=== pc_fetch_register ===
**pc_fetch_register: signal wires by layer**

Two of the layers only.
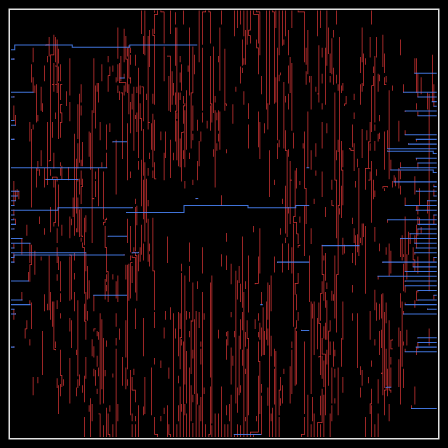
**pc_fetch_register: the clock network**

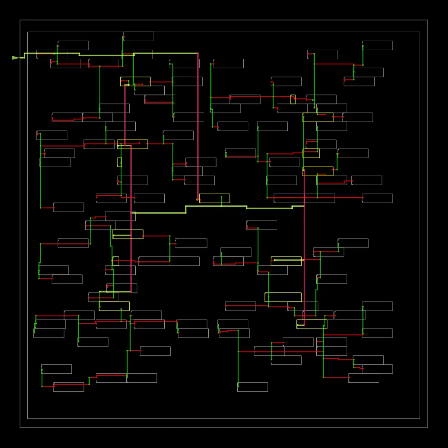
**pc_fetch_register: cell area per tile**

Scale bar: 20 um. 12 x 12 tiles, from dark purple (low) to yellow (high), 0 to 100% covered.
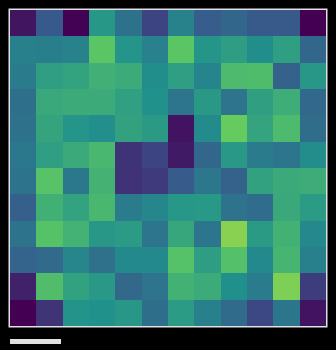
==> src/rtl/pc_fetch_register.sv <==
// Program counter register with next-PC select, stall-time redirect buffering
// and a sticky trap on misaligned branch/jump targets.
module pc_fetch_register #(
    parameter logic [31:0] RESET_VECTOR = 32'h0000_0000,
    parameter int          COUNT_WIDTH  = 32
) (
    input  logic                   Clk,
    input  logic                   Reset,
    input  logic                   Stall,
    input  logic [31:0]            PCAddResult,
    input  logic                   BranchTaken,
    input  logic [31:0]            BranchTarget,
    input  logic                   Jump,
    input  logic [31:0]            JumpTarget,
    output logic [31:0]            PCResult,
    output logic                   FetchValid,
    output logic                   RedirectPending,
    output logic                   Misaligned,
    output logic [COUNT_WIDTH-1:0] FetchCount
);

    typedef enum logic [1:0] {BOOT, RUN, HALT} state_t;

    state_t      state;
    logic [31:0] pend_tgt;
    logic [31:0] new_tgt;
    logic        new_redir;
    logic [31:0] sel_pc;
    logic        sel_redir;
    logic        sel_bad;

    // Fresh redirect this cycle: jump beats branch.
    always_comb begin
        new_redir = Jump | BranchTaken;
        new_tgt   = Jump ? JumpTarget : BranchTarget;
    end

    // Pending redirect sits between fresh redirects and the adder; only
    // redirect targets are alignment-checked, the adder output is trusted.
    always_comb begin
        sel_pc    = PCAddResult;
        sel_redir = 1'b0;
        if (new_redir) begin
            sel_pc    = new_tgt;
            sel_redir = 1'b1;
        end else if (RedirectPending) begin
            sel_pc    = pend_tgt;
            sel_redir = 1'b1;
        end
        sel_bad = sel_redir && (sel_pc[1:0] != 2'b00);
    end

    always_ff @(posedge Clk or negedge Reset) begin
        if (!Reset) begin
            state           <= BOOT;
            PCResult        <= RESET_VECTOR;
            FetchValid      <= 1'b0;
            RedirectPending <= 1'b0;
            Misaligned      <= 1'b0;
            FetchCount      <= '0;
            pend_tgt        <= '0;
        end else begin
            case (state)
                BOOT: begin
                    state      <= RUN;
                    FetchValid <= 1'b1;
                end
                RUN: begin
                    if (Stall) begin
                        // Latest stalled redirect overwrites any older one.
                        if (new_redir) begin
                            pend_tgt        <= new_tgt;
                            RedirectPending <= 1'b1;
                        end
                    end else begin
                        RedirectPending <= 1'b0;
                        PCResult        <= sel_pc;
                        if (sel_bad) begin
                            state      <= HALT;
                            Misaligned <= 1'b1;
                            FetchValid <= 1'b0;
                        end else begin
                            FetchCount <= FetchCount + {{(COUNT_WIDTH-1){1'b0}}, 1'b1};
                        end
                    end
                end
                HALT: begin
                    state <= HALT;
                end
                default: begin
                    state      <= HALT;
                    FetchValid <= 1'b0;
                end
            endcase
        end
    end

endmodule

==> config.mk <==
export PLATFORM = sky130hd
export DESIGN_NAME = pc_fetch_register
export DESIGN_NICKNAME = d
export VERILOG_FILES = /design/src/rtl/pc_fetch_register.sv
export SDC_FILE = /design/constraint.sdc
export NUM_CORES = 1
export LEC_CHECK = 0
export ABC_AREA = 0
export ABC_CLOCK_PERIOD_IN_PS = 3000
export CELL_PAD_IN_SITES_DETAIL_PLACEMENT = 0
export CELL_PAD_IN_SITES_GLOBAL_PLACEMENT = 1
export CORE_MARGIN = 2
export CORE_UTILIZATION = 35
export DETAILED_ROUTE_END_ITERATION = 8
export MAX_ROUTING_LAYER = met4
export PLACE_DENSITY_LB_ADDON = 0.1
export SYNTH_ARGS = -nofsm -noshare
export SYNTH_HDL_FRONTEND = slang
export SYNTH_SLANG_ARGS = --single-unit
==> constraint.sdc <==
create_clock -name Clk -period 3 [get_ports Clk]
set_clock_uncertainty 0.05 [all_clocks]
set_input_delay 0.75 -clock Clk [delete_from_list [all_inputs] [get_ports Clk]]
set_output_delay 0.75 -clock Clk [all_outputs]
set_load 0.05 [all_outputs]
==> flow_summary.json <==
{
  "min_path_type": "primary input to async pin",
  "ir_worst_vdd_mv": 0.390,
  "grt_use_met2_pct": 29.4,
  "p_sw_mw": 2.30,
  "io_buffer_count": 167,
  "most_common_cell": "dfrtp_1",
  "crit_path_top_delay_cell": "or4_1",
  "endpoint": "FetchCount[30]",
  "top_usage_layer": "met2",
  "power.density_nw_per_um2": 810,
  "core_area_um2": 13900,
  "rsz0062_at_grt": "false",
  "placed_cells": 777,
  "synth.area.mux_share_pct": 26.4,
  "top_area_share_pct": 50.7,
  "wl_met2_um": 6210,
  "synthTopCellsByCount": "dfrtp_1 (101), mux2i_1 (94), nand2_1 (49), o21ai_0 (34), mux2_2 (33)",
  "highest_layer": "met4",
  "fin_area_um2": 7230,
  "timing.fmax_mhz": 396,
  "area_leaders": "dfrtp_1 (51%), mux2i_1 (19%), mux2_2 (7.5%)",
  "fin_ws_ns": 0.476,
  "most-common-layout-cells": "clkdlybuf4s50_1 (165), dfrtp_1 (100), mux2i_1 (94)",
  "crit_cells": 7,
  "die.size.y_um": 123,
  "ys_sh_simple_pct": 11.0,
  "period_needed_ns": 2.52,
  "dpl_worst_slack_ns": 0.124,
  "globalplace.congestion": 0.759,
  "fin_total_pwr_mw": 5.86,
  "clock_sinks": 101,
  "cts_resized": 0,
  "drt_iter0_drc": 142,
  "wl_um": 12800,
  "worstPathArrival_ns": 2.73,
  "power_frac_seq_pct": 36.1,
  "num_vias": 3842,
  "cts-root-buf": "clkbuf_16",
  "layout-drive-gt1-share_pct": 11.8,
  "detailed_place_hpwl_um": 9320,
  "worstSetupStartpoint": "BranchTarget[1]",
  "layout.cells.non_filler": 792,
  "htreeDepth": 3,
  "gr-usage-all-layers_pct": 18.0,
  "regToRegEndpoint": "FetchCount[30]",
  "met1_length_um": 5750,
  "async_reset_ff_share_pct": 100,
  "intPower_mw": 3.56,
  "fin_setup_tns_ns": 0,
  "overflow": 0,
  "final_nets": 710,
  "post-route-util_pct": 52.1,
  "synth_cells": 438,
  "status": "finished clean",
  "logic_family": "multiplexers"
}
Notes on 'signal wires by layer' of pc_fetch_register above:
layer	colour	wire length
metal 2	red	6,210 um
metal 3	blue	688 um

Notes on 'the clock network' of pc_fetch_register above:
clk ins delay skew pair: 0.34 ns
P_clk: 1.14 mW

Notes on 'cell area per tile' of pc_fetch_register above:
nearly empty tiles	2.1%
emptiest ninth of the die	centre
fullest tile	82%
tiles over 75% full	2.1%

## power groups by stage
stage	sequential, mW	clock, mW	combinational (mW)
floorplan	3.00	0	0.824
global placement	2.12	0	2.60
detailed placement	2.14	0	2.63
CTS	2.12	1.17	2.64
global route	2.19	1.23	2.78
finish	2.12	1.14	2.61
## layout make-up
class,instances,area (um2)
diodes,1,2.50
fillers,1289,6650
repair buffers,182,1810
well taps,180,225
clock inverters,2,35.0
inverters,4,15.0
flip-flops and latches,101,2530
multi-input cells,310,2360
clock buffers,12,246

=== regfile_wb_arbiter_flat ===
`src/rtl/regfile_wb_arbiter_pkg.sv`:
```
// Shared types for the register-file write-port arbiter: bus widths and FSM state codes.
package regfile_wb_arbiter_pkg;

  localparam int REG_ADDR_W = 5;
  localparam int REG_W      = 32;

  typedef logic [REG_ADDR_W-1:0] reg_addr_t;
  typedef logic [REG_W-1:0]      reg_data_t;

  localparam reg_addr_t ZERO_REG  = '0;
  localparam reg_data_t ZERO_WORD = '0;

  typedef enum logic [1:0] {
    WB_ARB_IDLE  = 2'd0,
    WB_ARB_PEND  = 2'd1,
    WB_ARB_FORCE = 2'd2
  } arb_state_e;

endpackage

```
`src/rtl/regfile_wb_arbiter_if.sv`:
```
// Bundle of pipeline writeback, long-latency result, regfile write and hazard signals.
interface regfile_wb_arbiter_if;
  import regfile_wb_arbiter_pkg::*;

  logic      wb_we;
  reg_addr_t wb_waddr;
  reg_data_t wb_wdata;
  logic      lu_valid;
  logic      lu_ready;
  reg_addr_t lu_waddr;
  reg_data_t lu_wdata;
  logic      rf_we;
  reg_addr_t rf_waddr;
  reg_data_t rf_wdata;
  logic      stall_o;
  logic      pend_valid;
  reg_addr_t pend_addr;

  modport master (
    output wb_we, wb_waddr, wb_wdata, lu_valid, lu_waddr, lu_wdata,
    input  lu_ready, rf_we, rf_waddr, rf_wdata, stall_o, pend_valid, pend_addr
  );

  modport slave (
    input  wb_we, wb_waddr, wb_wdata, lu_valid, lu_waddr, lu_wdata,
    output lu_ready, rf_we, rf_waddr, rf_wdata, stall_o, pend_valid, pend_addr
  );

endinterface

```
`src/rtl/regfile_wb_arbiter.sv`:
```
// Arbitrates the single regfile write port between in-order writeback (A) and a
// one-entry buffered long-latency result (B), with starvation-forced drains.
module regfile_wb_arbiter
  import regfile_wb_arbiter_pkg::*;
#(
  parameter int STARVE_LIMIT = 4,
  parameter int CNT_W        = 3
) (
  input logic                 clk,
  input logic                 rst,
  regfile_wb_arbiter_if.slave bus
);

  arb_state_e       state;
  logic [CNT_W-1:0] cnt;
  logic [CNT_W-1:0] cnt_inc;
  reg_addr_t        buf_addr;
  reg_data_t        buf_data;

  assign cnt_inc = cnt + CNT_W'(1);

  // Outputs are combinational so port A reaches the regfile with no added latency.
  always_comb begin
    bus.rf_we      = 1'b0;
    bus.rf_waddr   = ZERO_REG;
    bus.rf_wdata   = ZERO_WORD;
    bus.stall_o    = 1'b0;
    bus.lu_ready   = 1'b0;
    bus.pend_valid = 1'b0;
    bus.pend_addr  = ZERO_REG;
    if (!rst) begin
      case (state)
        WB_ARB_IDLE: begin
          bus.lu_ready = 1'b1;
          bus.rf_we    = bus.wb_we;
          bus.rf_waddr = bus.wb_waddr;
          bus.rf_wdata = bus.wb_wdata;
        end
        WB_ARB_PEND: begin
          bus.pend_valid = 1'b1;
          bus.pend_addr  = buf_addr;
          bus.rf_we      = 1'b1;
          if (bus.wb_we) begin
            bus.rf_waddr = bus.wb_waddr;
            bus.rf_wdata = bus.wb_wdata;
          end else begin
            bus.rf_waddr = buf_addr;
            bus.rf_wdata = buf_data;
          end
        end
        WB_ARB_FORCE: begin
          bus.stall_o    = 1'b1;
          bus.pend_valid = 1'b1;
          bus.pend_addr  = buf_addr;
          bus.rf_we      = 1'b1;
          bus.rf_waddr   = buf_addr;
          bus.rf_wdata   = buf_data;
        end
        default: ;
      endcase
    end
  end

  // Control: state, starvation counter and buffered destination.
  always_ff @(posedge clk) begin
    if (rst) begin
      state    <= WB_ARB_IDLE;
      cnt      <= '0;
      buf_addr <= ZERO_REG;
    end else begin
      case (state)
        WB_ARB_IDLE: begin
          // Results aimed at x0 are dropped so they never consume the port.
          if (bus.lu_valid && (bus.lu_waddr != ZERO_REG)) begin
            state    <= WB_ARB_PEND;
            cnt      <= '0;
            buf_addr <= bus.lu_waddr;
          end
        end
        WB_ARB_PEND: begin
          if (!bus.wb_we) begin
            state <= WB_ARB_IDLE;
          end else if (bus.wb_waddr == buf_addr) begin
            // Younger writeback owns the register; the buffered value is stale.
            state <= WB_ARB_IDLE;
          end else begin
            cnt <= cnt_inc;
            if (cnt_inc == CNT_W'(STARVE_LIMIT)) begin
              state <= WB_ARB_FORCE;
            end
          end
        end
        WB_ARB_FORCE: begin
          state <= WB_ARB_IDLE;
          cnt   <= '0;
        end
        default: begin
          state <= WB_ARB_IDLE;
          cnt   <= '0;
        end
      endcase
    end
  end

  // Data: buffered result payload, loaded only on an accepted result.
  always_ff @(posedge clk) begin
    if ((state == WB_ARB_IDLE) && bus.lu_valid) begin
      buf_data <= bus.lu_wdata;
    end
  end

endmodule

```
`src/flat_wrapper.sv`:
```
// flat-port wrapper written by rule: the top's interface ports become plain ports
module regfile_wb_arbiter_flat import regfile_wb_arbiter_pkg::*;
#(
  parameter int STARVE_LIMIT = 4,
  parameter int CNT_W        = 3
)
  (clk, rst, bus_wb_we, bus_wb_waddr, bus_wb_wdata, bus_lu_valid, bus_lu_waddr, bus_lu_wdata, bus_lu_ready, bus_rf_we, bus_rf_waddr, bus_rf_wdata, bus_stall_o, bus_pend_valid, bus_pend_addr);
  regfile_wb_arbiter_if bus_i ();
  input logic clk;
  input logic rst;
  input wire logic [$bits(bus_i.wb_we)-1:0] bus_wb_we;
  input wire logic [$bits(bus_i.wb_waddr)-1:0] bus_wb_waddr;
  input wire logic [$bits(bus_i.wb_wdata)-1:0] bus_wb_wdata;
  input wire logic [$bits(bus_i.lu_valid)-1:0] bus_lu_valid;
  input wire logic [$bits(bus_i.lu_waddr)-1:0] bus_lu_waddr;
  input wire logic [$bits(bus_i.lu_wdata)-1:0] bus_lu_wdata;
  output wire logic [$bits(bus_i.lu_ready)-1:0] bus_lu_ready;
  output wire logic [$bits(bus_i.rf_we)-1:0] bus_rf_we;
  output wire logic [$bits(bus_i.rf_waddr)-1:0] bus_rf_waddr;
  output wire logic [$bits(bus_i.rf_wdata)-1:0] bus_rf_wdata;
  output wire logic [$bits(bus_i.stall_o)-1:0] bus_stall_o;
  output wire logic [$bits(bus_i.pend_valid)-1:0] bus_pend_valid;
  output wire logic [$bits(bus_i.pend_addr)-1:0] bus_pend_addr;
  assign bus_i.wb_we = bus_wb_we;
  assign bus_i.wb_waddr = bus_wb_waddr;
  assign bus_i.wb_wdata = bus_wb_wdata;
  assign bus_i.lu_valid = bus_lu_valid;
  assign bus_i.lu_waddr = bus_lu_waddr;
  assign bus_i.lu_wdata = bus_lu_wdata;
  assign bus_lu_ready = bus_i.lu_ready;
  assign bus_rf_we = bus_i.rf_we;
  assign bus_rf_waddr = bus_i.rf_waddr;
  assign bus_rf_wdata = bus_i.rf_wdata;
  assign bus_stall_o = bus_i.stall_o;
  assign bus_pend_valid = bus_i.pend_valid;
  assign bus_pend_addr = bus_i.pend_addr;
  regfile_wb_arbiter #(.STARVE_LIMIT(STARVE_LIMIT), .CNT_W(CNT_W)) u_core (.clk(clk), .rst(rst), .bus(bus_i));
endmodule
```
`config.mk`:
```
export PLATFORM = sky130hd
export DESIGN_NAME = regfile_wb_arbiter_flat
export DESIGN_NICKNAME = d
export VERILOG_FILES = /design/src/rtl/regfile_wb_arbiter_pkg.sv /design/src/rtl/regfile_wb_arbiter_if.sv /design/src/rtl/regfile_wb_arbiter.sv /design/src/flat_wrapper.sv
export SDC_FILE = /design/constraint.sdc
export NUM_CORES = 1
export LEC_CHECK = 0
export CORE_MARGIN = 1.5
export CORE_UTILIZATION = 34
export CTS_BUF_LIST = sky130_fd_sc_hd__clkbuf_16
export DETAILED_ROUTE_END_ITERATION = 10
export PLACE_DENSITY_LB_ADDON = 0.3
export RECOVER_POWER = 50
export SETUP_SLACK_MARGIN = 0.4
export SLEW_MARGIN = 15
export SYNTH_ARGS = -nofsm -noshare
export SYNTH_HDL_FRONTEND = slang
export SYNTH_SLANG_ARGS = --single-unit
```
`constraint.sdc`:
```
create_clock -name clk -period 2.5 [get_ports clk]
set_clock_uncertainty 0.2 [all_clocks]
set_input_delay 0.375 -clock clk [delete_from_list [all_inputs] [get_ports clk]]
set_output_delay 0.375 -clock clk [all_outputs]
set_load 0.005 [all_outputs]
```
**regfile_wb_arbiter_flat: signal metal coverage by tile**

16 x 16 tiles, from dark purple (low) to yellow (high), scaled to the fullest tile. Values are wire area over tile area, all layers added.
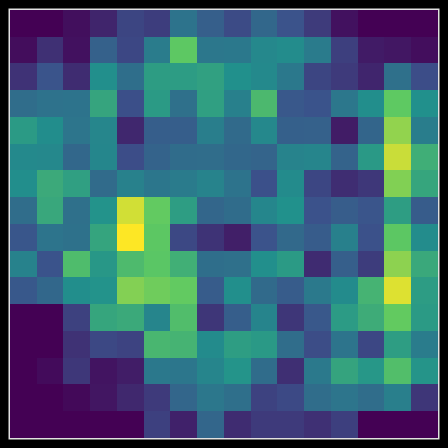
emptiest ninth of the die	lower left
fullest tile	0.48
densest ninth of the die	middle left
mean over tiles	0.17
nearly empty tiles	7.8%

==> flow_summary.json <==
{
  "status": "finished clean",
  "use_met3_pct": 5.71,
  "clkPwrFrac_pct": 26.8,
  "holdPathEnd": "u_core.cnt[1]",
  "largest-register": "u_core.buf_data",
  "maxCapViolCount": 0,
  "final_max_slew_viol_count": 0,
  "place_area_um2": 3500,
  "grt_use_met1_pct": 23.0,
  "dominant_cells": "buffers",
  "rows": 28,
  "min_path_type": "flop to flop",
  "cts.reportedPaths.clkPinSlew_ns": 0.06,
  "num-nonclk-inverters": 6,
  "clock_tree.buffer_depth": 2,
  "fin_total_pwr_mw": 2.64,
  "num_vias": 2253,
  "layout.cells.non_filler": 458,
  "comb_share_pct": 26.3,
  "rsz0062_at_grt": "true",
  "synthTopCellsByCount": "nor2_1 (43), a22oi_1 (39), edfxtp_1 (32), nand2_1 (13), dfxtp_1 (10)",
  "largest_reg_flops": 32,
  "num-clock-buffers": 5,
  "async_reset_ff_share_pct": 0,
  "met1_length_um": 2960,
  "cts_hold_buf": 0,
  "syn-num-nets": 291,
  "fillers": 406,
  "cts-buffers-inserted": 5,
  "placed_cells": 400,
  "globalplace.congestion": 0.827,
  "drc": 0,
  "area_growth_pct": 105,
  "power_frac_seq_pct": 33.4,
  "met3_wirelength_um": 534,
  "cts_tree": "built",
  "regArea_um2": 1170,
  "cts_resized": 235,
  "edf_count": 32,
  "most-common-layout-cells": "clkdlybuf4s50_1 (43), nor2_1 (41), buf_2 (41)",
  "clock_sinks": 42,
  "top_usage_layer": "met2",
  "drt_iter0_drc": 79,
  "layout-drive-gt1-share_pct": 43.9,
  "worstReg2RegStart": "u_core.state[1]",
  "wl_per_cell_um": 15.8,
  "top_area_cell": "edfxtp_1",
  "ant_nets": 0,
  "clk_latency_ns": 0.28,
  "seq_share_pct": 26.8,
  "pwr-share-comb_pct": 39.9,
  "period_used_pct": 97.8,
  "intPower_mw": 1.93,
  "cellLeakagePower_nw": 1.86,
  "grt_pass1_vias": 2123,
  "hold_viol": 0,
  "n_antenna_cell": 0,
  "io_buffer_count": 123,
  "warning_count": 33,
  "most_common_cell": "nor2_1",
  "ys_cells": 206
}
**regfile_wb_arbiter_flat: cell area per tile**

Scale bar: 20 um. 8 x 8 tiles, from dark purple (low) to yellow (high), 0 to 100% covered.
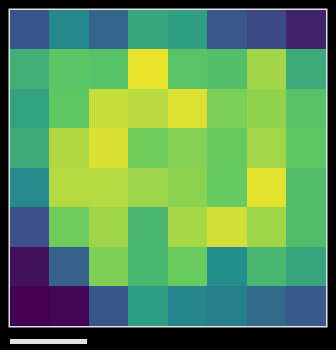
fullest tile	97%
nearly empty tiles	3.1%
tiles over 75% full	41%
emptiest ninth of the die	lower left
mean over tiles	63%

[kinds of logic (layout without fill, tap and decap cells)]
| group | after synthesis | in the layout | share of synthesized area (%) |
|---|---|---|---|
| AND/OR/NAND/NOR | 74 | 74 | 15.7 |
| AND-OR/OR-AND | 56 | 56 | 19.1 |
| flip-flops | 42 | 42 | 54.5 |
| buffers and inverters | 20 | 197 | 3.76 |
| adder cells (fa/ha/maj) | 7 | 7 | 4.11 |
| XOR/XNOR | 6 | 6 | 2.46 |
| multiplexers | 1 | 1 | 0.470 |

=== dds_sweep_ctrl_flat ===
--- config.mk ---
export PLATFORM = sky130hd
export DESIGN_NAME = dds_sweep_ctrl_flat
export DESIGN_NICKNAME = d
export VERILOG_FILES = /design/src/rtl/dds_sweep_ctrl_if.sv /design/src/rtl/dds_sweep_ctrl.sv /design/src/flat_wrapper.sv
export SDC_FILE = /design/constraint.sdc
export NUM_CORES = 1
export LEC_CHECK = 0
export CAP_MARGIN = 20
export CORE_MARGIN = 4
export CORE_UTILIZATION = 50
export DETAILED_ROUTE_END_ITERATION = 6
export GPL_TIMING_DRIVEN = 0
export PLACE_DENSITY = 0.87
export SLEW_MARGIN = 20
export SYNTH_ARGS = -nofsm -noshare
export SYNTH_HDL_FRONTEND = slang
export SYNTH_SLANG_ARGS = --single-unit
export TNS_END_PERCENT = 10
--- constraint.sdc ---
create_clock -name clk -period 2.3 [get_ports clk]
set_input_delay 0.23 -clock clk [delete_from_list [all_inputs] [get_ports clk]]
set_output_delay 0.23 -clock clk [all_outputs]
set_load 0.01 [all_outputs]
--- src/rtl/dds_sweep_ctrl_if.sv ---
// Config, control and phase-output signals of the DDS sweep controller.
// The controller uses the slave modport; a stimulus/driver side uses master.
interface dds_sweep_ctrl_if #(
   parameter int PHASE_DW = 16,
   parameter int STEP_DW  = 16,
   parameter int DWELL_DW = 8
);
   logic [PHASE_DW-1:0] s_axis_cfg_start_freq;
   logic [PHASE_DW-1:0] s_axis_cfg_step;
   logic [STEP_DW-1:0]  s_axis_cfg_num_steps;
   logic [DWELL_DW-1:0] s_axis_cfg_dwell;
   logic                s_axis_cfg_loop;
   logic                s_axis_cfg_tvalid;
   logic                s_axis_cfg_tready;
   logic                start;
   logic                abort;
   logic [PHASE_DW-1:0] m_axis_phase_tdata;
   logic                m_axis_phase_tvalid;
   logic                busy;
   logic                done;
   logic                cfg_loaded;

   modport slave (
      input  s_axis_cfg_start_freq, s_axis_cfg_step, s_axis_cfg_num_steps,
      input  s_axis_cfg_dwell, s_axis_cfg_loop, s_axis_cfg_tvalid,
      input  start, abort,
      output s_axis_cfg_tready, m_axis_phase_tdata, m_axis_phase_tvalid,
      output busy, done, cfg_loaded
   );

   modport master (
      output s_axis_cfg_start_freq, s_axis_cfg_step, s_axis_cfg_num_steps,
      output s_axis_cfg_dwell, s_axis_cfg_loop, s_axis_cfg_tvalid,
      output start, abort,
      input  s_axis_cfg_tready, m_axis_phase_tdata, m_axis_phase_tvalid,
      input  busy, done, cfg_loaded
   );
endinterface

--- src/rtl/dds_sweep_ctrl.sv ---
// Stepped-frequency sweep generator feeding a DDS phase input.
// Define DDS_SWEEP_LOOP_EN to honour the config loop bit; otherwise sweeps are one-shot.
module dds_sweep_ctrl #(
   parameter int PHASE_DW = 16,
   parameter int STEP_DW  = 16,
   parameter int DWELL_DW = 8
) (
   input logic              clk,
   input logic              reset_n,
   dds_sweep_ctrl_if.slave  bus
);

`ifdef DDS_SWEEP_LOOP_EN
   localparam logic LOOP_EN = 1'b1;
`else
   localparam logic LOOP_EN = 1'b0;
`endif

   typedef enum logic [1:0] {
      S_IDLE = 2'd0,
      S_RUN  = 2'd1,
      S_DONE = 2'd2
   } state_t;

   state_t              r_state;
   state_t              w_next;

   logic [PHASE_DW-1:0] r_start_freq;
   logic [PHASE_DW-1:0] r_step;
   logic [STEP_DW-1:0]  r_num_steps;
   logic [DWELL_DW-1:0] r_dwell;
   logic                r_loop;
   logic                r_cfg_loaded;

   logic [PHASE_DW-1:0] r_acc;
   logic [PHASE_DW-1:0] r_freq;
   logic [DWELL_DW-1:0] r_dcnt;
   logic [STEP_DW-1:0]  r_scnt;

   logic                r_tvalid;
   logic                r_busy;
   logic                r_done;
   logic                r_tready;

   logic                w_hs;
   logic                w_init;
   logic                w_adv;
   logic                w_last;
   logic                w_loop;
   logic [PHASE_DW-1:0] w_start_freq;

   assign w_last       = (r_dcnt == r_dwell) && (r_scnt == r_num_steps);
   assign w_loop       = r_loop & LOOP_EN;
   // A config accepted in the same cycle as start must seed the sweep directly.
   assign w_start_freq = w_hs ? bus.s_axis_cfg_start_freq : r_start_freq;

   // State register.
   always_ff @(posedge clk or negedge reset_n) begin
      if (!reset_n) begin
         r_state <= S_IDLE;
      end else begin
         r_state <= w_next;
      end
   end

   // Next-state and datapath control strobes.
   always_comb begin
      w_next = r_state;
      w_hs   = 1'b0;
      w_init = 1'b0;
      w_adv  = 1'b0;
      case (r_state)
         S_IDLE: begin
            w_hs = bus.s_axis_cfg_tvalid & r_tready;
            if (bus.start && !bus.abort && (r_cfg_loaded || w_hs)) begin
               w_next = S_RUN;
               w_init = 1'b1;
            end else begin
               w_next = S_IDLE;
            end
         end
         S_RUN: begin
            if (bus.abort) begin
               w_next = S_IDLE;
            end else if (w_last) begin
               if (w_loop) begin
                  w_next = S_RUN;
                  w_init = 1'b1;
               end else begin
                  w_next = S_DONE;
               end
            end else begin
               w_next = S_RUN;
               w_adv  = 1'b1;
            end
         end
         S_DONE: begin
            w_next = S_IDLE;
         end
         default: begin
            w_next = S_IDLE;
         end
      endcase
   end

   // Shadow config registers.
   always_ff @(posedge clk or negedge reset_n) begin
      if (!reset_n) begin
         r_start_freq <= {PHASE_DW{1'b0}};
         r_step       <= {PHASE_DW{1'b0}};
         r_num_steps  <= {STEP_DW{1'b0}};
         r_dwell      <= {DWELL_DW{1'b0}};
         r_loop       <= 1'b0;
         r_cfg_loaded <= 1'b0;
      end else if (w_hs) begin
         r_start_freq <= bus.s_axis_cfg_start_freq;
         r_step       <= bus.s_axis_cfg_step;
         r_num_steps  <= bus.s_axis_cfg_num_steps;
         r_dwell      <= bus.s_axis_cfg_dwell;
         r_loop       <= bus.s_axis_cfg_loop;
         r_cfg_loaded <= 1'b1;
      end
   end

   // Phase accumulator, current frequency and dwell/step counters.
   always_ff @(posedge clk or negedge reset_n) begin
      if (!reset_n) begin
         r_acc  <= {PHASE_DW{1'b0}};
         r_freq <= {PHASE_DW{1'b0}};
         r_dcnt <= {DWELL_DW{1'b0}};
         r_scnt <= {STEP_DW{1'b0}};
      end else if (w_init) begin
         r_acc  <= {PHASE_DW{1'b0}};
         r_freq <= w_start_freq;
         r_dcnt <= {DWELL_DW{1'b0}};
         r_scnt <= {STEP_DW{1'b0}};
      end else if (w_adv) begin
         // r_acc is the sample on the bus now; the add uses the pre-step frequency.
         r_acc <= r_acc + r_freq;
         if (r_dcnt == r_dwell) begin
            r_dcnt <= {DWELL_DW{1'b0}};
            r_scnt <= r_scnt + STEP_DW'(1);
            r_freq <= r_freq + r_step;
         end else begin
            r_dcnt <= r_dcnt + DWELL_DW'(1);
         end
      end
   end

   // Status outputs follow the state being entered.
   always_ff @(posedge clk or negedge reset_n) begin
      if (!reset_n) begin
         r_tvalid <= 1'b0;
         r_busy   <= 1'b0;
         r_done   <= 1'b0;
         r_tready <= 1'b0;
      end else begin
         r_tvalid <= (w_next == S_RUN);
         r_busy   <= (w_next == S_RUN);
         r_done   <= (w_next == S_DONE);
         r_tready <= (w_next == S_IDLE);
      end
   end

   assign bus.s_axis_cfg_tready   = r_tready;
   assign bus.m_axis_phase_tdata  = r_acc;
   assign bus.m_axis_phase_tvalid = r_tvalid;
   assign bus.busy                = r_busy;
   assign bus.done                = r_done;
   assign bus.cfg_loaded          = r_cfg_loaded;

endmodule

--- src/flat_wrapper.sv ---
// flat-port wrapper written by rule: the top's interface ports become plain ports
module dds_sweep_ctrl_flat 
#(
   parameter int PHASE_DW = 16,
   parameter int STEP_DW  = 16,
   parameter int DWELL_DW = 8
)
  (clk, reset_n, bus_s_axis_cfg_start_freq, bus_s_axis_cfg_step, bus_s_axis_cfg_num_steps, bus_s_axis_cfg_dwell, bus_s_axis_cfg_loop, bus_s_axis_cfg_tvalid, bus_start, bus_abort, bus_s_axis_cfg_tready, bus_m_axis_phase_tdata, bus_m_axis_phase_tvalid, bus_busy, bus_done, bus_cfg_loaded);
  dds_sweep_ctrl_if #(.PHASE_DW(PHASE_DW), .STEP_DW(STEP_DW), .DWELL_DW(DWELL_DW)) bus_i ();
  input logic clk;
  input logic reset_n;
  input wire logic [$bits(bus_i.s_axis_cfg_start_freq)-1:0] bus_s_axis_cfg_start_freq;
  input wire logic [$bits(bus_i.s_axis_cfg_step)-1:0] bus_s_axis_cfg_step;
  input wire logic [$bits(bus_i.s_axis_cfg_num_steps)-1:0] bus_s_axis_cfg_num_steps;
  input wire logic [$bits(bus_i.s_axis_cfg_dwell)-1:0] bus_s_axis_cfg_dwell;
  input wire logic [$bits(bus_i.s_axis_cfg_loop)-1:0] bus_s_axis_cfg_loop;
  input wire logic [$bits(bus_i.s_axis_cfg_tvalid)-1:0] bus_s_axis_cfg_tvalid;
  input wire logic [$bits(bus_i.start)-1:0] bus_start;
  input wire logic [$bits(bus_i.abort)-1:0] bus_abort;
  output wire logic [$bits(bus_i.s_axis_cfg_tready)-1:0] bus_s_axis_cfg_tready;
  output wire logic [$bits(bus_i.m_axis_phase_tdata)-1:0] bus_m_axis_phase_tdata;
  output wire logic [$bits(bus_i.m_axis_phase_tvalid)-1:0] bus_m_axis_phase_tvalid;
  output wire logic [$bits(bus_i.busy)-1:0] bus_busy;
  output wire logic [$bits(bus_i.done)-1:0] bus_done;
  output wire logic [$bits(bus_i.cfg_loaded)-1:0] bus_cfg_loaded;
  assign bus_i.s_axis_cfg_start_freq = bus_s_axis_cfg_start_freq;
  assign bus_i.s_axis_cfg_step = bus_s_axis_cfg_step;
  assign bus_i.s_axis_cfg_num_steps = bus_s_axis_cfg_num_steps;
  assign bus_i.s_axis_cfg_dwell = bus_s_axis_cfg_dwell;
  assign bus_i.s_axis_cfg_loop = bus_s_axis_cfg_loop;
  assign bus_i.s_axis_cfg_tvalid = bus_s_axis_cfg_tvalid;
  assign bus_i.start = bus_start;
  assign bus_i.abort = bus_abort;
  assign bus_s_axis_cfg_tready = bus_i.s_axis_cfg_tready;
  assign bus_m_axis_phase_tdata = bus_i.m_axis_phase_tdata;
  assign bus_m_axis_phase_tvalid = bus_i.m_axis_phase_tvalid;
  assign bus_busy = bus_i.busy;
  assign bus_done = bus_i.done;
  assign bus_cfg_loaded = bus_i.cfg_loaded;
  dds_sweep_ctrl #(.PHASE_DW(PHASE_DW), .STEP_DW(STEP_DW), .DWELL_DW(DWELL_DW)) u_core (.clk(clk), .reset_n(reset_n), .bus(bus_i));
endmodule
**dds_sweep_ctrl_flat: cell classes on the final placement**

Scale bar: 20 um.
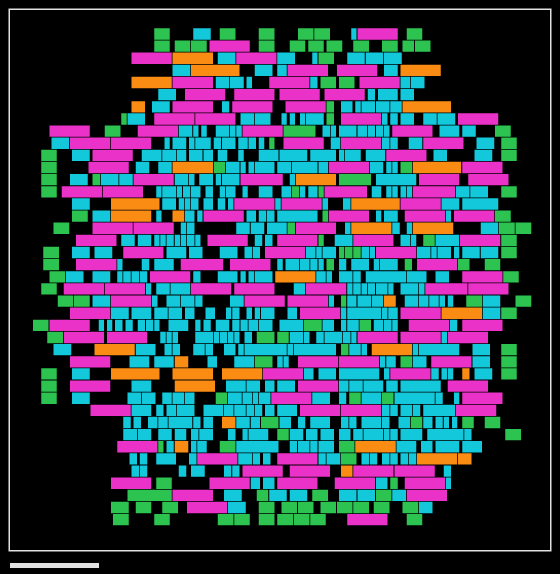
class	colour	cells	share of their area
combinational and other logic	cyan	473	43%
sequential cells	magenta	118	35%
remaining buffers and delay cells	green	123	14%
clock drivers and dummy loads	orange	32	8.1%

through the flow:
step / instances / util (%) / worst slack, ns / TNS [ns] / power, mW
3_3_place_gp: 866 / 59.0 / -3.37 / -419.21 / 6.56
4_1_cts: 913 / 67.4 / -0.207 / -0.980 / 10.4
6_report: 918 / 68.4 / -0.255 / -1.47 / 10.9
5_1_grt: 918 / 68.4 / -0.363 / -2.97 / 11.4
3_5_place_dp: 867 / 59.3 / -0.471 / -26.12 / 6.77
2_1_floorplan: 613 / - / -0.0234 / -0.0234 / 5.65
==> flow_summary.json <==
{
  "most_common_cell": "dfrtp_1",
  "violations": "setup timing",
  "setup_viol": 12,
  "crit_path_top_delay_cell": "dfrtp_1",
  "yosysSeqAreaShare_pct": 46.3,
  "top_area_share_pct": 46.3,
  "most-common-layout-cells": "dfrtp_1 (113), clkdlybuf4s50_1 (80), mux2_2 (56)",
  "antenna_found_initial": 0,
  "path_class": "flop to flop",
  "grt_pass1_wl_um": 28800,
  "tap-cell-count": 172,
  "layout-drive-gt1-share_pct": 24.0,
  "intPower_mw": 6.93,
  "slowest_delay_ns": 0.43,
  "yosys-stat-area_um2": 6380,
  "yosysWarnings": 0,
  "path_delay_family": "AND-OR/OR-AND gates",
  "met3_wirelength_um": 1200,
  "drc": 0,
  "edf_count": 0,
  "status": "finished with violations",
  "clk_latency_ns": 0.43,
  "grt_max_degree": 61,
  "clock_sinks": 118,
  "top_area_cell": "dfrtp_1",
  "buffers": 123,
  "avgSynthCellArea_um2": 10.4,
  "dr.pass1.iters": 5,
  "initCoreUtil_pct": 50.8,
  "final_nets": 829,
  "tightest_slew_ns": 0.787,
  "highest_layer": "met4",
  "pwr-share-comb_pct": 43.7,
  "top_usage_layer": "met2",
  "hold_viol": 0,
  "syn-num-nets": 709,
  "drt_iter0_drc": 432,
  "grt_use_met1_pct": 30.6,
  "fin_ws_ns": -0.255,
  "num_vias": 5484,
  "place_area_um2": 7450,
  "n_antenna_cell": 0,
  "worst-path-buf-inv": 1,
  "cellLeakagePower_nw": 3.66
}

=== div_result_collector_flat ===
==> config.mk <==
export PLATFORM = sky130hd
export DESIGN_NAME = div_result_collector_flat
export DESIGN_NICKNAME = d
export VERILOG_FILES = /design/src/rtl/div_result_collector_pkg.sv /design/src/rtl/div_result_collector_if.sv /design/src/rtl/div_result_collector_fifo.sv /design/src/rtl/div_result_collector.sv /design/src/flat_wrapper.sv
export SDC_FILE = /design/constraint.sdc
export NUM_CORES = 1
export LEC_CHECK = 0
export ABC_AREA = 1
export CAP_MARGIN = 20
export CORE_ASPECT_RATIO = 0.6
export CORE_MARGIN = 2
export CORE_UTILIZATION = 55
export CTS_BUF_LIST = sky130_fd_sc_hd__clkbuf_8
export CTS_CLUSTER_SIZE = 40
export DETAILED_ROUTE_END_ITERATION = 10
export GPL_TIMING_DRIVEN = 0
export PLACE_DENSITY_LB_ADDON = 0.1
export SLEW_MARGIN = 20
export SYNTH_ARGS = -nofsm -noshare
export SYNTH_HDL_FRONTEND = slang
export SYNTH_SLANG_ARGS = --single-unit
export TNS_END_PERCENT = 1
==> constraint.sdc <==
create_clock -name clk -period 1.6 [get_ports clk]
set_input_delay 0.32 -clock clk [delete_from_list [all_inputs] [get_ports clk]]
set_output_delay 0.32 -clock clk [all_outputs]
set_load 0.02 [all_outputs]
==> src/rtl/div_result_collector_pkg.sv <==
// div_result_collector_pkg: shared FSM state, beat-select constants and record sizing for the divider result path
package div_result_collector_pkg;
  typedef enum logic {IDLE, GOT_Q} state_t;
  localparam logic SEL_QUOT = 1'b0;
  localparam logic SEL_REM  = 1'b1;
  function automatic int rec_bits(input int w);
    return 2 * w + 2;
  endfunction
endpackage

==> src/rtl/div_result_collector_if.sv <==
// div_result_collector_if: divider result bus in (res_bus/done/selOut/OV/DivByZero), record stream out (out_*), start gating and sticky flags
interface div_result_collector_if #(parameter int WIDTH = 6);
  logic [WIDTH-1:0] res_bus;
  logic             done;
  logic             selOut;
  logic             OV;
  logic             DivByZero;
  logic             div_start_ok;
  logic             out_valid;
  logic             out_ready;
  logic [WIDTH-1:0] out_quot;
  logic [WIDTH-1:0] out_rem;
  logic             out_ov;
  logic             out_dbz;
  logic             overrun;
  logic             proto_err;
  modport master (
    output res_bus, done, selOut, OV, DivByZero, out_ready,
    input  div_start_ok, out_valid, out_quot, out_rem, out_ov, out_dbz, overrun, proto_err
  );
  modport slave (
    input  res_bus, done, selOut, OV, DivByZero, out_ready,
    output div_start_ok, out_valid, out_quot, out_rem, out_ov, out_dbz, overrun, proto_err
  );
endinterface

==> src/rtl/div_result_collector_fifo.sv <==
// result_fifo: DEPTH x W sync FIFO; push/din in, pop in, dout (entry at rptr), count/full/empty, dropped when push hits full without pop
module result_fifo #(
  parameter int W     = 14,
  parameter int DEPTH = 2
) (
  input  logic                       clk,
  input  logic                       rst,
  input  logic                       push,
  input  logic                       pop,
  input  logic [W-1:0]               din,
  output logic [W-1:0]               dout,
  output logic [$clog2(DEPTH+1)-1:0] count,
  output logic                       full,
  output logic                       empty,
  output logic                       dropped
);
  localparam int AW = $clog2(DEPTH);
  localparam int CW = $clog2(DEPTH + 1);
  logic [W-1:0]  mem [DEPTH];
  logic [AW-1:0] wptr, rptr;
  logic          do_push, do_pop;
  assign full    = count == CW'(DEPTH);
  assign empty   = count == '0;
  assign do_pop  = pop & ~empty;
  assign do_push = push & (~full | do_pop);
  assign dropped = push & ~do_push;
  assign dout    = mem[rptr];
  always_ff @(posedge clk) begin
    if (rst) begin
      wptr  <= '0;
      rptr  <= '0;
      count <= '0;
      for (int i = 0; i < DEPTH; i++) mem[i] <= '0;
    end else begin
      if (do_push) begin
        mem[wptr] <= din;
        wptr      <= wptr + 1'b1;
      end
      if (do_pop) rptr <= rptr + 1'b1;
      count <= count + CW'(do_push) - CW'(do_pop);
    end
  end
endmodule

==> src/rtl/div_result_collector.sv <==
// div_result_collector: assembles quotient/remainder beats and error pulses from bus into records, queues them, gates div_start_ok
module div_result_collector
  import div_result_collector_pkg::*;
#(
  parameter int WIDTH = 6,
  parameter int DEPTH = 2
) (
  input logic                  clk,
  input logic                  rst,
  div_result_collector_if.slave bus
);
  typedef struct packed {
    logic [WIDTH-1:0] quot;
    logic [WIDTH-1:0] rem;
    logic             ov;
    logic             dbz;
  } rec_t;
  localparam int CW = $clog2(DEPTH + 1);
  state_t           state;
  logic [WIDTH-1:0] q_hold;
  rec_t             rec, head;
  logic             err, rem_beat, push, dropped, full, empty, overrun, proto_err;
  logic [CW-1:0]    count;
  assign err      = bus.OV | bus.DivByZero;
  assign rem_beat = bus.done & (bus.selOut == SEL_REM);
  assign push     = err | (state == GOT_Q & rem_beat);
  assign rec      = err ? rec_t'{quot: '0, rem: '0, ov: bus.OV, dbz: bus.DivByZero}
                        : rec_t'{quot: q_hold, rem: bus.res_bus, ov: 1'b0, dbz: 1'b0};
  result_fifo #(.W(rec_bits(WIDTH)), .DEPTH(DEPTH)) u_fifo (
    .clk     (clk),
    .rst     (rst),
    .push    (push),
    .pop     (bus.out_valid & bus.out_ready),
    .din     (rec),
    .dout    (head),
    .count   (count),
    .full    (full),
    .empty   (empty),
    .dropped (dropped)
  );
  // a held quotient reserves a slot, so one free slot is not enough while in GOT_Q
  assign bus.div_start_ok = ~full & ~(state == GOT_Q & count == CW'(DEPTH - 1));
  assign bus.out_valid    = ~empty;
  assign bus.out_quot     = head.quot;
  assign bus.out_rem      = head.rem;
  assign bus.out_ov       = head.ov;
  assign bus.out_dbz      = head.dbz;
  assign bus.overrun      = overrun;
  assign bus.proto_err    = proto_err;
  always_ff @(posedge clk) begin
    if (rst) begin
      state     <= IDLE;
      q_hold    <= '0;
      overrun   <= 1'b0;
      proto_err <= 1'b0;
    end else begin
      overrun <= overrun | dropped;
      if (err) state <= IDLE;
      else if (bus.done && bus.selOut == SEL_QUOT) begin
        q_hold <= bus.res_bus;
        state  <= GOT_Q;
      end else if (bus.done) begin
        proto_err <= proto_err | (state == IDLE);
        state     <= IDLE;
      end
    end
  end
endmodule

==> src/flat_wrapper.sv <==
// flat-port wrapper written by rule: the top's interface ports become plain ports
module div_result_collector_flat import div_result_collector_pkg::*;
#(
  parameter int WIDTH = 6,
  parameter int DEPTH = 2
)
  (clk, rst, bus_res_bus, bus_done, bus_selOut, bus_OV, bus_DivByZero, bus_out_ready, bus_div_start_ok, bus_out_valid, bus_out_quot, bus_out_rem, bus_out_ov, bus_out_dbz, bus_overrun, bus_proto_err);
  div_result_collector_if #(.WIDTH(WIDTH)) bus_i ();
  input logic clk;
  input logic rst;
  input wire logic [$bits(bus_i.res_bus)-1:0] bus_res_bus;
  input wire logic [$bits(bus_i.done)-1:0] bus_done;
  input wire logic [$bits(bus_i.selOut)-1:0] bus_selOut;
  input wire logic [$bits(bus_i.OV)-1:0] bus_OV;
  input wire logic [$bits(bus_i.DivByZero)-1:0] bus_DivByZero;
  input wire logic [$bits(bus_i.out_ready)-1:0] bus_out_ready;
  output wire logic [$bits(bus_i.div_start_ok)-1:0] bus_div_start_ok;
  output wire logic [$bits(bus_i.out_valid)-1:0] bus_out_valid;
  output wire logic [$bits(bus_i.out_quot)-1:0] bus_out_quot;
  output wire logic [$bits(bus_i.out_rem)-1:0] bus_out_rem;
  output wire logic [$bits(bus_i.out_ov)-1:0] bus_out_ov;
  output wire logic [$bits(bus_i.out_dbz)-1:0] bus_out_dbz;
  output wire logic [$bits(bus_i.overrun)-1:0] bus_overrun;
  output wire logic [$bits(bus_i.proto_err)-1:0] bus_proto_err;
  assign bus_i.res_bus = bus_res_bus;
  assign bus_i.done = bus_done;
  assign bus_i.selOut = bus_selOut;
  assign bus_i.OV = bus_OV;
  assign bus_i.DivByZero = bus_DivByZero;
  assign bus_i.out_ready = bus_out_ready;
  assign bus_div_start_ok = bus_i.div_start_ok;
  assign bus_out_valid = bus_i.out_valid;
  assign bus_out_quot = bus_i.out_quot;
  assign bus_out_rem = bus_i.out_rem;
  assign bus_out_ov = bus_i.out_ov;
  assign bus_out_dbz = bus_i.out_dbz;
  assign bus_overrun = bus_i.overrun;
  assign bus_proto_err = bus_i.proto_err;
  div_result_collector #(.WIDTH(WIDTH), .DEPTH(DEPTH)) u_core (.clk(clk), .rst(rst), .bus(bus_i));
endmodule
**div_result_collector_flat: where the registers sit**

Scale bar: 20 um.
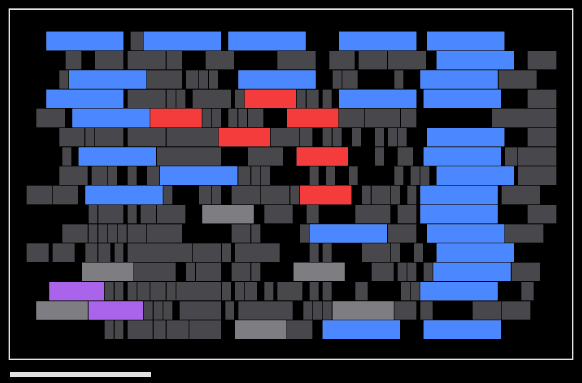
name in the netlist	colour	flops
u_core.u_fifo.mem	blue	28
u_core.q_hold	red	6
u_core.u_fifo.count	purple	2
not coloured	6

==> flow_summary.json <==
{
  "status": "finished with violations",
  "violations": "setup timing",
  "place_area_um2": 2230,
  "p_sw_mw": 1.04,
  "globalplace.congestion": 0.795,
  "detailed_place_hpwl_um": 2460,
  "clock_area_share_pct": 3.44,
  "lay_top_count": "nor2_1",
  "avgSynthCellArea_um2": 10.9,
  "relSlewSlack_pct": 81.0,
  "regArea_um2": 1130,
  "synthTopCellsByCount": "nor2_1 (41), edfxtp_1 (28), nand2_1 (26), dfxtp_1 (14), mux2_2 (14)",
  "fin_setup_tns_ns": -0.0854,
  "hold_depth": 2,
  "endpoint": "bus_out_rem[2]",
  "htreeDepth": 2,
  "most-common-layout-cells": "nor2_1 (41), edfxtp_1 (28), nand2_1 (23)",
  "rsz0062_at_grt": "true",
  "yosysWarnings": 0,
  "dieWidth_um": 79.4,
  "fin_total_pwr_mw": 3.18,
  "crit_cells": 3,
  "synth_cells": 172,
  "fin_area_um2": 2480,
  "cp_data_required_time_ns": 1.28,
  "initCoreUtil_pct": 57.6,
  "cp_max_fo": 6,
  "dominant_cells": "registers",
  "setup_viol": 10,
  "worst-path-buf-inv": 2,
  "grt_use_met1_pct": 27.4,
  "largest-register": "u_core.u_fifo.mem",
  "layout.cells.non_filler": 259,
  "power_clock_mw": 0.656,
  "grt_max_degree": 15,
  "final_max_slew_viol_count": 0,
  "worstPathArrival_ns": 1.30,
  "top_usage_layer": "met2",
  "fin_ws_ns": -0.0181,
  "die_area_um2": 3910,
  "flops": 42,
  "cts_setup_buffers": 1,
  "num_vias": 1321,
  "flop_cell": "edfxtp_1",
  "grt_pass1_vias": 1244,
  "grt_pass1_wl_um": 5770,
  "rr_worst_depth": 10
}
**div_result_collector_flat: signal metal coverage by tile**

16 x 10 tiles, from dark purple (low) to yellow (high), scaled to the fullest tile. Values are wire area over tile area, all layers added.
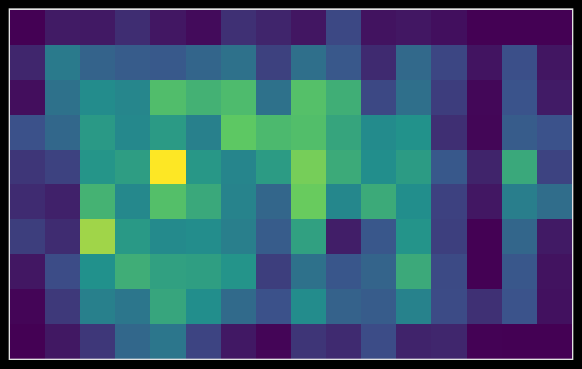
fullest tile	0.50
mean over tiles	0.16
densest ninth of the die	centre
emptiest ninth of the die	upper right
nearly empty tiles	8.7%

## kinds of logic after synthesis
| family | Yosys count | synth area share [%] |
|---|---|---|
| fa+ha+maj | 2 | 1.33 |
| xor+xnor | 1 | 0.466 |
| buf+inv | 19 | 5.06 |
| mux | 14 | 8.39 |
| compound gates | 11 | 3.40 |
| simple gates | 83 | 21.7 |
| flops | 42 | 59.7 |
## routing by layer
layer	routed length, um	part of all wire, %	vias up
li1	-	-	645
met1	1710	44	623
met2	1920	49	45
met3	189	4.8	8
met4	79	2.0	0
met5	0	0	-

=== toy_bus_periph_node_ost ===
**toy_bus_periph_node_ost: where the registers sit**

Scale bar: 50 um.
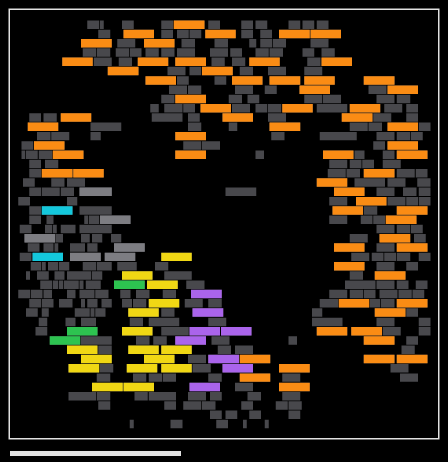
**toy_bus_periph_node_ost: signal metal coverage by tile**

25 x 25 tiles, from dark purple (low) to yellow (high), scaled to the fullest tile. Values are wire area over tile area, all layers added.
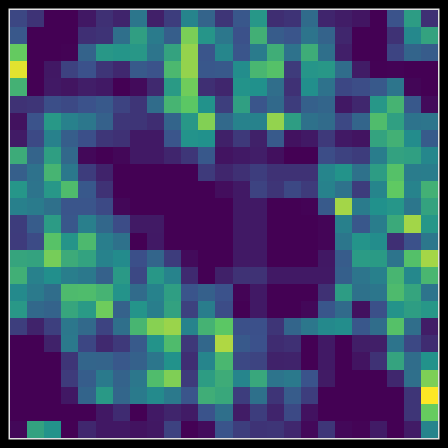
$ cat src/rtl/toy_bus_periph_node_ost.sv
// ToyBus-to-peripheral endpoint node with multiple outstanding reads.
// Requests go through to the peripheral combinationally, gated by read credit.
// Each accepted read records its requester id in an in-order tag FIFO. Peripheral
// read data is paired with the oldest tag and returned through a 2-entry skid
// buffer onto the bus ack channel. Writes are posted and never acknowledged.
module toy_bus_periph_node_ost #(
    parameter int ADDR_W    = 32,
    parameter int DATA_W    = 32,
    parameter int ID_W      = 4,
    parameter int OST_DEPTH = 4,
    parameter int NODE_ID   = 0
) (
    input  logic                             clk,
    input  logic                             rst,

    // bus request channel (from crossbar target port)
    input  logic                             in_req_vld,
    output logic                             in_req_rdy,
    input  logic [ADDR_W-1:0]                in_req_addr,
    input  logic [DATA_W/8-1:0]              in_req_strb,
    input  logic [DATA_W-1:0]                in_req_data,
    input  logic                             in_req_opcode,
    input  logic [ID_W-1:0]                  in_req_src_id,
    input  logic [ID_W-1:0]                  in_req_tgt_id,

    // bus ack channel (read responses back to the requester)
    output logic                             in_ack_vld,
    input  logic                             in_ack_rdy,
    output logic                             in_ack_opcode,
    output logic [DATA_W-1:0]                in_ack_data,
    output logic [ID_W-1:0]                  in_ack_src_id,
    output logic [ID_W-1:0]                  in_ack_tgt_id,

    // peripheral request channel
    output logic                             out_req_vld,
    input  logic                             out_req_rdy,
    output logic [ADDR_W-1:0]                out_req_addr,
    output logic [DATA_W-1:0]                out_req_data,
    output logic [DATA_W/8-1:0]              out_req_strb,
    output logic                             out_req_opcode,

    // peripheral read data channel
    input  logic                             out_ack_vld,
    output logic                             out_ack_rdy,
    input  logic [DATA_W-1:0]                out_ack_data,

    // status
    output logic [$clog2(OST_DEPTH+1)-1:0]   rd_ost_cnt,
    output logic                             err_orphan
);

    localparam int PW = $clog2(OST_DEPTH);
    localparam int CW = $clog2(OST_DEPTH+1);

    // ------------------------------------------------------------------
    // Tag FIFO state: pointers carry one extra wrap bit so that full and
    // empty can be told apart when the index bits match.
    // ------------------------------------------------------------------
    logic [ID_W-1:0] tag_mem [OST_DEPTH];
    logic [PW:0]     tag_wr_ptr;
    logic [PW:0]     tag_rd_ptr;
    logic [PW:0]     tag_occ;
    logic            tag_full;
    logic            tag_empty;
    logic [ID_W-1:0] tag_head;
    logic            tag_push;
    logic            tag_pop;

    // ------------------------------------------------------------------
    // Skid buffer state: two entries of {tag, data}, in order.
    // ------------------------------------------------------------------
    logic [ID_W-1:0]   skid_tag  [2];
    logic [DATA_W-1:0] skid_data [2];
    logic              skid_wr_ptr;
    logic              skid_rd_ptr;
    logic [1:0]        skid_cnt;
    logic              skid_push;
    logic              skid_pop;

    // Handshake and credit terms
    logic credit_ok;
    logic rd_accept;
    logic rsp_hs;
    logic orphan_hs;

    // The target id on the request is not needed: this node is the target.
    logic unused_tgt_id;
    assign unused_tgt_id = ^in_req_tgt_id;

    // Tag FIFO status derived from the wrap-bit pointers
    assign tag_occ   = tag_wr_ptr - tag_rd_ptr;
    assign tag_empty = (tag_wr_ptr == tag_rd_ptr);
    assign tag_full  = (tag_wr_ptr[PW] != tag_rd_ptr[PW]) &&
                       (tag_wr_ptr[PW-1:0] == tag_rd_ptr[PW-1:0]);
    assign tag_head  = tag_mem[tag_rd_ptr[PW-1:0]];
    assign rd_ost_cnt = CW'(tag_occ);

    // Request path: writes always have credit; reads need a free tag slot.
    // A pop in the same cycle does not free a slot early (no bypass).
    assign credit_ok      = in_req_opcode | ~tag_full;
    assign out_req_vld    = in_req_vld & credit_ok;
    assign in_req_rdy     = out_req_rdy & credit_ok;
    assign out_req_addr   = in_req_addr;
    assign out_req_data   = in_req_data;
    assign out_req_strb   = in_req_strb;
    assign out_req_opcode = in_req_opcode;

    assign rd_accept = in_req_vld & in_req_rdy & ~in_req_opcode;
    assign tag_push  = rd_accept;

    // Response path: accept peripheral data whenever the skid buffer has room.
    // With no tag outstanding the data has no owner and is dropped as an orphan.
    assign out_ack_rdy = (skid_cnt != 2'd2);
    assign rsp_hs      = out_ack_vld & out_ack_rdy;
    assign tag_pop     = rsp_hs & ~tag_empty;
    assign orphan_hs   = rsp_hs & tag_empty;
    assign skid_push   = tag_pop;
    assign skid_pop    = in_ack_vld & in_ack_rdy;

    // Ack channel presents the skid buffer head
    assign in_ack_vld    = (skid_cnt != 2'd0);
    assign in_ack_opcode = 1'b0;
    assign in_ack_data   = skid_data[skid_rd_ptr];
    assign in_ack_tgt_id = skid_tag[skid_rd_ptr];
    assign in_ack_src_id = ID_W'(NODE_ID);

    // Tag FIFO storage: write the requester id at the write pointer on each read accept
    always_ff @(posedge clk or posedge rst) begin
        if (rst) begin
            for (int i = 0; i < OST_DEPTH; i++) begin
                tag_mem[i] <= '0;
            end
        end else if (tag_push) begin
            tag_mem[tag_wr_ptr[PW-1:0]] <= in_req_src_id;
        end
    end

    // Tag FIFO pointers: advance on push and pop independently
    always_ff @(posedge clk or posedge rst) begin
        if (rst) begin
            tag_wr_ptr <= '0;
            tag_rd_ptr <= '0;
        end else begin
            if (tag_push) begin
                tag_wr_ptr <= tag_wr_ptr + 1'b1;
            end
            if (tag_pop) begin
                tag_rd_ptr <= tag_rd_ptr + 1'b1;
            end
        end
    end

    // Skid buffer storage: capture {tag, data} for each tagged response
    always_ff @(posedge clk or posedge rst) begin
        if (rst) begin
            for (int i = 0; i < 2; i++) begin
                skid_tag[i]  <= '0;
                skid_data[i] <= '0;
            end
        end else if (skid_push) begin
            skid_tag[skid_wr_ptr]  <= tag_head;
            skid_data[skid_wr_ptr] <= out_ack_data;
        end
    end

    // Skid buffer pointers and occupancy; the head only moves on an ack handshake
    always_ff @(posedge clk or posedge rst) begin
        if (rst) begin
            skid_wr_ptr <= 1'b0;
            skid_rd_ptr <= 1'b0;
            skid_cnt    <= 2'd0;
        end else begin
            if (skid_push) begin
                skid_wr_ptr <= ~skid_wr_ptr;
            end
            if (skid_pop) begin
                skid_rd_ptr <= ~skid_rd_ptr;
            end
            case ({skid_push, skid_pop})
                2'b10:   skid_cnt <= skid_cnt + 2'd1;
                2'b01:   skid_cnt <= skid_cnt - 2'd1;
                default: skid_cnt <= skid_cnt;
            endcase
        end
    end

    // Sticky orphan flag: set by any response that arrives with no tag outstanding
    always_ff @(posedge clk or posedge rst) begin
        if (rst) begin
            err_orphan <= 1'b0;
        end else if (orphan_hs) begin
            err_orphan <= 1'b1;
        end
    end

endmodule

$ cat config.mk
export PLATFORM = sky130hd
export DESIGN_NAME = toy_bus_periph_node_ost
export DESIGN_NICKNAME = d
export VERILOG_FILES = /design/src/rtl/toy_bus_periph_node_ost.sv
export SDC_FILE = /design/constraint.sdc
export NUM_CORES = 1
export LEC_CHECK = 0
export CAP_MARGIN = 0
export CELL_PAD_IN_SITES_DETAIL_PLACEMENT = 0
export CELL_PAD_IN_SITES_GLOBAL_PLACEMENT = 1
export CORE_MARGIN = 2
export CORE_UTILIZATION = 36
export CTS_BUF_LIST = sky130_fd_sc_hd__clkbuf_16
export CTS_CLUSTER_DIAMETER = 200
export DETAILED_ROUTE_END_ITERATION = 10
export HOLD_SLACK_MARGIN = 0.05
export PLACE_DENSITY = 0.93
export SETUP_SLACK_MARGIN = 0.05
export SLEW_MARGIN = 20
export SYNTH_ARGS = -nofsm -noshare
export SYNTH_HDL_FRONTEND = slang
export SYNTH_SLANG_ARGS = --single-unit
$ cat constraint.sdc
create_clock -name clk -period 6.3 [get_ports clk]
set_input_delay 0.63 -clock clk [delete_from_list [all_inputs] [get_ports clk]]
set_output_delay 0.63 -clock clk [all_outputs]
set_load 0.02 [all_outputs]
==> flow_summary.json <==
{
  "status": "finished clean",
  "wl_um": 9850,
  "fin_total_pwr_mw": 3.75,
  "grt_max_degree": 56,
  "globalplace.congestion": 0.718,
  "worstPathArrival_ns": 3.22,
  "cts_resized": 0,
  "top_usage_layer": "met2",
  "htreeDepth": 3,
  "period_used_pct": 47.5,
  "ys_cells": 364,
  "netlist_area_um2": 5300,
  "power.density_nw_per_um2": 614,
  "most_common_cell": "dfrtp_1",
  "detailed_place_hpwl_um": 6570,
  "largest-register": "skid_data",
  "xor_share_pct": 2.12,
  "timing.fmax_mhz": 334,
  "period_needed_ns": 2.99,
  "highest_layer": "met4",
  "top_area_share_pct": 46.7,
  "io_pins": 233,
  "num_vias": 2773,
  "relSlewSlack_pct": 36.7,
  "ys_sh_simple_pct": 0.779,
  "hold_viol": 0,
  "comb_share_pct": 35.5,
  "rows": 44,
  "num-nonclk-inverters": 7,
  "tightest_slew_ns": 0.949,
  "wl_met2_um": 4550,
  "regArea_um2": 2480,
  "core_area_um2": 14500,
  "grt_pass1_wl_um": 16500,
  "synth.area.mux_share_pct": 32.7,
  "dominant_cells": "registers",
  "edf_count": 0,
  "r2r_setup_slack_ns": 3.31,
  "tap-cell-count": 184,
  "cp-start-kind": "flop",
  "grt_pass1_vias": 3095,
  "yosysWarnings": 0,
  "ant_nets": 0,
  "regToRegEndpoint": "skid_data[8]",
  "gr-usage-all-layers_pct": 13.2,
  "fin_skew_ns": 0.0110,
  "num-clock-buffers": 9,
  "final_max_slew_viol_count": 0,
  "synth_cells": 364,
  "die.size.y_um": 125,
  "synthDistinctLibCells": 29,
  "worst_setup_path_end_kind": "flop",
  "met1_length_um": 4370,
  "dr.pass1.iters": 4,
  "top_regs": "skid_data x64, tag_mem x16, skid_tag x8",
  "grt_use_met1_pct": 17.0,
  "io_buffer_count": 87,
  "min_path_type": "flop to flop",
  "path_class": "flop to flop",
  "logic_family": "multiplexers",
  "buffers": 90
}
About 'where the registers sit' of toy_bus_periph_node_ost:
name in the netlist	colour	flops
tag_wr_ptr	green	3
skid_data	orange	64
skid_tag	purple	8
tag_mem	yellow	16
skid_cnt	cyan	2
not coloured	6

About 'signal metal coverage by tile' of toy_bus_periph_node_ost:
nearly empty tiles	18%
mean over tiles	0.10
fullest tile	0.37
emptiest ninth of the die	centre
tiles over half the peak	20%

per-stage QoR:
stage | hold WS (ns) | setup slack [ns]
floorplan | 0.456 | 3.08
global placement | 0.457 | 3.35
detailed placement | 0.478 | 3.28
CTS | 0.497 | 3.26
global route | 0.507 | 3.11
finish | 0.487 | 3.31
where the power goes:
part	leakage (nW)	internal, mW	switching (mW)
clock	0.147	0.314	0.254
combinational	1.41	1.16	0.805
sequential	1.18	0.962	0.255
critical path, stage by stage, from the launching register on:
cell and delay [ns]:
dfrtp_1 0.57, inv_1 0.09, ha_1 0.30, nand2_1 0.26, o2111ai_4 0.76, buf_4 0.51
mux2_4 0.34

=== regfile_mp ===
**regfile_mp: cell area per tile**

Scale bar: 100 um. 13 x 22 tiles, from dark purple (low) to yellow (high), 0 to 100% covered.
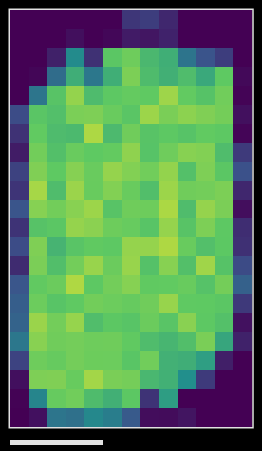
**regfile_mp: signal metal coverage by tile**

13 x 22 tiles, from dark purple (low) to yellow (high), scaled to the fullest tile. Values are wire area over tile area, all layers added.
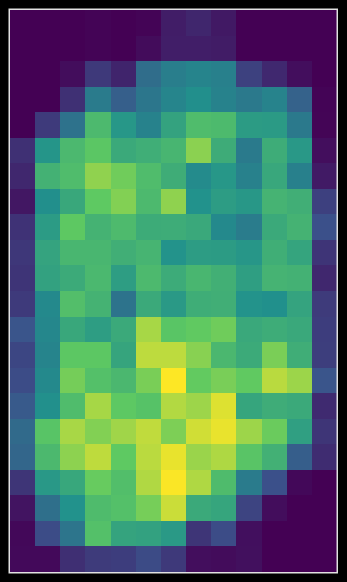
## src/rtl/regfile_pkg.sv

```systemverilog
// Shared types and legal parameter ranges for the multi-port register file.
package regfile_pkg;

  typedef enum logic {
    CLEAR = 1'b0,
    READY = 1'b1
  } state_t;

  localparam int RD_PORTS_MIN = 1;
  localparam int RD_PORTS_MAX = 4;
  localparam int WR_PORTS_MIN = 1;
  localparam int WR_PORTS_MAX = 2;

endpackage : regfile_pkg

```

## src/rtl/regfile_clear_ctrl.sv

```systemverilog
// Sweep controller: after reset, walks every address once so the array can be
// zeroed one entry per cycle, holding busy until the last entry is written.
module regfile_clear_ctrl
  import regfile_pkg::*;
#(
  parameter int ADDR_W = 5
) (
  input  logic              clk,
  input  logic              rst,
  output logic              busy,
  output logic [ADDR_W-1:0] clr_cnt
);

  localparam logic [ADDR_W-1:0] LAST_ADDR = ADDR_W'((2 ** ADDR_W) - 1);

  state_t state;

  // NOTE: sequential state uses non-blocking assignments so every register
  // samples the pre-edge values, independent of statement order.
  always_ff @(posedge clk) begin
    if (rst) begin
      state   <= CLEAR;
      clr_cnt <= '0;
      busy    <= 1'b1;
    end else begin
      case (state)
        CLEAR: begin
          clr_cnt <= clr_cnt + ADDR_W'(1);
          if (clr_cnt == LAST_ADDR) begin
            state <= READY;
            busy  <= 1'b0;
          end
        end
        READY:   busy <= 1'b0;
        default: state <= CLEAR;
      endcase
    end
  end

endmodule : regfile_clear_ctrl

```

## src/rtl/regfile_mp.sv

```systemverilog
// Multi-port register file with sequential clear sweep, same-cycle write
// bypass on reads, optional hardwired-zero register 0 and conflict flag.
module regfile_mp
  import regfile_pkg::*;
#(
  parameter int DATA_W   = 32,
  parameter int ADDR_W   = 5,
  parameter int NUM_RD   = 2,
  parameter int NUM_WR   = 2,
  parameter bit ZERO_REG = 1'b1
) (
  input  logic                     clk,
  input  logic                     rst,
  input  logic [NUM_WR-1:0]        we,
  input  logic [NUM_WR*ADDR_W-1:0] wa,
  input  logic [NUM_WR*DATA_W-1:0] wd,
  input  logic [NUM_RD*ADDR_W-1:0] ra,
  output logic [NUM_RD*DATA_W-1:0] rd,
  output logic                     busy,
  output logic                     wr_conflict
);

  localparam int DEPTH = 2 ** ADDR_W;

  if (NUM_RD < RD_PORTS_MIN || NUM_RD > RD_PORTS_MAX) begin : g_bad_num_rd
    $error("regfile_mp: NUM_RD=%0d outside legal range", NUM_RD);
  end
  if (NUM_WR < WR_PORTS_MIN || NUM_WR > WR_PORTS_MAX) begin : g_bad_num_wr
    $error("regfile_mp: NUM_WR=%0d outside legal range", NUM_WR);
  end

  logic              sweep_busy;
  logic [ADDR_W-1:0] clr_cnt;
  logic              conflict_now;
  logic [DATA_W-1:0] mem [DEPTH];

  regfile_clear_ctrl #(.ADDR_W(ADDR_W)) u_clear_ctrl (
    .clk    (clk),
    .rst    (rst),
    .busy   (sweep_busy),
    .clr_cnt(clr_cnt)
  );

  // rst is folded in so the block reads as busy before the first reset edge.
  assign busy = sweep_busy | rst;

  function automatic logic is_zero_reg(input logic [ADDR_W-1:0] addr);
    return ZERO_REG && (addr == '0);
  endfunction

  // NOTE: the array has no reset branch; contents are cleared only by the
  // sweep, which keeps this a plain RAM-style write path.
  always_ff @(posedge clk) begin
    if (busy) begin
      if (!rst) mem[clr_cnt] <= '0;
    end else begin
      for (int j = 0; j < NUM_WR; j++) begin
        if (we[j] && !is_zero_reg(wa[j*ADDR_W +: ADDR_W]))
          mem[wa[j*ADDR_W +: ADDR_W]] <= wd[j*DATA_W +: DATA_W];
      end
    end
  end

  // NOTE: every always_comb output gets a default first so no path can
  // leave it unassigned and infer a latch.
  always_comb begin
    rd = '0;
    for (int i = 0; i < NUM_RD; i++) begin
      rd[i*DATA_W +: DATA_W] = mem[ra[i*ADDR_W +: ADDR_W]];
      for (int j = 0; j < NUM_WR; j++) begin
        if (we[j] && (wa[j*ADDR_W +: ADDR_W] == ra[i*ADDR_W +: ADDR_W]))
          rd[i*DATA_W +: DATA_W] = wd[j*DATA_W +: DATA_W];
      end
      if (busy || is_zero_reg(ra[i*ADDR_W +: ADDR_W]))
        rd[i*DATA_W +: DATA_W] = '0;
    end
  end

  always_comb begin
    conflict_now = 1'b0;
    for (int j = 0; j < NUM_WR; j++) begin
      for (int k = j + 1; k < NUM_WR; k++) begin
        if (we[j] && we[k] &&
            (wa[j*ADDR_W +: ADDR_W] == wa[k*ADDR_W +: ADDR_W]) &&
            !is_zero_reg(wa[j*ADDR_W +: ADDR_W]))
          conflict_now = 1'b1;
      end
    end
  end

  always_ff @(posedge clk) begin
    if (rst) wr_conflict <= 1'b0;
    else     wr_conflict <= conflict_now && !busy;
  end

endmodule : regfile_mp

```

## config.mk

```make
export PLATFORM = sky130hd
export DESIGN_NAME = regfile_mp
export DESIGN_NICKNAME = d
export VERILOG_FILES = /design/src/rtl/regfile_pkg.sv /design/src/rtl/regfile_clear_ctrl.sv /design/src/rtl/regfile_mp.sv
export SDC_FILE = /design/constraint.sdc
export NUM_CORES = 2
export LEC_CHECK = 0
export CORE_ASPECT_RATIO = 1.75
export CORE_MARGIN = 5
export CORE_UTILIZATION = 55
export DETAILED_ROUTE_END_ITERATION = 8
export GPL_ROUTABILITY_DRIVEN = 0
export HOLD_SLACK_MARGIN = 0.02
export PLACE_DENSITY = 0.76
export SLEW_MARGIN = 5
export SYNTH_ARGS = -nofsm -noshare
export SYNTH_HDL_FRONTEND = slang
export SYNTH_SLANG_ARGS = --single-unit
export TNS_END_PERCENT = 5
```

## constraint.sdc

```tcl
create_clock -name clk -period 11.9 [get_ports clk]
set_input_delay 2.38 -clock clk [delete_from_list [all_inputs] [get_ports clk]]
set_output_delay 2.38 -clock clk [all_outputs]
set_load 0.005 [all_outputs]
```

==> flow_summary.json <==
{
  "status": "finished clean",
  "most_common_cell": "nand2_1",
  "fin_setup_tns_ns": 0,
  "rr_worst_depth": 6,
  "largest_reg_flops": 1024,
  "synth_cells": 4838,
  "fin_skew_ns": 0.0313,
  "holdPathEnd": "u_clear_ctrl.state",
  "comb_share_pct": 41.3,
  "path_class": "primary input to output port",
  "wl_per_cell_um": 34.7,
  "area_leaders": "edfxtp_1 (51%), mux4_2 (24%), o21ai_0 (8.3%)",
  "drc": 0,
  "async_reset_ff_share_pct": 0,
  "dr.pass1.iters": 7,
  "initCoreUtil_pct": 55.4,
  "synthDistinctLibCells": 49,
  "cp-start-kind": "primary input",
  "ys_sh_simple_pct": 9.39,
  "post-route-util_pct": 59.8,
  "grt_pass1_vias": 45400,
  "buffers": 273,
  "top_area_share_pct": 51.0,
  "nonClkBufAreaFrac_pct": 3.82,
  "worstReg2RegStart": "u_clear_ctrl.busy"
}
## Picture notes: 'cell area per tile' of regfile_mp
tiles over 75% full	41%
nearly empty tiles	14%
densest ninth of the die	centre

## Picture notes: 'signal metal coverage by tile' of regfile_mp
fullest tile	0.75
mean over tiles	0.34
nearly empty tiles	13%
tiles over half the peak	54%

[metal layers]
layer	vias up	GRT usage, %	routed length (um)
li1	18000	-	-
met1	21500	40.7	58900
met2	4245	57.1	97200
met3	1350	9.87	31200
met4	2	29.4	23500
met5	-	0	13
[where the power goes]
group	switching (mW)	internal [mW]	leakage, nW
sequential	0.0103	3.96	10.4
clock	1.41	1.57	1.40
combinational	0.351	0.273	9.48
total	1.77	5.80	21.3

=== sfifo_drain_stage ===
**sfifo_drain_stage: signal metal coverage by tile**

15 x 15 tiles, from dark purple (low) to yellow (high), scaled to the fullest tile. Values are wire area over tile area, all layers added.
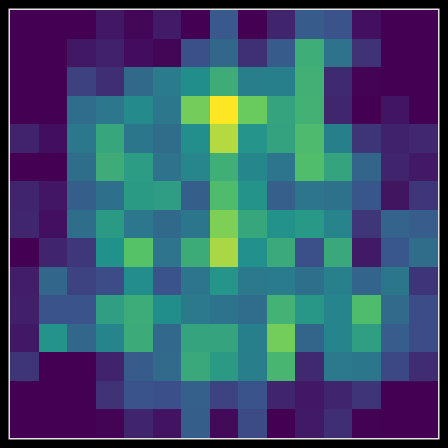
**sfifo_drain_stage: cell area per tile**

Scale bar: 20 um. 8 x 8 tiles, from dark purple (low) to yellow (high), 0 to 100% covered.
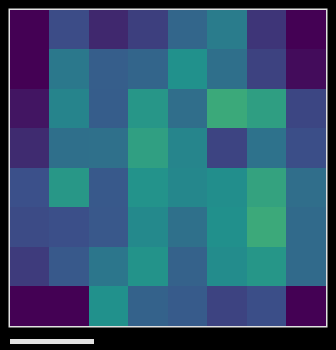
--- config.mk ---
export PLATFORM = sky130hd
export DESIGN_NAME = sfifo_drain_stage
export DESIGN_NICKNAME = d
export VERILOG_FILES = /design/src/rtl/sfifo_drain_stage.sv
export SDC_FILE = /design/constraint.sdc
export NUM_CORES = 1
export LEC_CHECK = 0
export ABC_AREA = 1
export CELL_PAD_IN_SITES_DETAIL_PLACEMENT = 1
export CELL_PAD_IN_SITES_GLOBAL_PLACEMENT = 2
export CORE_UTILIZATION = 25
export DETAILED_ROUTE_END_ITERATION = 12
export GPL_TIMING_DRIVEN = 0
export PLACE_DENSITY = 0.78
export SYNTH_ARGS = -nofsm -noshare
export SYNTH_HDL_FRONTEND = slang
export SYNTH_SLANG_ARGS = --single-unit
--- constraint.sdc ---
create_clock -name i_clk -period 1.55 [get_ports i_clk]
set_input_delay 0.155 -clock i_clk [delete_from_list [all_inputs] [get_ports i_clk]]
set_output_delay 0.155 -clock i_clk [all_outputs]
set_load 0.005 [all_outputs]
--- src/rtl/sfifo_drain_stage.sv ---
// Drains a 16-entry circular FIFO into a 2-slot output/skid buffer, tagging each entry with its read pointer.
// Optional macro SFIFO_DRAIN_STALL_CNT_EN adds o_stall_cnt, a saturating count of stalled output cycles.
module sfifo_drain_stage #(
  parameter int DW = 8
) (
  input  logic          i_clk,
  input  logic          i_reset,
  input  logic          i_flush,
  input  logic [DW-1:0] i_fifo_data,
  input  logic          i_fifo_empty,
  input  logic [4:0]    i_fifo_rptr,
  output logic          o_fifo_rd,
  output logic          o_valid,
  output logic [DW-1:0] o_data,
  output logic [4:0]    o_tag,
  input  logic          i_ready,
  output logic [1:0]    o_occupancy
`ifdef SFIFO_DRAIN_STALL_CNT_EN
  ,
  output logic [31:0]   o_stall_cnt
`endif
);

  typedef enum logic [1:0] {
    OCC0 = 2'd0,
    OCC1 = 2'd1,
    OCC2 = 2'd2
  } occ_e;

  occ_e          occ, occ_nxt;
  logic [DW-1:0] out_data, skid_data;
  logic [4:0]    out_tag, skid_tag;
  logic          push, pop;
  logic          ld_out_new, ld_out_skid, ld_skid;

  // Pop decision uses registered occupancy only, so i_ready never reaches o_fifo_rd.
  assign push        = ~i_fifo_empty & (occ != OCC2) & ~i_flush & ~i_reset;
  assign o_fifo_rd   = push;
  assign o_valid     = (occ != OCC0) & ~i_flush;
  assign pop         = o_valid & i_ready;
  assign o_data      = out_data;
  assign o_tag       = out_tag;
  assign o_occupancy = occ;

  always_comb begin
    occ_nxt     = occ;
    ld_out_new  = 1'b0;
    ld_out_skid = 1'b0;
    ld_skid     = 1'b0;
    case (occ)
      OCC0: begin
        if (push) begin
          ld_out_new = 1'b1;
          occ_nxt    = OCC1;
        end
      end
      OCC1: begin
        if (push && pop) begin
          ld_out_new = 1'b1;
        end else if (push) begin
          ld_skid = 1'b1;
          occ_nxt = OCC2;
        end else if (pop) begin
          occ_nxt = OCC0;
        end
      end
      OCC2: begin
        if (pop) begin
          ld_out_skid = 1'b1;
          occ_nxt     = OCC1;
        end
      end
      default: occ_nxt = OCC0;
    endcase
    // Flush forces push and pop low, so only the occupancy needs clearing.
    if (i_flush) occ_nxt = OCC0;
  end

  always_ff @(posedge i_clk) begin
    if (i_reset) occ <= OCC0;
    else         occ <= occ_nxt;
  end

  always_ff @(posedge i_clk) begin
    if (i_reset) begin
      out_data  <= '0;
      out_tag   <= '0;
      skid_data <= '0;
      skid_tag  <= '0;
    end else begin
      if (ld_out_new) begin
        out_data <= i_fifo_data;
        out_tag  <= i_fifo_rptr;
      end else if (ld_out_skid) begin
        out_data <= skid_data;
        out_tag  <= skid_tag;
      end
      if (ld_skid) begin
        skid_data <= i_fifo_data;
        skid_tag  <= i_fifo_rptr;
      end
    end
  end

`ifdef SFIFO_DRAIN_STALL_CNT_EN
  always_ff @(posedge i_clk) begin
    if (i_reset)                                      o_stall_cnt <= '0;
    else if (o_valid && !i_ready && o_stall_cnt != '1) o_stall_cnt <= o_stall_cnt + 32'd1;
  end
`endif

endmodule

==> flow_summary.json <==
{
  "grt_use_met1_pct": 20.0,
  "post-route-util_pct": 36.6,
  "intPower_mw": 1.07,
  "met3_wirelength_um": 74,
  "core_area_um2": 5140,
  "worst-path-buf-inv": 2,
  "fin_ws_ns": 0.111,
  "async_reset_ff_share_pct": 0,
  "min_path_type": "primary input to flop",
  "num_vias": 1348,
  "nonClkBufAreaFrac_pct": 24.1,
  "cts-root-buf": "clkbuf_8",
  "highest_layer": "met4",
  "whs_ns": 0.129,
  "status": "finished clean",
  "r2r_setup_slack_ns": 0.11,
  "initCoreUtil_pct": 26.0,
  "tap-cell-count": 70,
  "comb-power_mw": 0.190
}
## Picture notes: 'signal metal coverage by tile' of sfifo_drain_stage
fullest tile	0.34
tiles over half the peak	21%
nearly empty tiles	18%
emptiest ninth of the die	upper left
mean over tiles	0.10
densest ninth of the die	centre

## Picture notes: 'cell area per tile' of sfifo_drain_stage
nearly empty tiles	9.4%
fullest tile	61%
densest ninth of the die	centre

what timing repair did:
action | 4_1_cts | 5_1_grt
resized | 8 | 5
endpoints found under the setup margin | 12 | 20
hold endpoints to repair | 0 | 0
pin swaps | 1 | 3
cloned | 0 | 0
buffers inserted | 3 | 4
kinds of logic after synthesis:
logic type             after synthesis  share of synthesized area, %
AND-OR/OR-AND                       28                          10.8
buffers and inverters               34                          11.6
flip-flops                          28                          42.0
AND/OR/NAND/NOR                    104                          35.6

=== rv32_bus_arbiter_flat ===
**rv32_bus_arbiter_flat: cell area per tile**

Scale bar: 50 um. 17 x 15 tiles, from dark purple (low) to yellow (high), 0 to 100% covered.
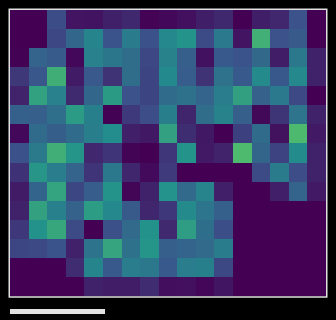
**rv32_bus_arbiter_flat: the clock network**

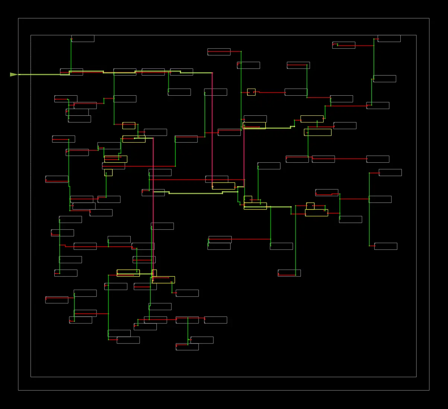
$ cat src/rtl/rv32_bus_arbiter_if.sv
// rv32 fetch/data/memory port bundle for the shared bus arbiter.
// slave = arbiter view, master = core plus memory view.
interface rv32_bus_arbiter_if;
  logic [31:0] instr_address_in;
  logic        instr_read_in;
  logic [31:0] instr_read_value_out;
  logic        instr_ready_out;
  logic [31:0] data_address_in;
  logic        data_read_in;
  logic        data_write_in;
  logic [3:0]  data_write_mask_in;
  logic [31:0] data_write_value_in;
  logic [31:0] data_read_value_out;
  logic        data_ready_out;
  logic [31:0] bus_address_out;
  logic        bus_read_out;
  logic        bus_write_out;
  logic [3:0]  bus_write_mask_out;
  logic [31:0] bus_write_value_out;
  logic [31:0] bus_read_value_in;
  logic        bus_ready_in;
  logic [1:0]  grant_out;

  modport slave (
    input  instr_address_in, instr_read_in,
    output instr_read_value_out, instr_ready_out,
    input  data_address_in, data_read_in,
    input  data_write_in, data_write_mask_in,
    input  data_write_value_in,
    output data_read_value_out, data_ready_out,
    output bus_address_out, bus_read_out,
    output bus_write_out, bus_write_mask_out,
    output bus_write_value_out,
    input  bus_read_value_in, bus_ready_in,
    output grant_out
  );

  modport master (
    output instr_address_in, instr_read_in,
    input  instr_read_value_out, instr_ready_out,
    output data_address_in, data_read_in,
    output data_write_in, data_write_mask_in,
    output data_write_value_in,
    input  data_read_value_out, data_ready_out,
    input  bus_address_out, bus_read_out,
    input  bus_write_out, bus_write_mask_out,
    input  bus_write_value_out,
    output bus_read_value_in, bus_ready_in,
    input  grant_out
  );
endinterface

$ cat src/rtl/rv32_bus_arbiter.sv
// Shares one memory port between rv32 fetch and data buses.
// Data has priority; a streak counter bounds fetch starvation.
module rv32_bus_arbiter #(
  parameter int unsigned DATA_BURST_MAX = 4
) (
  input logic                clk,
  input logic                reset_n,
  rv32_bus_arbiter_if.slave  io
);

  typedef enum logic [1:0] {
    IDLE  = 2'b00,
    INSTR = 2'b01,
    DATA  = 2'b10
  } state_t;

  localparam logic [3:0] BMAX = 4'(DATA_BURST_MAX);

  state_t     state;
  logic [3:0] streak;
  logic [3:0] streak_inc;
  logic       ireq;
  logic       dreq;
  logic       d_win;
  logic       go_d;
  logic       go_i;
  logic       go_idle;

  assign ireq       = io.instr_read_in;
  assign dreq       = io.data_read_in | io.data_write_in;
  assign d_win      = dreq & (~ireq | (streak < BMAX));
  assign streak_inc = (streak == 4'hf) ? streak : streak + 4'd1;

  // Next-owner decision; completion hands over to the other master only.
  always_comb begin
    go_d    = 1'b0;
    go_i    = 1'b0;
    go_idle = 1'b0;
    unique case (state)
      IDLE: begin
        go_d = d_win;
        go_i = ~d_win & ireq;
      end
      INSTR: begin
        go_d    = io.bus_ready_in & dreq;
        go_idle = io.bus_ready_in & ~dreq;
      end
      DATA: begin
        go_i    = io.bus_ready_in & ireq;
        go_idle = io.bus_ready_in & ~ireq;
      end
      default: go_idle = 1'b1;
    endcase
  end

  // Owner state, streak counter and the registered memory-side request.
  always_ff @(posedge clk or negedge reset_n) begin
    if (!reset_n) begin
      state                  <= IDLE;
      streak                 <= 4'd0;
      io.bus_address_out     <= 32'd0;
      io.bus_read_out        <= 1'b0;
      io.bus_write_out       <= 1'b0;
      io.bus_write_mask_out  <= 4'd0;
      io.bus_write_value_out <= 32'd0;
    end else if (go_d) begin
      state                  <= DATA;
      if (ireq) streak       <= streak_inc;
      io.bus_address_out     <= io.data_address_in;
      io.bus_read_out        <= io.data_read_in;
      io.bus_write_out       <= io.data_write_in;
      io.bus_write_mask_out  <= io.data_write_mask_in;
      io.bus_write_value_out <= io.data_write_value_in;
    end else if (go_i) begin
      state                  <= INSTR;
      streak                 <= 4'd0;
      io.bus_address_out     <= io.instr_address_in;
      io.bus_read_out        <= 1'b1;
      io.bus_write_out       <= 1'b0;
      io.bus_write_mask_out  <= 4'd0;
      io.bus_write_value_out <= 32'd0;
    end else if (go_idle) begin
      state                  <= IDLE;
      io.bus_read_out        <= 1'b0;
      io.bus_write_out       <= 1'b0;
      io.bus_write_mask_out  <= 4'd0;
    end
  end

  assign io.grant_out = state;

  // Completion is reported only to a master still asserting its request.
  assign io.instr_ready_out =
    io.bus_ready_in & (state == INSTR) & ireq;
  assign io.data_ready_out =
    io.bus_ready_in & (state == DATA) & dreq;

  assign io.instr_read_value_out = io.bus_read_value_in;
  assign io.data_read_value_out  = io.bus_read_value_in;

endmodule

$ cat src/flat_wrapper.sv
// flat-port wrapper written by rule: the top's interface ports become plain ports
module rv32_bus_arbiter_flat 
#(
  parameter int unsigned DATA_BURST_MAX = 4
)
  (clk, reset_n, io_instr_address_in, io_instr_read_in, io_instr_read_value_out, io_instr_ready_out, io_data_address_in, io_data_read_in, io_data_write_in, io_data_write_mask_in, io_data_write_value_in, io_data_read_value_out, io_data_ready_out, io_bus_address_out, io_bus_read_out, io_bus_write_out, io_bus_write_mask_out, io_bus_write_value_out, io_bus_read_value_in, io_bus_ready_in, io_grant_out);
  rv32_bus_arbiter_if io_i ();
  input logic clk;
  input logic reset_n;
  input wire logic [$bits(io_i.instr_address_in)-1:0] io_instr_address_in;
  input wire logic [$bits(io_i.instr_read_in)-1:0] io_instr_read_in;
  output wire logic [$bits(io_i.instr_read_value_out)-1:0] io_instr_read_value_out;
  output wire logic [$bits(io_i.instr_ready_out)-1:0] io_instr_ready_out;
  input wire logic [$bits(io_i.data_address_in)-1:0] io_data_address_in;
  input wire logic [$bits(io_i.data_read_in)-1:0] io_data_read_in;
  input wire logic [$bits(io_i.data_write_in)-1:0] io_data_write_in;
  input wire logic [$bits(io_i.data_write_mask_in)-1:0] io_data_write_mask_in;
  input wire logic [$bits(io_i.data_write_value_in)-1:0] io_data_write_value_in;
  output wire logic [$bits(io_i.data_read_value_out)-1:0] io_data_read_value_out;
  output wire logic [$bits(io_i.data_ready_out)-1:0] io_data_ready_out;
  output wire logic [$bits(io_i.bus_address_out)-1:0] io_bus_address_out;
  output wire logic [$bits(io_i.bus_read_out)-1:0] io_bus_read_out;
  output wire logic [$bits(io_i.bus_write_out)-1:0] io_bus_write_out;
  output wire logic [$bits(io_i.bus_write_mask_out)-1:0] io_bus_write_mask_out;
  output wire logic [$bits(io_i.bus_write_value_out)-1:0] io_bus_write_value_out;
  input wire logic [$bits(io_i.bus_read_value_in)-1:0] io_bus_read_value_in;
  input wire logic [$bits(io_i.bus_ready_in)-1:0] io_bus_ready_in;
  output wire logic [$bits(io_i.grant_out)-1:0] io_grant_out;
  assign io_i.instr_address_in = io_instr_address_in;
  assign io_i.instr_read_in = io_instr_read_in;
  assign io_instr_read_value_out = io_i.instr_read_value_out;
  assign io_instr_ready_out = io_i.instr_ready_out;
  assign io_i.data_address_in = io_data_address_in;
  assign io_i.data_read_in = io_data_read_in;
  assign io_i.data_write_in = io_data_write_in;
  assign io_i.data_write_mask_in = io_data_write_mask_in;
  assign io_i.data_write_value_in = io_data_write_value_in;
  assign io_data_read_value_out = io_i.data_read_value_out;
  assign io_data_ready_out = io_i.data_ready_out;
  assign io_bus_address_out = io_i.bus_address_out;
  assign io_bus_read_out = io_i.bus_read_out;
  assign io_bus_write_out = io_i.bus_write_out;
  assign io_bus_write_mask_out = io_i.bus_write_mask_out;
  assign io_bus_write_value_out = io_i.bus_write_value_out;
  assign io_i.bus_read_value_in = io_bus_read_value_in;
  assign io_i.bus_ready_in = io_bus_ready_in;
  assign io_grant_out = io_i.grant_out;
  rv32_bus_arbiter #(.DATA_BURST_MAX(DATA_BURST_MAX)) u_core (.clk(clk), .reset_n(reset_n), .io(io_i));
endmodule
$ cat config.mk
export PLATFORM = sky130hd
export DESIGN_NAME = rv32_bus_arbiter_flat
export DESIGN_NICKNAME = d
export VERILOG_FILES = /design/src/rtl/rv32_bus_arbiter_if.sv /design/src/rtl/rv32_bus_arbiter.sv /design/src/flat_wrapper.sv
export SDC_FILE = /design/constraint.sdc
export NUM_CORES = 1
export LEC_CHECK = 0
export ABC_CLOCK_PERIOD_IN_PS = 1950
export CAP_MARGIN = 20
export CELL_PAD_IN_SITES_DETAIL_PLACEMENT = 1
export CELL_PAD_IN_SITES_GLOBAL_PLACEMENT = 2
export CORE_ASPECT_RATIO = 0.9
export CORE_MARGIN = 5
export CORE_UTILIZATION = 17
export DETAILED_ROUTE_END_ITERATION = 6
export PLACE_DENSITY_LB_ADDON = 0.1
export RECOVER_POWER = 100
export SLEW_MARGIN = 20
export SYNTH_ARGS = -nofsm -noshare
export SYNTH_HDL_FRONTEND = slang
export SYNTH_SLANG_ARGS = --single-unit
$ cat constraint.sdc
create_clock -name clk -period 1.95 [get_ports clk]
set_input_delay 0.195 -clock clk [delete_from_list [all_inputs] [get_ports clk]]
set_output_delay 0.195 -clock clk [all_outputs]
set_load 0.01 [all_outputs]
==> flow_summary.json <==
{
  "rr_worst_depth": 6,
  "cp-start-kind": "flop",
  "fin_ws_ns": 0.0782,
  "fin_total_pwr_mw": 9.32,
  "detailed_place_hpwl_um": 9860,
  "crit_path_top_delay_cell": "dfrtp_1",
  "highest_layer": "met5",
  "worstSetupStartpoint": "u_core.io.grant_out[0]",
  "use_met3_pct": 5.95,
  "yosysSeqAreaShare_pct": 50.6,
  "area_leaders": "dfrtp_1 (51%), buf_4 (13%), mux2i_1 (8.5%)",
  "dr.pass1.iters": 4,
  "min_from": "io_bus_read_value_in[14]",
  "cts.reportedPaths.clkPinSlew_ns": 0.06,
  "fin_area_um2": 6030,
  "status": "finished clean"
}
About 'cell area per tile' of rv32_bus_arbiter_flat:
mean over tiles	23%
densest ninth of the die	middle left
nearly empty tiles	22%
fullest tile	68%

About 'the clock network' of rv32_bus_arbiter_flat:
clk_skew: 0.00637 ns
clk ins delay skew pair: 0.34 ns

-- report_power, final --
part | leakage [nW] | switching, mW | internal [mW]
registers | 0.917 | 0.390 | 2.31
clock network | 0.153 | 0.731 | 1.04
logic | 1.64 | 2.26 | 2.59
total | 2.71 | 3.38 | 5.94
-- cell families (layout without fill, tap and decap cells) --
family                     after synthesis  in the layout  synth area share [%]
DFF                                     76             76                  50.6
AOI/OAI and AO/OA                       91             91                  17.7
adders and majority gates                4              4                  1.33
and+or+nand+nor                         50             50                  5.56
muxes                                   33             33                  8.83
buffers and inverters                   88            231                  16.0

=== lfsr_random_source ===
## config.mk

```make
export PLATFORM = sky130hd
export DESIGN_NAME = lfsr_random_source
export DESIGN_NICKNAME = d
export VERILOG_FILES = /design/src/rtl/lfsr_random_source.sv
export SDC_FILE = /design/constraint.sdc
export NUM_CORES = 1
export LEC_CHECK = 0
export ABC_AREA = 1
export CORE_MARGIN = 3
export CORE_UTILIZATION = 47
export DETAILED_ROUTE_END_ITERATION = 8
export GPL_ROUTABILITY_DRIVEN = 0
export MAX_ROUTING_LAYER = met4
export PLACE_DENSITY = 0.76
export SYNTH_ARGS = -nofsm -noshare
export SYNTH_HDL_FRONTEND = slang
export SYNTH_SLANG_ARGS = --single-unit
```

## constraint.sdc

```tcl
create_clock -name i_clk -period 1.3 [get_ports i_clk]
set_input_delay 0.39 -clock i_clk [delete_from_list [all_inputs] [get_ports i_clk]]
set_output_delay 0.39 -clock i_clk [all_outputs]
set_load 0.02 [all_outputs]
```

## src/rtl/lfsr_random_source.sv

```systemverilog
// Fibonacci LFSR pseudo-random word source.
// The state shifts right by one on each requested advance, and the XOR of the
// tapped bits enters at the MSB. o_rand is driven straight from the state
// register, so i_next has no combinational path to the output.
// The all-zero lock-up state is never reached from a legal seed. If a glitch
// produces it anyway, the block reloads the seed on the next edge.
module lfsr_random_source #(
    parameter int unsigned          WIDTH = 16,
    parameter logic [WIDTH-1:0]     TAPS  = 16'h002D,
    parameter logic [WIDTH-1:0]     SEED  = 16'hACE1
) (
    input  logic             i_clk,
    input  logic             i_rst_n,
    input  logic             i_next,
    output logic [WIDTH-1:0] o_rand
);

    // A zero seed would lock the register, so substitute 1 in that case.
    localparam logic [WIDTH-1:0] SEED_EFF =
        (SEED == {WIDTH{1'b0}}) ? {{(WIDTH-1){1'b0}}, 1'b1} : SEED;

    logic [WIDTH-1:0] state_q;
    logic [WIDTH-1:0] state_d;
    logic             state_zero_s;

    // Parity of the tapped state bits, which is the new MSB on each advance.
    function automatic logic lfsr_feedback(input logic [WIDTH-1:0] st);
        return ^(st & TAPS);
    endfunction

    assign state_zero_s = (state_q == {WIDTH{1'b0}});

    // Next-state selection: the lock-up guard first, then advance, otherwise hold.
    always_comb begin
        state_d = state_q;
        if (state_zero_s) begin
            state_d = SEED_EFF;
        end else if (i_next) begin
            state_d = {lfsr_feedback(state_q), state_q[WIDTH-1:1]};
        end else begin
            state_d = state_q;
        end
    end

    // State register: reset loads the seed asynchronously and dominates i_next.
    always_ff @(posedge i_clk or negedge i_rst_n) begin
        if (!i_rst_n) begin
            state_q <= SEED_EFF;
        end else begin
            state_q <= state_d;
        end
    end

    assign o_rand = state_q;

endmodule

```

**lfsr_random_source: signal wires by layer**

Two of the layers only.
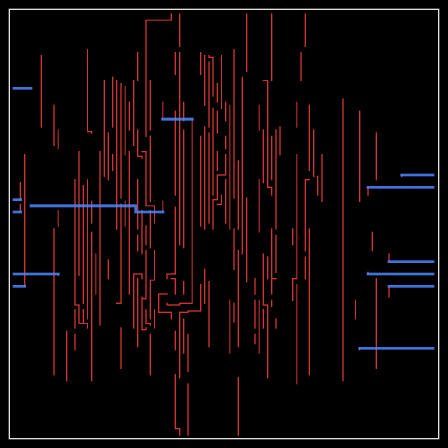
layer	colour	wire length
metal 3	blue	63.0 um
metal 2	red	959 um

==> flow_summary.json <==
{
  "clkPwrFrac_pct": 19.2,
  "violations": "setup timing",
  "worst_setup_path_end_kind": "output port",
  "logic_area_um2": 315,
  "regToRegEndpoint": "o_rand[15]",
  "logic_family": "simple AND/OR/NAND/NOR gates",
  "fin_total_pwr_mw": 1.72,
  "grt_pass1_vias": 700,
  "syn-num-nets": 97,
  "switching_share_pct": 34.5,
  "overflow": 0,
  "power.density_nw_per_um2": 1530,
  "cp-start-kind": "flop",
  "warning_count": 28,
  "layout.cells.non_filler": 149,
  "top_usage_layer": "met2",
  "num_vias": 702,
  "fin_ws_ns": -0.0592,
  "power_frac_seq_pct": 39.4,
  "antenna_found_initial": 0,
  "avgSynthCellArea_um2": 8.50,
  "ys_sh_aoi_pct": 9.49,
  "use_met3_pct": 2.30,
  "status": "finished with violations",
  "p_sw_mw": 0.593,
  "dieWidth_um": 47.0,
  "ys_sh_simple_pct": 27.2,
  "path_cells": "buf_6",
  "rsz0062_at_grt": "true",
  "ys_cells": 93,
  "setup_viol": 8,
  "met1_length_um": 762,
  "yosysSeqAreaShare_pct": 51.9,
  "min_path_type": "primary input to async pin",
  "endpoint": "o_rand[7]",
  "n_antenna_cell": 0,
  "worstSetupStartpoint": "o_rand[7]",
  "area_growth_pct": 42.6,
  "placed_cells": 144,
  "worstPathArrival_ns": 0.97,
  "fin_area_um2": 1130,
  "fin_skew_ns": 0.00200,
  "layout-drive-gt1-share_pct": 43.6,
  "power-top-group": "combinational logic",
  "detailed_place_hpwl_um": 1290,
  "initCoreUtil_pct": 51.3,
  "die.size.y_um": 47.0,
  "cts_resized": 80,
  "period_needed_ns": 1.36,
  "period_used_pct": 105,
  "gr-usage-all-layers_pct": 19.3,
  "highest_layer": "met4",
  "xor_share_pct": 0,
  "fillers": 116,
  "regArea_um2": 410,
  "ys.flops": 16,
  "rows": 14,
  "drt_iter0_drc": 7,
  "p_seq_mw": 0.678,
  "cts_setup_buffers": 1,
  "cellLeakagePower_nw": 0.610,
  "via_per_inst": 4.71,
  "htreeDepth": 1
}
[cell type report]
class | instances | share of cell area (%)
inverter | 10 | 3.33
multi-input combinational | 64 | 28.0
clock buffer | 4 | 3.22
timing repair buffer | 39 | 27.3
sequential | 16 | 36.4
tap | 16 | 1.78
[synth_stat cells, drive strengths merged]
library cell | n | area (um2)
nand2 | 31 | 126
nor2 | 13 | 68.8
inv | 10 | 37.5
dfrtp | 8 | 200
dfstp | 8 | 210
o21ai | 8 | 40.0
a21oi | 7 | 35.0
buf | 3 | 30.0
nand3 | 3 | 20.0
ha | 1 | 12.5
mux2i | 1 | 10.0

=== mac_dot_ctrl_flat ===
**mac_dot_ctrl_flat: the clock network**

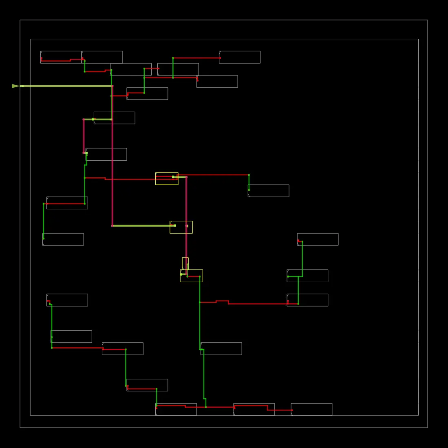
**mac_dot_ctrl_flat: cell area per tile**

Scale bar: 20 um. 9 x 9 tiles, from dark purple (low) to yellow (high), 0 to 100% covered.
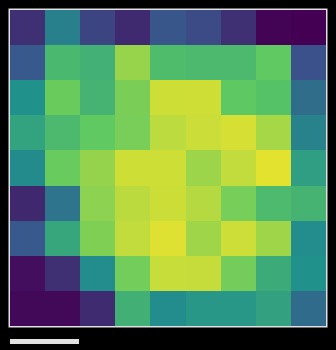
--- src/rtl/mac_dot_ctrl_if.sv ---
// ---------------------------------------------------------------------------
// mac_dot_ctrl_if
//   Handshake/data bundle between a job requester / operand source / result
//   consumer (master side) and the mac_dot_ctrl controller (slave side).
//
//   Signals:
//     start        job request (sampled by the controller only in IDLE)
//     len[4:0]     operand-pair count, sampled with start
//     busy         controller is not IDLE
//     a_in, b_in   unsigned 8-bit operands
//     in_valid     operand pair present
//     in_ready     controller accepts a pair this cycle
//     result[15:0] saturating dot-product accumulator
//     result_valid result is final
//     result_ack   consumer has taken the result
//     sat          sticky saturation flag (only when MAC_DOT_SAT_FLAG_EN is
//                  defined)
// ---------------------------------------------------------------------------
interface mac_dot_ctrl_if;
    logic        start;
    logic [4:0]  len;
    logic        busy;
    logic [7:0]  a_in;
    logic [7:0]  b_in;
    logic        in_valid;
    logic        in_ready;
    logic [15:0] result;
    logic        result_valid;
    logic        result_ack;
`ifdef MAC_DOT_SAT_FLAG_EN
    logic        sat;
`endif

    // Requester / operand source / consumer side.
    modport master (
        output start, len, a_in, b_in, in_valid, result_ack,
        input  busy, in_ready, result, result_valid
`ifdef MAC_DOT_SAT_FLAG_EN
        , input sat
`endif
    );

    // Controller side.
    modport slave (
        input  start, len, a_in, b_in, in_valid, result_ack,
        output busy, in_ready, result, result_valid
`ifdef MAC_DOT_SAT_FLAG_EN
        , output sat
`endif
    );
endinterface

--- src/rtl/mac_dot_ctrl.sv ---
// ---------------------------------------------------------------------------
// mac_dot_ctrl
//   Saturating 8x8 unsigned dot-product controller. A job is requested with
//   start/len in IDLE; the controller then accepts exactly min(len, MAX_LEN)
//   operand pairs, accumulates a*b into a 16-bit accumulator that clamps at
//   16'hFFFF, and presents the result until it is acknowledged.
//
//   Parameters:
//     MAX_LEN   maximum operand pairs per job (1..31), default 16
//
//   Ports:
//     clock     rising-edge clock for all state
//     reset_n   asynchronous active-low reset
//     bus       mac_dot_ctrl_if.slave (start/len/busy, a_in/b_in/in_valid/
//               in_ready, result/result_valid/result_ack, optional sat)
//
//   Optional feature:
//     MAC_DOT_SAT_FLAG_EN  when defined, adds the sticky sat output, set on
//                          any beat whose 17-bit sum overflows, cleared on
//                          job start or reset.
// ---------------------------------------------------------------------------
module mac_dot_ctrl #(
    parameter int MAX_LEN = 16
) (
    input  logic         clock,
    input  logic         reset_n,
    mac_dot_ctrl_if.slave bus
);
    localparam logic [4:0] MAX_LEN_C = 5'(MAX_LEN);

    typedef enum logic [1:0] {
        IDLE = 2'd0,
        RUN  = 2'd1,
        DONE = 2'd2
    } state_t;

    state_t      state_reg, state_next;
    logic [15:0] acc_reg,   acc_next;
    logic [4:0]  count_reg, count_next;
`ifdef MAC_DOT_SAT_FLAG_EN
    logic        sat_reg,   sat_next;
`endif

    logic [4:0]  len_clamped;
    logic [15:0] product;
    logic [16:0] sum;

    assign len_clamped = (bus.len > MAX_LEN_C) ? MAX_LEN_C : bus.len;
    assign product     = 16'(bus.a_in) * 16'(bus.b_in);
    // One extra bit so overflow past 16'hFFFF is visible. Because products are
    // non-negative, a clamped accumulator can never drop below 16'hFFFF again.
    assign sum         = {1'b0, acc_reg} + {1'b0, product};

    always_ff @(posedge clock or negedge reset_n) begin
        if (!reset_n) begin
            state_reg <= IDLE;
            acc_reg   <= '0;
            count_reg <= '0;
`ifdef MAC_DOT_SAT_FLAG_EN
            sat_reg   <= 1'b0;
`endif
        end else begin
            state_reg <= state_next;
            acc_reg   <= acc_next;
            count_reg <= count_next;
`ifdef MAC_DOT_SAT_FLAG_EN
            sat_reg   <= sat_next;
`endif
        end
    end

    always_comb begin
        state_next = state_reg;
        acc_next   = acc_reg;
        count_next = count_reg;
`ifdef MAC_DOT_SAT_FLAG_EN
        sat_next   = sat_reg;
`endif
        case (state_reg)
            IDLE: begin
                if (bus.start) begin
                    acc_next   = '0;
                    count_next = len_clamped;
`ifdef MAC_DOT_SAT_FLAG_EN
                    sat_next   = 1'b0;
`endif
                    // An empty job finishes immediately with a zero result.
                    state_next = (len_clamped == 5'd0) ? DONE : RUN;
                end
            end
            RUN: begin
                // in_ready is 1 throughout RUN, so in_valid alone marks a beat.
                if (bus.in_valid) begin
                    acc_next   = sum[16] ? 16'hFFFF : sum[15:0];
                    count_next = count_reg - 5'd1;
`ifdef MAC_DOT_SAT_FLAG_EN
                    if (sum[16]) begin
                        sat_next = 1'b1;
                    end
`endif
                    if (count_reg == 5'd1) begin
                        state_next = DONE;
                    end
                end
            end
            DONE: begin
                // start is deliberately not looked at here, even alongside ack.
                if (bus.result_ack) begin
                    state_next = IDLE;
                end
            end
            default: begin
                state_next = IDLE;
            end
        endcase
    end

    // All handshake outputs decode registered state only.
    assign bus.busy         = (state_reg != IDLE);
    assign bus.in_ready     = (state_reg == RUN);
    assign bus.result_valid = (state_reg == DONE);
    assign bus.result       = acc_reg;
`ifdef MAC_DOT_SAT_FLAG_EN
    assign bus.sat          = sat_reg;
`endif
endmodule

--- src/flat_wrapper.sv ---
// flat-port wrapper written by rule: the top's interface ports become plain ports
module mac_dot_ctrl_flat 
#(
    parameter int MAX_LEN = 16
)
  (clock, reset_n, bus_start, bus_len, bus_a_in, bus_b_in, bus_in_valid, bus_result_ack, bus_busy, bus_in_ready, bus_result, bus_result_valid);
  mac_dot_ctrl_if bus_i ();
  input  logic clock;
  input  logic reset_n;
  input wire logic [$bits(bus_i.start)-1:0] bus_start;
  input wire logic [$bits(bus_i.len)-1:0] bus_len;
  input wire logic [$bits(bus_i.a_in)-1:0] bus_a_in;
  input wire logic [$bits(bus_i.b_in)-1:0] bus_b_in;
  input wire logic [$bits(bus_i.in_valid)-1:0] bus_in_valid;
  input wire logic [$bits(bus_i.result_ack)-1:0] bus_result_ack;
  output wire logic [$bits(bus_i.busy)-1:0] bus_busy;
  output wire logic [$bits(bus_i.in_ready)-1:0] bus_in_ready;
  output wire logic [$bits(bus_i.result)-1:0] bus_result;
  output wire logic [$bits(bus_i.result_valid)-1:0] bus_result_valid;
  assign bus_i.start = bus_start;
  assign bus_i.len = bus_len;
  assign bus_i.a_in = bus_a_in;
  assign bus_i.b_in = bus_b_in;
  assign bus_i.in_valid = bus_in_valid;
  assign bus_i.result_ack = bus_result_ack;
  assign bus_busy = bus_i.busy;
  assign bus_in_ready = bus_i.in_ready;
  assign bus_result = bus_i.result;
  assign bus_result_valid = bus_i.result_valid;
  mac_dot_ctrl #(.MAX_LEN(MAX_LEN)) u_core (.clock(clock), .reset_n(reset_n), .bus(bus_i));
endmodule
--- config.mk ---
export PLATFORM = sky130hd
export DESIGN_NAME = mac_dot_ctrl_flat
export DESIGN_NICKNAME = d
export VERILOG_FILES = /design/src/rtl/mac_dot_ctrl_if.sv /design/src/rtl/mac_dot_ctrl.sv /design/src/flat_wrapper.sv
export SDC_FILE = /design/constraint.sdc
export NUM_CORES = 1
export LEC_CHECK = 0
export ABC_AREA = 1
export CAP_MARGIN = 20
export CORE_MARGIN = 2
export CORE_UTILIZATION = 53
export DETAILED_ROUTE_END_ITERATION = 8
export GPL_TIMING_DRIVEN = 0
export PLACE_DENSITY = 0.79
export REMOVE_ABC_BUFFERS = 1
export SLEW_MARGIN = 20
export SYNTH_ARGS = -nofsm -noshare
export SYNTH_HDL_FRONTEND = slang
export SYNTH_SLANG_ARGS = --single-unit
--- constraint.sdc ---
create_clock -name clock -period 3.5 [get_ports clock]
set_input_delay 0.7 -clock clock [delete_from_list [all_inputs] [get_ports clock]]
set_output_delay 0.7 -clock clock [all_outputs]
set_load 0.02 [all_outputs]
==> flow_summary.json <==
{
  "tightest_slew_ns": 0.803,
  "status": "finished with violations",
  "hold_viol": 0,
  "die_area_um2": 8330,
  "dr.pass1.iters": 5,
  "yosysWarnings": 0,
  "fin_setup_tns_ns": -9.00,
  "core_area_um2": 7330,
  "synth.area.mux_share_pct": 0,
  "cts_tree": "built",
  "wl_um": 10400,
  "met3_wirelength_um": 486,
  "grt_pass1_wl_um": 17200,
  "cts-root-buf": "clkbuf_8",
  "period_used_pct": 118,
  "period_needed_ns": 4.13,
  "detailed_place_hpwl_um": 7350,
  "io_buffer_count": 44,
  "ir_worst_vdd_mv": 0.556,
  "die.size.y_um": 91.3,
  "relSlewSlack_pct": 46.4,
  "htreeDepth": 1,
  "ys_sh_aoi_pct": 3.38,
  "clock_tree.buffer_depth": 2,
  "antenna_found_initial": 0,
  "cts.reportedPaths.clkPinSlew_ns": 0.09,
  "cp-start-kind": "primary input",
  "regArea_um2": 576,
  "num-clock-buffers": 4,
  "seq_share_pct": 11.2,
  "setup_viol": 16,
  "top_usage_layer": "met2",
  "comb_share_pct": 60.0,
  "violations": "setup timing",
  "maxCapViolCount": 0,
  "drc": 0,
  "fin_ws_ns": -0.625
}
## Picture notes: 'the clock network' of mac_dot_ctrl_flat
P_clk: 0.183 mW
flip-flops: 23
clk ins delay skew pair: 0.27 ns
clock buffer count from CTS: 3
clk_skew: 0.00228 ns

## Picture notes: 'cell area per tile' of mac_dot_ctrl_flat
fullest tile	96%
nearly empty tiles	2.5%
tiles over 75% full	43%
mean over tiles	60%

report_power, final:
part / leakage, nW / internal (mW) / switching [mW] / total, mW
combinational: 2.69 / 2.00 / 2.62 / 4.62
clock: 0.0228 / 0.0817 / 0.101 / 0.183
sequential: 0.303 / 0.366 / 0.0780 / 0.444
total: 3.02 / 2.44 / 2.80 / 5.25
layout by cell type, fill, tap and decap left out, types with 13 or more instances in the layout:
cell type and count:
clkdlybuf4s50_1 27, dfrtp_1 23, fa_1 44, ha_1 29, inv_1 159, inv_2 16, nand2_1 141, nand2_2 40
nand2_4 13, nand3_1 17

=== mem_access ===
==> config.mk <==
export PLATFORM = sky130hd
export DESIGN_NAME = mem_access
export DESIGN_NICKNAME = d
export VERILOG_FILES = /design/src/rtl/mem_access.sv
export SDC_FILE = /design/constraint.sdc
export NUM_CORES = 1
export LEC_CHECK = 0
export CAP_MARGIN = 20
export CORE_MARGIN = 5
export CORE_UTILIZATION = 25
export DETAILED_ROUTE_END_ITERATION = 16
export GPL_ROUTABILITY_DRIVEN = 0
export PLACE_DENSITY = 0.6
export SYNTH_ARGS = -nofsm -noshare
export SYNTH_HDL_FRONTEND = slang
export SYNTH_SLANG_ARGS = --single-unit
==> constraint.sdc <==
create_clock -name clk -period 2.3 [get_ports clk]
set_input_delay 0.69 -clock clk [delete_from_list [all_inputs] [get_ports clk]]
set_output_delay 0.69 -clock clk [all_outputs]
set_load 0.01 [all_outputs]
==> src/rtl/mem_access.sv <==
// mem_access: memory-stage load/store engine on a req/ack data port; optional MEM_ALIGN_CHECK_EN rejects misaligned HALF/WORD.
// Latency: 3 cycles minimum (IDLE, BUSY until ack or TIMEOUT_CYCLES, DONE); stall is high on every cycle but DONE.
// Backpressure: dmem_req and all dmem_* fields stay stable until dmem_ack; upstream is frozen via stall meanwhile.
module mem_access #(
    parameter int TIMEOUT_CYCLES = 255,
    parameter int L_S_MODE_W     = 3
) (
    input  logic                  clk,
    input  logic                  rst_n,
    input  logic                  ex_valid,
    input  logic                  mem_read_en,
    input  logic                  mem_write_en,
    input  logic [L_S_MODE_W-1:0] l_s_mode,
    input  logic [31:0]           addr,
    input  logic [31:0]           wdata,
    output logic                  stall,
    output logic [31:0]           load_data,
    output logic                  load_valid,
    output logic                  bus_err,
    output logic                  addr_err,
    output logic                  dmem_req,
    output logic                  dmem_we,
    output logic [31:0]           dmem_addr,
    output logic [3:0]            dmem_be,
    output logic [31:0]           dmem_wdata,
    input  logic                  dmem_ack,
    input  logic [31:0]           dmem_rdata
);
    localparam logic [L_S_MODE_W-1:0] L_S_BYTE   = L_S_MODE_W'(0);
    localparam logic [L_S_MODE_W-1:0] L_S_BYTE_U = L_S_MODE_W'(1);
    localparam logic [L_S_MODE_W-1:0] L_S_HALF   = L_S_MODE_W'(2);
    localparam logic [L_S_MODE_W-1:0] L_S_HALF_U = L_S_MODE_W'(3);
    localparam int CNT_W = (TIMEOUT_CYCLES < 2) ? 1 : $clog2(TIMEOUT_CYCLES);
    localparam logic [CNT_W-1:0] CNT_LAST = CNT_W'(TIMEOUT_CYCLES - 1);

    typedef enum logic [1:0] {S_IDLE, S_BUSY, S_DONE} state_e;

    state_e                state_q, state_d;
    logic [31:0]           addr_q, addr_d;
    logic [L_S_MODE_W-1:0] mode_q, mode_d;
    logic [31:0]           wdata_q, wdata_d;
    logic                  we_q, we_d;
    logic                  rd_q, rd_d;
    logic [CNT_W-1:0]      cnt_q, cnt_d;
    logic [31:0]           load_data_q, load_data_d;
    logic                  bus_err_q, bus_err_d;
    logic                  addr_err_q, addr_err_d;

    logic                  access;
    logic                  misaligned;
    logic [7:0]            rd_byte;
    logic [15:0]           rd_half;
    logic [31:0]           rd_fmt;

    assign access = ex_valid & (mem_read_en | mem_write_en);

`ifdef MEM_ALIGN_CHECK_EN
    // Misaligned HALF/WORD accesses are rejected before any bus request
    always_comb begin
        misaligned = 1'b0;
        if (l_s_mode == L_S_HALF || l_s_mode == L_S_HALF_U) begin
            misaligned = addr[0];
        end else if (l_s_mode != L_S_BYTE && l_s_mode != L_S_BYTE_U) begin
            misaligned = (addr[1:0] != 2'b00);
        end
    end
`else
    assign misaligned = 1'b0;
`endif

    // Select the addressed lane of the read data and extend it per the latched mode
    always_comb begin
        case (addr_q[1:0])
            2'd0:    rd_byte = dmem_rdata[7:0];
            2'd1:    rd_byte = dmem_rdata[15:8];
            2'd2:    rd_byte = dmem_rdata[23:16];
            default: rd_byte = dmem_rdata[31:24];
        endcase
        rd_half = addr_q[1] ? dmem_rdata[31:16] : dmem_rdata[15:0];
        case (mode_q)
            L_S_BYTE:   rd_fmt = {{24{rd_byte[7]}}, rd_byte};
            L_S_BYTE_U: rd_fmt = {24'd0, rd_byte};
            L_S_HALF:   rd_fmt = {{16{rd_half[15]}}, rd_half};
            L_S_HALF_U: rd_fmt = {16'd0, rd_half};
            default:    rd_fmt = dmem_rdata;
        endcase
    end

    // State and datapath registers; async reset drops the request at once
    always_ff @(posedge clk or negedge rst_n) begin
        if (!rst_n) begin
            state_q     <= S_IDLE;
            addr_q      <= '0;
            mode_q      <= '0;
            wdata_q     <= '0;
            we_q        <= 1'b0;
            rd_q        <= 1'b0;
            cnt_q       <= '0;
            load_data_q <= '0;
            bus_err_q   <= 1'b0;
            addr_err_q  <= 1'b0;
        end else begin
            state_q     <= state_d;
            addr_q      <= addr_d;
            mode_q      <= mode_d;
            wdata_q     <= wdata_d;
            we_q        <= we_d;
            rd_q        <= rd_d;
            cnt_q       <= cnt_d;
            load_data_q <= load_data_d;
            bus_err_q   <= bus_err_d;
            addr_err_q  <= addr_err_d;
        end
    end

    // Next-state: latch on accept, count BUSY cycles, resolve ack or timeout into DONE
    always_comb begin
        state_d     = state_q;
        addr_d      = addr_q;
        mode_d      = mode_q;
        wdata_d     = wdata_q;
        we_d        = we_q;
        rd_d        = rd_q;
        cnt_d       = cnt_q;
        load_data_d = load_data_q;
        bus_err_d   = 1'b0;
        addr_err_d  = 1'b0;
        case (state_q)
            S_IDLE: begin
                if (access) begin
                    addr_d  = addr;
                    mode_d  = l_s_mode;
                    wdata_d = wdata;
                    we_d    = mem_write_en;
                    rd_d    = ~mem_write_en;
                    cnt_d   = '0;
                    if (misaligned) begin
                        state_d     = S_DONE;
                        addr_err_d  = 1'b1;
                        load_data_d = '0;
                    end else begin
                        state_d = S_BUSY;
                    end
                end
            end
            S_BUSY: begin
                cnt_d = cnt_q + 1'b1;
                if (dmem_ack) begin
                    state_d = S_DONE;
                    if (rd_q) begin
                        load_data_d = rd_fmt;
                    end
                end else if (cnt_q == CNT_LAST) begin
                    state_d     = S_DONE;
                    bus_err_d   = 1'b1;
                    load_data_d = '0;
                end
            end
            default: begin
                state_d = S_IDLE;
            end
        endcase
    end

    // Outputs: bus fields only while BUSY, pulses only in DONE
    always_comb begin
        stall      = 1'b0;
        dmem_req   = 1'b0;
        dmem_we    = 1'b0;
        dmem_addr  = '0;
        dmem_be    = '0;
        dmem_wdata = '0;
        load_valid = 1'b0;
        bus_err    = 1'b0;
        addr_err   = 1'b0;
        load_data  = load_data_q;
        case (state_q)
            S_IDLE: begin
                stall = access & rst_n;
            end
            S_BUSY: begin
                stall     = 1'b1;
                dmem_req  = 1'b1;
                dmem_we   = we_q;
                dmem_addr = {addr_q[31:2], 2'b00};
                case (mode_q)
                    L_S_BYTE, L_S_BYTE_U: begin
                        dmem_be    = 4'b0001 << addr_q[1:0];
                        dmem_wdata = {4{wdata_q[7:0]}};
                    end
                    L_S_HALF, L_S_HALF_U: begin
                        dmem_be    = 4'b0011 << {addr_q[1], 1'b0};
                        dmem_wdata = {2{wdata_q[15:0]}};
                    end
                    default: begin
                        dmem_be    = 4'b1111;
                        dmem_wdata = wdata_q;
                    end
                endcase
            end
            default: begin
                load_valid = rd_q & ~bus_err_q & ~addr_err_q;
                bus_err    = bus_err_q;
                addr_err   = addr_err_q;
            end
        endcase
    end

endmodule

**mem_access: where the registers sit**

Scale bar: 50 um.
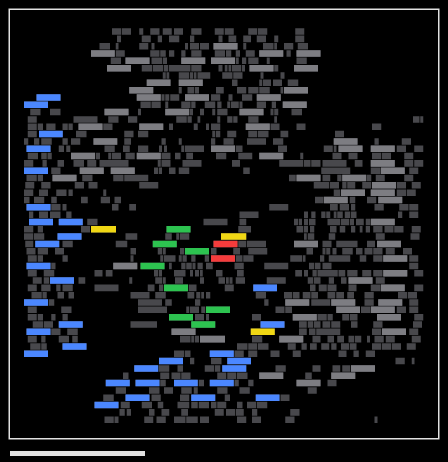
name in the netlist	colour	flops
addr_q	blue	32
mode_q	yellow	3
cnt_q	green	8
state_q	red	2

**mem_access: the clock network**

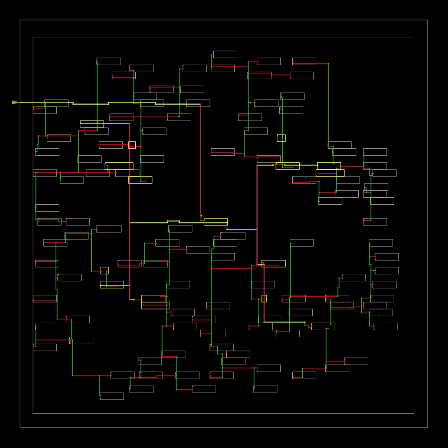
flip-flops: 112
clk_skew: 0.00598 ns

-- worst register-to-register path, cell delays in order, from the launching register on --
cell       delay (ns)
dfrtp_2          0.45
buf_4            0.15
buf_12           0.12
nand2b_4         0.15
buf_4            0.18
a2111oi_0        0.40
buf_4            0.18
a211oi_1         0.05
mux2_2           0.26
-- what timing repair did --
| item | in CTS | in global routing |
|---|---|---|
| pin swaps | 9 | 11 |
| hold endpoints to repair | 0 | 0 |
| gates resized | 172 | 69 |
| hold buffers | 0 | 0 |
| gates cloned | 1 | 0 |
| setup buffers | 12 | 8 |
| endpoints found under the setup margin | 70 | 81 |
==> flow_summary.json <==
{
  "status": "finished with violations",
  "violations": "setup timing",
  "seq_share_pct": 32.4,
  "worst_setup_path_end_kind": "output port",
  "grt_use_met2_pct": 22.2,
  "worstPathArrival_ns": 1.72,
  "wl_met2_um": 8280,
  "synth.area.mux_share_pct": 18.7,
  "rr_worst_depth": 8,
  "setup_viol": 9,
  "top_area_share_pct": 50.5,
  "avgSynthCellArea_um2": 11.2,
  "switching_share_pct": 36.5,
  "nonClkBufAreaFrac_pct": 29.0,
  "top_usage_layer": "met2",
  "cts-buffers-inserted": 9,
  "power_clock_mw": 1.84,
  "cp_data_required_time_ns": 1.61,
  "fin_ws_ns": -0.106,
  "htreeDepth": 3,
  "logic_family": "multiplexers",
  "rows": 54,
  "dominant_cells": "registers"
}

=== lfsr_period_meter ===
**lfsr_period_meter: cell area per tile**

Scale bar: 10 um. 9 x 9 tiles, from dark purple (low) to yellow (high), 0 to 100% covered.
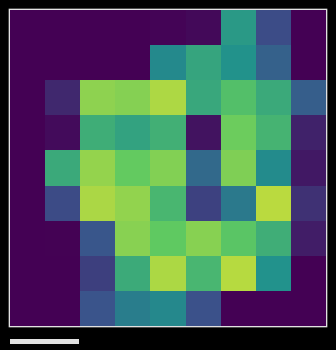
**lfsr_period_meter: cell classes on the final placement**

Scale bar: 10 um.
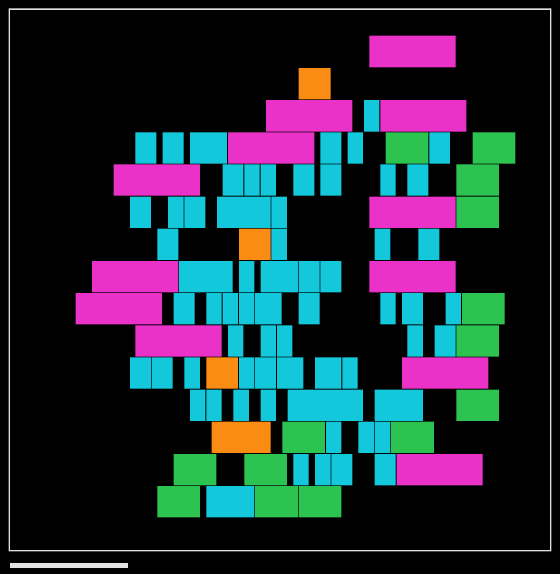
--- src/rtl/lfsr_chk_pkg.sv ---
// Shared definitions for the LFSR sequence checker.
//   chk_state_t : checker FSM states (HUNT, VERIFY, LOCKED)
//   lfsr4_next  : successor of a 4-bit value in the counter's LFSR sequence
//   LFSR_SEED   : counter seed, used as the period-measurement reference
//   PERIOD_W    : width of the period measurement
package lfsr_chk_pkg;

    typedef enum logic [1:0] {
        HUNT   = 2'd0,
        VERIFY = 2'd1,
        LOCKED = 2'd2
    } chk_state_t;

    localparam logic [3:0] LFSR_SEED = 4'b1001;
    localparam int         PERIOD_W  = 5;

    // Feedback Q3' = Q1^Q0, everything else shifts down by one.
    function automatic logic [3:0] lfsr4_next(input logic [3:0] x);
        return {x[1] ^ x[0], x[3], x[2], x[1]};
    endfunction

endpackage

--- src/rtl/lfsr_period_meter.sv ---
// Period meter for the LFSR sequence checker.
// Counts valid samples while the checker is locked and latches the count
// between consecutive SEED samples. The first SEED after locking only arms
// the meter.
// Ports:
//   clk, reset (sync, active-low), clear (zeroes period/period_valid)
//   active       : checker currently in LOCKED
//   in_valid     : sample strobe
//   in_data[3:0] : sample
//   period[4:0], period_valid : last measurement
module lfsr_period_meter
    import lfsr_chk_pkg::*;
#(
    parameter logic [3:0] SEED = LFSR_SEED
) (
    input  logic                clk,
    input  logic                reset,
    input  logic                clear,
    input  logic                active,
    input  logic                in_valid,
    input  logic [3:0]          in_data,
    output logic [PERIOD_W-1:0] period,
    output logic                period_valid
);

    logic [PERIOD_W-1:0] cnt;
    logic                armed;

    function automatic logic [PERIOD_W-1:0] sat_inc(input logic [PERIOD_W-1:0] v);
        return (&v) ? v : v + 1'b1;
    endfunction

    always_ff @(posedge clk) begin
        if (!reset) begin
            cnt          <= '0;
            armed        <= 1'b0;
            period       <= '0;
            period_valid <= 1'b0;
        end else begin
            if (clear) begin
                period       <= '0;
                period_valid <= 1'b0;
            end
            if (!active) begin
                // Leaving LOCKED forgets the previous SEED so a fresh lock
                // never reports a period spanning an unlocked stretch.
                armed <= 1'b0;
            end else if (in_valid) begin
                if (in_data == SEED) begin
                    if (armed) begin
                        period       <= cnt;
                        period_valid <= 1'b1;
                    end
                    armed <= 1'b1;
                    cnt   <= PERIOD_W'(1);
                end else begin
                    cnt <= sat_inc(cnt);
                end
            end
        end
    end

endmodule

--- config.mk ---
export PLATFORM = sky130hd
export DESIGN_NAME = lfsr_period_meter
export DESIGN_NICKNAME = d
export VERILOG_FILES = /design/src/rtl/lfsr_chk_pkg.sv /design/src/rtl/lfsr_period_meter.sv
export SDC_FILE = /design/constraint.sdc
export NUM_CORES = 1
export LEC_CHECK = 0
export ABC_AREA = 1
export CORE_MARGIN = 2
export CORE_UTILIZATION = 33
export DETAILED_ROUTE_END_ITERATION = 7
export PLACE_DENSITY = 0.66
export SYNTH_ARGS = -nofsm -noshare
export SYNTH_HDL_FRONTEND = slang
export SYNTH_SLANG_ARGS = --single-unit
--- constraint.sdc ---
create_clock -name clk -period 3.93 [get_ports clk]
set_input_delay 0.786 -clock clk [delete_from_list [all_inputs] [get_ports clk]]
set_output_delay 0.786 -clock clk [all_outputs]
set_load 0.02 [all_outputs]
==> flow_summary.json <==
{
  "edf_count": 0,
  "ys_cells": 76,
  "fin_area_um2": 771,
  "logic_area_um2": 292,
  "ir_worst_vdd_mv": 0.144,
  "whs_ns": 0.474,
  "layout-drive-gt1-share_pct": 8.51,
  "rsz0062_at_grt": "false",
  "top_usage_layer": "met2",
  "holdPathEnd": "period_valid",
  "logic_family": "simple AND/OR/NAND/NOR gates",
  "drt_iter0_drc": 2,
  "warning_count": 26,
  "area_growth_pct": 34.5,
  "cts_setup_buffers": 0,
  "r2r_setup_slack_ns": 2.39,
  "status": "finished clean",
  "place_area_um2": 734,
  "io_buffer_count": 14,
  "cts-buffers-inserted": 3,
  "cp_data_required_time_ns": 3.14,
  "ant_nets": 0,
  "worstReg2RegStart": "cnt[1]",
  "syn-num-nets": 87,
  "min_path_type": "flop to flop",
  "power.density_nw_per_um2": 321,
  "via_per_inst": 4.85,
  "top_regs": "cnt x5, period x5",
  "gr-usage-all-layers_pct": 13.9,
  "globalplace.congestion": 0.800,
  "final_max_slew_viol_count": 0,
  "antenna_found_initial": 0,
  "synth.area.mux_share_pct": 0,
  "post-route-util_pct": 46.1,
  "final_nets": 106,
  "synthDistinctLibCells": 13,
  "crit_path_top_delay_cell": "clkdlybuf4s50_1",
  "fillers": 173,
  "fin_total_pwr_mw": 0.247,
  "path_delay_family": "buffers and inverters",
  "ys.flops": 12,
  "cts_tree": "built",
  "die_area_um2": 2090,
  "highest_layer": "met4",
  "rr_worst_depth": 8
}
## Picture notes: 'cell area per tile' of lfsr_period_meter
fullest tile	90%
emptiest ninth of the die	lower left
densest ninth of the die	bottom centre
nearly empty tiles	31%
tiles over 75% full	20%
mean over tiles	36%

## Picture notes: 'cell classes on the final placement' of lfsr_period_meter
class	colour	cells	share of their area
clock drivers and dummy loads	orange	4	4.8%
sequential cells	magenta	12	32%
combinational and other logic	cyan	64	44%
remaining buffers and delay cells	green	14	19%

power by group through the flow:
stage               registers, mW  clock network [mW]  logic (mW)
finish                      0.124               0.100      0.0233
global route                0.124               0.107      0.0263
CTS                         0.124               0.102      0.0235
detailed placement          0.127                   0      0.0234
global placement            0.127                   0      0.0230
floorplan                   0.127                   0      0.0118
area by class of cell:
class	instances	area share [%]
tap	17	2.76
inverter	11	5.36
multi-input combinational	53	37.8
timing repair buffer	14	18.2
sequential	12	31.2
clock buffer	4	4.71

=== queue_rd_ctrl ===
--- src/rtl/queue_rd_ctrl.sv ---
// queue_rd_ctrl: drains one switch queue as a packet sized by the occupancy snapshotted at port grant.
// Latency: port_req 1 cycle after occupancy, first beat 1 cycle after grant; a beat is held while !out_rdy.
// Option QUEUE_RD_TIMEOUT_EN: drop port_req for one cycle after GNT_TIMEOUT ungranted request cycles.
module queue_rd_ctrl #(
   parameter int DATA_WIDTH = 8,
   parameter int FIFO_SIZE  = 64
`ifdef QUEUE_RD_TIMEOUT_EN
   ,
   parameter int GNT_TIMEOUT = 16
`endif
) (
   input  logic                         clk,
   input  logic                         rst,
   input  logic [$clog2(FIFO_SIZE):0]   fifo_index,
   input  logic [DATA_WIDTH-1:0]        fifo_rd_data,
   output logic                         fifo_rd_en,
   output logic                         port_req,
   input  logic                         port_gnt,
   output logic [DATA_WIDTH-1:0]        out_data,
   output logic                         out_vld,
   output logic                         out_eop,
   input  logic                         out_rdy,
   output logic                         busy
);

   localparam int CW = $clog2(FIFO_SIZE) + 1;

   typedef enum logic [1:0] {
      IDLE,
      REQ,
      XFER
`ifdef QUEUE_RD_TIMEOUT_EN
      ,
      BACKOFF
`endif
   } state_t;

   state_t        state;
   logic [CW-1:0] remaining;
   logic          slot_free;

`ifdef QUEUE_RD_TIMEOUT_EN
   localparam int TW = $clog2(GNT_TIMEOUT) + 1;
   logic [TW-1:0] to_cnt;
`endif

   assign slot_free  = !out_vld || out_rdy;
   assign fifo_rd_en = !rst && (state == XFER) && slot_free && (remaining != '0);
   assign busy       = (state != IDLE);

   always_ff @(posedge clk or posedge rst) begin
      if (rst) begin
         state     <= IDLE;
         port_req  <= 1'b0;
         out_vld   <= 1'b0;
         out_eop   <= 1'b0;
         out_data  <= '0;
         remaining <= '0;
`ifdef QUEUE_RD_TIMEOUT_EN
         to_cnt    <= '0;
`endif
      end else begin
         case (state)
            IDLE: begin
               if (fifo_index != '0) begin
                  state    <= REQ;
                  port_req <= 1'b1;
               end
            end
            REQ: begin
               if (port_gnt) begin
`ifdef QUEUE_RD_TIMEOUT_EN
                  to_cnt <= '0;
`endif
                  // Occupancy at grant fixes the packet length; later writes wait for the next packet.
                  if (fifo_index != '0) begin
                     remaining <= fifo_index;
                     state     <= XFER;
                  end else begin
                     state    <= IDLE;
                     port_req <= 1'b0;
                  end
               end
`ifdef QUEUE_RD_TIMEOUT_EN
               else if (to_cnt == TW'(GNT_TIMEOUT - 1)) begin
                  to_cnt   <= '0;
                  state    <= BACKOFF;
                  port_req <= 1'b0;
               end else begin
                  to_cnt <= to_cnt + TW'(1);
               end
`endif
            end
            XFER: begin
               if (slot_free) begin
                  if (remaining != '0) begin
                     out_data  <= fifo_rd_data;
                     out_vld   <= 1'b1;
                     out_eop   <= (remaining == CW'(1));
                     remaining <= remaining - CW'(1);
                  end else begin
                     out_vld <= 1'b0;
                     out_eop <= 1'b0;
                  end
               end
               // Port stays locked until the eop beat is taken, regardless of port_gnt.
               if (out_vld && out_eop && out_rdy) begin
                  state    <= IDLE;
                  port_req <= 1'b0;
               end
            end
`ifdef QUEUE_RD_TIMEOUT_EN
            BACKOFF: begin
               to_cnt <= '0;
               if (fifo_index != '0) begin
                  state    <= REQ;
                  port_req <= 1'b1;
               end else begin
                  state <= IDLE;
               end
            end
`endif
            default: begin
               state    <= IDLE;
               port_req <= 1'b0;
            end
         endcase
      end
   end

endmodule

--- config.mk ---
export PLATFORM = sky130hd
export DESIGN_NAME = queue_rd_ctrl
export DESIGN_NICKNAME = d
export VERILOG_FILES = /design/src/rtl/queue_rd_ctrl.sv
export SDC_FILE = /design/constraint.sdc
export NUM_CORES = 1
export LEC_CHECK = 0
export ABC_AREA = 1
export CAP_MARGIN = 20
export CORE_UTILIZATION = 46
export CTS_CLUSTER_SIZE = 8
export DETAILED_ROUTE_END_ITERATION = 6
export PLACE_DENSITY = 0.84
export SLEW_MARGIN = 20
export SYNTH_ARGS = -nofsm -noshare
export SYNTH_HDL_FRONTEND = slang
export SYNTH_SLANG_ARGS = --single-unit
--- constraint.sdc ---
create_clock -name clk -period 2.9 [get_ports clk]
set_input_delay 0.87 -clock clk [delete_from_list [all_inputs] [get_ports clk]]
set_output_delay 0.87 -clock clk [all_outputs]
set_load 0.02 [all_outputs]
**queue_rd_ctrl: where the registers sit**

Scale bar: 20 um.
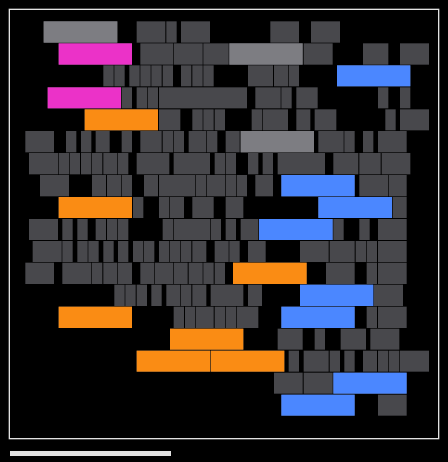
name in the netlist	colour	flops
state	magenta	2
remaining	orange	7
out_data	blue	8
not coloured	3

==> flow_summary.json <==
{
  "power-top-group": "combinational logic",
  "cts-root-buf": "clkbuf_4",
  "yosys-stat-area_um2": 1200,
  "drt_iter0_drc": 11,
  "fin_total_pwr_mw": 1.79,
  "overflow": 0,
  "largest_reg_flops": 8,
  "crit_path_top_delay_cell": "clkdlybuf4s50_1",
  "status": "finished clean",
  "clk_latency_ns": 0.31,
  "globalplace.congestion": 0.855,
  "grt_use_met1_pct": 23.5,
  "area_leaders": "dfrtp_1 (42%), nand2_1 (17%), o21ai_2 (8.0%)",
  "logic_family": "simple AND/OR/NAND/NOR gates",
  "core_area_um2": 2480,
  "avgSynthCellArea_um2": 7.63,
  "dpl_worst_slack_ns": -0.206,
  "holdPathEnd": "port_req",
  "switching_share_pct": 45.6,
  "maxCapViolCount": 0,
  "grt_pass1_vias": 1034,
  "fillers": 214,
  "comb-power_mw": 1.04,
  "met3_wirelength_um": 191,
  "top_area_cell": "dfrtp_1",
  "rsz0062_at_grt": "false",
  "min_path_type": "flop to flop",
  "synthDistinctLibCells": 22,
  "fin_skew_ns": 0.00175,
  "yosysSeqAreaShare_pct": 41.8,
  "worstSetupStartpoint": "out_rdy",
  "cp-start-kind": "primary input",
  "ys.flops": 20,
  "ys_sh_simple_pct": 33.9,
  "period_needed_ns": 2.71,
  "power.density_nw_per_um2": 1120,
  "r2r_setup_slack_ns": 1.38,
  "via_per_inst": 5.02,
  "cts_setup_buffers": 0,
  "grt_max_degree": 21,
  "use_met3_pct": 5.46,
  "clkPwrFrac_pct": 12.9,
  "cts-buffers-inserted": 3,
  "die.size.y_um": 53.0,
  "io_buffer_count": 31,
  "most-common-layout-cells": "nand2_1 (54), clkdlybuf4s50_1 (30), dfrtp_1 (20)",
  "die_area_um2": 2810,
  "area_growth_pct": 33.2,
  "rr_worst_depth": 7
}
-- per-stage QoR --
stage | hold WS (ns) | utilization [%] | instances
floorplan | 0.464 | - | 157
global placement | 0.457 | 62.5 | 220
detailed placement | 0.471 | 62.5 | 220
CTS | 0.497 | 64.6 | 224
global route | 0.516 | 64.4 | 224
finish | 0.489 | 64.4 | 224
-- layout make-up --
cell class | instances | share of cell area, %
Clock buffer | 3 | 1.41
Clock inverter | 1 | 1.88
Inverter | 22 | 5.25
Multi-Input combinational cell | 114 | 37.2
Sequential cell | 20 | 31.3
Tap cell | 30 | 2.35
Timing Repair Buffer | 34 | 20.5

=== event_stretcher ===
## src/rtl/event_stretcher.sv

```systemverilog
// Per-channel event-to-level stretcher: every accepted single-cycle event yields one
// HOLD_CYCLES-wide high level followed by a GAP_CYCLES-wide forced-low gap.
module event_stretcher #(
    parameter int CHANNELS    = 1,
    parameter int HOLD_CYCLES = 4,
    parameter int GAP_CYCLES  = 1
) (
    input  logic                clk_i,
    input  logic                rst_i,
    input  logic [CHANNELS-1:0] event_i,
    output logic [CHANNELS-1:0] level_o,
    output logic [CHANNELS-1:0] busy_o,
    output logic [CHANNELS-1:0] overflow_o
);

    localparam int MAX_CYCLES = (HOLD_CYCLES > GAP_CYCLES) ? HOLD_CYCLES : GAP_CYCLES;
    localparam int CW         = $clog2(MAX_CYCLES + 1);

    localparam logic [CW-1:0] HOLD_LOAD = CW'(HOLD_CYCLES - 1);
    localparam logic [CW-1:0] GAP_LOAD  = CW'(GAP_CYCLES - 1);

    if (HOLD_CYCLES < 1 || GAP_CYCLES < 1) begin : g_param_check
        $error("event_stretcher: HOLD_CYCLES and GAP_CYCLES must both be >= 1");
    end

    typedef enum logic [1:0] {
        IDLE,
        HIGH,
        GAP
    } state_t;

    for (genvar c = 0; c < CHANNELS; c++) begin : g_chan
        state_t          state, state_next;
        logic [CW-1:0]   count, count_next;
        logic            pending, pending_next;
        logic            drop;
        logic            level, busy, overflow;

        always_comb begin
            state_next   = state;
            count_next   = count;
            pending_next = pending;
            drop         = 1'b0;
            unique case (state)
                IDLE: begin
                    pending_next = 1'b0;
                    if (event_i[c]) begin
                        state_next = HIGH;
                        count_next = HOLD_LOAD;
                    end
                end
                HIGH: begin
                    if (count == '0) begin
                        state_next = GAP;
                        count_next = GAP_LOAD;
                    end else begin
                        count_next = count - CW'(1);
                    end
                    if (event_i[c]) begin
                        if (pending) drop = 1'b1;
                        else         pending_next = 1'b1;
                    end
                end
                GAP: begin
                    if (count != '0) begin
                        count_next = count - CW'(1);
                        if (event_i[c]) begin
                            if (pending) drop = 1'b1;
                            else         pending_next = 1'b1;
                        end
                    // Final gap cycle: the queued event is served and a
                    // simultaneous new event takes its slot, so nothing is lost.
                    end else if (pending) begin
                        state_next   = HIGH;
                        count_next   = HOLD_LOAD;
                        pending_next = event_i[c];
                    end else if (event_i[c]) begin
                        state_next = HIGH;
                        count_next = HOLD_LOAD;
                    end else begin
                        state_next = IDLE;
                    end
                end
                default: begin
                    state_next   = IDLE;
                    count_next   = '0;
                    pending_next = 1'b0;
                end
            endcase
        end

        always_ff @(posedge clk_i) begin
            if (rst_i) begin
                state    <= IDLE;
                count    <= '0;
                pending  <= 1'b0;
                level    <= 1'b0;
                busy     <= 1'b0;
                overflow <= 1'b0;
            end else begin
                state    <= state_next;
                count    <= count_next;
                pending  <= pending_next;
                level    <= (state_next == HIGH);
                busy     <= (state_next != IDLE);
                overflow <= drop;
            end
        end

        assign level_o[c]    = level;
        assign busy_o[c]     = busy;
        assign overflow_o[c] = overflow;
    end

endmodule

```

## config.mk

```make
export PLATFORM = sky130hd
export DESIGN_NAME = event_stretcher
export DESIGN_NICKNAME = d
export VERILOG_FILES = /design/src/rtl/event_stretcher.sv
export SDC_FILE = /design/constraint.sdc
export NUM_CORES = 1
export LEC_CHECK = 0
export CAP_MARGIN = 20
export CORE_AREA = 5 5 42 44
export CTS_CLUSTER_SIZE = 8
export DETAILED_ROUTE_END_ITERATION = 10
export DIE_AREA = 0 0 47 49
export GPL_TIMING_DRIVEN = 0
export SKIP_CTS_REPAIR_TIMING = 1
export SLEW_MARGIN = 15
export SYNTH_ARGS = -nofsm -noshare
export SYNTH_HDL_FRONTEND = slang
export SYNTH_SLANG_ARGS = --single-unit
```

## constraint.sdc

```tcl
create_clock -name clk_i -period 1.86 [get_ports clk_i]
set_input_delay 0.279 -clock clk_i [delete_from_list [all_inputs] [get_ports clk_i]]
set_output_delay 0.279 -clock clk_i [all_outputs]
set_load 0.02 [all_outputs]
```

**event_stretcher: cell area per tile**

Scale bar: 10 um. 9 x 10 tiles, from dark purple (low) to yellow (high), 0 to 100% covered.
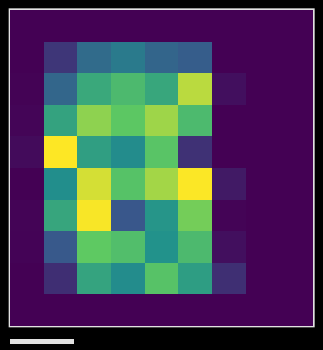
tiles over 75% full	10%
emptiest ninth of the die	upper right
fullest tile	100%
mean over tiles	27%
nearly empty tiles	50%
densest ninth of the die	centre

**event_stretcher: where the registers sit**

Scale bar: 10 um.
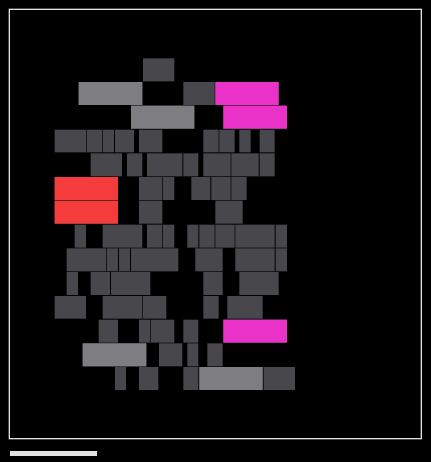
name in the netlist	colour	flops
g_chan.state	red	2
g_chan.count	magenta	3
not coloured	4

## power groups by stage
stage / clock network, mW / logic [mW] / registers [mW]
6_report: 0.151 / 0.242 / 0.244
5_1_grt: 0.165 / 0.268 / 0.248
4_1_cts: 0.159 / 0.242 / 0.244
3_5_place_dp: 0 / 0.241 / 0.248
3_3_place_gp: 0 / 0.237 / 0.247
2_1_floorplan: 0 / 0.176 / 0.255
## layer usage
metal | global-route usage (%) | wire, um
met1 | 12.7 | 439
met3 | 2.21 | 22
met2 | 15.4 | 514
met4 | 5.53 | 29
met5 | 0 | 0
==> flow_summary.json <==
{
  "status": "finished clean",
  "yosysSeqAreaShare_pct": 32.7,
  "n_antenna_cell": 0,
  "placed_cells": 83,
  "io_pins": 6,
  "ant_nets": 0,
  "flop_cell": "dfxtp_1",
  "endpoint": "busy_o",
  "tap-cell-count": 16,
  "grt_pass1_vias": 415,
  "die_area_um2": 2300,
  "hold_viol": 0,
  "comb_share_pct": 53.9,
  "die.size.y_um": 49,
  "path_class": "flop to flop",
  "crit_path_top_delay_cell": "dfxtp_1",
  "num-nonclk-inverters": 5,
  "clock_area_share_pct": 4.12,
  "worstSetupStartpoint": "g_chan[0].state[1]",
  "dieWidth_um": 47,
  "power_frac_seq_pct": 38.3,
  "avgSynthCellArea_um2": 8.76,
  "edf_count": 0,
  "path_delay_family": "AND-OR/OR-AND gates",
  "ys_cells": 63,
  "maxCapViolCount": 0,
  "detailed_place_hpwl_um": 770,
  "io_buffer_count": 4,
  "worst_setup_path_end_kind": "flop",
  "power.density_nw_per_um2": 998,
  "cp-start-kind": "flop",
  "warning_count": 31,
  "core_area_um2": 1400,
  "worst-path-buf-inv": 1,
  "worstReg2RegStart": "g_chan[0].state[1]",
  "antenna_found_initial": 0
}

=== seq_shift_add_multiplier_flat ===
**seq_shift_add_multiplier_flat: signal wires by layer**

Two of the layers only.
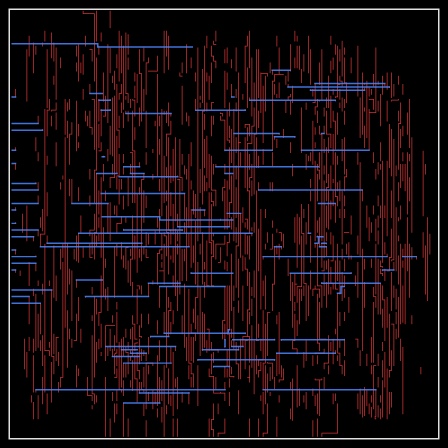
**seq_shift_add_multiplier_flat: signal metal coverage by tile**

17 x 17 tiles, from dark purple (low) to yellow (high), scaled to the fullest tile. Values are wire area over tile area, all layers added.
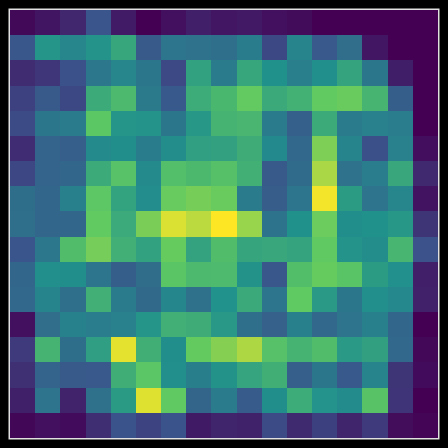
**seq_shift_add_multiplier_flat: the clock network**

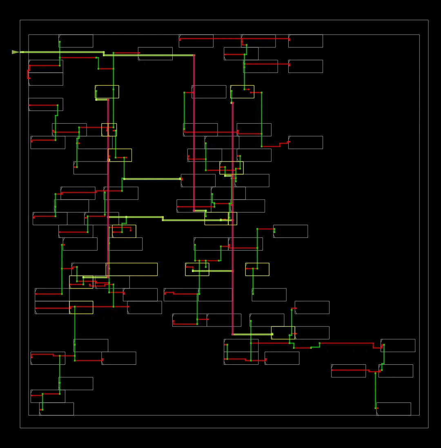
$ cat config.mk
export PLATFORM = sky130hd
export DESIGN_NAME = seq_shift_add_multiplier_flat
export DESIGN_NICKNAME = d
export VERILOG_FILES = /design/src/rtl/seq_shift_add_multiplier_if.sv /design/src/rtl/seq_shift_add_multiplier.sv /design/src/flat_wrapper.sv
export SDC_FILE = /design/constraint.sdc
export NUM_CORES = 1
export LEC_CHECK = 0
export ABC_AREA = 1
export CORE_MARGIN = 1.5
export CORE_UTILIZATION = 60
export DETAILED_ROUTE_END_ITERATION = 8
export GPL_TIMING_DRIVEN = 0
export PLACE_DENSITY = 0.83
export SETUP_SLACK_MARGIN = 0.5
export SLEW_MARGIN = 5
export SYNTH_ARGS = -nofsm -noshare
export SYNTH_HDL_FRONTEND = slang
export SYNTH_SLANG_ARGS = --single-unit
$ cat constraint.sdc
create_clock -name clk -period 6.7 [get_ports clk]
set_clock_uncertainty 0.2 [all_clocks]
set_input_delay 1.34 -clock clk [delete_from_list [all_inputs] [get_ports clk]]
set_output_delay 1.34 -clock clk [all_outputs]
set_load 0.02 [all_outputs]
$ cat src/rtl/seq_shift_add_multiplier_if.sv
// Issue-side bundle of the shift-add multiplier: request operands toward the unit,
// status and result back toward the issuer.
interface seq_shift_add_multiplier_if #(
  parameter int WIDTH = 8
);
  // Handshake: a request is taken at a rising edge where start=1 and ready=1.
  // Operands and signed_mode matter only at that edge. done pulses for one cycle
  // when product is updated, and product then holds until the next done.
  logic                 start;
  logic                 signed_mode;
  logic [WIDTH-1:0]     a_in;
  logic [WIDTH-1:0]     b_in;
  logic                 ready;
  logic                 busy;
  logic                 done;
  logic [2*WIDTH-1:0]   product;

  modport master (
    output start,
    output signed_mode,
    output a_in,
    output b_in,
    input  ready,
    input  busy,
    input  done,
    input  product
  );

  modport slave (
    input  start,
    input  signed_mode,
    input  a_in,
    input  b_in,
    output ready,
    output busy,
    output done,
    output product
  );
endinterface

$ cat src/rtl/seq_shift_add_multiplier.sv
// Sequential shift-add multiplier (unsigned or two's-complement per operation).
// The multiplier is retired LSB-first and the loop stops once no set bits remain.
module seq_shift_add_multiplier #(
  parameter int WIDTH = 8
) (
  input  logic                        clk,
  input  logic                        rst,
  seq_shift_add_multiplier_if.slave   bus,
  output logic [1:0]                  state_o
);

  localparam int CW = (WIDTH > 2) ? $clog2(WIDTH) : 1;
  localparam logic [CW-1:0] CNT_LAST = CW'(WIDTH - 1);

  typedef enum logic [1:0] {
    S_IDLE = 2'd0,
    S_ADD  = 2'd1,
    S_DONE = 2'd2
  } state_e;

  state_e               state_q;
  logic [2*WIDTH-1:0]   mag_a_q;
  logic [WIDTH-1:0]     mag_b_q;
  logic                 neg_q;
  logic [2*WIDTH-1:0]   acc_q;
  logic [CW-1:0]        cnt_q;
  logic [2*WIDTH-1:0]   product_q;
  logic                 ready_q;
  logic                 busy_q;
  logic                 done_q;

  logic [WIDTH-1:0]     a_abs;
  logic [WIDTH-1:0]     b_abs;
  logic [2*WIDTH-1:0]   acc_d;
  logic [WIDTH-1:0]     mag_b_d;
  logic                 last_step;

  // -2^(WIDTH-1) negates to itself, which read unsigned is exactly its magnitude.
  always_comb begin
    a_abs = bus.a_in;
    b_abs = bus.b_in;
    if (bus.signed_mode && bus.a_in[WIDTH-1]) a_abs = -bus.a_in;
    if (bus.signed_mode && bus.b_in[WIDTH-1]) b_abs = -bus.b_in;
  end

  always_comb begin
    acc_d     = acc_q;
    mag_b_d   = mag_b_q >> 1;
    last_step = 1'b0;
    if (mag_b_q[0]) acc_d = acc_q + mag_a_q;
    if ((mag_b_d == '0) || (cnt_q == CNT_LAST)) last_step = 1'b1;
  end

  always_ff @(posedge clk) begin
    if (rst) begin
      state_q   <= S_IDLE;
      mag_a_q   <= '0;
      mag_b_q   <= '0;
      neg_q     <= 1'b0;
      acc_q     <= '0;
      cnt_q     <= '0;
      product_q <= '0;
      ready_q   <= 1'b1;
      busy_q    <= 1'b0;
      done_q    <= 1'b0;
    end else begin
      case (state_q)
        S_IDLE: begin
          if (bus.start) begin
            mag_a_q <= {{WIDTH{1'b0}}, a_abs};
            mag_b_q <= b_abs;
            neg_q   <= bus.signed_mode & (bus.a_in[WIDTH-1] ^ bus.b_in[WIDTH-1]);
            acc_q   <= '0;
            cnt_q   <= '0;
            state_q <= S_ADD;
            ready_q <= 1'b0;
            busy_q  <= 1'b1;
          end
        end
        S_ADD: begin
          acc_q   <= acc_d;
          mag_a_q <= mag_a_q << 1;
          mag_b_q <= mag_b_d;
          cnt_q   <= cnt_q + CW'(1);
          if (last_step) begin
            product_q <= neg_q ? -acc_d : acc_d;
            state_q   <= S_DONE;
            busy_q    <= 1'b0;
            done_q    <= 1'b1;
          end
        end
        S_DONE: begin
          state_q <= S_IDLE;
          done_q  <= 1'b0;
          ready_q <= 1'b1;
        end
        default: begin
          state_q <= S_IDLE;
          ready_q <= 1'b1;
          busy_q  <= 1'b0;
          done_q  <= 1'b0;
        end
      endcase
    end
  end

  assign bus.ready   = ready_q;
  assign bus.busy    = busy_q;
  assign bus.done    = done_q;
  assign bus.product = product_q;
  assign state_o     = state_q;

endmodule
$ cat src/flat_wrapper.sv
// flat-port wrapper written by rule: the top's interface ports become plain ports
module seq_shift_add_multiplier_flat 
#(
  parameter int WIDTH = 8
)
  (clk, rst, state_o, bus_start, bus_signed_mode, bus_a_in, bus_b_in, bus_ready, bus_busy, bus_done, bus_product);
  seq_shift_add_multiplier_if #(.WIDTH(WIDTH)) bus_i ();
  input  logic clk;
  input  logic rst;
  output logic [1:0] state_o;
  input wire logic [$bits(bus_i.start)-1:0] bus_start;
  input wire logic [$bits(bus_i.signed_mode)-1:0] bus_signed_mode;
  input wire logic [$bits(bus_i.a_in)-1:0] bus_a_in;
  input wire logic [$bits(bus_i.b_in)-1:0] bus_b_in;
  output wire logic [$bits(bus_i.ready)-1:0] bus_ready;
  output wire logic [$bits(bus_i.busy)-1:0] bus_busy;
  output wire logic [$bits(bus_i.done)-1:0] bus_done;
  output wire logic [$bits(bus_i.product)-1:0] bus_product;
  assign bus_i.start = bus_start;
  assign bus_i.signed_mode = bus_signed_mode;
  assign bus_i.a_in = bus_a_in;
  assign bus_i.b_in = bus_b_in;
  assign bus_ready = bus_i.ready;
  assign bus_busy = bus_i.busy;
  assign bus_done = bus_i.done;
  assign bus_product = bus_i.product;
  seq_shift_add_multiplier #(.WIDTH(WIDTH)) u_core (.clk(clk), .rst(rst), .bus(bus_i), .state_o(state_o));
endmodule
==> flow_summary.json <==
{
  "status": "finished clean",
  "drt_iter0_drc": 340,
  "edf_count": 0,
  "top_area_share_pct": 30.4,
  "regArea_um2": 1300,
  "slowest_delay_ns": 0.44,
  "initCoreUtil_pct": 62.7,
  "adder_share_pct": 6.31,
  "power-top-group": "registers",
  "cts_hold_buf": 0,
  "clkPwrFrac_pct": 30.0,
  "clock_tree.buffer_depth": 2,
  "synthTopCellsByCount": "nand2_1 (166), inv_1 (89), dfxtp_1 (65), nand3_1 (59), nor2_1 (47)",
  "post-route-util_pct": 73.0,
  "nonClkBufAreaFrac_pct": 9.86,
  "cts_resized": 0,
  "warning_count": 26,
  "place_area_um2": 4790,
  "min_path_type": "flop to flop",
  "most_common_cell": "nand2_1",
  "core_area_um2": 6830,
  "power_frac_seq_pct": 38.9,
  "relSlewSlack_pct": 59.8,
  "via_per_inst": 5.57,
  "cts_tree": "built",
  "regToRegEndpoint": "u_core.bus.product[12]",
  "hold_depth": 2,
  "cp-start-kind": "primary input",
  "layout.cells.non_filler": 811,
  "path_class": "primary input to flop",
  "globalplace.congestion": 0.946,
  "ys_cells": 661,
  "rows": 30,
  "logic_area_um2": 2520,
  "area_growth_pct": 16.5,
  "intPower_mw": 0.734,
  "p_sw_mw": 0.399,
  "pwr-share-comb_pct": 31.1,
  "path_delay_family": "simple AND/OR/NAND/NOR gates"
}
Notes on 'signal wires by layer' of seq_shift_add_multiplier_flat above:
layer	colour	wire length
metal 3	blue	781 um
metal 2	red	4,890 um

Notes on 'signal metal coverage by tile' of seq_shift_add_multiplier_flat above:
densest ninth of the die	centre
fullest tile	0.57
emptiest ninth of the die	upper right
mean over tiles	0.24

Notes on 'the clock network' of seq_shift_add_multiplier_flat above:
clock sink count: 65
clk_buf instances: 12
flip-flops: 65
P_clk: 0.340 mW
clock buffer count from CTS: 9

## registers in the layout, summed over array words and instances (netlist names)
register / count
u_core.acc_q: 16
u_core.bus.product: 16
u_core.state_o: 2
u_core.bus.ready: 1
u_core.bus.busy: 1
u_core.bus.done: 1
u_core.cnt_q: 3
u_core.mag_b_q: 8
u_core.mag_a_q: 16
u_core.neg_q: 1

=== opr_sequencer ===
--- src/rtl/opr_sequencer.sv ---
// PDP-8 operate (OPR) microinstruction sequencer: executes one enabled
// micro-event per clock in architectural order, then pulses done with the new AC/L.
module opr_sequencer #(
    parameter int WORD_WIDTH = 12
) (
    input  logic                  clk,
    input  logic                  reset,
    input  logic                  start,
    input  logic [8:0]            i_reg,
    input  logic [WORD_WIDTH-1:0] ac_in,
    input  logic                  l_in,
    input  logic [WORD_WIDTH-1:0] sr,
    output logic                  busy,
    output logic                  done,
    output logic [WORD_WIDTH-1:0] ac_out,
    output logic                  l_out,
    output logic                  ac_we,
    output logic                  pc_skip,
    output logic                  halt,
    output logic                  g3_unimpl
);

    typedef enum logic [3:0] {
        S_IDLE,
        S_CLEAR,
        S_CMPL,
        S_INCR,
        S_ROT1,
        S_ROT2,
        S_SKIP,
        S_OSR,
        S_DONE
    } state_t;

    localparam int HALF = WORD_WIDTH / 2;
    localparam logic [WORD_WIDTH:0] LINK_AC_ONE = (WORD_WIDTH + 1)'(1);

    state_t                state;
    state_t                state_next;
    logic [8:0]            ir_q;
    logic [WORD_WIDTH-1:0] ac_q;
    logic                  l_q;
    logic                  skip_q;
    logic [WORD_WIDTH-1:0] ac_hold;
    logic                  l_hold;
    logic                  skip_eval;
    logic                  ac_msb;
    logic                  ac_zero;
    logic                  is_group2;
    logic                  is_group3;

    // Returns the next enabled phase after 'cur' for instruction 'ir'.
    // Disabled phases are skipped entirely; no enabled phase left means DONE.
    function automatic state_t next_phase(input logic [8:0] ir, input state_t cur);
        logic [2:0] rot;
        logic       rot_en;
        logic       rot_two;
        rot        = ir[3:1];
        rot_en     = rot inside {3'b001, 3'b010, 3'b011, 3'b100, 3'b101};
        rot_two    = rot inside {3'b011, 3'b101};
        next_phase = S_DONE;
        if (!ir[8]) begin
            if (cur == S_IDLE && (ir[7] || ir[6]))
                next_phase = S_CLEAR;
            else if ((cur inside {S_IDLE, S_CLEAR}) && (ir[5] || ir[4]))
                next_phase = S_CMPL;
            else if ((cur inside {S_IDLE, S_CLEAR, S_CMPL}) && ir[0])
                next_phase = S_INCR;
            else if ((cur inside {S_IDLE, S_CLEAR, S_CMPL, S_INCR}) && rot_en)
                next_phase = S_ROT1;
            else if (cur == S_ROT1 && rot_two)
                next_phase = S_ROT2;
        end else if (!ir[0]) begin
            // Group 2 evaluates the skip first so it sees AC/L before CLA.
            if (cur == S_IDLE)
                next_phase = S_SKIP;
            else if (cur == S_SKIP && ir[7])
                next_phase = S_CLEAR;
            else if ((cur inside {S_SKIP, S_CLEAR}) && ir[2])
                next_phase = S_OSR;
        end
    endfunction

    always_comb begin
        state_next = state;
        unique case (state)
            S_IDLE:  if (start) state_next = next_phase(i_reg, S_IDLE);
            S_DONE:  state_next = S_IDLE;
            default: state_next = next_phase(ir_q, state);
        endcase
    end

    always_comb begin
        ac_msb    = ac_q[WORD_WIDTH-1];
        ac_zero   = (ac_q == '0);
        skip_eval = ir_q[3]
            ? ((!ir_q[6] || !ac_msb) && (!ir_q[5] || !ac_zero) && (!ir_q[4] || !l_q))
            : ((ir_q[6] && ac_msb) || (ir_q[5] && ac_zero) || (ir_q[4] && l_q));
    end

    // NOTE: sequential state uses non-blocking assignments so every register
    // samples pre-edge values, independent of statement order.
    always_ff @(posedge clk) begin
        if (reset) begin
            state   <= S_IDLE;
            ir_q    <= '0;
            ac_q    <= '0;
            l_q     <= 1'b0;
            skip_q  <= 1'b0;
            ac_hold <= '0;
            l_hold  <= 1'b0;
        end else begin
            state <= state_next;
            case (state)
                S_IDLE: begin
                    if (start) begin
                        ir_q   <= i_reg;
                        ac_q   <= ac_in;
                        l_q    <= l_in;
                        skip_q <= 1'b0;
                    end
                end
                S_CLEAR: begin
                    if (ir_q[8]) begin
                        ac_q <= '0;
                    end else begin
                        if (ir_q[7]) ac_q <= '0;
                        if (ir_q[6]) l_q  <= 1'b0;
                    end
                end
                S_CMPL: begin
                    if (ir_q[5]) ac_q <= ~ac_q;
                    if (ir_q[4]) l_q  <= ~l_q;
                end
                S_INCR: {l_q, ac_q} <= {l_q, ac_q} + LINK_AC_ONE;
                S_ROT1, S_ROT2: begin
                    case (ir_q[3:1])
                        3'b001:         ac_q        <= {ac_q[HALF-1:0], ac_q[WORD_WIDTH-1:HALF]};
                        3'b010, 3'b011: {l_q, ac_q} <= {ac_q, l_q};
                        3'b100, 3'b101: {l_q, ac_q} <= {ac_q[0], l_q, ac_q[WORD_WIDTH-1:1]};
                        default:        ;
                    endcase
                end
                S_SKIP:  skip_q <= skip_eval;
                S_OSR:   ac_q   <= ac_q | sr;
                S_DONE: begin
                    ac_hold <= ac_q;
                    l_hold  <= l_q;
                end
                default: ;
            endcase
        end
    end

    assign is_group2 = ir_q[8] && !ir_q[0];
    assign is_group3 = ir_q[8] && ir_q[0];

    // NOTE: every always_comb output is given a default first so no path
    // leaves it unassigned and infers a latch.
    always_comb begin
        busy      = 1'b0;
        done      = 1'b0;
        ac_out    = ac_hold;
        l_out     = l_hold;
        ac_we     = 1'b0;
        pc_skip   = 1'b0;
        halt      = 1'b0;
        g3_unimpl = 1'b0;
        if (state != S_IDLE) busy = 1'b1;
        if (state == S_DONE) begin
            done      = 1'b1;
            ac_out    = ac_q;
            l_out     = l_q;
            ac_we     = !is_group3;
            pc_skip   = skip_q;
            halt      = is_group2 && ir_q[1];
            g3_unimpl = is_group3;
        end
    end

endmodule

--- config.mk ---
export PLATFORM = sky130hd
export DESIGN_NAME = opr_sequencer
export DESIGN_NICKNAME = d
export VERILOG_FILES = /design/src/rtl/opr_sequencer.sv
export SDC_FILE = /design/constraint.sdc
export NUM_CORES = 1
export LEC_CHECK = 0
export CELL_PAD_IN_SITES_DETAIL_PLACEMENT = 1
export CELL_PAD_IN_SITES_GLOBAL_PLACEMENT = 2
export CORE_AREA = 2 2 98 100
export CTS_BUF_LIST = sky130_fd_sc_hd__clkbuf_4
export CTS_CLUSTER_SIZE = 40
export DETAILED_ROUTE_END_ITERATION = 16
export DIE_AREA = 0 0 100 102
export PLACE_DENSITY_LB_ADDON = 0.1
export SYNTH_ARGS = -nofsm -noshare
export SYNTH_HDL_FRONTEND = slang
export SYNTH_SLANG_ARGS = --single-unit
--- constraint.sdc ---
create_clock -name clk -period 5.3 [get_ports clk]
set_input_delay 1.06 -clock clk [delete_from_list [all_inputs] [get_ports clk]]
set_output_delay 1.06 -clock clk [all_outputs]
set_load 0.1 [all_outputs]
**opr_sequencer: signal wires by layer**

Two of the layers only.
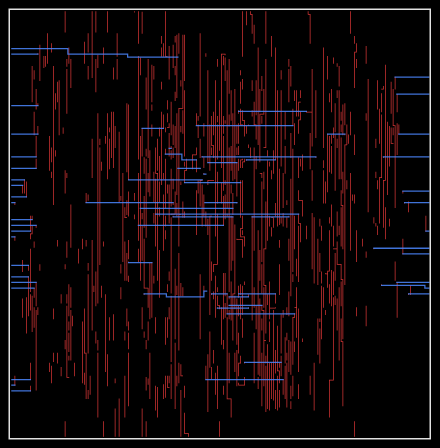
layer	colour	wire length
metal 3	blue	575 um
metal 2	red	4,440 um

==> flow_summary.json <==
{
  "status": "finished clean",
  "dominant_cells": "multi-input combinational cells",
  "fin_area_um2": 3500,
  "core_area_um2": 9110,
  "switching_share_pct": 55.4,
  "maxCapViolCount": 0,
  "period_used_pct": 78.6,
  "cts_resized": 0,
  "power_clock_mw": 0.173,
  "holdPathEnd": "skip_q",
  "clock_sinks": 40,
  "ys_sh_simple_pct": 26.3,
  "fin_setup_tns_ns": 0,
  "top_regs": "ac_hold x12, ac_q x12, ir_q x9",
  "ant_nets": 0,
  "yosysWarnings": 0,
  "dpl_worst_slack_ns": 1.53,
  "dr.pass1.iters": 4,
  "die.size.y_um": 102,
  "cts.reportedPaths.clkPinSlew_ns": 0.12,
  "worst_setup_path_end_kind": "output port",
  "ys.flops": 40,
  "cts_setup_buffers": 0,
  "num_vias": 3028,
  "worstPathArrival_ns": 3.11,
  "die_area_um2": 10200,
  "lay_top_count": "nand2_1",
  "io_pins": 56,
  "use_met3_pct": 2.46,
  "synthTopCellsByCount": "nand2_1 (46), dfxtp_1 (40), a21oi_1 (22), clkbuf_1 (22), o21ai_0 (22)",
  "via_per_inst": 5.78,
  "worstReg2RegStart": "ir_q[2]",
  "setup_viol": 0
}
==> worst max-delay path by stage <==
stage	from	to	slack, ns	cells past startpoint
final	state[0]	done	1.13	4
after global placement	state[0]	done	1.59	4
after detailed placement	state[0]	done	1.53	4
after floorplan	state[1]	ac_we	0.63	6
after global routing	state[0]	done	0.98	4
after CTS	state[0]	done	1.11	4
==> critical path, stage by stage (launching register included) <==
cell and delay, ns:
dfxtp_1 0.62, nor3_2 0.51, and2_1 0.19, buf_4 0.24, clkdlybuf4s50_1 1.18

=== lsu ===
**lsu: cell area per tile**

Scale bar: 20 um. 8 x 16 tiles, from dark purple (low) to yellow (high), 0 to 100% covered.
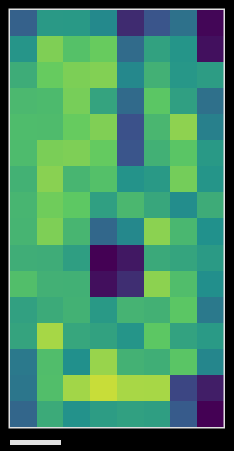
**lsu: where the registers sit**

Scale bar: 20 um.
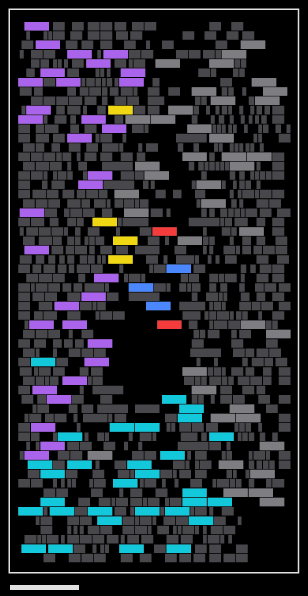
**src/rtl/lsu_pkg.sv**
```systemverilog
// lsu_pkg: shared encodings for the load/store unit.
//   - RV32I funct3 width/sign codes for loads and stores
//   - FSM state enum
//   - byte-lane strobe base patterns (shifted by the address offset)
package lsu_pkg;

    localparam logic [2:0] F3_B  = 3'b000;
    localparam logic [2:0] F3_H  = 3'b001;
    localparam logic [2:0] F3_W  = 3'b010;
    localparam logic [2:0] F3_BU = 3'b100;
    localparam logic [2:0] F3_HU = 3'b101;

    localparam logic [3:0] STRB_B = 4'b0001;
    localparam logic [3:0] STRB_H = 4'b0011;
    localparam logic [3:0] STRB_W = 4'b1111;

    typedef enum logic [1:0] {
        S_IDLE  = 2'd0,
        S_REQ   = 2'd1,
        S_DONE  = 2'd2,
        S_FAULT = 2'd3
    } state_t;

endpackage

```
**src/rtl/lsu_align.sv**
```systemverilog
// lsu_align: combinational alignment helpers for the load/store unit.
// Request side (from the live request inputs):
//   is_load, funct3, offset, store_data -> bad (illegal funct3 or misaligned),
//   wstrb (byte-lane strobes for a store), wdata (store data replicated into lanes)
// Load side (from the registered access description and the bus read word):
//   ld_funct3, ld_offset, rdata -> ld_value (selected lane, sign/zero extended)
module lsu_align
    import lsu_pkg::*;
(
    input  logic        is_load,
    input  logic [2:0]  funct3,
    input  logic [1:0]  offset,
    input  logic [31:0] store_data,
    output logic        bad,
    output logic [3:0]  wstrb,
    output logic [31:0] wdata,
    input  logic [2:0]  ld_funct3,
    input  logic [1:0]  ld_offset,
    input  logic [31:0] rdata,
    output logic [31:0] ld_value
);

    logic        legal;
    logic        misaligned;
    logic [31:0] shifted;
    logic [7:0]  lane_b;
    logic [15:0] lane_h;

    always_comb begin
        legal      = 1'b0;
        misaligned = 1'b0;
        wstrb      = 4'b0000;
        wdata      = store_data;
        case (funct3)
            F3_B: begin
                legal = 1'b1;
                wstrb = STRB_B << offset;
                wdata = {4{store_data[7:0]}};
            end
            F3_H: begin
                legal      = 1'b1;
                misaligned = offset[0];
                wstrb      = STRB_H << offset;
                wdata      = {2{store_data[15:0]}};
            end
            F3_W: begin
                legal      = 1'b1;
                misaligned = (offset != 2'b00);
                wstrb      = STRB_W;
            end
            // Unsigned widths exist only for loads.
            F3_BU: begin
                legal = is_load;
            end
            F3_HU: begin
                legal      = is_load;
                misaligned = offset[0];
            end
            default: begin
                legal = 1'b0;
            end
        endcase
        bad = !legal || misaligned;
    end

    // Byte lane comes from shifting the word down by 8*offset; halfword lane
    // only depends on offset[1] because aligned halves sit at 0 or 2.
    always_comb begin
        shifted = rdata >> {ld_offset, 3'b000};
        lane_b  = shifted[7:0];
        lane_h  = ld_offset[1] ? rdata[31:16] : rdata[15:0];
        case (ld_funct3)
            F3_B:    ld_value = {{24{lane_b[7]}}, lane_b};
            F3_BU:   ld_value = {24'h000000, lane_b};
            F3_H:    ld_value = {{16{lane_h[15]}}, lane_h};
            F3_HU:   ld_value = {16'h0000, lane_h};
            default: ld_value = rdata;
        endcase
    end

endmodule

```
**src/rtl/lsu.sv**
```systemverilog
// lsu: multicycle load/store unit between execute and data memory.
// Inputs : clk, rst_n (sync, active-low), start, is_load, is_store, funct3,
//          addr, store_data (all sampled with start), mem_ready, mem_rdata.
// Outputs: load_result (held until the next successful load), done (1-cycle
//          pulse), fault (valid with done), busy (state != IDLE), and the bus
//          request group mem_req/mem_we/mem_addr/mem_wstrb/mem_wdata.
// Bus handshake: mem_req rises the cycle after an accepted start and stays
// high, with mem_we/mem_addr/mem_wstrb/mem_wdata frozen, until a cycle in which
// mem_ready is high; that cycle completes the access (mem_rdata is taken then
// for loads). mem_ready in any other cycle is ignored.
// Every output is a register.
module lsu
    import lsu_pkg::*;
#(
    parameter int ADDR_W = 32
) (
    input  logic              clk,
    input  logic              rst_n,
    input  logic              start,
    input  logic              is_load,
    input  logic              is_store,
    input  logic [2:0]        funct3,
    input  logic [ADDR_W-1:0] addr,
    input  logic [31:0]       store_data,
    output logic [31:0]       load_result,
    output logic              done,
    output logic              fault,
    output logic              busy,
    output logic              mem_req,
    output logic              mem_we,
    output logic [ADDR_W-1:0] mem_addr,
    output logic [3:0]        mem_wstrb,
    output logic [31:0]       mem_wdata,
    input  logic              mem_ready,
    input  logic [31:0]       mem_rdata
);

    state_t      state;
    logic        ld_q;
    logic [2:0]  f3_q;
    logic [1:0]  off_q;

    logic        req_bad;
    logic [3:0]  req_wstrb;
    logic [31:0] req_wdata;
    logic [31:0] ld_value;

    lsu_align u_align (
        .is_load    (is_load),
        .funct3     (funct3),
        .offset     (addr[1:0]),
        .store_data (store_data),
        .bad        (req_bad),
        .wstrb      (req_wstrb),
        .wdata      (req_wdata),
        .ld_funct3  (f3_q),
        .ld_offset  (off_q),
        .rdata      (mem_rdata),
        .ld_value   (ld_value)
    );

    always_ff @(posedge clk) begin
        if (!rst_n) begin
            state       <= S_IDLE;
            ld_q        <= 1'b0;
            f3_q        <= 3'b000;
            off_q       <= 2'b00;
            load_result <= 32'h0;
            done        <= 1'b0;
            fault       <= 1'b0;
            busy        <= 1'b0;
            mem_req     <= 1'b0;
            mem_we      <= 1'b0;
            mem_addr    <= '0;
            mem_wstrb   <= 4'b0000;
            mem_wdata   <= 32'h0;
        end else begin
            done  <= 1'b0;
            fault <= 1'b0;
            case (state)
                S_IDLE: begin
                    if (start && (is_load || is_store)) begin
                        // A simultaneous load+store is treated as a load.
                        ld_q  <= is_load;
                        f3_q  <= funct3;
                        off_q <= addr[1:0];
                        busy  <= 1'b1;
                        if (req_bad) begin
                            state <= S_FAULT;
                        end else begin
                            state     <= S_REQ;
                            mem_req   <= 1'b1;
                            mem_we    <= !is_load;
                            mem_addr  <= {addr[ADDR_W-1:2], 2'b00};
                            mem_wstrb <= is_load ? 4'b0000 : req_wstrb;
                            mem_wdata <= is_load ? 32'h0 : req_wdata;
                        end
                    end
                end
                S_REQ: begin
                    if (mem_ready) begin
                        mem_req <= 1'b0;
                        done    <= 1'b1;
                        state   <= S_DONE;
                        if (ld_q) begin
                            load_result <= ld_value;
                        end
                    end
                end
                S_DONE: begin
                    // done was raised on entry; this cycle is the pulse.
                    busy  <= 1'b0;
                    state <= S_IDLE;
                end
                S_FAULT: begin
                    // One bus-free cycle, then the done+fault pulse leaving
                    // for IDLE, so faults report with the same 2-cycle latency
                    // as the fastest bus access.
                    done  <= 1'b1;
                    fault <= 1'b1;
                    busy  <= 1'b0;
                    state <= S_IDLE;
                end
                default: begin
                    state <= S_IDLE;
                    busy  <= 1'b0;
                end
            endcase
        end
    end

endmodule

```
**config.mk**
```make
export PLATFORM = sky130hd
export DESIGN_NAME = lsu
export DESIGN_NICKNAME = d
export VERILOG_FILES = /design/src/rtl/lsu_pkg.sv /design/src/rtl/lsu_align.sv /design/src/rtl/lsu.sv
export SDC_FILE = /design/constraint.sdc
export NUM_CORES = 1
export LEC_CHECK = 0
export CORE_ASPECT_RATIO = 2
export CORE_MARGIN = 2
export CORE_UTILIZATION = 45
export CTS_CLUSTER_SIZE = 28
export DETAILED_ROUTE_END_ITERATION = 12
export PLACE_DENSITY = 0.81
export SYNTH_ARGS = -nofsm -noshare
export SYNTH_HDL_FRONTEND = slang
export SYNTH_HIERARCHICAL = 1
export SYNTH_SLANG_ARGS = --single-unit
```
**constraint.sdc**
```tcl
create_clock -name clk -period 3.8 [get_ports clk]
set_input_delay 1.14 -clock clk [delete_from_list [all_inputs] [get_ports clk]]
set_output_delay 1.14 -clock clk [all_outputs]
set_load 0.02 [all_outputs]
```
==> flow_summary.json <==
{
  "avgSynthCellArea_um2": 8.42,
  "area_growth_pct": 39.8,
  "tap-cell-count": 150,
  "clock_sinks": 111,
  "cts.reportedPaths.clkPinSlew_ns": 0.08,
  "buffers": 217,
  "fin_area_um2": 8040,
  "flops": 111,
  "fillers": 1048,
  "xor_share_pct": 0,
  "flop_cell": "dfxtp_1",
  "endpoint": "mem_addr[22]",
  "dominant_cells": "multi-input combinational cells",
  "wl_met2_um": 9550,
  "num-clock-buffers": 11,
  "htreeDepth": 3,
  "wl_um": 17300,
  "drt_iter0_drc": 240,
  "ys_sh_aoi_pct": 11.3,
  "cellLeakagePower_nw": 2.90,
  "fin_total_pwr_mw": 2.71,
  "status": "finished clean",
  "cts-root-buf": "clkbuf_16",
  "grt_use_met1_pct": 24.1,
  "maxCapViolCount": 0,
  "most-common-layout-cells": "clkdlybuf4s50_1 (206), nand2_1 (179), dfxtp_1 (111)",
  "synthDistinctLibCells": 46,
  "cts_hold_buf": 0,
  "logic_family": "simple AND/OR/NAND/NOR gates",
  "yosysWarnings": 6,
  "edf_count": 0,
  "fin_setup_tns_ns": 0,
  "p_seq_mw": 1.23,
  "holdPathEnd": "mem_addr[8]",
  "switching_share_pct": 27.7,
  "seq_share_pct": 27.7,
  "worstSetupStartpoint": "addr[1]"
}
Notes on 'cell area per tile' of lsu above:
mean over tiles	57%
tiles over 75% full	19%
nearly empty tiles	2.3%
fullest tile	92%

Notes on 'where the registers sit' of lsu above:
name in the netlist	colour	flops
mem_wdata	purple	32
mem_addr	cyan	30
mem_wstrb	yellow	4
off_q	red	2
f3_q	blue	3

[state kept, by name, summed over array words and instances, names as in the netlist]
name and count:
busy 1, done 1, f3_q 3, fault 1, ld_q 1, load_result 32
mem_addr 30, mem_req 1, mem_wdata 32, mem_we 1, mem_wstrb 4, off_q 2
state 2
[critical path, stage by stage]
cell and delay [ns]:
clkdlybuf4s50_1 0.51, nor4_1 0.35, a21oi_1 0.17, nor4_4 0.34
buf_12 0.41, mux2i_1 0.26

=== mbist_march_ctrl ===
<file path="src/rtl/mbist_pkg.sv">
// Shared definitions for the March C- memory BIST controller.
// Element tables are packed vectors: bit e describes March element Me.
package mbist_pkg;

  typedef enum logic [1:0] {
    StIdle,
    StRun,
    StDrain,
    StDone
  } mbist_state_e;

  localparam int unsigned NumElems    = 6;
  localparam int unsigned ElemWidth   = 3;
  localparam int unsigned ErrCntWidth = 8;

  localparam logic [ElemWidth-1:0] ElemLast = ElemWidth'(NumElems - 1);

  // Op count per element: bit set = two ops (read then write), clear = one op.
  localparam logic [NumElems-1:0] ElemTwoOps  = 6'b011110;
  // Address direction per element: bit set = descending.
  localparam logic [NumElems-1:0] ElemDown    = 6'b011000;
  // Element starts with a read (M0 is write-only).
  localparam logic [NumElems-1:0] ElemHasRead = 6'b111110;
  // Data backgrounds: bit set = all-ones word, clear = all-zeros word.
  localparam logic [NumElems-1:0] ElemRdOnes  = 6'b010100;
  localparam logic [NumElems-1:0] ElemWrOnes  = 6'b001010;

endpackage

</file>
<file path="src/rtl/mbist_cmp.sv">
// Read-compare pipeline and error capture for the March controller.
// A read issued in cycle t is compared against rdata in cycle t+2.
// Ports:
//   clk, rst_n        clock, async active-low reset
//   clear             clears sticky flags and counter (start of a test)
//   rd_valid          a read op is on the memory bus this cycle
//   exp_data          expected value for that read
//   rd_addr, rd_elem  address and March element of that read
//   rdata             memory read data (valid two cycles after the read)
//   fail              sticky mismatch flag
//   fail_addr/elem    address and element of the first mismatch
//   err_cnt           saturating mismatch count
module mbist_cmp
  import mbist_pkg::*;
#(
  parameter int unsigned DATA_WIDTH = 8,
  parameter int unsigned ADDR_WIDTH = 4
) (
  input  logic                   clk,
  input  logic                   rst_n,
  input  logic                   clear,
  input  logic                   rd_valid,
  input  logic [DATA_WIDTH-1:0]  exp_data,
  input  logic [ADDR_WIDTH-1:0]  rd_addr,
  input  logic [ElemWidth-1:0]   rd_elem,
  input  logic [DATA_WIDTH-1:0]  rdata,
  output logic                   fail,
  output logic [ADDR_WIDTH-1:0]  fail_addr,
  output logic [ElemWidth-1:0]   fail_elem,
  output logic [ErrCntWidth-1:0] err_cnt
);

  logic                   s1_valid_q, s2_valid_q;
  logic [DATA_WIDTH-1:0]  s1_exp_q, s2_exp_q;
  logic [ADDR_WIDTH-1:0]  s1_addr_q, s2_addr_q;
  logic [ElemWidth-1:0]   s1_elem_q, s2_elem_q;

  logic                   fail_q, fail_d;
  logic [ADDR_WIDTH-1:0]  fail_addr_q, fail_addr_d;
  logic [ElemWidth-1:0]   fail_elem_q, fail_elem_d;
  logic [ErrCntWidth-1:0] err_cnt_q, err_cnt_d;
  logic                   mismatch;

  assign mismatch = s2_valid_q && (rdata != s2_exp_q);

  always_comb begin
    fail_d      = fail_q;
    fail_addr_d = fail_addr_q;
    fail_elem_d = fail_elem_q;
    err_cnt_d   = err_cnt_q;
    // Clear wins: a mismatch landing in the start cycle is dropped.
    if (clear) begin
      fail_d      = 1'b0;
      fail_addr_d = '0;
      fail_elem_d = '0;
      err_cnt_d   = '0;
    end else if (mismatch) begin
      fail_d = 1'b1;
      if (err_cnt_q != '1) err_cnt_d = err_cnt_q + 1'b1;
      if (!fail_q) begin
        fail_addr_d = s2_addr_q;
        fail_elem_d = s2_elem_q;
      end
    end
  end

  always_ff @(posedge clk or negedge rst_n) begin
    if (!rst_n) begin
      s1_valid_q  <= 1'b0;
      s2_valid_q  <= 1'b0;
      s1_exp_q    <= '0;
      s2_exp_q    <= '0;
      s1_addr_q   <= '0;
      s2_addr_q   <= '0;
      s1_elem_q   <= '0;
      s2_elem_q   <= '0;
      fail_q      <= 1'b0;
      fail_addr_q <= '0;
      fail_elem_q <= '0;
      err_cnt_q   <= '0;
    end else begin
      s1_valid_q  <= rd_valid;
      s2_valid_q  <= s1_valid_q;
      s1_exp_q    <= exp_data;
      s2_exp_q    <= s1_exp_q;
      s1_addr_q   <= rd_addr;
      s2_addr_q   <= s1_addr_q;
      s1_elem_q   <= rd_elem;
      s2_elem_q   <= s1_elem_q;
      fail_q      <= fail_d;
      fail_addr_q <= fail_addr_d;
      fail_elem_q <= fail_elem_d;
      err_cnt_q   <= err_cnt_d;
    end
  end

  assign fail      = fail_q;
  assign fail_addr = fail_addr_q;
  assign fail_elem = fail_elem_q;
  assign err_cnt   = err_cnt_q;

endmodule

</file>
<file path="src/rtl/mbist_march_ctrl.sv">
// March C- memory BIST controller: sequences one memory op per cycle over
// addresses 0..CAPACITY through elements M0..M5, then drains the compare
// pipeline for two cycles before reporting done.
// Ports:
//   clk, rst_n            clock, async active-low reset
//   start                 one-cycle pulse starting a test (ignored while busy)
//   write_read, address   memory op (1 = write) and address, zero outside RUN
//   wdata                 write data, presented one cycle ahead of the write
//   rdata                 memory read data, valid two cycles after a read
//   busy, done            RUN/DRAIN and DONE indications
//   fail, fail_addr,
//   fail_elem, err_cnt    mismatch results
module mbist_march_ctrl
  import mbist_pkg::*;
#(
  parameter int unsigned DATA_WIDTH = 8,
  parameter int unsigned ADDR_WIDTH = 4,
  parameter int unsigned CAPACITY   = 15
) (
  input  logic                   clk,
  input  logic                   rst_n,
  input  logic                   start,
  output logic                   write_read,
  output logic [ADDR_WIDTH-1:0]  address,
  output logic [DATA_WIDTH-1:0]  wdata,
  input  logic [DATA_WIDTH-1:0]  rdata,
  output logic                   busy,
  output logic                   done,
  output logic                   fail,
  output logic [ADDR_WIDTH-1:0]  fail_addr,
  output logic [2:0]             fail_elem,
  output logic [ErrCntWidth-1:0] err_cnt
);

  localparam logic [ADDR_WIDTH-1:0] CapAddr = ADDR_WIDTH'(CAPACITY);

  mbist_state_e           state_q, state_d;
  logic [ElemWidth-1:0]   elem_q, elem_d, elem_inc;
  logic [ADDR_WIDTH-1:0]  addr_q, addr_d;
  logic                   phase_q, phase_d;
  logic                   drain_q, drain_d;

  logic                   last_op, last_addr;
  logic                   clear, rd_valid;
  logic [DATA_WIDTH-1:0]  exp_data;

  assign elem_inc  = elem_q + 1'b1;
  assign last_op   = ElemTwoOps[elem_q] ? phase_q : 1'b1;
  assign last_addr = ElemDown[elem_q] ? (addr_q == '0) : (addr_q == CapAddr);
  assign exp_data  = ElemRdOnes[elem_q] ? '1 : '0;

  always_comb begin
    state_d    = state_q;
    elem_d     = elem_q;
    addr_d     = addr_q;
    phase_d    = phase_q;
    drain_d    = drain_q;
    write_read = 1'b0;
    address    = '0;
    busy       = 1'b0;
    done       = 1'b0;
    clear      = 1'b0;
    rd_valid   = 1'b0;

    case (state_q)
      StIdle, StDone: begin
        done = (state_q == StDone);
        if (start) begin
          state_d = StRun;
          elem_d  = '0;
          addr_d  = '0;
          phase_d = 1'b0;
          clear   = 1'b1;
        end
      end
      StRun: begin
        busy       = 1'b1;
        address    = addr_q;
        // Phase 0 is the read of read-first elements; everything else writes.
        write_read = ~ElemHasRead[elem_q] | phase_q;
        rd_valid   = ElemHasRead[elem_q] & ~phase_q;
        if (!last_op) begin
          phase_d = 1'b1;
        end else begin
          phase_d = 1'b0;
          if (!last_addr) begin
            addr_d = ElemDown[elem_q] ? addr_q - 1'b1 : addr_q + 1'b1;
          end else if (elem_q == ElemLast) begin
            state_d = StDrain;
            drain_d = 1'b0;
          end else begin
            elem_d = elem_inc;
            addr_d = ElemDown[elem_inc] ? CapAddr : '0;
          end
        end
      end
      StDrain: begin
        busy    = 1'b1;
        drain_d = 1'b1;
        if (drain_q) state_d = StDone;
      end
      default: state_d = StIdle;
    endcase
  end

  // Write data tracks the element of the next op, so it leads the write by a cycle.
  assign wdata = ((state_q == StRun) && ElemWrOnes[elem_d]) ? '1 : '0;

  always_ff @(posedge clk or negedge rst_n) begin
    if (!rst_n) begin
      state_q <= StIdle;
      elem_q  <= '0;
      addr_q  <= '0;
      phase_q <= 1'b0;
      drain_q <= 1'b0;
    end else begin
      state_q <= state_d;
      elem_q  <= elem_d;
      addr_q  <= addr_d;
      phase_q <= phase_d;
      drain_q <= drain_d;
    end
  end

  mbist_cmp #(
    .DATA_WIDTH (DATA_WIDTH),
    .ADDR_WIDTH (ADDR_WIDTH)
  ) u_cmp (
    .clk       (clk),
    .rst_n     (rst_n),
    .clear     (clear),
    .rd_valid  (rd_valid),
    .exp_data  (exp_data),
    .rd_addr   (addr_q),
    .rd_elem   (elem_q),
    .rdata     (rdata),
    .fail      (fail),
    .fail_addr (fail_addr),
    .fail_elem (fail_elem),
    .err_cnt   (err_cnt)
  );

endmodule

</file>
<file path="config.mk">
export PLATFORM = sky130hd
export DESIGN_NAME = mbist_march_ctrl
export DESIGN_NICKNAME = d
export VERILOG_FILES = /design/src/rtl/mbist_pkg.sv /design/src/rtl/mbist_cmp.sv /design/src/rtl/mbist_march_ctrl.sv
export SDC_FILE = /design/constraint.sdc
export NUM_CORES = 1
export LEC_CHECK = 0
export CORE_MARGIN = 2
export CORE_UTILIZATION = 40
export CTS_BUF_LIST = sky130_fd_sc_hd__clkbuf_2
export CTS_CLUSTER_DIAMETER = 200
export DETAILED_ROUTE_END_ITERATION = 12
export GPL_TIMING_DRIVEN = 1
export PLACE_DENSITY = 0.7
export SLEW_MARGIN = 10
export SYNTH_ARGS = -nofsm -noshare
export SYNTH_HDL_FRONTEND = slang
export SYNTH_SLANG_ARGS = --single-unit
export TNS_END_PERCENT = 5
</file>
<file path="constraint.sdc">
create_clock -name clk -period 3.3 [get_ports clk]
set_input_delay 0.66 -clock clk [delete_from_list [all_inputs] [get_ports clk]]
set_output_delay 0.66 -clock clk [all_outputs]
set_load 0.005 [all_outputs]
</file>
**mbist_march_ctrl: signal metal coverage by tile**

16 x 16 tiles, from dark purple (low) to yellow (high), scaled to the fullest tile. Values are wire area over tile area, all layers added.
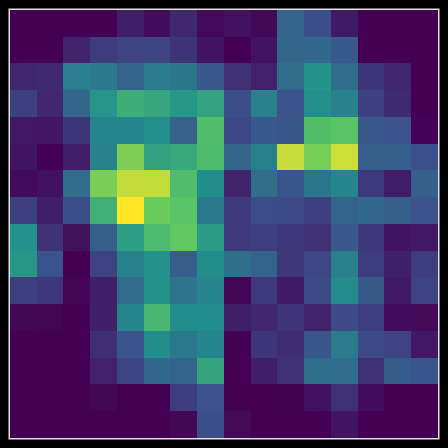
nearly empty tiles	22%
mean over tiles	0.11
densest ninth of the die	centre
fullest tile	0.45
tiles over half the peak	13%
emptiest ninth of the die	lower left

==> flow_summary.json <==
{
  "grt_max_degree": 46,
  "htreeDepth": 2,
  "most_common_cell": "dfrtp_1",
  "cellLeakagePower_nw": 1.37,
  "setup_viol": 0,
  "status": "finished clean",
  "ys_cells": 218,
  "area_growth_pct": 30.2,
  "crit_path_top_delay_cell": "or4b_4",
  "fin_total_pwr_mw": 2.08,
  "comb-power_mw": 1.05,
  "path_cells": "ha_4 > inv_4 > nor2_4 > nor3_1 > or4b_4 > a31oi_4 > buf_6 > buf_4 > clkdlybuf4s15_1",
  "avgSynthCellArea_um2": 10.3,
  "synth.area.mux_share_pct": 4.33,
  "cp-start-kind": "flop",
  "edf_count": 0,
  "area_leaders": "dfrtp_1 (50%), ha_1 (3.9%), nand2_1 (3.7%)",
  "dominant_cells": "registers",
  "fin_setup_tns_ns": 0,
  "seq_share_pct": 38.6,
  "synthDistinctLibCells": 51,
  "regArea_um2": 1130,
  "min_from": "u_cmp.s1_elem_q[1]",
  "overflow": 0,
  "top_area_cell": "dfrtp_1",
  "met3_wirelength_um": 195,
  "adder_share_pct": 4.77,
  "power_frac_seq_pct": 38.0,
  "num_vias": 1760,
  "power_clock_mw": 0.233,
  "multiInputCombCellCount": 148,
  "clkPwrFrac_pct": 11.2,
  "yosysWarnings": 0,
  "syn-num-nets": 237,
  "switching_share_pct": 39.1,
  "worstReg2RegStart": "elem_q[2]"
}
==> placed cells by master, fill, tap and decap left out, drive strengths merged, types with 2 or more instances in the layout <==
cell type,instances
mux2i,7
a31oi,5
and3b,2
dfrtp,45
o21ai,14
a21o,3
nor2b,2
nand4,3
nor2,14
a211oi,2
and2,7
a21oi,5
nor3,3
clkdlybuf4s50,32
and4,3
nand2b,5
ha,7
nor4,3
clkbuf,6
dlygate4sd2,3
o31ai,2
xor2,4
a22o,5
nand3,14
inv,9
buf,24
clkdlybuf4s15,3
nand2,23

=== la_trigger_flat ===
**la_trigger_flat: where the registers sit**

Scale bar: 20 um.
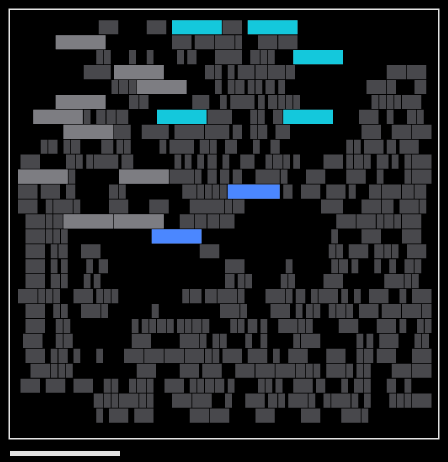
===== config.mk =====
export PLATFORM = sky130hd
export DESIGN_NAME = la_trigger_flat
export DESIGN_NICKNAME = d
export VERILOG_FILES = /design/src/rtl/la_trigger_if.sv /design/src/rtl/la_trigger.sv /design/src/flat_wrapper.sv
export SDC_FILE = /design/constraint.sdc
export NUM_CORES = 1
export LEC_CHECK = 0
export ABC_AREA = 1
export CAP_MARGIN = 5
export CORE_UTILIZATION = 30
export DETAILED_ROUTE_END_ITERATION = 8
export GPL_TIMING_DRIVEN = 0
export PLACE_DENSITY = 0.75
export SYNTH_ARGS = -nofsm -noshare
export SYNTH_HDL_FRONTEND = slang
export SYNTH_SLANG_ARGS = --single-unit
export TNS_END_PERCENT = 5

===== constraint.sdc =====
create_clock -name CLK -period 2.2 [get_ports CLK]
set_clock_uncertainty 0.05 [all_clocks]
set_input_delay 0.44 -clock CLK [delete_from_list [all_inputs] [get_ports CLK]]
set_output_delay 0.44 -clock CLK [all_outputs]
set_load 0.005 [all_outputs]

===== src/rtl/la_trigger_if.sv =====
`default_nettype none
// ============================================================================
//  Module      : la_trigger_if
//  Description : Control/status bundle between a logic-analyzer trigger
//                block and the agent that configures and arms it.
//                master : drives probe bus, trigger setup, arm/abort.
//                slave  : the trigger block itself.
//  Revision    : 1.0 - initial release
// ============================================================================
interface la_trigger_if;
    logic [31:0] SIGNALS;
    logic [31:0] TRIG_MASK;
    logic [31:0] TRIG_VALUE;
    logic [4:0]  POST_COUNT;
    logic        arm;
    logic        abort;
    logic        step_en;
    logic        in_init;
    logic        stop_n;
    logic [4:0]  trig_addr;
    logic [1:0]  STATE;

    modport master (
        output SIGNALS, TRIG_MASK, TRIG_VALUE, POST_COUNT, arm, abort,
        input  step_en, in_init, stop_n, trig_addr, STATE
    );

    modport slave (
        input  SIGNALS, TRIG_MASK, TRIG_VALUE, POST_COUNT, arm, abort,
        output step_en, in_init, stop_n, trig_addr, STATE
    );
endinterface : la_trigger_if
`default_nettype wire


===== src/rtl/la_trigger.sv =====
`default_nettype none
// ============================================================================
//  Module      : la_trigger
//  Description : Trigger sequencer for a 32-bit logic analyzer. Arms on
//                request, samples until the masked compare fires, runs a
//                programmable number of post-trigger samples, then reports
//                capture stopped together with the trigger sample index.
//                Optional macro LA_TRIG_EDGE_EN selects rising-edge trigger
//                on the compare result instead of level trigger.
//  Revision    : 1.0 - initial release
// ============================================================================
module la_trigger (
    input  logic        CLK,
    input  logic        RST_N,
    la_trigger_if.slave bus
);

    // State codes are visible on the STATE output, so the encoding is fixed.
    localparam logic [1:0] c_ST_IDLE = 2'd0;
    localparam logic [1:0] c_ST_PRE  = 2'd1;
    localparam logic [1:0] c_ST_POST = 2'd2;
    localparam logic [1:0] c_ST_DONE = 2'd3;

    logic [1:0] r_state;
    logic [1:0] w_state_nxt;
    logic [4:0] r_scnt;        // sample index, wraps modulo 32
    logic [4:0] r_pcnt;        // post-trigger samples remaining
    logic [4:0] r_trig_addr;
    logic       w_match;
    logic       w_fire;
    logic       w_start;       // arm/re-arm accepted this cycle
    logic       w_trig;        // trigger accepted this cycle
    logic       w_sampling;

    // Live masked compare; a zero mask matches unconditionally.
    assign w_match = (((bus.SIGNALS ^ bus.TRIG_VALUE) & bus.TRIG_MASK) == 32'd0);

`ifdef LA_TRIG_EDGE_EN
    logic r_prev_match;

    // Previous compare result; forced high at arm so a condition that is
    // already true when the capture starts does not count as an edge.
    always_ff @(posedge CLK or negedge RST_N) begin
        if (!RST_N) begin
            r_prev_match <= 1'b0;
        end else if (w_start) begin
            r_prev_match <= 1'b1;
        end else if (r_state == c_ST_PRE) begin
            r_prev_match <= w_match;
        end
    end

    assign w_fire = w_match & ~r_prev_match;
`else
    assign w_fire = w_match;
`endif

    assign w_sampling = (r_state == c_ST_PRE) || (r_state == c_ST_POST);

    // Next-state decode; abort has priority over arm in every state.
    always_comb begin
        w_state_nxt = r_state;
        w_start     = 1'b0;
        w_trig      = 1'b0;
        case (r_state)
            c_ST_IDLE: begin
                if (!bus.abort && bus.arm) begin
                    w_state_nxt = c_ST_PRE;
                    w_start     = 1'b1;
                end
            end
            c_ST_PRE: begin
                if (bus.abort) begin
                    w_state_nxt = c_ST_IDLE;
                end else if (w_fire) begin
                    w_trig      = 1'b1;
                    w_state_nxt = (r_pcnt == 5'd0) ? c_ST_DONE : c_ST_POST;
                end
            end
            c_ST_POST: begin
                if (bus.abort) begin
                    w_state_nxt = c_ST_IDLE;
                end else if (r_pcnt == 5'd1) begin
                    w_state_nxt = c_ST_DONE;
                end
            end
            c_ST_DONE: begin
                if (bus.abort) begin
                    w_state_nxt = c_ST_IDLE;
                end else if (bus.arm) begin
                    w_state_nxt = c_ST_PRE;
                    w_start     = 1'b1;
                end
            end
            default: begin
                w_state_nxt = c_ST_IDLE;
            end
        endcase
    end

    // State register.
    always_ff @(posedge CLK or negedge RST_N) begin
        if (!RST_N) begin
            r_state <= c_ST_IDLE;
        end else begin
            r_state <= w_state_nxt;
        end
    end

    // Sample counter: cleared at arm, advances on every sampled cycle.
    always_ff @(posedge CLK or negedge RST_N) begin
        if (!RST_N) begin
            r_scnt <= 5'd0;
        end else if (w_start) begin
            r_scnt <= 5'd0;
        end else if (w_sampling) begin
            r_scnt <= r_scnt + 5'd1;
        end
    end

    // Post-trigger length is captured at arm and held through PRE, so the
    // value in r_pcnt at trigger time is already the load value for POST.
    // Later POST_COUNT changes cannot affect the running capture.
    always_ff @(posedge CLK or negedge RST_N) begin
        if (!RST_N) begin
            r_pcnt <= 5'd0;
        end else if (w_start) begin
            r_pcnt <= bus.POST_COUNT;
        end else if ((r_state == c_ST_POST) && !bus.abort) begin
            r_pcnt <= r_pcnt - 5'd1;
        end
    end

    // Trigger index: updated only when a trigger is accepted, survives abort.
    always_ff @(posedge CLK or negedge RST_N) begin
        if (!RST_N) begin
            r_trig_addr <= 5'd0;
        end else if (w_trig) begin
            r_trig_addr <= r_scnt;
        end
    end

    // Outputs are pure decodes of registered state.
    assign bus.STATE     = r_state;
    assign bus.step_en   = w_sampling;
    assign bus.in_init   = (r_state == c_ST_IDLE);
    assign bus.stop_n    = (r_state != c_ST_DONE);
    assign bus.trig_addr = r_trig_addr;

endmodule : la_trigger
`default_nettype wire


===== src/flat_wrapper.sv =====
// flat-port wrapper written by rule: the top's interface ports become plain ports
module la_trigger_flat 
  (CLK, RST_N, bus_SIGNALS, bus_TRIG_MASK, bus_TRIG_VALUE, bus_POST_COUNT, bus_arm, bus_abort, bus_step_en, bus_in_init, bus_stop_n, bus_trig_addr, bus_STATE);
  la_trigger_if bus_i ();
  input  logic CLK;
  input  logic RST_N;
  input wire logic [$bits(bus_i.SIGNALS)-1:0] bus_SIGNALS;
  input wire logic [$bits(bus_i.TRIG_MASK)-1:0] bus_TRIG_MASK;
  input wire logic [$bits(bus_i.TRIG_VALUE)-1:0] bus_TRIG_VALUE;
  input wire logic [$bits(bus_i.POST_COUNT)-1:0] bus_POST_COUNT;
  input wire logic [$bits(bus_i.arm)-1:0] bus_arm;
  input wire logic [$bits(bus_i.abort)-1:0] bus_abort;
  output wire logic [$bits(bus_i.step_en)-1:0] bus_step_en;
  output wire logic [$bits(bus_i.in_init)-1:0] bus_in_init;
  output wire logic [$bits(bus_i.stop_n)-1:0] bus_stop_n;
  output wire logic [$bits(bus_i.trig_addr)-1:0] bus_trig_addr;
  output wire logic [$bits(bus_i.STATE)-1:0] bus_STATE;
  assign bus_i.SIGNALS = bus_SIGNALS;
  assign bus_i.TRIG_MASK = bus_TRIG_MASK;
  assign bus_i.TRIG_VALUE = bus_TRIG_VALUE;
  assign bus_i.POST_COUNT = bus_POST_COUNT;
  assign bus_i.arm = bus_arm;
  assign bus_i.abort = bus_abort;
  assign bus_step_en = bus_i.step_en;
  assign bus_in_init = bus_i.in_init;
  assign bus_stop_n = bus_i.stop_n;
  assign bus_trig_addr = bus_i.trig_addr;
  assign bus_STATE = bus_i.STATE;
  la_trigger u_core (.CLK(CLK), .RST_N(RST_N), .bus(bus_i));
endmodule

==> flow_summary.json <==
{
  "power-top-group": "combinational logic",
  "power.density_nw_per_um2": 546,
  "rows": 27,
  "die_area_um2": 6080,
  "initCoreUtil_pct": 31.2,
  "r2r_setup_slack_ns": 0.48,
  "place_area_um2": 2960,
  "grt_max_degree": 18,
  "htreeDepth": 1,
  "layout-drive-gt1-share_pct": 5.45,
  "dpl_worst_slack_ns": 0.189,
  "cts.reportedPaths.clkPinSlew_ns": 0.08,
  "timing.fmax_mhz": 469,
  "cts_tree": "built",
  "antenna_found_initial": 0,
  "avgSynthCellArea_um2": 5.75,
  "worst_setup_path_end_kind": "output port",
  "relSlewSlack_pct": 46.3,
  "yosysSeqAreaShare_pct": 24.6,
  "holdPathEnd": "u_core.bus.trig_addr[3]",
  "grt_use_met1_pct": 16.9,
  "hold_depth": 2,
  "top_usage_layer": "met2",
  "wl_um": 4840,
  "ir_worst_vdd_mv": 0.432,
  "status": "finished clean",
  "warning_count": 31,
  "intPower_mw": 1.02,
  "gr-usage-all-layers_pct": 16.3,
  "cp-start-kind": "flop",
  "via_per_inst": 4.43,
  "yosysWarnings": 0,
  "maxCapViolCount": 0,
  "io_pins": 115,
  "wl_met2_um": 2380,
  "power_clock_mw": 0.244,
  "core_area_um2": 5540,
  "num_vias": 2187,
  "worstSetupStartpoint": "u_core.bus.STATE[0]",
  "rsz0062_at_grt": "false",
  "p_sw_mw": 0.639,
  "n_antenna_cell": 0,
  "cp_data_required_time_ns": 1.71,
  "edf_count": 0,
  "crit_path_top_delay_cell": "clkdlybuf4s50_1",
  "top_area_cell": "dfrtp_1",
  "clock_tree.buffer_depth": 2,
  "final_max_slew_viol_count": 0,
  "path_delay_family": "buffers and inverters",
  "p_seq_mw": 0.497,
  "yosys-stat-area_um2": 1730,
  "synthTopCellsByCount": "nand2_1 (104), inv_1 (74), nand3_1 (38), dfrtp_1 (17), nor2_1 (13)",
  "flop_cell": "dfrtp_1",
  "netlist_area_um2": 1730,
  "nonClkBufAreaFrac_pct": 38.5,
  "whs_ns": 0.432,
  "fin_total_pwr_mw": 1.66,
  "dieWidth_um": 77.9,
  "num-clock-buffers": 4,
  "adder_share_pct": 5.78,
  "regToRegEndpoint": "u_core.r_pcnt[4]",
  "placed_cells": 487,
  "async_reset_ff_share_pct": 100
}
## Picture notes: 'where the registers sit' of la_trigger_flat
name in the netlist	colour	flops
u_core.bus.STATE	blue	2
u_core.r_pcnt	cyan	5
not coloured	10

-- cells in the final DEF (no fill, tap or decap), types with 2 or more instances in the layout --
cell type        instances
a21oi_1                  3
a31oi_1                  2
buf_4                    3
clkbuf_8                 3
clkdlybuf4s50_1        114
clkinv_2                 2
dfrtp_1                 16
ha_1                     7
inv_1                   74
nand2_1                104
nand2_2                  5
nand3_1                 38
nand4_1                  2
nor2_1                  13
nor2_2                   3
o21ai_0                 11
o21ai_1                  4
o221ai_1                 2
or2_1                    2

=== ad9854_sweep_top ===
**ad9854_sweep_top: the clock network**

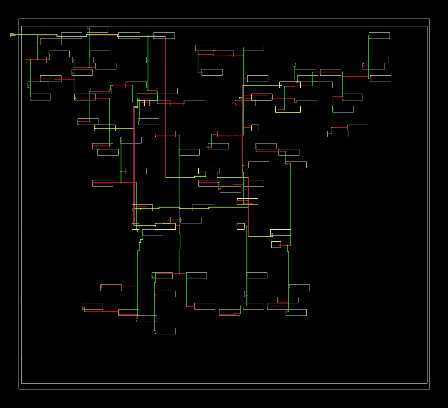
==> src/rtl/ad9854_sweep_top.sv <==
// AD9854 parallel-bus controller: power-up reset, control-register init, FTW1 writes and sweep stepping.
// Optional auto-sweep mode (key0 toggle plus SWEEP_DIV divider) is built only when AUTO_SWEEP_EN is defined.
module ad9854_sweep_top #(
  parameter int SWEEP_DIV = 1000
) (
  input  logic        clk,
  input  logic        rst_in,
  input  logic        key0,
  input  logic        add_in,
  input  logic [31:0] Freq_0,
  input  logic [31:0] Freq_1,
  input  logic [31:0] Freq_L_0,
  input  logic [31:0] Freq_L_1,
  input  logic [31:0] dFreq_0,
  input  logic [31:0] dFreq_1,
  output logic        MRST,
  output logic        WR,
  output logic        RD,
  output logic        UDCLK,
  output logic [5:0]  A,
  output logic [7:0]  D,
  output logic        FBH,
  output logic        OSK,
  output logic        mod
);

  typedef enum logic [2:0] {RST_HOLD, RST_WAIT, INIT, FREQ, UPD, IDLE} state_t;

  logic [47:0] start_w, limit_w, inc_w;
  logic [48:0] nxt_w;
  logic        auto_tick;
  logic        unused_bits;

  state_t      state_q, state_d;
  logic [4:0]  cnt_q, cnt_d;
  logic [47:0] cur_q, cur_d;
  logic        pend_q, pend_d;
  logic [2:0]  add_sync_q, add_sync_d;
  logic        add_edge_q, add_edge_d;
  logic        mrst_q, mrst_d, wr_q, wr_d, udclk_q, udclk_d;
  logic [5:0]  a_q, a_d;
  logic [7:0]  d_q, d_d;

  assign start_w = {Freq_1[15:0], Freq_0};
  assign limit_w = {Freq_L_1[15:0], Freq_L_0};
  assign inc_w   = {dFreq_1[15:0], dFreq_0};
  assign nxt_w   = {1'b0, cur_q} + {1'b0, inc_w};

  function automatic logic [7:0] init_byte(input logic [1:0] idx);
    case (idx)
      2'd0:    init_byte = 8'h10;
      2'd1:    init_byte = 8'h24;
      2'd2:    init_byte = 8'h00;
      default: init_byte = 8'h40;
    endcase
  endfunction

  function automatic logic [7:0] ftw_byte(input logic [47:0] w, input logic [2:0] idx);
    case (idx)
      3'd0:    ftw_byte = w[47:40];
      3'd1:    ftw_byte = w[39:32];
      3'd2:    ftw_byte = w[31:24];
      3'd3:    ftw_byte = w[23:16];
      3'd4:    ftw_byte = w[15:8];
      default: ftw_byte = w[7:0];
    endcase
  endfunction

  always_comb begin
    add_sync_d = {add_sync_q[1:0], add_in};
    add_edge_d = add_sync_q[1] & ~add_sync_q[2];
  end

  always_comb begin
    state_d = state_q;
    cnt_d   = cnt_q + 5'd1;
    cur_d   = cur_q;
    pend_d  = pend_q;
    case (state_q)
      RST_HOLD: if (cnt_q == 5'd15) begin state_d = RST_WAIT; cnt_d = '0; end
      RST_WAIT: if (cnt_q == 5'd15) begin state_d = INIT; cnt_d = '0; end
      INIT: if (cnt_q == 5'd15) begin
        state_d = FREQ;
        cnt_d   = '0;
        cur_d   = start_w;
      end
      FREQ: if (cnt_q == 5'd23) begin state_d = UPD; cnt_d = '0; end
      UPD:  if (cnt_q == 5'd4)  begin state_d = IDLE; cnt_d = '0; end
      default: begin
        cnt_d = '0;
        if (add_edge_q || auto_tick || pend_q) begin
          state_d = FREQ;
          pend_d  = 1'b0;
          cur_d   = (nxt_w > {1'b0, limit_w}) ? start_w : nxt_w[47:0];
        end
      end
    endcase
    // Requests landing mid-sequence collapse into one deferred step.
    if (state_q != IDLE && (add_edge_q || auto_tick)) pend_d = 1'b1;

    // Pins are decoded from the next state so every output leaves a flop.
    mrst_d  = (state_d == RST_HOLD);
    udclk_d = (state_d == UPD) && (cnt_d < 5'd4);
    wr_d    = 1'b1;
    a_d     = a_q;
    d_d     = d_q;
    case (state_d)
      RST_HOLD, RST_WAIT: begin a_d = '0; d_d = '0; end
      INIT: begin
        a_d  = 6'h1D + {4'b0, cnt_d[3:2]};
        d_d  = init_byte(cnt_d[3:2]);
        wr_d = ~(cnt_d[1] ^ cnt_d[0]);
      end
      FREQ: begin
        a_d  = 6'h04 + {3'b0, cnt_d[4:2]};
        d_d  = ftw_byte(cur_d, cnt_d[4:2]);
        wr_d = ~(cnt_d[1] ^ cnt_d[0]);
      end
      default: ;
    endcase
  end

  always_ff @(posedge clk or posedge rst_in) begin
    if (rst_in) begin
      state_q    <= RST_HOLD;
      cnt_q      <= '0;
      cur_q      <= '0;
      pend_q     <= 1'b0;
      add_sync_q <= '0;
      add_edge_q <= 1'b0;
      mrst_q     <= 1'b1;
      wr_q       <= 1'b1;
      udclk_q    <= 1'b0;
      a_q        <= '0;
      d_q        <= '0;
    end else begin
      state_q    <= state_d;
      cnt_q      <= cnt_d;
      cur_q      <= cur_d;
      pend_q     <= pend_d;
      add_sync_q <= add_sync_d;
      add_edge_q <= add_edge_d;
      mrst_q     <= mrst_d;
      wr_q       <= wr_d;
      udclk_q    <= udclk_d;
      a_q        <= a_d;
      d_q        <= d_d;
    end
  end

  assign MRST  = mrst_q;
  assign WR    = wr_q;
  assign UDCLK = udclk_q;
  assign A     = a_q;
  assign D     = d_q;
  assign RD    = 1'b1;
  assign FBH   = 1'b0;
  assign OSK   = 1'b0;

`ifdef AUTO_SWEEP_EN
  localparam int DIV_W = (SWEEP_DIV > 1) ? $clog2(SWEEP_DIV) : 1;
  localparam logic [DIV_W-1:0] DIV_LAST = DIV_W'(SWEEP_DIV - 1);

  logic [2:0]       key_sync_q, key_sync_d;
  logic             key_edge_q, key_edge_d;
  logic             mod_q, mod_d;
  logic [DIV_W-1:0] div_q, div_d;

  always_comb begin
    key_sync_d = {key_sync_q[1:0], key0};
    key_edge_d = key_sync_q[1] & ~key_sync_q[2];
    mod_d      = mod_q;
    div_d      = div_q;
    auto_tick  = 1'b0;
    if (mod_q) begin
      if (div_q == DIV_LAST) begin
        div_d     = '0;
        auto_tick = 1'b1;
      end else begin
        div_d = div_q + 1'b1;
      end
    end
    // Mode flips restart the divider so the first auto step is a full period away.
    if (key_edge_q && state_q != RST_HOLD && state_q != RST_WAIT) begin
      mod_d = ~mod_q;
      div_d = '0;
    end
  end

  always_ff @(posedge clk or posedge rst_in) begin
    if (rst_in) begin
      key_sync_q <= '0;
      key_edge_q <= 1'b0;
      mod_q      <= 1'b0;
      div_q      <= '0;
    end else begin
      key_sync_q <= key_sync_d;
      key_edge_q <= key_edge_d;
      mod_q      <= mod_d;
      div_q      <= div_d;
    end
  end

  assign mod         = mod_q;
  assign unused_bits = ^{Freq_1[31:16], Freq_L_1[31:16], dFreq_1[31:16]};
`else
  assign auto_tick   = 1'b0;
  assign mod         = 1'b0;
  assign unused_bits = ^{Freq_1[31:16], Freq_L_1[31:16], dFreq_1[31:16], key0, 1'(SWEEP_DIV)};
`endif

endmodule

==> config.mk <==
export PLATFORM = sky130hd
export DESIGN_NAME = ad9854_sweep_top
export DESIGN_NICKNAME = d
export VERILOG_FILES = /design/src/rtl/ad9854_sweep_top.sv
export SDC_FILE = /design/constraint.sdc
export NUM_CORES = 1
export LEC_CHECK = 0
export CELL_PAD_IN_SITES_DETAIL_PLACEMENT = 1
export CELL_PAD_IN_SITES_GLOBAL_PLACEMENT = 2
export CORE_ASPECT_RATIO = 0.9
export CORE_UTILIZATION = 31
export CTS_BUF_LIST = sky130_fd_sc_hd__clkbuf_4 sky130_fd_sc_hd__clkbuf_8 sky130_fd_sc_hd__clkbuf_16
export DETAILED_ROUTE_END_ITERATION = 10
export GPL_TIMING_DRIVEN = 1
export PLACE_DENSITY_LB_ADDON = 0.1
export SYNTH_ARGS = -nofsm -noshare
export SYNTH_HDL_FRONTEND = slang
export SYNTH_SLANG_ARGS = --single-unit
==> constraint.sdc <==
create_clock -name clk -period 9.15 [get_ports clk]
set_input_delay 0.915 -clock clk [delete_from_list [all_inputs] [get_ports clk]]
set_output_delay 0.915 -clock clk [all_outputs]
set_load 0.02 [all_outputs]
==> flow_summary.json <==
{
  "status": "finished clean",
  "async_reset_ff_share_pct": 100,
  "final_max_slew_viol_count": 0,
  "drc": 0,
  "cts.reportedPaths.clkPinSlew_ns": 0.07,
  "power_clock_mw": 0.401,
  "die_area_um2": 29800,
  "clock_tree.buffer_depth": 2,
  "use_met3_pct": 4.43,
  "fin_setup_tns_ns": 0,
  "most-common-layout-cells": "clkdlybuf4s50_1 (163), a21oi_1 (116), nand2_1 (106)",
  "period_used_pct": 84.7,
  "avgSynthCellArea_um2": 7.78,
  "cp-start-kind": "primary input",
  "min_from": "add_sync_q[0]",
  "intPower_mw": 0.842,
  "worst-path-buf-inv": 3,
  "xor_share_pct": 4.37,
  "highest_layer": "met5",
  "synth_cells": 1160,
  "dpl_worst_slack_ns": 1.16,
  "crit_cells": 21,
  "worstPathArrival_ns": 7.99,
  "endpoint": "cur_q[34]",
  "ys_cells": 1160,
  "p_sw_mw": 0.591,
  "power-top-group": "combinational logic",
  "via_per_inst": 5.89,
  "top_area_share_pct": 21.1,
  "ant_nets": 0,
  "synth.area.mux_share_pct": 1.29,
  "tightest_slew_ns": 1.16,
  "setup_viol": 0,
  "cts-buffers-inserted": 9,
  "warning_count": 81,
  "globalplace.congestion": 0.904,
  "crit_path_top_delay_cell": "a2111oi_0",
  "p_seq_mw": 0.379,
  "fin_total_pwr_mw": 1.43,
  "rsz0062_at_grt": "false",
  "clkPwrFrac_pct": 28.0,
  "area_leaders": "dfrtp_1 (21%), ha_1 (15%), a21oi_1 (6.4%)",
  "grt_use_met2_pct": 44.1,
  "flop_cell": "dfrtp_1",
  "post-route-util_pct": 40.1,
  "period_needed_ns": 7.75,
  "cp_max_fo": 20,
  "final_nets": 1605,
  "met3_wirelength_um": 2610,
  "io_buffer_count": 163,
  "wl_um": 42300,
  "initCoreUtil_pct": 31.9,
  "adder_share_pct": 14.8,
  "switching_share_pct": 41.2,
  "layout.cells.non_filler": 1668,
  "timing.fmax_mhz": 129,
  "pwr-share-comb_pct": 45.5,
  "top_area_cell": "dfrtp_1",
  "fillers": 3426,
  "relSlewSlack_pct": 22.0,
  "maxCapViolCount": 0,
  "worstSetupStartpoint": "dFreq_0[0]",
  "lay_top_count": "clkdlybuf4s50_1",
  "regToRegEndpoint": "cur_q[34]",
  "netlist_area_um2": 9030,
  "comb-power_mw": 0.653,
  "power.density_nw_per_um2": 126
}
Notes on 'the clock network' of ad9854_sweep_top above:
clk_skew: 0.00814 ns
clk ins delay skew pair: 0.36 ns
clock sink count: 78

==> registers in the layout, summed over array words and instances, names as in the netlist, 3 cells and up <==
register	count
cur_q	48
D	8
A	6
cnt_q	5
add_sync_q	3
state_q	3
==> final cells by class <==
type / instances / area [um2] / share of cell area (%)
multi-input combinational: 930 / 6470 / 57.0
sequential: 78 / 1950 / 17.2
timing repair buffer: 184 / 1790 / 15.8
tap: 360 / 450 / 3.97
inverter: 100 / 377 / 3.32
clock buffer: 9 / 225 / 1.98
clock inverter: 7 / 85.1 / 0.749

=== hex_circle_chaser ===
<file path="config.mk">
export PLATFORM = sky130hd
export DESIGN_NAME = hex_circle_chaser
export DESIGN_NICKNAME = d
export VERILOG_FILES = /design/src/rtl/hex_seg_pkg.sv /design/src/rtl/hex_circle_chaser_tick_prescaler.sv /design/src/rtl/hex_circle_chaser.sv
export SDC_FILE = /design/constraint.sdc
export NUM_CORES = 1
export LEC_CHECK = 0
export ABC_AREA = 1
export ABC_CLOCK_PERIOD_IN_PS = 4900
export CAP_MARGIN = 40
export CORE_ASPECT_RATIO = 0.5
export CORE_UTILIZATION = 30
export DETAILED_ROUTE_END_ITERATION = 8
export PLACE_DENSITY_LB_ADDON = 0.1
export SETUP_SLACK_MARGIN = 0.3
export SLEW_MARGIN = 30
export SYNTH_ARGS = -nofsm -noshare
export SYNTH_HDL_FRONTEND = slang
export SYNTH_SLANG_ARGS = --single-unit
</file>
<file path="constraint.sdc">
create_clock -name clk_i -period 4.9 [get_ports clk_i]
set_input_delay 0.49 -clock clk_i [delete_from_list [all_inputs] [get_ports clk_i]]
set_output_delay 0.49 -clock clk_i [all_outputs]
set_load 0.05 [all_outputs]
</file>
<file path="src/rtl/hex_seg_pkg.sv">
// Shared 7-segment bit indices, glyph constants and chase-mode type.
package hex_seg_pkg;

    localparam int unsigned SEG_W  = 8;
    localparam int unsigned SEG_A  = 0;
    localparam int unsigned SEG_B  = 1;
    localparam int unsigned SEG_C  = 2;
    localparam int unsigned SEG_D  = 3;
    localparam int unsigned SEG_E  = 4;
    localparam int unsigned SEG_F  = 5;
    localparam int unsigned SEG_G  = 6;
    localparam int unsigned SEG_DP = 7;

    // Active-high glyphs; dp is always off
    localparam logic [SEG_W-1:0] HIGH_CIRCLE = 8'b0110_0011; // a,b,f,g
    localparam logic [SEG_W-1:0] LOW_CIRCLE  = 8'b0101_1100; // c,d,e,g
    localparam logic [SEG_W-1:0] OFF         = 8'b0000_0000;

    typedef enum logic {
        MODE_CIRCLE = 1'b0,
        MODE_PERIM  = 1'b1
    } chase_mode_e;

endpackage

</file>
<file path="src/rtl/hex_circle_chaser_tick_prescaler.sv">
// Free-running divider: one tick every DIV enabled cycles, frozen while disabled.
module tick_prescaler #(
    parameter int unsigned DIV = 4
) (
    input  logic clk_i,
    input  logic rst_i,
    input  logic en_i,
    input  logic clr_i,
    output logic tick_o
);

    localparam int unsigned   CW   = (DIV > 1) ? $clog2(DIV) : 1;
    localparam logic [CW-1:0] LAST = CW'(DIV - 1);

    logic [CW-1:0] cnt_q;
    logic [CW-1:0] cnt_d;

    // Counter register
    always_ff @(posedge clk_i or posedge rst_i) begin
        if (rst_i) begin
            cnt_q <= '0;
        end else begin
            cnt_q <= cnt_d;
        end
    end

    // Tick is combinational so the owner can act on it in the same cycle (DIV = 1 ticks every cycle)
    always_comb begin
        cnt_d  = cnt_q;
        tick_o = 1'b0;
        if (clr_i) begin
            cnt_d = '0;
        end else if (en_i) begin
            if (cnt_q == LAST) begin
                cnt_d  = '0;
                tick_o = 1'b1;
            end else begin
                cnt_d = cnt_q + CW'(1);
            end
        end
    end

endmodule

</file>
<file path="src/rtl/hex_circle_chaser.sv">
// Steps a circle or perimeter-chase pattern across a row of 7-segment digits.
module hex_circle_chaser
    import hex_seg_pkg::*;
#(
    parameter int unsigned NUM_DIGITS   = 6,
    parameter bit          COMMON_ANODE = 1'b1,
    parameter int unsigned TICK_DIV     = 5_000_000
) (
    input  logic                                clk_i,
    input  logic                                rst_i,
    input  logic                                en_i,
    input  logic                                step_i,
    input  logic                                dir_i,
    input  logic                                mode_i,
    input  logic                                blank_i,
    output logic [8*NUM_DIGITS-1:0]             seg7_o,
    output logic [$clog2(2*NUM_DIGITS+4)-1:0]   pos_o,
    output logic                                wrap_o
);

    localparam int unsigned   N           = NUM_DIGITS;
    localparam int unsigned   BW          = SEG_W * N;
    localparam int unsigned   IW          = $clog2(BW);
    localparam int unsigned   PW          = $clog2(2 * N + 4);
    localparam logic [PW-1:0] LAST_CIRCLE = PW'(2 * N - 1);
    localparam logic [PW-1:0] LAST_PERIM  = PW'(2 * N + 3);
    localparam logic [BW-1:0] POL_MASK    = {BW{COMMON_ANODE}};

    // Position/mode -> active-high segment bus; unlit digits stay OFF
    function automatic logic [BW-1:0] decode_pattern(input logic [PW-1:0] pos,
                                                     input chase_mode_e   mode);
        logic [BW-1:0] bus;
        logic [IW-1:0] idx;
        int unsigned   p;
        bus = {N{OFF}};
        idx = '0;
        p   = 32'(pos);
        if (mode == MODE_CIRCLE) begin
            if (p < N) begin
                idx = IW'(SEG_W * (N - 1 - p));
                bus[idx +: SEG_W] = HIGH_CIRCLE;
            end else if (p < 2 * N) begin
                idx = IW'(SEG_W * (p - N));
                bus[idx +: SEG_W] = LOW_CIRCLE;
            end
        end else begin
            if (p < N) begin
                idx = IW'(SEG_W * (N - 1 - p) + SEG_A);
                bus[idx] = 1'b1;
            end else if (p == N) begin
                bus[SEG_B] = 1'b1;
            end else if (p == N + 1) begin
                bus[SEG_C] = 1'b1;
            end else if (p < 2 * N + 2) begin
                idx = IW'(SEG_W * (p - N - 2) + SEG_D);
                bus[idx] = 1'b1;
            end else if (p == 2 * N + 2) begin
                idx = IW'(SEG_W * (N - 1) + SEG_E);
                bus[idx] = 1'b1;
            end else if (p == 2 * N + 3) begin
                idx = IW'(SEG_W * (N - 1) + SEG_F);
                bus[idx] = 1'b1;
            end
        end
        return bus;
    endfunction

    chase_mode_e   mode_in;
    chase_mode_e   mode_q;
    chase_mode_e   mode_d;
    logic [PW-1:0] pos_q;
    logic [PW-1:0] pos_d;
    logic [PW-1:0] last_pos;
    logic          wrap_q;
    logic          wrap_d;
    logic [BW-1:0] seg_q;
    logic [BW-1:0] seg_d;
    logic          mode_chg;
    logic          tick;
    logic          advance;

    assign mode_in  = chase_mode_e'(mode_i);
    assign mode_chg = (mode_in != mode_q);
    assign last_pos = (mode_q == MODE_PERIM) ? LAST_PERIM : LAST_CIRCLE;
    assign advance  = en_i ? tick : step_i;

    // Rate divider; a mode change restarts the step interval
    tick_prescaler #(
        .DIV    (TICK_DIV)
    ) u_prescaler (
        .clk_i  (clk_i),
        .rst_i  (rst_i),
        .en_i   (en_i),
        .clr_i  (mode_chg),
        .tick_o (tick)
    );

    // State registers; seg reset value is "all off" in the configured polarity
    always_ff @(posedge clk_i or posedge rst_i) begin
        if (rst_i) begin
            mode_q <= MODE_CIRCLE;
            pos_q  <= '0;
            wrap_q <= 1'b0;
            seg_q  <= POL_MASK;
        end else begin
            mode_q <= mode_d;
            pos_q  <= pos_d;
            wrap_q <= wrap_d;
            seg_q  <= seg_d;
        end
    end

    // Next position (mode change outranks advance) and next segment bus
    always_comb begin
        mode_d = mode_q;
        pos_d  = pos_q;
        wrap_d = 1'b0;
        seg_d  = '0;
        if (mode_chg) begin
            mode_d = mode_in;
            pos_d  = '0;
        end else if (advance) begin
            if (!dir_i) begin
                if (pos_q == last_pos) begin
                    pos_d  = '0;
                    wrap_d = 1'b1;
                end else begin
                    pos_d = pos_q + PW'(1);
                end
            end else begin
                if (pos_q == '0) begin
                    pos_d  = last_pos;
                    wrap_d = 1'b1;
                end else begin
                    pos_d = pos_q - PW'(1);
                end
            end
        end
        seg_d = blank_i ? {N{OFF}} : decode_pattern(pos_q, mode_q);
        seg_d = seg_d ^ POL_MASK;
    end

    assign seg7_o = seg_q;
    assign pos_o  = pos_q;
    assign wrap_o = wrap_q;

endmodule

</file>
**hex_circle_chaser: signal metal coverage by tile**

32 x 16 tiles, from dark purple (low) to yellow (high), scaled to the fullest tile. Values are wire area over tile area, all layers added.
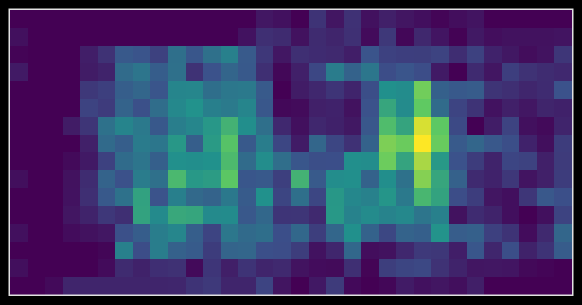
emptiest ninth of the die	upper left
tiles over half the peak	8.0%
nearly empty tiles	19%
fullest tile	0.55

==> flow_summary.json <==
{
  "status": "finished clean",
  "regArea_um2": 1620,
  "setup_viol": 0,
  "synthTopCellsByCount": "nand2_1 (100), inv_1 (65), nor2_1 (58), nand3_1 (38), dfstp_2 (34)",
  "adder_share_pct": 4.83,
  "ir_worst_vdd_mv": 0.145,
  "synth_cells": 461,
  "fin_total_pwr_mw": 1.44,
  "area_leaders": "dfstp_2 (25%), dfrtp_1 (20%), nand2_1 (10%)",
  "cp-start-kind": "flop",
  "ys_sh_simple_pct": 31.2,
  "async_reset_ff_share_pct": 100,
  "power_clock_mw": 0.663,
  "most_common_cell": "nand2_1",
  "layout-drive-gt1-share_pct": 13.8,
  "wl_um": 8960,
  "dr.pass1.iters": 4,
  "wl_per_cell_um": 13.3,
  "worst-path-buf-inv": 2,
  "xor_share_pct": 1.69,
  "cts-root-buf": "clkbuf_16",
  "edf_count": 0,
  "regToRegEndpoint": "seg7_o[45]",
  "most-common-layout-cells": "nand2_1 (100), inv_1 (64), nor2_1 (58)",
  "dpl_worst_slack_ns": 2.48,
  "fin_skew_ns": 0.00620,
  "yosysSeqAreaShare_pct": 44.6,
  "min_path_type": "primary input to async pin",
  "worst_setup_path_end_kind": "flop",
  "final_nets": 531,
  "drc": 0,
  "synthDistinctLibCells": 35
}
**hex_circle_chaser: where the registers sit**

Scale bar: 50 um.
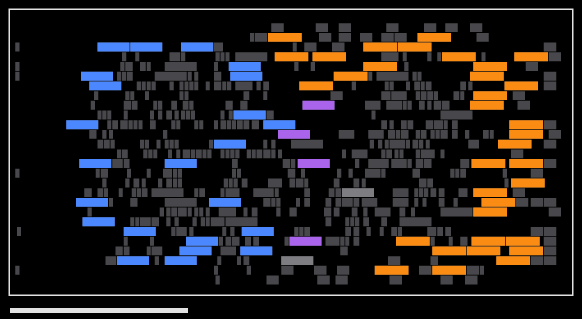
name in the netlist	colour	flops
pos_o	purple	4
seg7_o	orange	34
u_prescaler.cnt_q	blue	23

routing by layer:
layer	up-vias	track usage, %	share of wire, %
li1	1555	-	-
met1	1414	20.4	48
met2	71	25.1	45
met3	12	4.83	4.7
met4	0	6.70	1.7
met5	-	0	0
through the flow:
step	hold WS (ns)	instance area [um2]
after floorplan	0.484	3650
after global placement	0.524	4230
after detailed placement	0.526	4230
after CTS	0.432	4550
after global routing	0.462	4550
final	0.431	4550
area by class of cell:
type	instances	share of cell area, %
clock buffer	14	6.96
clock inverter	1	0.110
tap	159	4.37
timing repair buffer	54	11.8
sequential	63	35.6
inverter	69	5.69
multi-input combinational	313	35.5

=== alu_status_unit ===
**alu_status_unit: cell classes on the final placement**

Scale bar: 20 um.
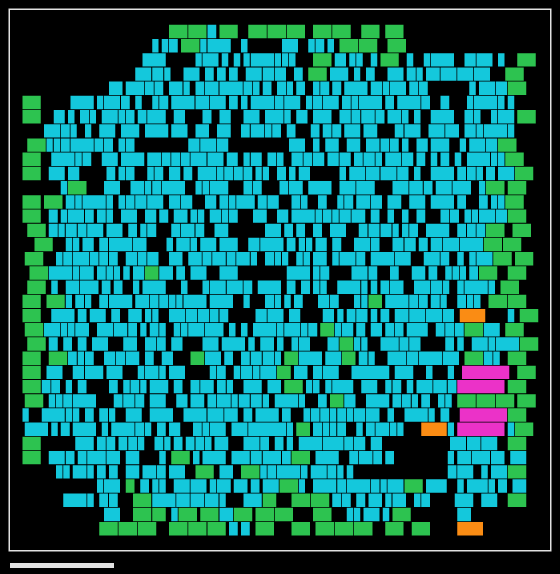
**alu_status_unit: the clock network**

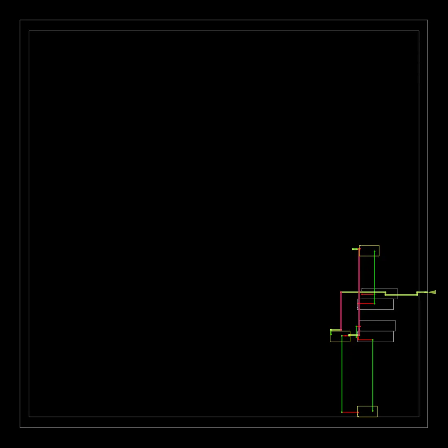
### config.mk
export PLATFORM = sky130hd
export DESIGN_NAME = alu_status_unit
export DESIGN_NICKNAME = d
export VERILOG_FILES = /design/src/rtl/dp_defs.sv /design/src/rtl/condition_evaluator.sv /design/src/rtl/alu_status_unit.sv
export SDC_FILE = /design/constraint.sdc
export NUM_CORES = 1
export LEC_CHECK = 0
export CORE_MARGIN = 2
export CORE_UTILIZATION = 59
export CTS_CLUSTER_DIAMETER = 150
export CTS_CLUSTER_SIZE = 30
export DETAILED_ROUTE_END_ITERATION = 16
export PLACE_DENSITY = 0.9
export SLEW_MARGIN = 20
export SYNTH_ARGS = -nofsm -noshare
export SYNTH_HDL_FRONTEND = slang
export SYNTH_SLANG_ARGS = --single-unit
### constraint.sdc
create_clock -name clk -period 15.8 [get_ports clk]
set_input_delay 2.37 -clock clk [delete_from_list [all_inputs] [get_ports clk]]
set_output_delay 2.37 -clock clk [all_outputs]
set_load 0.005 [all_outputs]
### src/rtl/dp_defs.sv
// Shared data-processing definitions: opcode and condition encodings, NZCV bit positions.
package dp_defs;

    localparam int unsigned DATA_W = 32;

    localparam logic [3:0] OP_AND = 4'h0;
    localparam logic [3:0] OP_EOR = 4'h1;
    localparam logic [3:0] OP_SUB = 4'h2;
    localparam logic [3:0] OP_RSB = 4'h3;
    localparam logic [3:0] OP_ADD = 4'h4;
    localparam logic [3:0] OP_ADC = 4'h5;
    localparam logic [3:0] OP_SBC = 4'h6;
    localparam logic [3:0] OP_RSC = 4'h7;
    localparam logic [3:0] OP_TST = 4'h8;
    localparam logic [3:0] OP_TEQ = 4'h9;
    localparam logic [3:0] OP_CMP = 4'hA;
    localparam logic [3:0] OP_CMN = 4'hB;
    localparam logic [3:0] OP_ORR = 4'hC;
    localparam logic [3:0] OP_MOV = 4'hD;
    localparam logic [3:0] OP_BIC = 4'hE;
    localparam logic [3:0] OP_MVN = 4'hF;

    localparam logic [3:0] COND_EQ = 4'h0;
    localparam logic [3:0] COND_NE = 4'h1;
    localparam logic [3:0] COND_CS = 4'h2;
    localparam logic [3:0] COND_CC = 4'h3;
    localparam logic [3:0] COND_MI = 4'h4;
    localparam logic [3:0] COND_PL = 4'h5;
    localparam logic [3:0] COND_VS = 4'h6;
    localparam logic [3:0] COND_VC = 4'h7;
    localparam logic [3:0] COND_HI = 4'h8;
    localparam logic [3:0] COND_LS = 4'h9;
    localparam logic [3:0] COND_GE = 4'hA;
    localparam logic [3:0] COND_LT = 4'hB;
    localparam logic [3:0] COND_GT = 4'hC;
    localparam logic [3:0] COND_LE = 4'hD;
    localparam logic [3:0] COND_AL = 4'hE;
    localparam logic [3:0] COND_NV = 4'hF;

    localparam int unsigned FLAG_N = 3;
    localparam int unsigned FLAG_Z = 2;
    localparam int unsigned FLAG_C = 1;
    localparam int unsigned FLAG_V = 0;

endpackage

### src/rtl/condition_evaluator.sv
// Combinational evaluation of a 4-bit condition field against NZCV; shared with the branch unit.
module condition_evaluator
    import dp_defs::*;
(
    input  logic [3:0] cond,
    input  logic [3:0] flags,
    output logic       pass
);

    logic n, z, c, v;

    always_comb begin
        n    = flags[FLAG_N];
        z    = flags[FLAG_Z];
        c    = flags[FLAG_C];
        v    = flags[FLAG_V];
        pass = 1'b0;
        case (cond)
            COND_EQ: pass = z;
            COND_NE: pass = ~z;
            COND_CS: pass = c;
            COND_CC: pass = ~c;
            COND_MI: pass = n;
            COND_PL: pass = ~n;
            COND_VS: pass = v;
            COND_VC: pass = ~v;
            COND_HI: pass = c & ~z;
            COND_LS: pass = ~c | z;
            COND_GE: pass = (n == v);
            COND_LT: pass = (n != v);
            COND_GT: pass = ~z & (n == v);
            COND_LE: pass = z | (n != v);
            COND_AL: pass = 1'b1;
            default: pass = 1'b0;
        endcase
    end

endmodule

### src/rtl/alu_status_unit.sv
// Execute-stage ALU with the NZCV status register and condition check of the instruction in execute.
module alu_status_unit
    import dp_defs::*;
(
    input  logic              clk,
    input  logic              reset,
    input  logic [3:0]        opcode,
    input  logic              s_bit,
    input  logic [3:0]        cond,
    input  logic [DATA_W-1:0] a,
    input  logic [DATA_W-1:0] b,
    input  logic              shifter_carry,
    input  logic              stall,
    output logic [DATA_W-1:0] result,
    output logic              rd_write,
    output logic              cond_pass,
    output logic [3:0]        flags
);

    logic [3:0]        flags_q, flags_d;
    logic [DATA_W-1:0] op_x, op_y;
    logic              carry_in;
    logic              is_arith;
    logic              is_compare;
    logic              flag_we;
    logic [DATA_W:0]   sum;
    logic              overflow;

    condition_evaluator u_cond (
        .cond  (cond),
        .flags (flags_q),
        .pass  (cond_pass)
    );

    // Adder operand steering: subtraction is x + ~y + cin, reverse forms swap the operands.
    always_comb begin
        op_x     = a;
        op_y     = b;
        carry_in = 1'b0;
        is_arith = 1'b1;
        case (opcode)
            OP_SUB, OP_CMP: begin op_y = ~b; carry_in = 1'b1; end
            OP_RSB:         begin op_x = b; op_y = ~a; carry_in = 1'b1; end
            OP_ADD, OP_CMN: begin carry_in = 1'b0; end
            OP_ADC:         begin carry_in = flags_q[FLAG_C]; end
            OP_SBC:         begin op_y = ~b; carry_in = flags_q[FLAG_C]; end
            OP_RSC:         begin op_x = b; op_y = ~a; carry_in = flags_q[FLAG_C]; end
            default:        is_arith = 1'b0;
        endcase
    end

    assign sum      = {1'b0, op_x} + {1'b0, op_y} + (DATA_W+1)'(carry_in);
    assign overflow = (op_x[DATA_W-1] == op_y[DATA_W-1]) && (sum[DATA_W-1] != op_x[DATA_W-1]);

    always_comb begin
        result = sum[DATA_W-1:0];
        case (opcode)
            OP_AND, OP_TST: result = a & b;
            OP_EOR, OP_TEQ: result = a ^ b;
            OP_ORR:         result = a | b;
            OP_MOV:         result = b;
            OP_BIC:         result = a & ~b;
            OP_MVN:         result = ~b;
            default:        result = sum[DATA_W-1:0];
        endcase
    end

    assign is_compare = (opcode[3:2] == 2'b10);
    assign rd_write   = cond_pass & ~is_compare;
    assign flag_we    = cond_pass & ~stall & (s_bit | is_compare);

    // Logical ops take C from the shifter and leave V alone.
    always_comb begin
        flags_d = flags_q;
        if (flag_we) begin
            flags_d[FLAG_N] = result[DATA_W-1];
            flags_d[FLAG_Z] = (result == '0);
            flags_d[FLAG_C] = is_arith ? sum[DATA_W] : shifter_carry;
            flags_d[FLAG_V] = is_arith ? overflow : flags_q[FLAG_V];
        end
    end

    always_ff @(posedge clk or posedge reset) begin
        if (reset) flags_q <= 4'b0000;
        else       flags_q <= flags_d;
    end

    assign flags = flags_q;

endmodule

==> flow_summary.json <==
{
  "fin_skew_ns": 0.00132,
  "period_needed_ns": 10.29,
  "flop_cell": "dfrtp_1",
  "rsz0062_at_grt": "false",
  "drt_iter0_drc": 829,
  "synthTopCellsByCount": "o21ai_0 (136), nand2_1 (128), inv_1 (76), ha_1 (63), a21oi_1 (56)",
  "r2r_setup_slack_ns": 11.46,
  "ys_sh_simple_pct": 26.3,
  "synthDistinctLibCells": 85,
  "dpl_worst_slack_ns": 5.67,
  "slowest_delay_ns": 0.74,
  "cts_resized": 0,
  "most_common_cell": "o21ai_0",
  "synth.area.mux_share_pct": 1.72,
  "cpMostUsedCell": "o21ai_0",
  "top_area_share_pct": 13.5,
  "relSlewSlack_pct": 28.0,
  "dieWidth_um": 103,
  "gr-usage-all-layers_pct": 35.7,
  "cts-buffers-inserted": 3,
  "xor_share_pct": 5.86,
  "status": "finished clean",
  "met3_wirelength_um": 2200
}
Notes on 'cell classes on the final placement' of alu_status_unit above:
class	colour	cells	share of their area
combinational and other logic	cyan	868	80%
remaining buffers and delay cells	green	126	18%
clock drivers	orange	3	0.61%
sequential cells	magenta	4	1.5%

Notes on 'the clock network' of alu_status_unit above:
clk_buf instances: 3
clk ins delay skew pair: 0.23 ns
clock sink count: 4

==> metrics by stage <==
step	area [um2]	instances	hold slack, ns
after floorplan	5830	939	0.521
after global placement	6920	1131	0.552
after detailed placement	6920	1131	0.571
after CTS	6960	1134	0.577
after global routing	6960	1134	0.612
final	6960	1134	0.578
==> where the power goes <==
group	switching, mW	internal (mW)	leakage, nW
clock network	0.00643	0.0163	0.0216
registers	0.00450	0.0133	0.0522
logic	0.189	0.162	2.90

=== dmem_port_arbiter ===
**dmem_port_arbiter: cell area per tile**

Scale bar: 20 um. 8 x 8 tiles, from dark purple (low) to yellow (high), 0 to 100% covered.
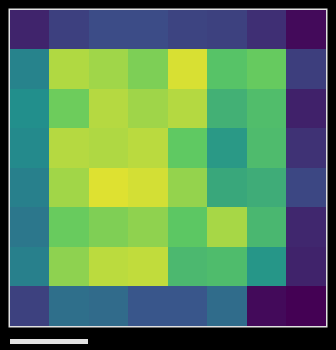
**dmem_port_arbiter: the clock network**

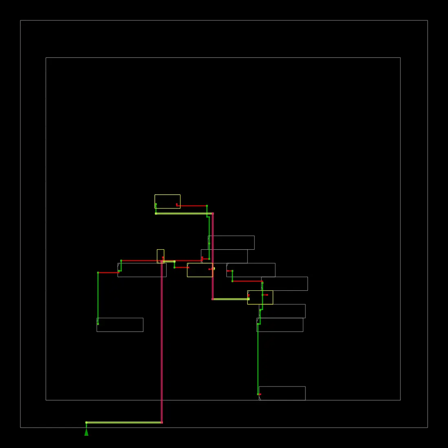
## config.mk

```make
export PLATFORM = sky130hd
export DESIGN_NAME = dmem_port_arbiter
export DESIGN_NICKNAME = d
export VERILOG_FILES = /design/src/rtl/dmem_port_arbiter.sv
export SDC_FILE = /design/constraint.sdc
export NUM_CORES = 1
export LEC_CHECK = 0
export ABC_AREA = 1
export ABC_CLOCK_PERIOD_IN_PS = 2100
export CAP_MARGIN = 20
export CORE_MARGIN = 5
export CORE_UTILIZATION = 27
export CTS_CLUSTER_SIZE = 8
export DETAILED_ROUTE_END_ITERATION = 16
export MAX_ROUTING_LAYER = met4
export PLACE_DENSITY_LB_ADDON = 0.1
export SLEW_MARGIN = 10
export SYNTH_ARGS = -nofsm -noshare
export SYNTH_HDL_FRONTEND = slang
export SYNTH_SLANG_ARGS = --single-unit
```

## constraint.sdc

```tcl
create_clock -name clk -period 2.1 [get_ports clk]
set_input_delay 0.63 -clock clk [delete_from_list [all_inputs] [get_ports clk]]
set_output_delay 0.63 -clock clk [all_outputs]
set_load 0.02 [all_outputs]
```

## src/rtl/dmem_port_arbiter.sv

```systemverilog
// Round-robin arbiter sharing one data-RAM port between GPP (port 0) and CP (port 1), with bounded locked bursts.
// Latency: one bubble cycle from a request seen in IDLE to its grant; read data returns 1 cycle after accept.
// Backpressure: a requester waits with gnt low and holds its beat stable; no beat is queued inside the arbiter.
module dmem_port_arbiter #(
    parameter int ADDR_W    = 16,
    parameter int DATA_W    = 16,
    parameter int MAX_BURST = 8
) (
    input  logic              clk,
    input  logic              rst,
    input  logic              req0,
    input  logic              req1,
    input  logic              lock0,
    input  logic              lock1,
    input  logic              we0,
    input  logic              we1,
    input  logic [ADDR_W-1:0] addr0,
    input  logic [ADDR_W-1:0] addr1,
    input  logic [DATA_W-1:0] wdata0,
    input  logic [DATA_W-1:0] wdata1,
    output logic              gnt0,
    output logic              gnt1,
    output logic [DATA_W-1:0] rdata0,
    output logic [DATA_W-1:0] rdata1,
    output logic              rvalid0,
    output logic              rvalid1,
    output logic              mem_en,
    output logic              mem_we,
    output logic [ADDR_W-1:0] mem_addr,
    output logic [DATA_W-1:0] mem_wdata,
    input  logic [DATA_W-1:0] mem_rdata,
    output logic [1:0]        owner
);

    localparam int CW = $clog2(MAX_BURST + 1);
    localparam logic [CW-1:0] BURST_LIM = CW'(MAX_BURST);

    // Encoding doubles as the owner output.
    typedef enum logic [1:0] {
        IDLE = 2'b00,
        OWN0 = 2'b01,
        OWN1 = 2'b10
    } state_t;

    state_t          state, state_nx;
    logic            last, last_nx;   // port that owned the RAM most recently
    logic [CW-1:0]   cnt, cnt_nx;     // beats taken in the current ownership
    logic [CW-1:0]   cnt_inc;
    logic            accept;
    logic            rd_pend0, rd_pend1;

    assign gnt0    = (state == OWN0) & req0;
    assign gnt1    = (state == OWN1) & req1;
    assign accept  = gnt0 | gnt1;
    assign mem_en  = accept;
    assign owner   = state;
    // Beat count saturates so a long uncontested burst cannot wrap.
    assign cnt_inc = (accept && (cnt != BURST_LIM)) ? cnt + 1'b1 : cnt;

    // Route the accepted beat to the RAM; drive zeros when nothing is accepted.
    always_comb begin
        mem_we    = 1'b0;
        mem_addr  = '0;
        mem_wdata = '0;
        if (gnt0) begin
            mem_we    = we0;
            mem_addr  = addr0;
            mem_wdata = wdata0;
        end else if (gnt1) begin
            mem_we    = we1;
            mem_addr  = addr1;
            mem_wdata = wdata1;
        end
    end

    // Ownership next-state: round-robin from IDLE, burst limit only enforced when the other port waits.
    always_comb begin
        state_nx = state;
        last_nx  = last;
        cnt_nx   = cnt;
        case (state)
            IDLE: begin
                cnt_nx = '0;
                if (req0 && req1) begin
                    state_nx = last ? OWN0 : OWN1;
                end else if (req0) begin
                    state_nx = OWN0;
                end else if (req1) begin
                    state_nx = OWN1;
                end
            end
            OWN0: begin
                if (!req0 && !req1) begin
                    state_nx = IDLE;
                    last_nx  = 1'b0;
                    cnt_nx   = '0;
                end else if (req1 && (!req0 || !lock0 || cnt_inc == BURST_LIM)) begin
                    state_nx = OWN1;
                    last_nx  = 1'b0;
                    cnt_nx   = '0;
                end else begin
                    cnt_nx   = cnt_inc;
                end
            end
            OWN1: begin
                if (!req0 && !req1) begin
                    state_nx = IDLE;
                    last_nx  = 1'b1;
                    cnt_nx   = '0;
                end else if (req0 && (!req1 || !lock1 || cnt_inc == BURST_LIM)) begin
                    state_nx = OWN0;
                    last_nx  = 1'b1;
                    cnt_nx   = '0;
                end else begin
                    cnt_nx   = cnt_inc;
                end
            end
            default: begin
                state_nx = IDLE;
                cnt_nx   = '0;
            end
        endcase
    end

    // Ownership state; last=1 after reset so a contested first grant goes to port 0.
    always_ff @(posedge clk or negedge rst) begin
        if (!rst) begin
            state <= IDLE;
            last  <= 1'b1;
            cnt   <= '0;
        end else begin
            state <= state_nx;
            last  <= last_nx;
            cnt   <= cnt_nx;
        end
    end

    // Read tags follow the issuing port, so a handover never misroutes returning data.
    always_ff @(posedge clk or negedge rst) begin
        if (!rst) begin
            rd_pend0 <= 1'b0;
            rd_pend1 <= 1'b0;
        end else begin
            rd_pend0 <= gnt0 & ~we0;
            rd_pend1 <= gnt1 & ~we1;
        end
    end

    assign rvalid0 = rd_pend0;
    assign rvalid1 = rd_pend1;
    assign rdata0  = rd_pend0 ? mem_rdata : '0;
    assign rdata1  = rd_pend1 ? mem_rdata : '0;

endmodule
```

==> flow_summary.json <==
{
  "avgSynthCellArea_um2": 5.13,
  "num-nonclk-inverters": 45,
  "cts_hold_buf": 0,
  "path_cells": "ha_4 > nand2_4 > clkinv_4 > buf_8 > buf_6 > nand3_1 > nand2_1 > buf_6",
  "r2r_setup_slack_ns": 0.03,
  "grt_pass1_wl_um": 10800,
  "wl_um": 7360,
  "whs_ns": 0.468,
  "min_from": "last",
  "area_leaders": "nand2_1 (35%), dfrtp_1 (15%), nand3_1 (13%)",
  "die.size.y_um": 80.8,
  "syn-num-nets": 358,
  "cts.reportedPaths.clkPinSlew_ns": 0.05,
  "crit_path_top_delay_cell": "dfrtp_2",
  "most_common_cell": "nand2_1",
  "logic_area_um2": 1200,
  "min_path_type": "flop to flop",
  "timing.fmax_mhz": 464,
  "final_nets": 544,
  "die_area_um2": 6540,
  "fin_ws_ns": -0.0565,
  "synthDistinctLibCells": 18,
  "wl_per_cell_um": 14.3,
  "edf_count": 0,
  "use_met3_pct": 4.88,
  "core_area_um2": 4790,
  "clock_area_share_pct": 1.23,
  "grt_max_degree": 18,
  "wl_met2_um": 3750,
  "layout.cells.non_filler": 516,
  "layout-drive-gt1-share_pct": 41.6,
  "fin_setup_tns_ns": -0.966,
  "met1_length_um": 2740,
  "cpMostUsedCell": "buf_6",
  "setup_viol": 34,
  "cts-root-buf": "clkbuf_8",
  "maxCapViolCount": 0,
  "cp_max_fo": 5,
  "num_vias": 2320,
  "seq_share_pct": 6.22,
  "detailed_place_hpwl_um": 5230,
  "worst-path-buf-inv": 4,
  "dpl_worst_slack_ns": -0.901,
  "status": "finished with violations",
  "slowest_delay_ns": 0.43,
  "largest_reg_flops": 4,
  "ys_sh_aoi_pct": 2.59,
  "antenna_found_initial": 0,
  "overflow": 0,
  "relSlewSlack_pct": 68.5,
  "async_reset_ff_share_pct": 100,
  "area_growth_pct": 170,
  "rsz0062_at_grt": "true",
  "synthTopCellsByCount": "nand2_1 (126), inv_1 (41), nand3_1 (36), clkbuf_1 (13), nor2_1 (10)",
  "dieWidth_um": 80.8,
  "period_used_pct": 103,
  "violations": "setup timing"
}
## Picture notes: 'cell area per tile' of dmem_port_arbiter
tiles over 75% full	38%
fullest tile	95%
densest ninth of the die	centre
emptiest ninth of the die	lower right
nearly empty tiles	1.6%
mean over tiles	55%

## Picture notes: 'the clock network' of dmem_port_arbiter
clock sink count: 9
clock buffer count from CTS: 3
flip-flops: 9
P_clk: 0.204 mW

==> where the power goes <==
| part | total, mW | internal [mW] | switching (mW) |
|---|---|---|---|
| Sequential | 0.251 | 0.217 | 0.0337 |
| Clock | 0.204 | 0.133 | 0.0718 |
| Combinational | 2.34 | 1.18 | 1.16 |
==> repair_timing <==
item                                    4_1_cts  5_1_grt
gates resized                               368       79
endpoints found under the setup margin       75       74
cloned                                        5        1
pin swaps                                    16       17
setup buffers                                 5        2

=== exe_stage ===
<file path="config.mk">
export PLATFORM = sky130hd
export DESIGN_NAME = exe_stage
export DESIGN_NICKNAME = d
export VERILOG_FILES = /design/src/rtl/exe_stage.sv
export SDC_FILE = /design/constraint.sdc
export NUM_CORES = 1
export LEC_CHECK = 0
export CORE_MARGIN = 2
export CORE_UTILIZATION = 36
export DETAILED_ROUTE_END_ITERATION = 16
export PLACE_DENSITY = 0.53
export SLEW_MARGIN = 20
export SYNTH_ARGS = -nofsm -noshare
export SYNTH_HDL_FRONTEND = slang
export SYNTH_SLANG_ARGS = --single-unit
</file>
<file path="constraint.sdc">
create_clock -name clk -period 10.8 [get_ports clk]
set_input_delay 1.08 -clock clk [delete_from_list [all_inputs] [get_ports clk]]
set_output_delay 1.08 -clock clk [all_outputs]
set_load 0.1 [all_outputs]
</file>
<file path="src/rtl/exe_stage.sv">
// Execute stage: forwarding muxes, single-cycle ALU, iterative shift-add multiplier
// and the EXE/MEM pipeline register consumed by the MEM stage.
module exe_stage #(
    parameter int          DATA_W   = 32,
    parameter int          MUL_ITER = 32,
    parameter logic [3:0]  MUL_CMD  = 4'b1100
) (
    input  logic              clk,
    input  logic              rst,
    input  logic [3:0]        EXE_CMD,
    input  logic [DATA_W-1:0] val1_ID,
    input  logic [DATA_W-1:0] val2_ID,
    input  logic [DATA_W-1:0] reg2_ID,
    input  logic [4:0]        dest_ID,
    input  logic              WB_En_ID,
    input  logic [1:0]        MEM_Signal_ID,
    input  logic [1:0]        sel_src1,
    input  logic [1:0]        sel_src2,
    input  logic [1:0]        sel_st,
    input  logic [DATA_W-1:0] ALU_result_MEM,
    input  logic [DATA_W-1:0] WB_value,
    output logic              stall_EXE,
    output logic              WB_En_EXE,
    output logic [1:0]        MEM_Signal_EXE,
    output logic [4:0]        dest_EXE,
    output logic [DATA_W-1:0] ALU_result_EXE,
    output logic [DATA_W-1:0] reg2_EXE
);
    localparam int CNT_W = (MUL_ITER > 1) ? $clog2(MUL_ITER) : 1;

    typedef enum logic [1:0] {S_IDLE, S_BUSY, S_DONE} state_t;

    state_t              r_state;
    logic [DATA_W-1:0]   r_acc, r_mcand, r_mplr, r_st;
    logic [CNT_W-1:0]    r_count;
    logic [4:0]          r_dest;
    logic                r_wb_en;
    logic [1:0]          r_mem_sig;

    logic                r_wb_en_exe;
    logic [1:0]          r_mem_sig_exe;
    logic [4:0]          r_dest_exe;
    logic [DATA_W-1:0]   r_result_exe, r_reg2_exe;

    logic [DATA_W-1:0]   w_src1, w_src2, w_st, w_alu;
    logic [4:0]          w_shamt;
    logic                w_mul_start;

    // Code 11 is unused and falls back to the ID/EXE value.
    function automatic logic [DATA_W-1:0] fwd(input logic [1:0] sel,
                                              input logic [DATA_W-1:0] id_v,
                                              input logic [DATA_W-1:0] mem_v,
                                              input logic [DATA_W-1:0] wb_v);
        case (sel)
            2'b01:   fwd = mem_v;
            2'b10:   fwd = wb_v;
            default: fwd = id_v;
        endcase
    endfunction

    assign w_src1  = fwd(sel_src1, val1_ID, ALU_result_MEM, WB_value);
    assign w_src2  = fwd(sel_src2, val2_ID, ALU_result_MEM, WB_value);
    assign w_st    = fwd(sel_st,   reg2_ID, ALU_result_MEM, WB_value);
    assign w_shamt = w_src2[4:0];

    always_comb begin
        w_alu = '0;
        case (EXE_CMD)
            4'b0000: w_alu = w_src1 + w_src2;
            4'b0010: w_alu = w_src1 - w_src2;
            4'b0100: w_alu = w_src1 & w_src2;
            4'b0101: w_alu = w_src1 | w_src2;
            4'b0110: w_alu = ~(w_src1 | w_src2);
            4'b0111: w_alu = w_src1 ^ w_src2;
            4'b1000: w_alu = w_src1 << w_shamt;
            4'b1001: w_alu = w_src1 >> w_shamt;
            4'b1010: w_alu = $unsigned($signed(w_src1) >>> w_shamt);
            default: w_alu = '0;
        endcase
    end

    assign w_mul_start = (r_state == S_IDLE) && (EXE_CMD == MUL_CMD);
    // Gated by rst so upstream is released in the reset cycle itself.
    assign stall_EXE   = ~rst & (w_mul_start | (r_state == S_BUSY));

    always_ff @(posedge clk) begin
        if (rst) begin
            r_state       <= S_IDLE;
            r_acc         <= '0;
            r_mcand       <= '0;
            r_mplr        <= '0;
            r_st          <= '0;
            r_count       <= '0;
            r_dest        <= '0;
            r_wb_en       <= 1'b0;
            r_mem_sig     <= '0;
            r_wb_en_exe   <= 1'b0;
            r_mem_sig_exe <= '0;
            r_dest_exe    <= '0;
            r_result_exe  <= '0;
            r_reg2_exe    <= '0;
        end else begin
            // Bubble by default; overridden below when a real result is ready.
            r_wb_en_exe   <= 1'b0;
            r_mem_sig_exe <= '0;
            r_dest_exe    <= '0;
            r_result_exe  <= '0;
            r_reg2_exe    <= '0;
            case (r_state)
                S_IDLE: begin
                    if (w_mul_start) begin
                        r_mcand   <= w_src1;
                        r_mplr    <= w_src2;
                        r_st      <= w_st;
                        r_dest    <= dest_ID;
                        r_wb_en   <= WB_En_ID;
                        r_mem_sig <= MEM_Signal_ID;
                        r_acc     <= '0;
                        r_count   <= '0;
                        r_state   <= S_BUSY;
                    end else begin
                        r_wb_en_exe   <= WB_En_ID;
                        r_mem_sig_exe <= MEM_Signal_ID;
                        r_dest_exe    <= dest_ID;
                        r_result_exe  <= w_alu;
                        r_reg2_exe    <= w_st;
                    end
                end
                S_BUSY: begin
                    if (r_mplr[0])
                        r_acc <= r_acc + r_mcand;
                    r_mcand <= r_mcand << 1;
                    r_mplr  <= r_mplr >> 1;
                    r_count <= r_count + 1'b1;
                    if (r_count == CNT_W'(MUL_ITER - 1))
                        r_state <= S_DONE;
                end
                S_DONE: begin
                    r_wb_en_exe   <= r_wb_en;
                    r_mem_sig_exe <= r_mem_sig;
                    r_dest_exe    <= r_dest;
                    r_result_exe  <= r_acc;
                    r_reg2_exe    <= r_st;
                    r_state       <= S_IDLE;
                end
                default: r_state <= S_IDLE;
            endcase
        end
    end

    assign WB_En_EXE      = r_wb_en_exe;
    assign MEM_Signal_EXE = r_mem_sig_exe;
    assign dest_EXE       = r_dest_exe;
    assign ALU_result_EXE = r_result_exe;
    assign reg2_EXE       = r_reg2_exe;

endmodule

</file>
**exe_stage: cell area per tile**

Scale bar: 50 um. 24 x 24 tiles, from dark purple (low) to yellow (high), 0 to 100% covered.
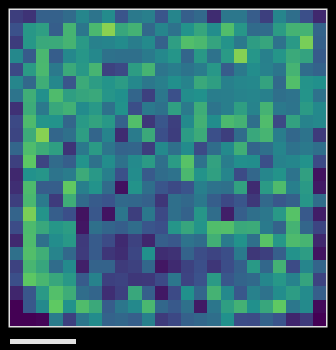
emptiest ninth of the die	bottom centre
mean over tiles	41%
fullest tile	82%
tiles over 75% full	1.2%

**exe_stage: cell classes on the final placement**

Scale bar: 50 um.
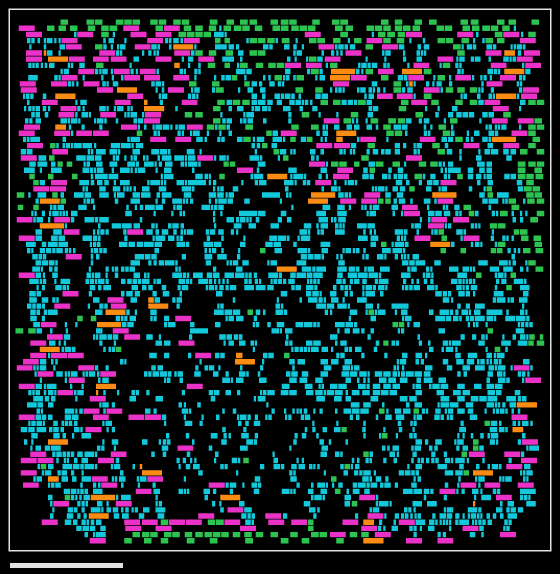
class	colour	cells	share of their area
remaining buffers and delay cells	green	330	13%
combinational and other logic	cyan	2,325	63%
sequential cells	magenta	215	19%
clock drivers and dummy loads	orange	49	4.4%

==> final timing paths <==
kind                              to  slack [ns]  cells past startpoint
setup reg to reg           r_acc[28]        7.06                     12
hold / removal             r_dest[0]        0.45                      2
hold reg to reg            r_dest[0]        0.45                      2
setup / recovery  ALU_result_EXE[27]        3.91                     22
==> worst max-delay path: cells and delay by family <==
kind                     cells  cell delay (ns)
AND-OR/OR-AND               11             3.15
AND/OR/NAND/NOR              4             1.09
buffers and inverters        3             1.02
adder cells (fa/ha/maj)      2             0.70
XOR/XNOR                     2             0.27
==> flow_summary.json <==
{
  "io_buffer_count": 252,
  "seq_share_pct": 18.0,
  "nonClkBufAreaFrac_pct": 13.0,
  "most_common_cell": "nand2_1",
  "edf_count": 0,
  "fin_ws_ns": 3.91,
  "flop_cell": "dfxtp_1",
  "worstSetupStartpoint": "sel_src2[0]",
  "status": "finished clean",
  "cts_setup_buffers": 0,
  "final_max_slew_viol_count": 0,
  "num-clock-buffers": 36,
  "drt_iter0_drc": 2412,
  "slowest_delay_ns": 0.74,
  "drc": 0,
  "top_area_cell": "dfxtp_1",
  "fin_total_pwr_mw": 3.38,
  "cellLeakagePower_nw": 9.63,
  "switching_share_pct": 42.2,
  "maxCapViolCount": 0,
  "dominant_cells": "multi-input combinational cells",
  "ys_sh_simple_pct": 18.7,
  "async_reset_ff_share_pct": 0,
  "period_needed_ns": 6.89,
  "ant_nets": 0,
  "met3_wirelength_um": 8340,
  "worstPathArrival_ns": 7.35
}

=== serial_adder_ctrl ===
**serial_adder_ctrl: where the registers sit**

Scale bar: 20 um.
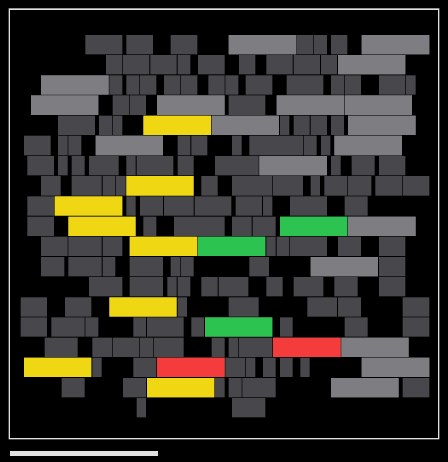
**serial_adder_ctrl: the clock network**

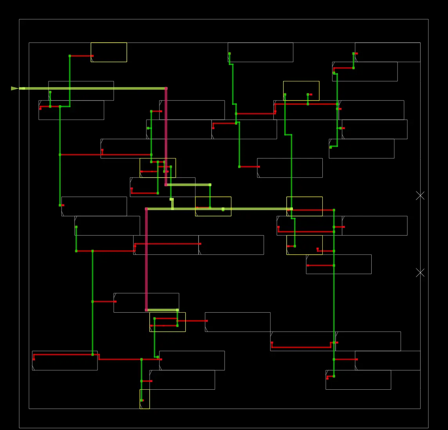
File: config.mk
export PLATFORM = sky130hd
export DESIGN_NAME = serial_adder_ctrl
export DESIGN_NICKNAME = d
export VERILOG_FILES = /design/src/rtl/serial_adder_ctrl_pkg.sv /design/src/rtl/serial_adder_ctrl_full_adder.sv /design/src/rtl/serial_adder_ctrl.sv
export SDC_FILE = /design/constraint.sdc
export NUM_CORES = 1
export LEC_CHECK = 0
export CAP_MARGIN = 20
export CORE_UTILIZATION = 51
export CTS_BUF_LIST = sky130_fd_sc_hd__clkbuf_8 sky130_fd_sc_hd__clkbuf_16
export CTS_CLUSTER_SIZE = 16
export DETAILED_ROUTE_END_ITERATION = 8
export GPL_TIMING_DRIVEN = 0
export HOLD_SLACK_MARGIN = 0.15
export PLACE_DENSITY = 0.79
export SLEW_MARGIN = 20
export SYNTH_ARGS = -nofsm -noshare
export SYNTH_HDL_FRONTEND = slang
export SYNTH_SLANG_ARGS = --single-unit
File: constraint.sdc
create_clock -name clk -period 1.8 [get_ports clk]
set_clock_uncertainty 0.05 [all_clocks]
set_input_delay 0.27 -clock clk [delete_from_list [all_inputs] [get_ports clk]]
set_output_delay 0.27 -clock clk [all_outputs]
set_load 0.005 [all_outputs]
File: src/rtl/serial_adder_ctrl_pkg.sv
// serial_adder_ctrl_pkg
//   Shared definitions for the bit-serial adder:
//   - state_e : controller state encoding (IDLE / RUN / DONE)
//   - cnt_w() : width of the bit counter for a given operand width
package serial_adder_ctrl_pkg;

  typedef enum logic [1:0] {
    ST_IDLE = 2'd0,
    ST_RUN  = 2'd1,
    ST_DONE = 2'd2
  } state_e;

  // Counter must index bits 0..width-1; keep at least one bit.
  function automatic int cnt_w(input int width);
    return (width <= 2) ? 1 : $clog2(width);
  endfunction

endpackage

File: src/rtl/serial_adder_ctrl_full_adder.sv
// full_adder
//   Single-bit full adder cell.
//   Ports:
//     in1, in2 : operand bits
//     cin      : carry in
//     out      : sum bit
//     cout     : carry out
module full_adder (
  input  logic in1,
  input  logic in2,
  input  logic cin,
  output logic out,
  output logic cout
);

  logic half_sum;

  assign half_sum = in1 ^ in2;
  assign out      = half_sum ^ cin;
  assign cout     = (in1 & in2) | (cin & half_sum);

endmodule

File: src/rtl/serial_adder_ctrl.sv
// serial_adder_ctrl
//   Bit-serial adder: one full_adder cell is reused over WIDTH cycles,
//   LSB first, with the carry held in a flop between cycles.
//   Ports:
//     clk, rst       : clock (rising edge), async active-high reset
//     start          : request, only honoured while idle
//     a, b, cin      : operands, captured when start is accepted
//     busy           : high while an operation is running or completing
//     done           : one-cycle pulse when sum/cout are valid
//     sum, cout      : result, held until the next accepted start
module serial_adder_ctrl
  import serial_adder_ctrl_pkg::*;
#(
  parameter int WIDTH = 8
) (
  input  logic             clk,
  input  logic             rst,
  input  logic             start,
  input  logic [WIDTH-1:0] a,
  input  logic [WIDTH-1:0] b,
  input  logic             cin,
  output logic             busy,
  output logic             done,
  output logic [WIDTH-1:0] sum,
  output logic             cout
);

  localparam int CNT_W = cnt_w(WIDTH);
  localparam logic [CNT_W-1:0] LAST_BIT = CNT_W'(WIDTH - 1);

  state_e           state_q, state_d;
  logic [WIDTH-1:0] a_sh_q, a_sh_d;
  logic [WIDTH-1:0] b_sh_q, b_sh_d;
  logic [WIDTH-1:0] sum_q, sum_d;
  logic             carry_q, carry_d;
  logic             cout_q, cout_d;
  logic [CNT_W-1:0] cnt_q, cnt_d;

  logic fa_out;
  logic fa_cout;

  full_adder u_fa (
    .in1  (a_sh_q[0]),
    .in2  (b_sh_q[0]),
    .cin  (carry_q),
    .out  (fa_out),
    .cout (fa_cout)
  );

  always_ff @(posedge clk or posedge rst) begin
    if (rst) begin
      state_q <= ST_IDLE;
      a_sh_q  <= '0;
      b_sh_q  <= '0;
      sum_q   <= '0;
      carry_q <= 1'b0;
      cout_q  <= 1'b0;
      cnt_q   <= '0;
    end else begin
      state_q <= state_d;
      a_sh_q  <= a_sh_d;
      b_sh_q  <= b_sh_d;
      sum_q   <= sum_d;
      carry_q <= carry_d;
      cout_q  <= cout_d;
      cnt_q   <= cnt_d;
    end
  end

  always_comb begin
    state_d = state_q;
    a_sh_d  = a_sh_q;
    b_sh_d  = b_sh_q;
    sum_d   = sum_q;
    carry_d = carry_q;
    cout_d  = cout_q;
    cnt_d   = cnt_q;

    case (state_q)
      ST_IDLE: begin
        if (start) begin
          a_sh_d  = a;
          b_sh_d  = b;
          carry_d = cin;
          cnt_d   = '0;
          sum_d   = '0;
          cout_d  = 1'b0;
          state_d = ST_RUN;
        end
      end
      ST_RUN: begin
        // Operands drain LSB first; result bits enter at the MSB so that
        // after WIDTH shifts bit 0 of the result sits at sum[0].
        a_sh_d  = {1'b0, a_sh_q[WIDTH-1:1]};
        b_sh_d  = {1'b0, b_sh_q[WIDTH-1:1]};
        sum_d   = {fa_out, sum_q[WIDTH-1:1]};
        carry_d = fa_cout;
        cnt_d   = cnt_q + CNT_W'(1);
        if (cnt_q == LAST_BIT) begin
          cout_d  = fa_cout;
          cnt_d   = cnt_q;
          state_d = ST_DONE;
        end
      end
      ST_DONE: begin
        state_d = ST_IDLE;
      end
      default: begin
        state_d = ST_IDLE;
      end
    endcase
  end

  assign busy = (state_q != ST_IDLE);
  assign done = (state_q == ST_DONE);
  assign sum  = sum_q;
  assign cout = cout_q;

endmodule
==> flow_summary.json <==
{
  "whs_ns": 0.348,
  "ant_nets": 0,
  "ir_worst_vdd_mv": 0.674,
  "worstReg2RegStart": "cnt_q[0]",
  "use_met3_pct": 5.13,
  "grt_max_degree": 32,
  "layout-drive-gt1-share_pct": 18.9,
  "cts_hold_buf": 0,
  "tightest_slew_ns": 0.648,
  "area_leaders": "dfrtp_1 (49%), o22ai_1 (6.3%), buf_6 (5.7%)",
  "power_frac_seq_pct": 38.0,
  "cts.reportedPaths.clkPinSlew_ns": 0.07,
  "ys_cells": 142,
  "adder_share_pct": 3.64,
  "cp-start-kind": "flop",
  "layout.cells.non_filler": 211,
  "grt_pass1_wl_um": 6040,
  "cts_tree": "built",
  "slowest_delay_ns": 0.38,
  "ys_sh_aoi_pct": 24.9,
  "power.density_nw_per_um2": 1590,
  "path_delay_family": "buffers and inverters",
  "cp_data_required_time_ns": 1.48,
  "drc": 2,
  "avgSynthCellArea_um2": 11.1,
  "pwr-share-comb_pct": 43.5,
  "post-route-util_pct": 70.9,
  "violations": "DRC",
  "hold_viol": 0,
  "crit_cells": 3,
  "detailed_place_hpwl_um": 2510,
  "synthDistinctLibCells": 32,
  "dieWidth_um": 57.7,
  "rsz0062_at_grt": "false",
  "overflow": 0,
  "timing.fmax_mhz": 592,
  "relSlewSlack_pct": 56.7,
  "xor_share_pct": 0,
  "warning_count": 27,
  "worstPathArrival_ns": 1.37,
  "core_area_um2": 2850,
  "wl_per_cell_um": 16.9,
  "worstSetupStartpoint": "state_q[0]",
  "worst_setup_path_end_kind": "output port",
  "top_area_cell": "dfrtp_1",
  "flop_cell": "dfrtp_1",
  "fin_total_pwr_mw": 3.22,
  "final_nets": 203,
  "syn-num-nets": 166,
  "gr-usage-all-layers_pct": 24.2,
  "rows": 19,
  "status": "finished with violations"
}
## Picture notes: 'where the registers sit' of serial_adder_ctrl
name in the netlist	colour	flops
a_sh_q	yellow	8
cnt_q	green	3
state_q	red	2

## Picture notes: 'the clock network' of serial_adder_ctrl
clock buffer count from CTS: 5
P_clk: 0.594 mW
flip-flops: 31
clk_buf instances: 7
clock sink count: 31

## layout make-up
| type | count | area (um2) | area share (%) |
|---|---|---|---|
| buffer | 10 | 103 | 5.07 |
| clock buffer | 7 | 96.3 | 4.76 |
| clock inverter | 1 | 3.75 | 0.186 |
| inverter | 10 | 38.8 | 1.92 |
| multi-input combinational | 91 | 669 | 33.1 |
| sequential | 31 | 776 | 38.3 |
| tap | 31 | 38.8 | 1.92 |
| timing repair buffer | 30 | 298 | 14.7 |
## repair_timing
| item | CTS | global route |
|---|---|---|
| endpoints found under the setup margin | 2 | 0 |
| gates resized | 4 | 0 |
| endpoints found under the hold margin | 0 | 0 |


==> gallery <==
The clock network.
(a)
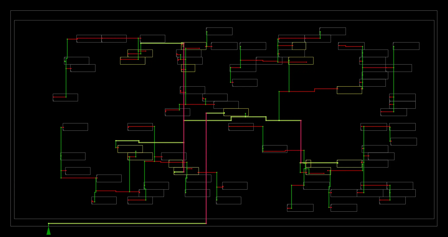
(b)
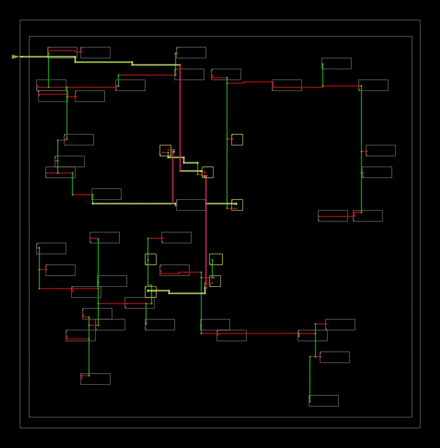
(c)
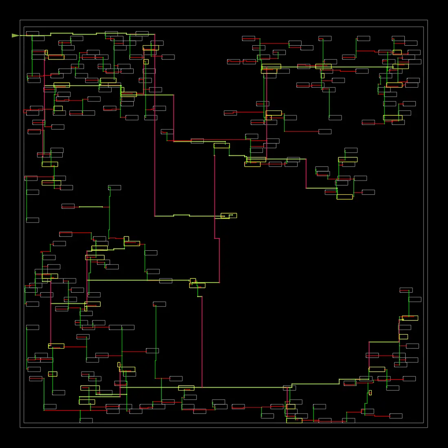
(d)
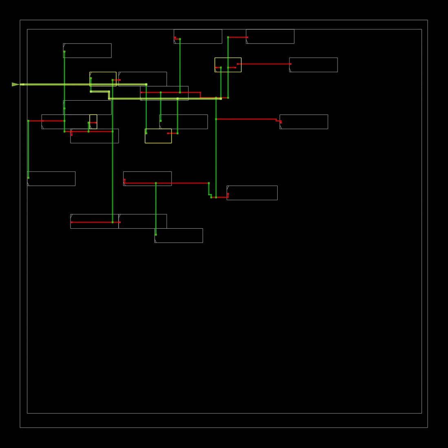
(e)
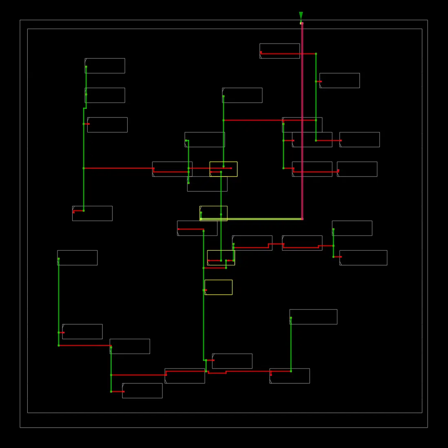
(f)
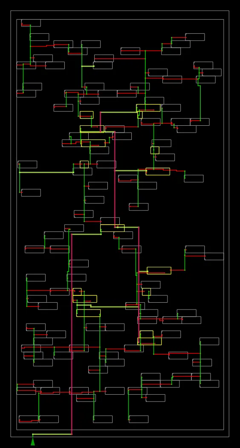
- sfifo_drain_stage = (e)
- lsu = (f)
- hex_circle_chaser = (a)
- la_trigger_flat = (d)
- exe_stage = (c)
- opr_sequencer = (b)


==> notes/layouts.md <==
Pictures saved along the way, in no particular order.

Cell area per tile.
image #1
Scale bar: 20 um. 12 x 12 tiles, from dark purple (low) to yellow (high), 0 to 100% covered.
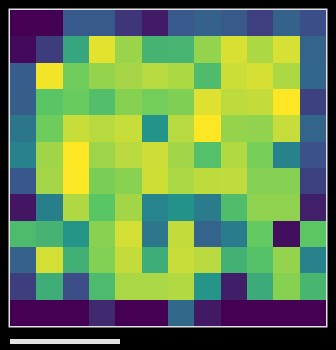
image #2
Scale bar: 20 um. 8 x 8 tiles, from dark purple (low) to yellow (high), 0 to 100% covered.
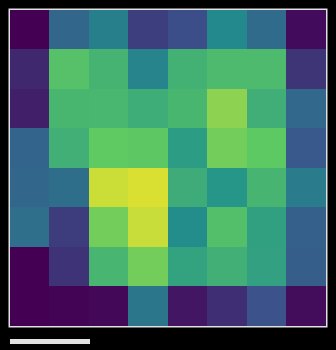
image #3
Scale bar: 20 um. 10 x 10 tiles, from dark purple (low) to yellow (high), 0 to 100% covered.
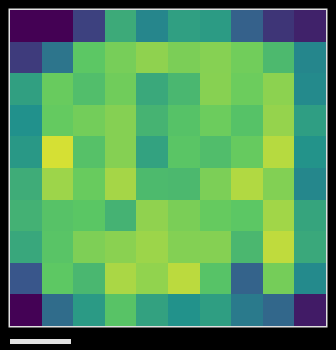
image #4
Scale bar: 20 um. 9 x 9 tiles, from dark purple (low) to yellow (high), 0 to 100% covered.
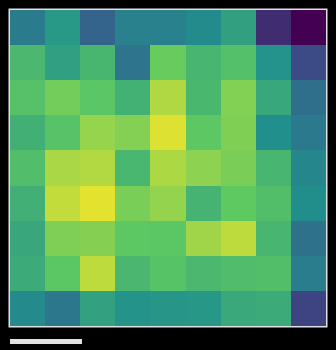
image #5
Scale bar: 20 um. 8 x 5 tiles, from dark purple (low) to yellow (high), 0 to 100% covered.
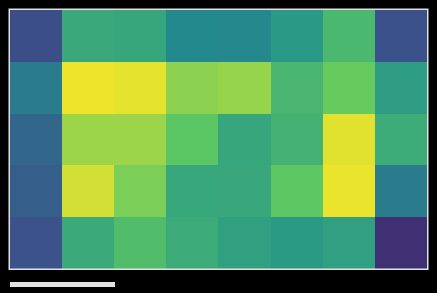
image #6
Scale bar: 50 um. 16 x 8 tiles, from dark purple (low) to yellow (high), 0 to 100% covered.
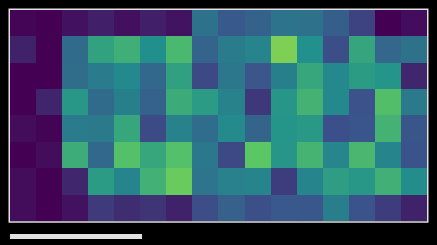
| from | picture |
|---|---|
| seq_shift_add_multiplier_flat | image #4 |
| hex_circle_chaser | image #6 |
| serial_adder_ctrl | image #1 |
| div_result_collector_flat | image #5 |
| mbist_march_ctrl | image #2 |
| alu_status_unit | image #3 |
The one with the smallest die is image #1.
The one with the lowest utilization is image #6.

Key to image #6:
tiles over 75% full	1.6%
fullest tile	80%
nearly empty tiles	8.6%
mean over tiles	35%

Power and IR drop assume default switching activity.
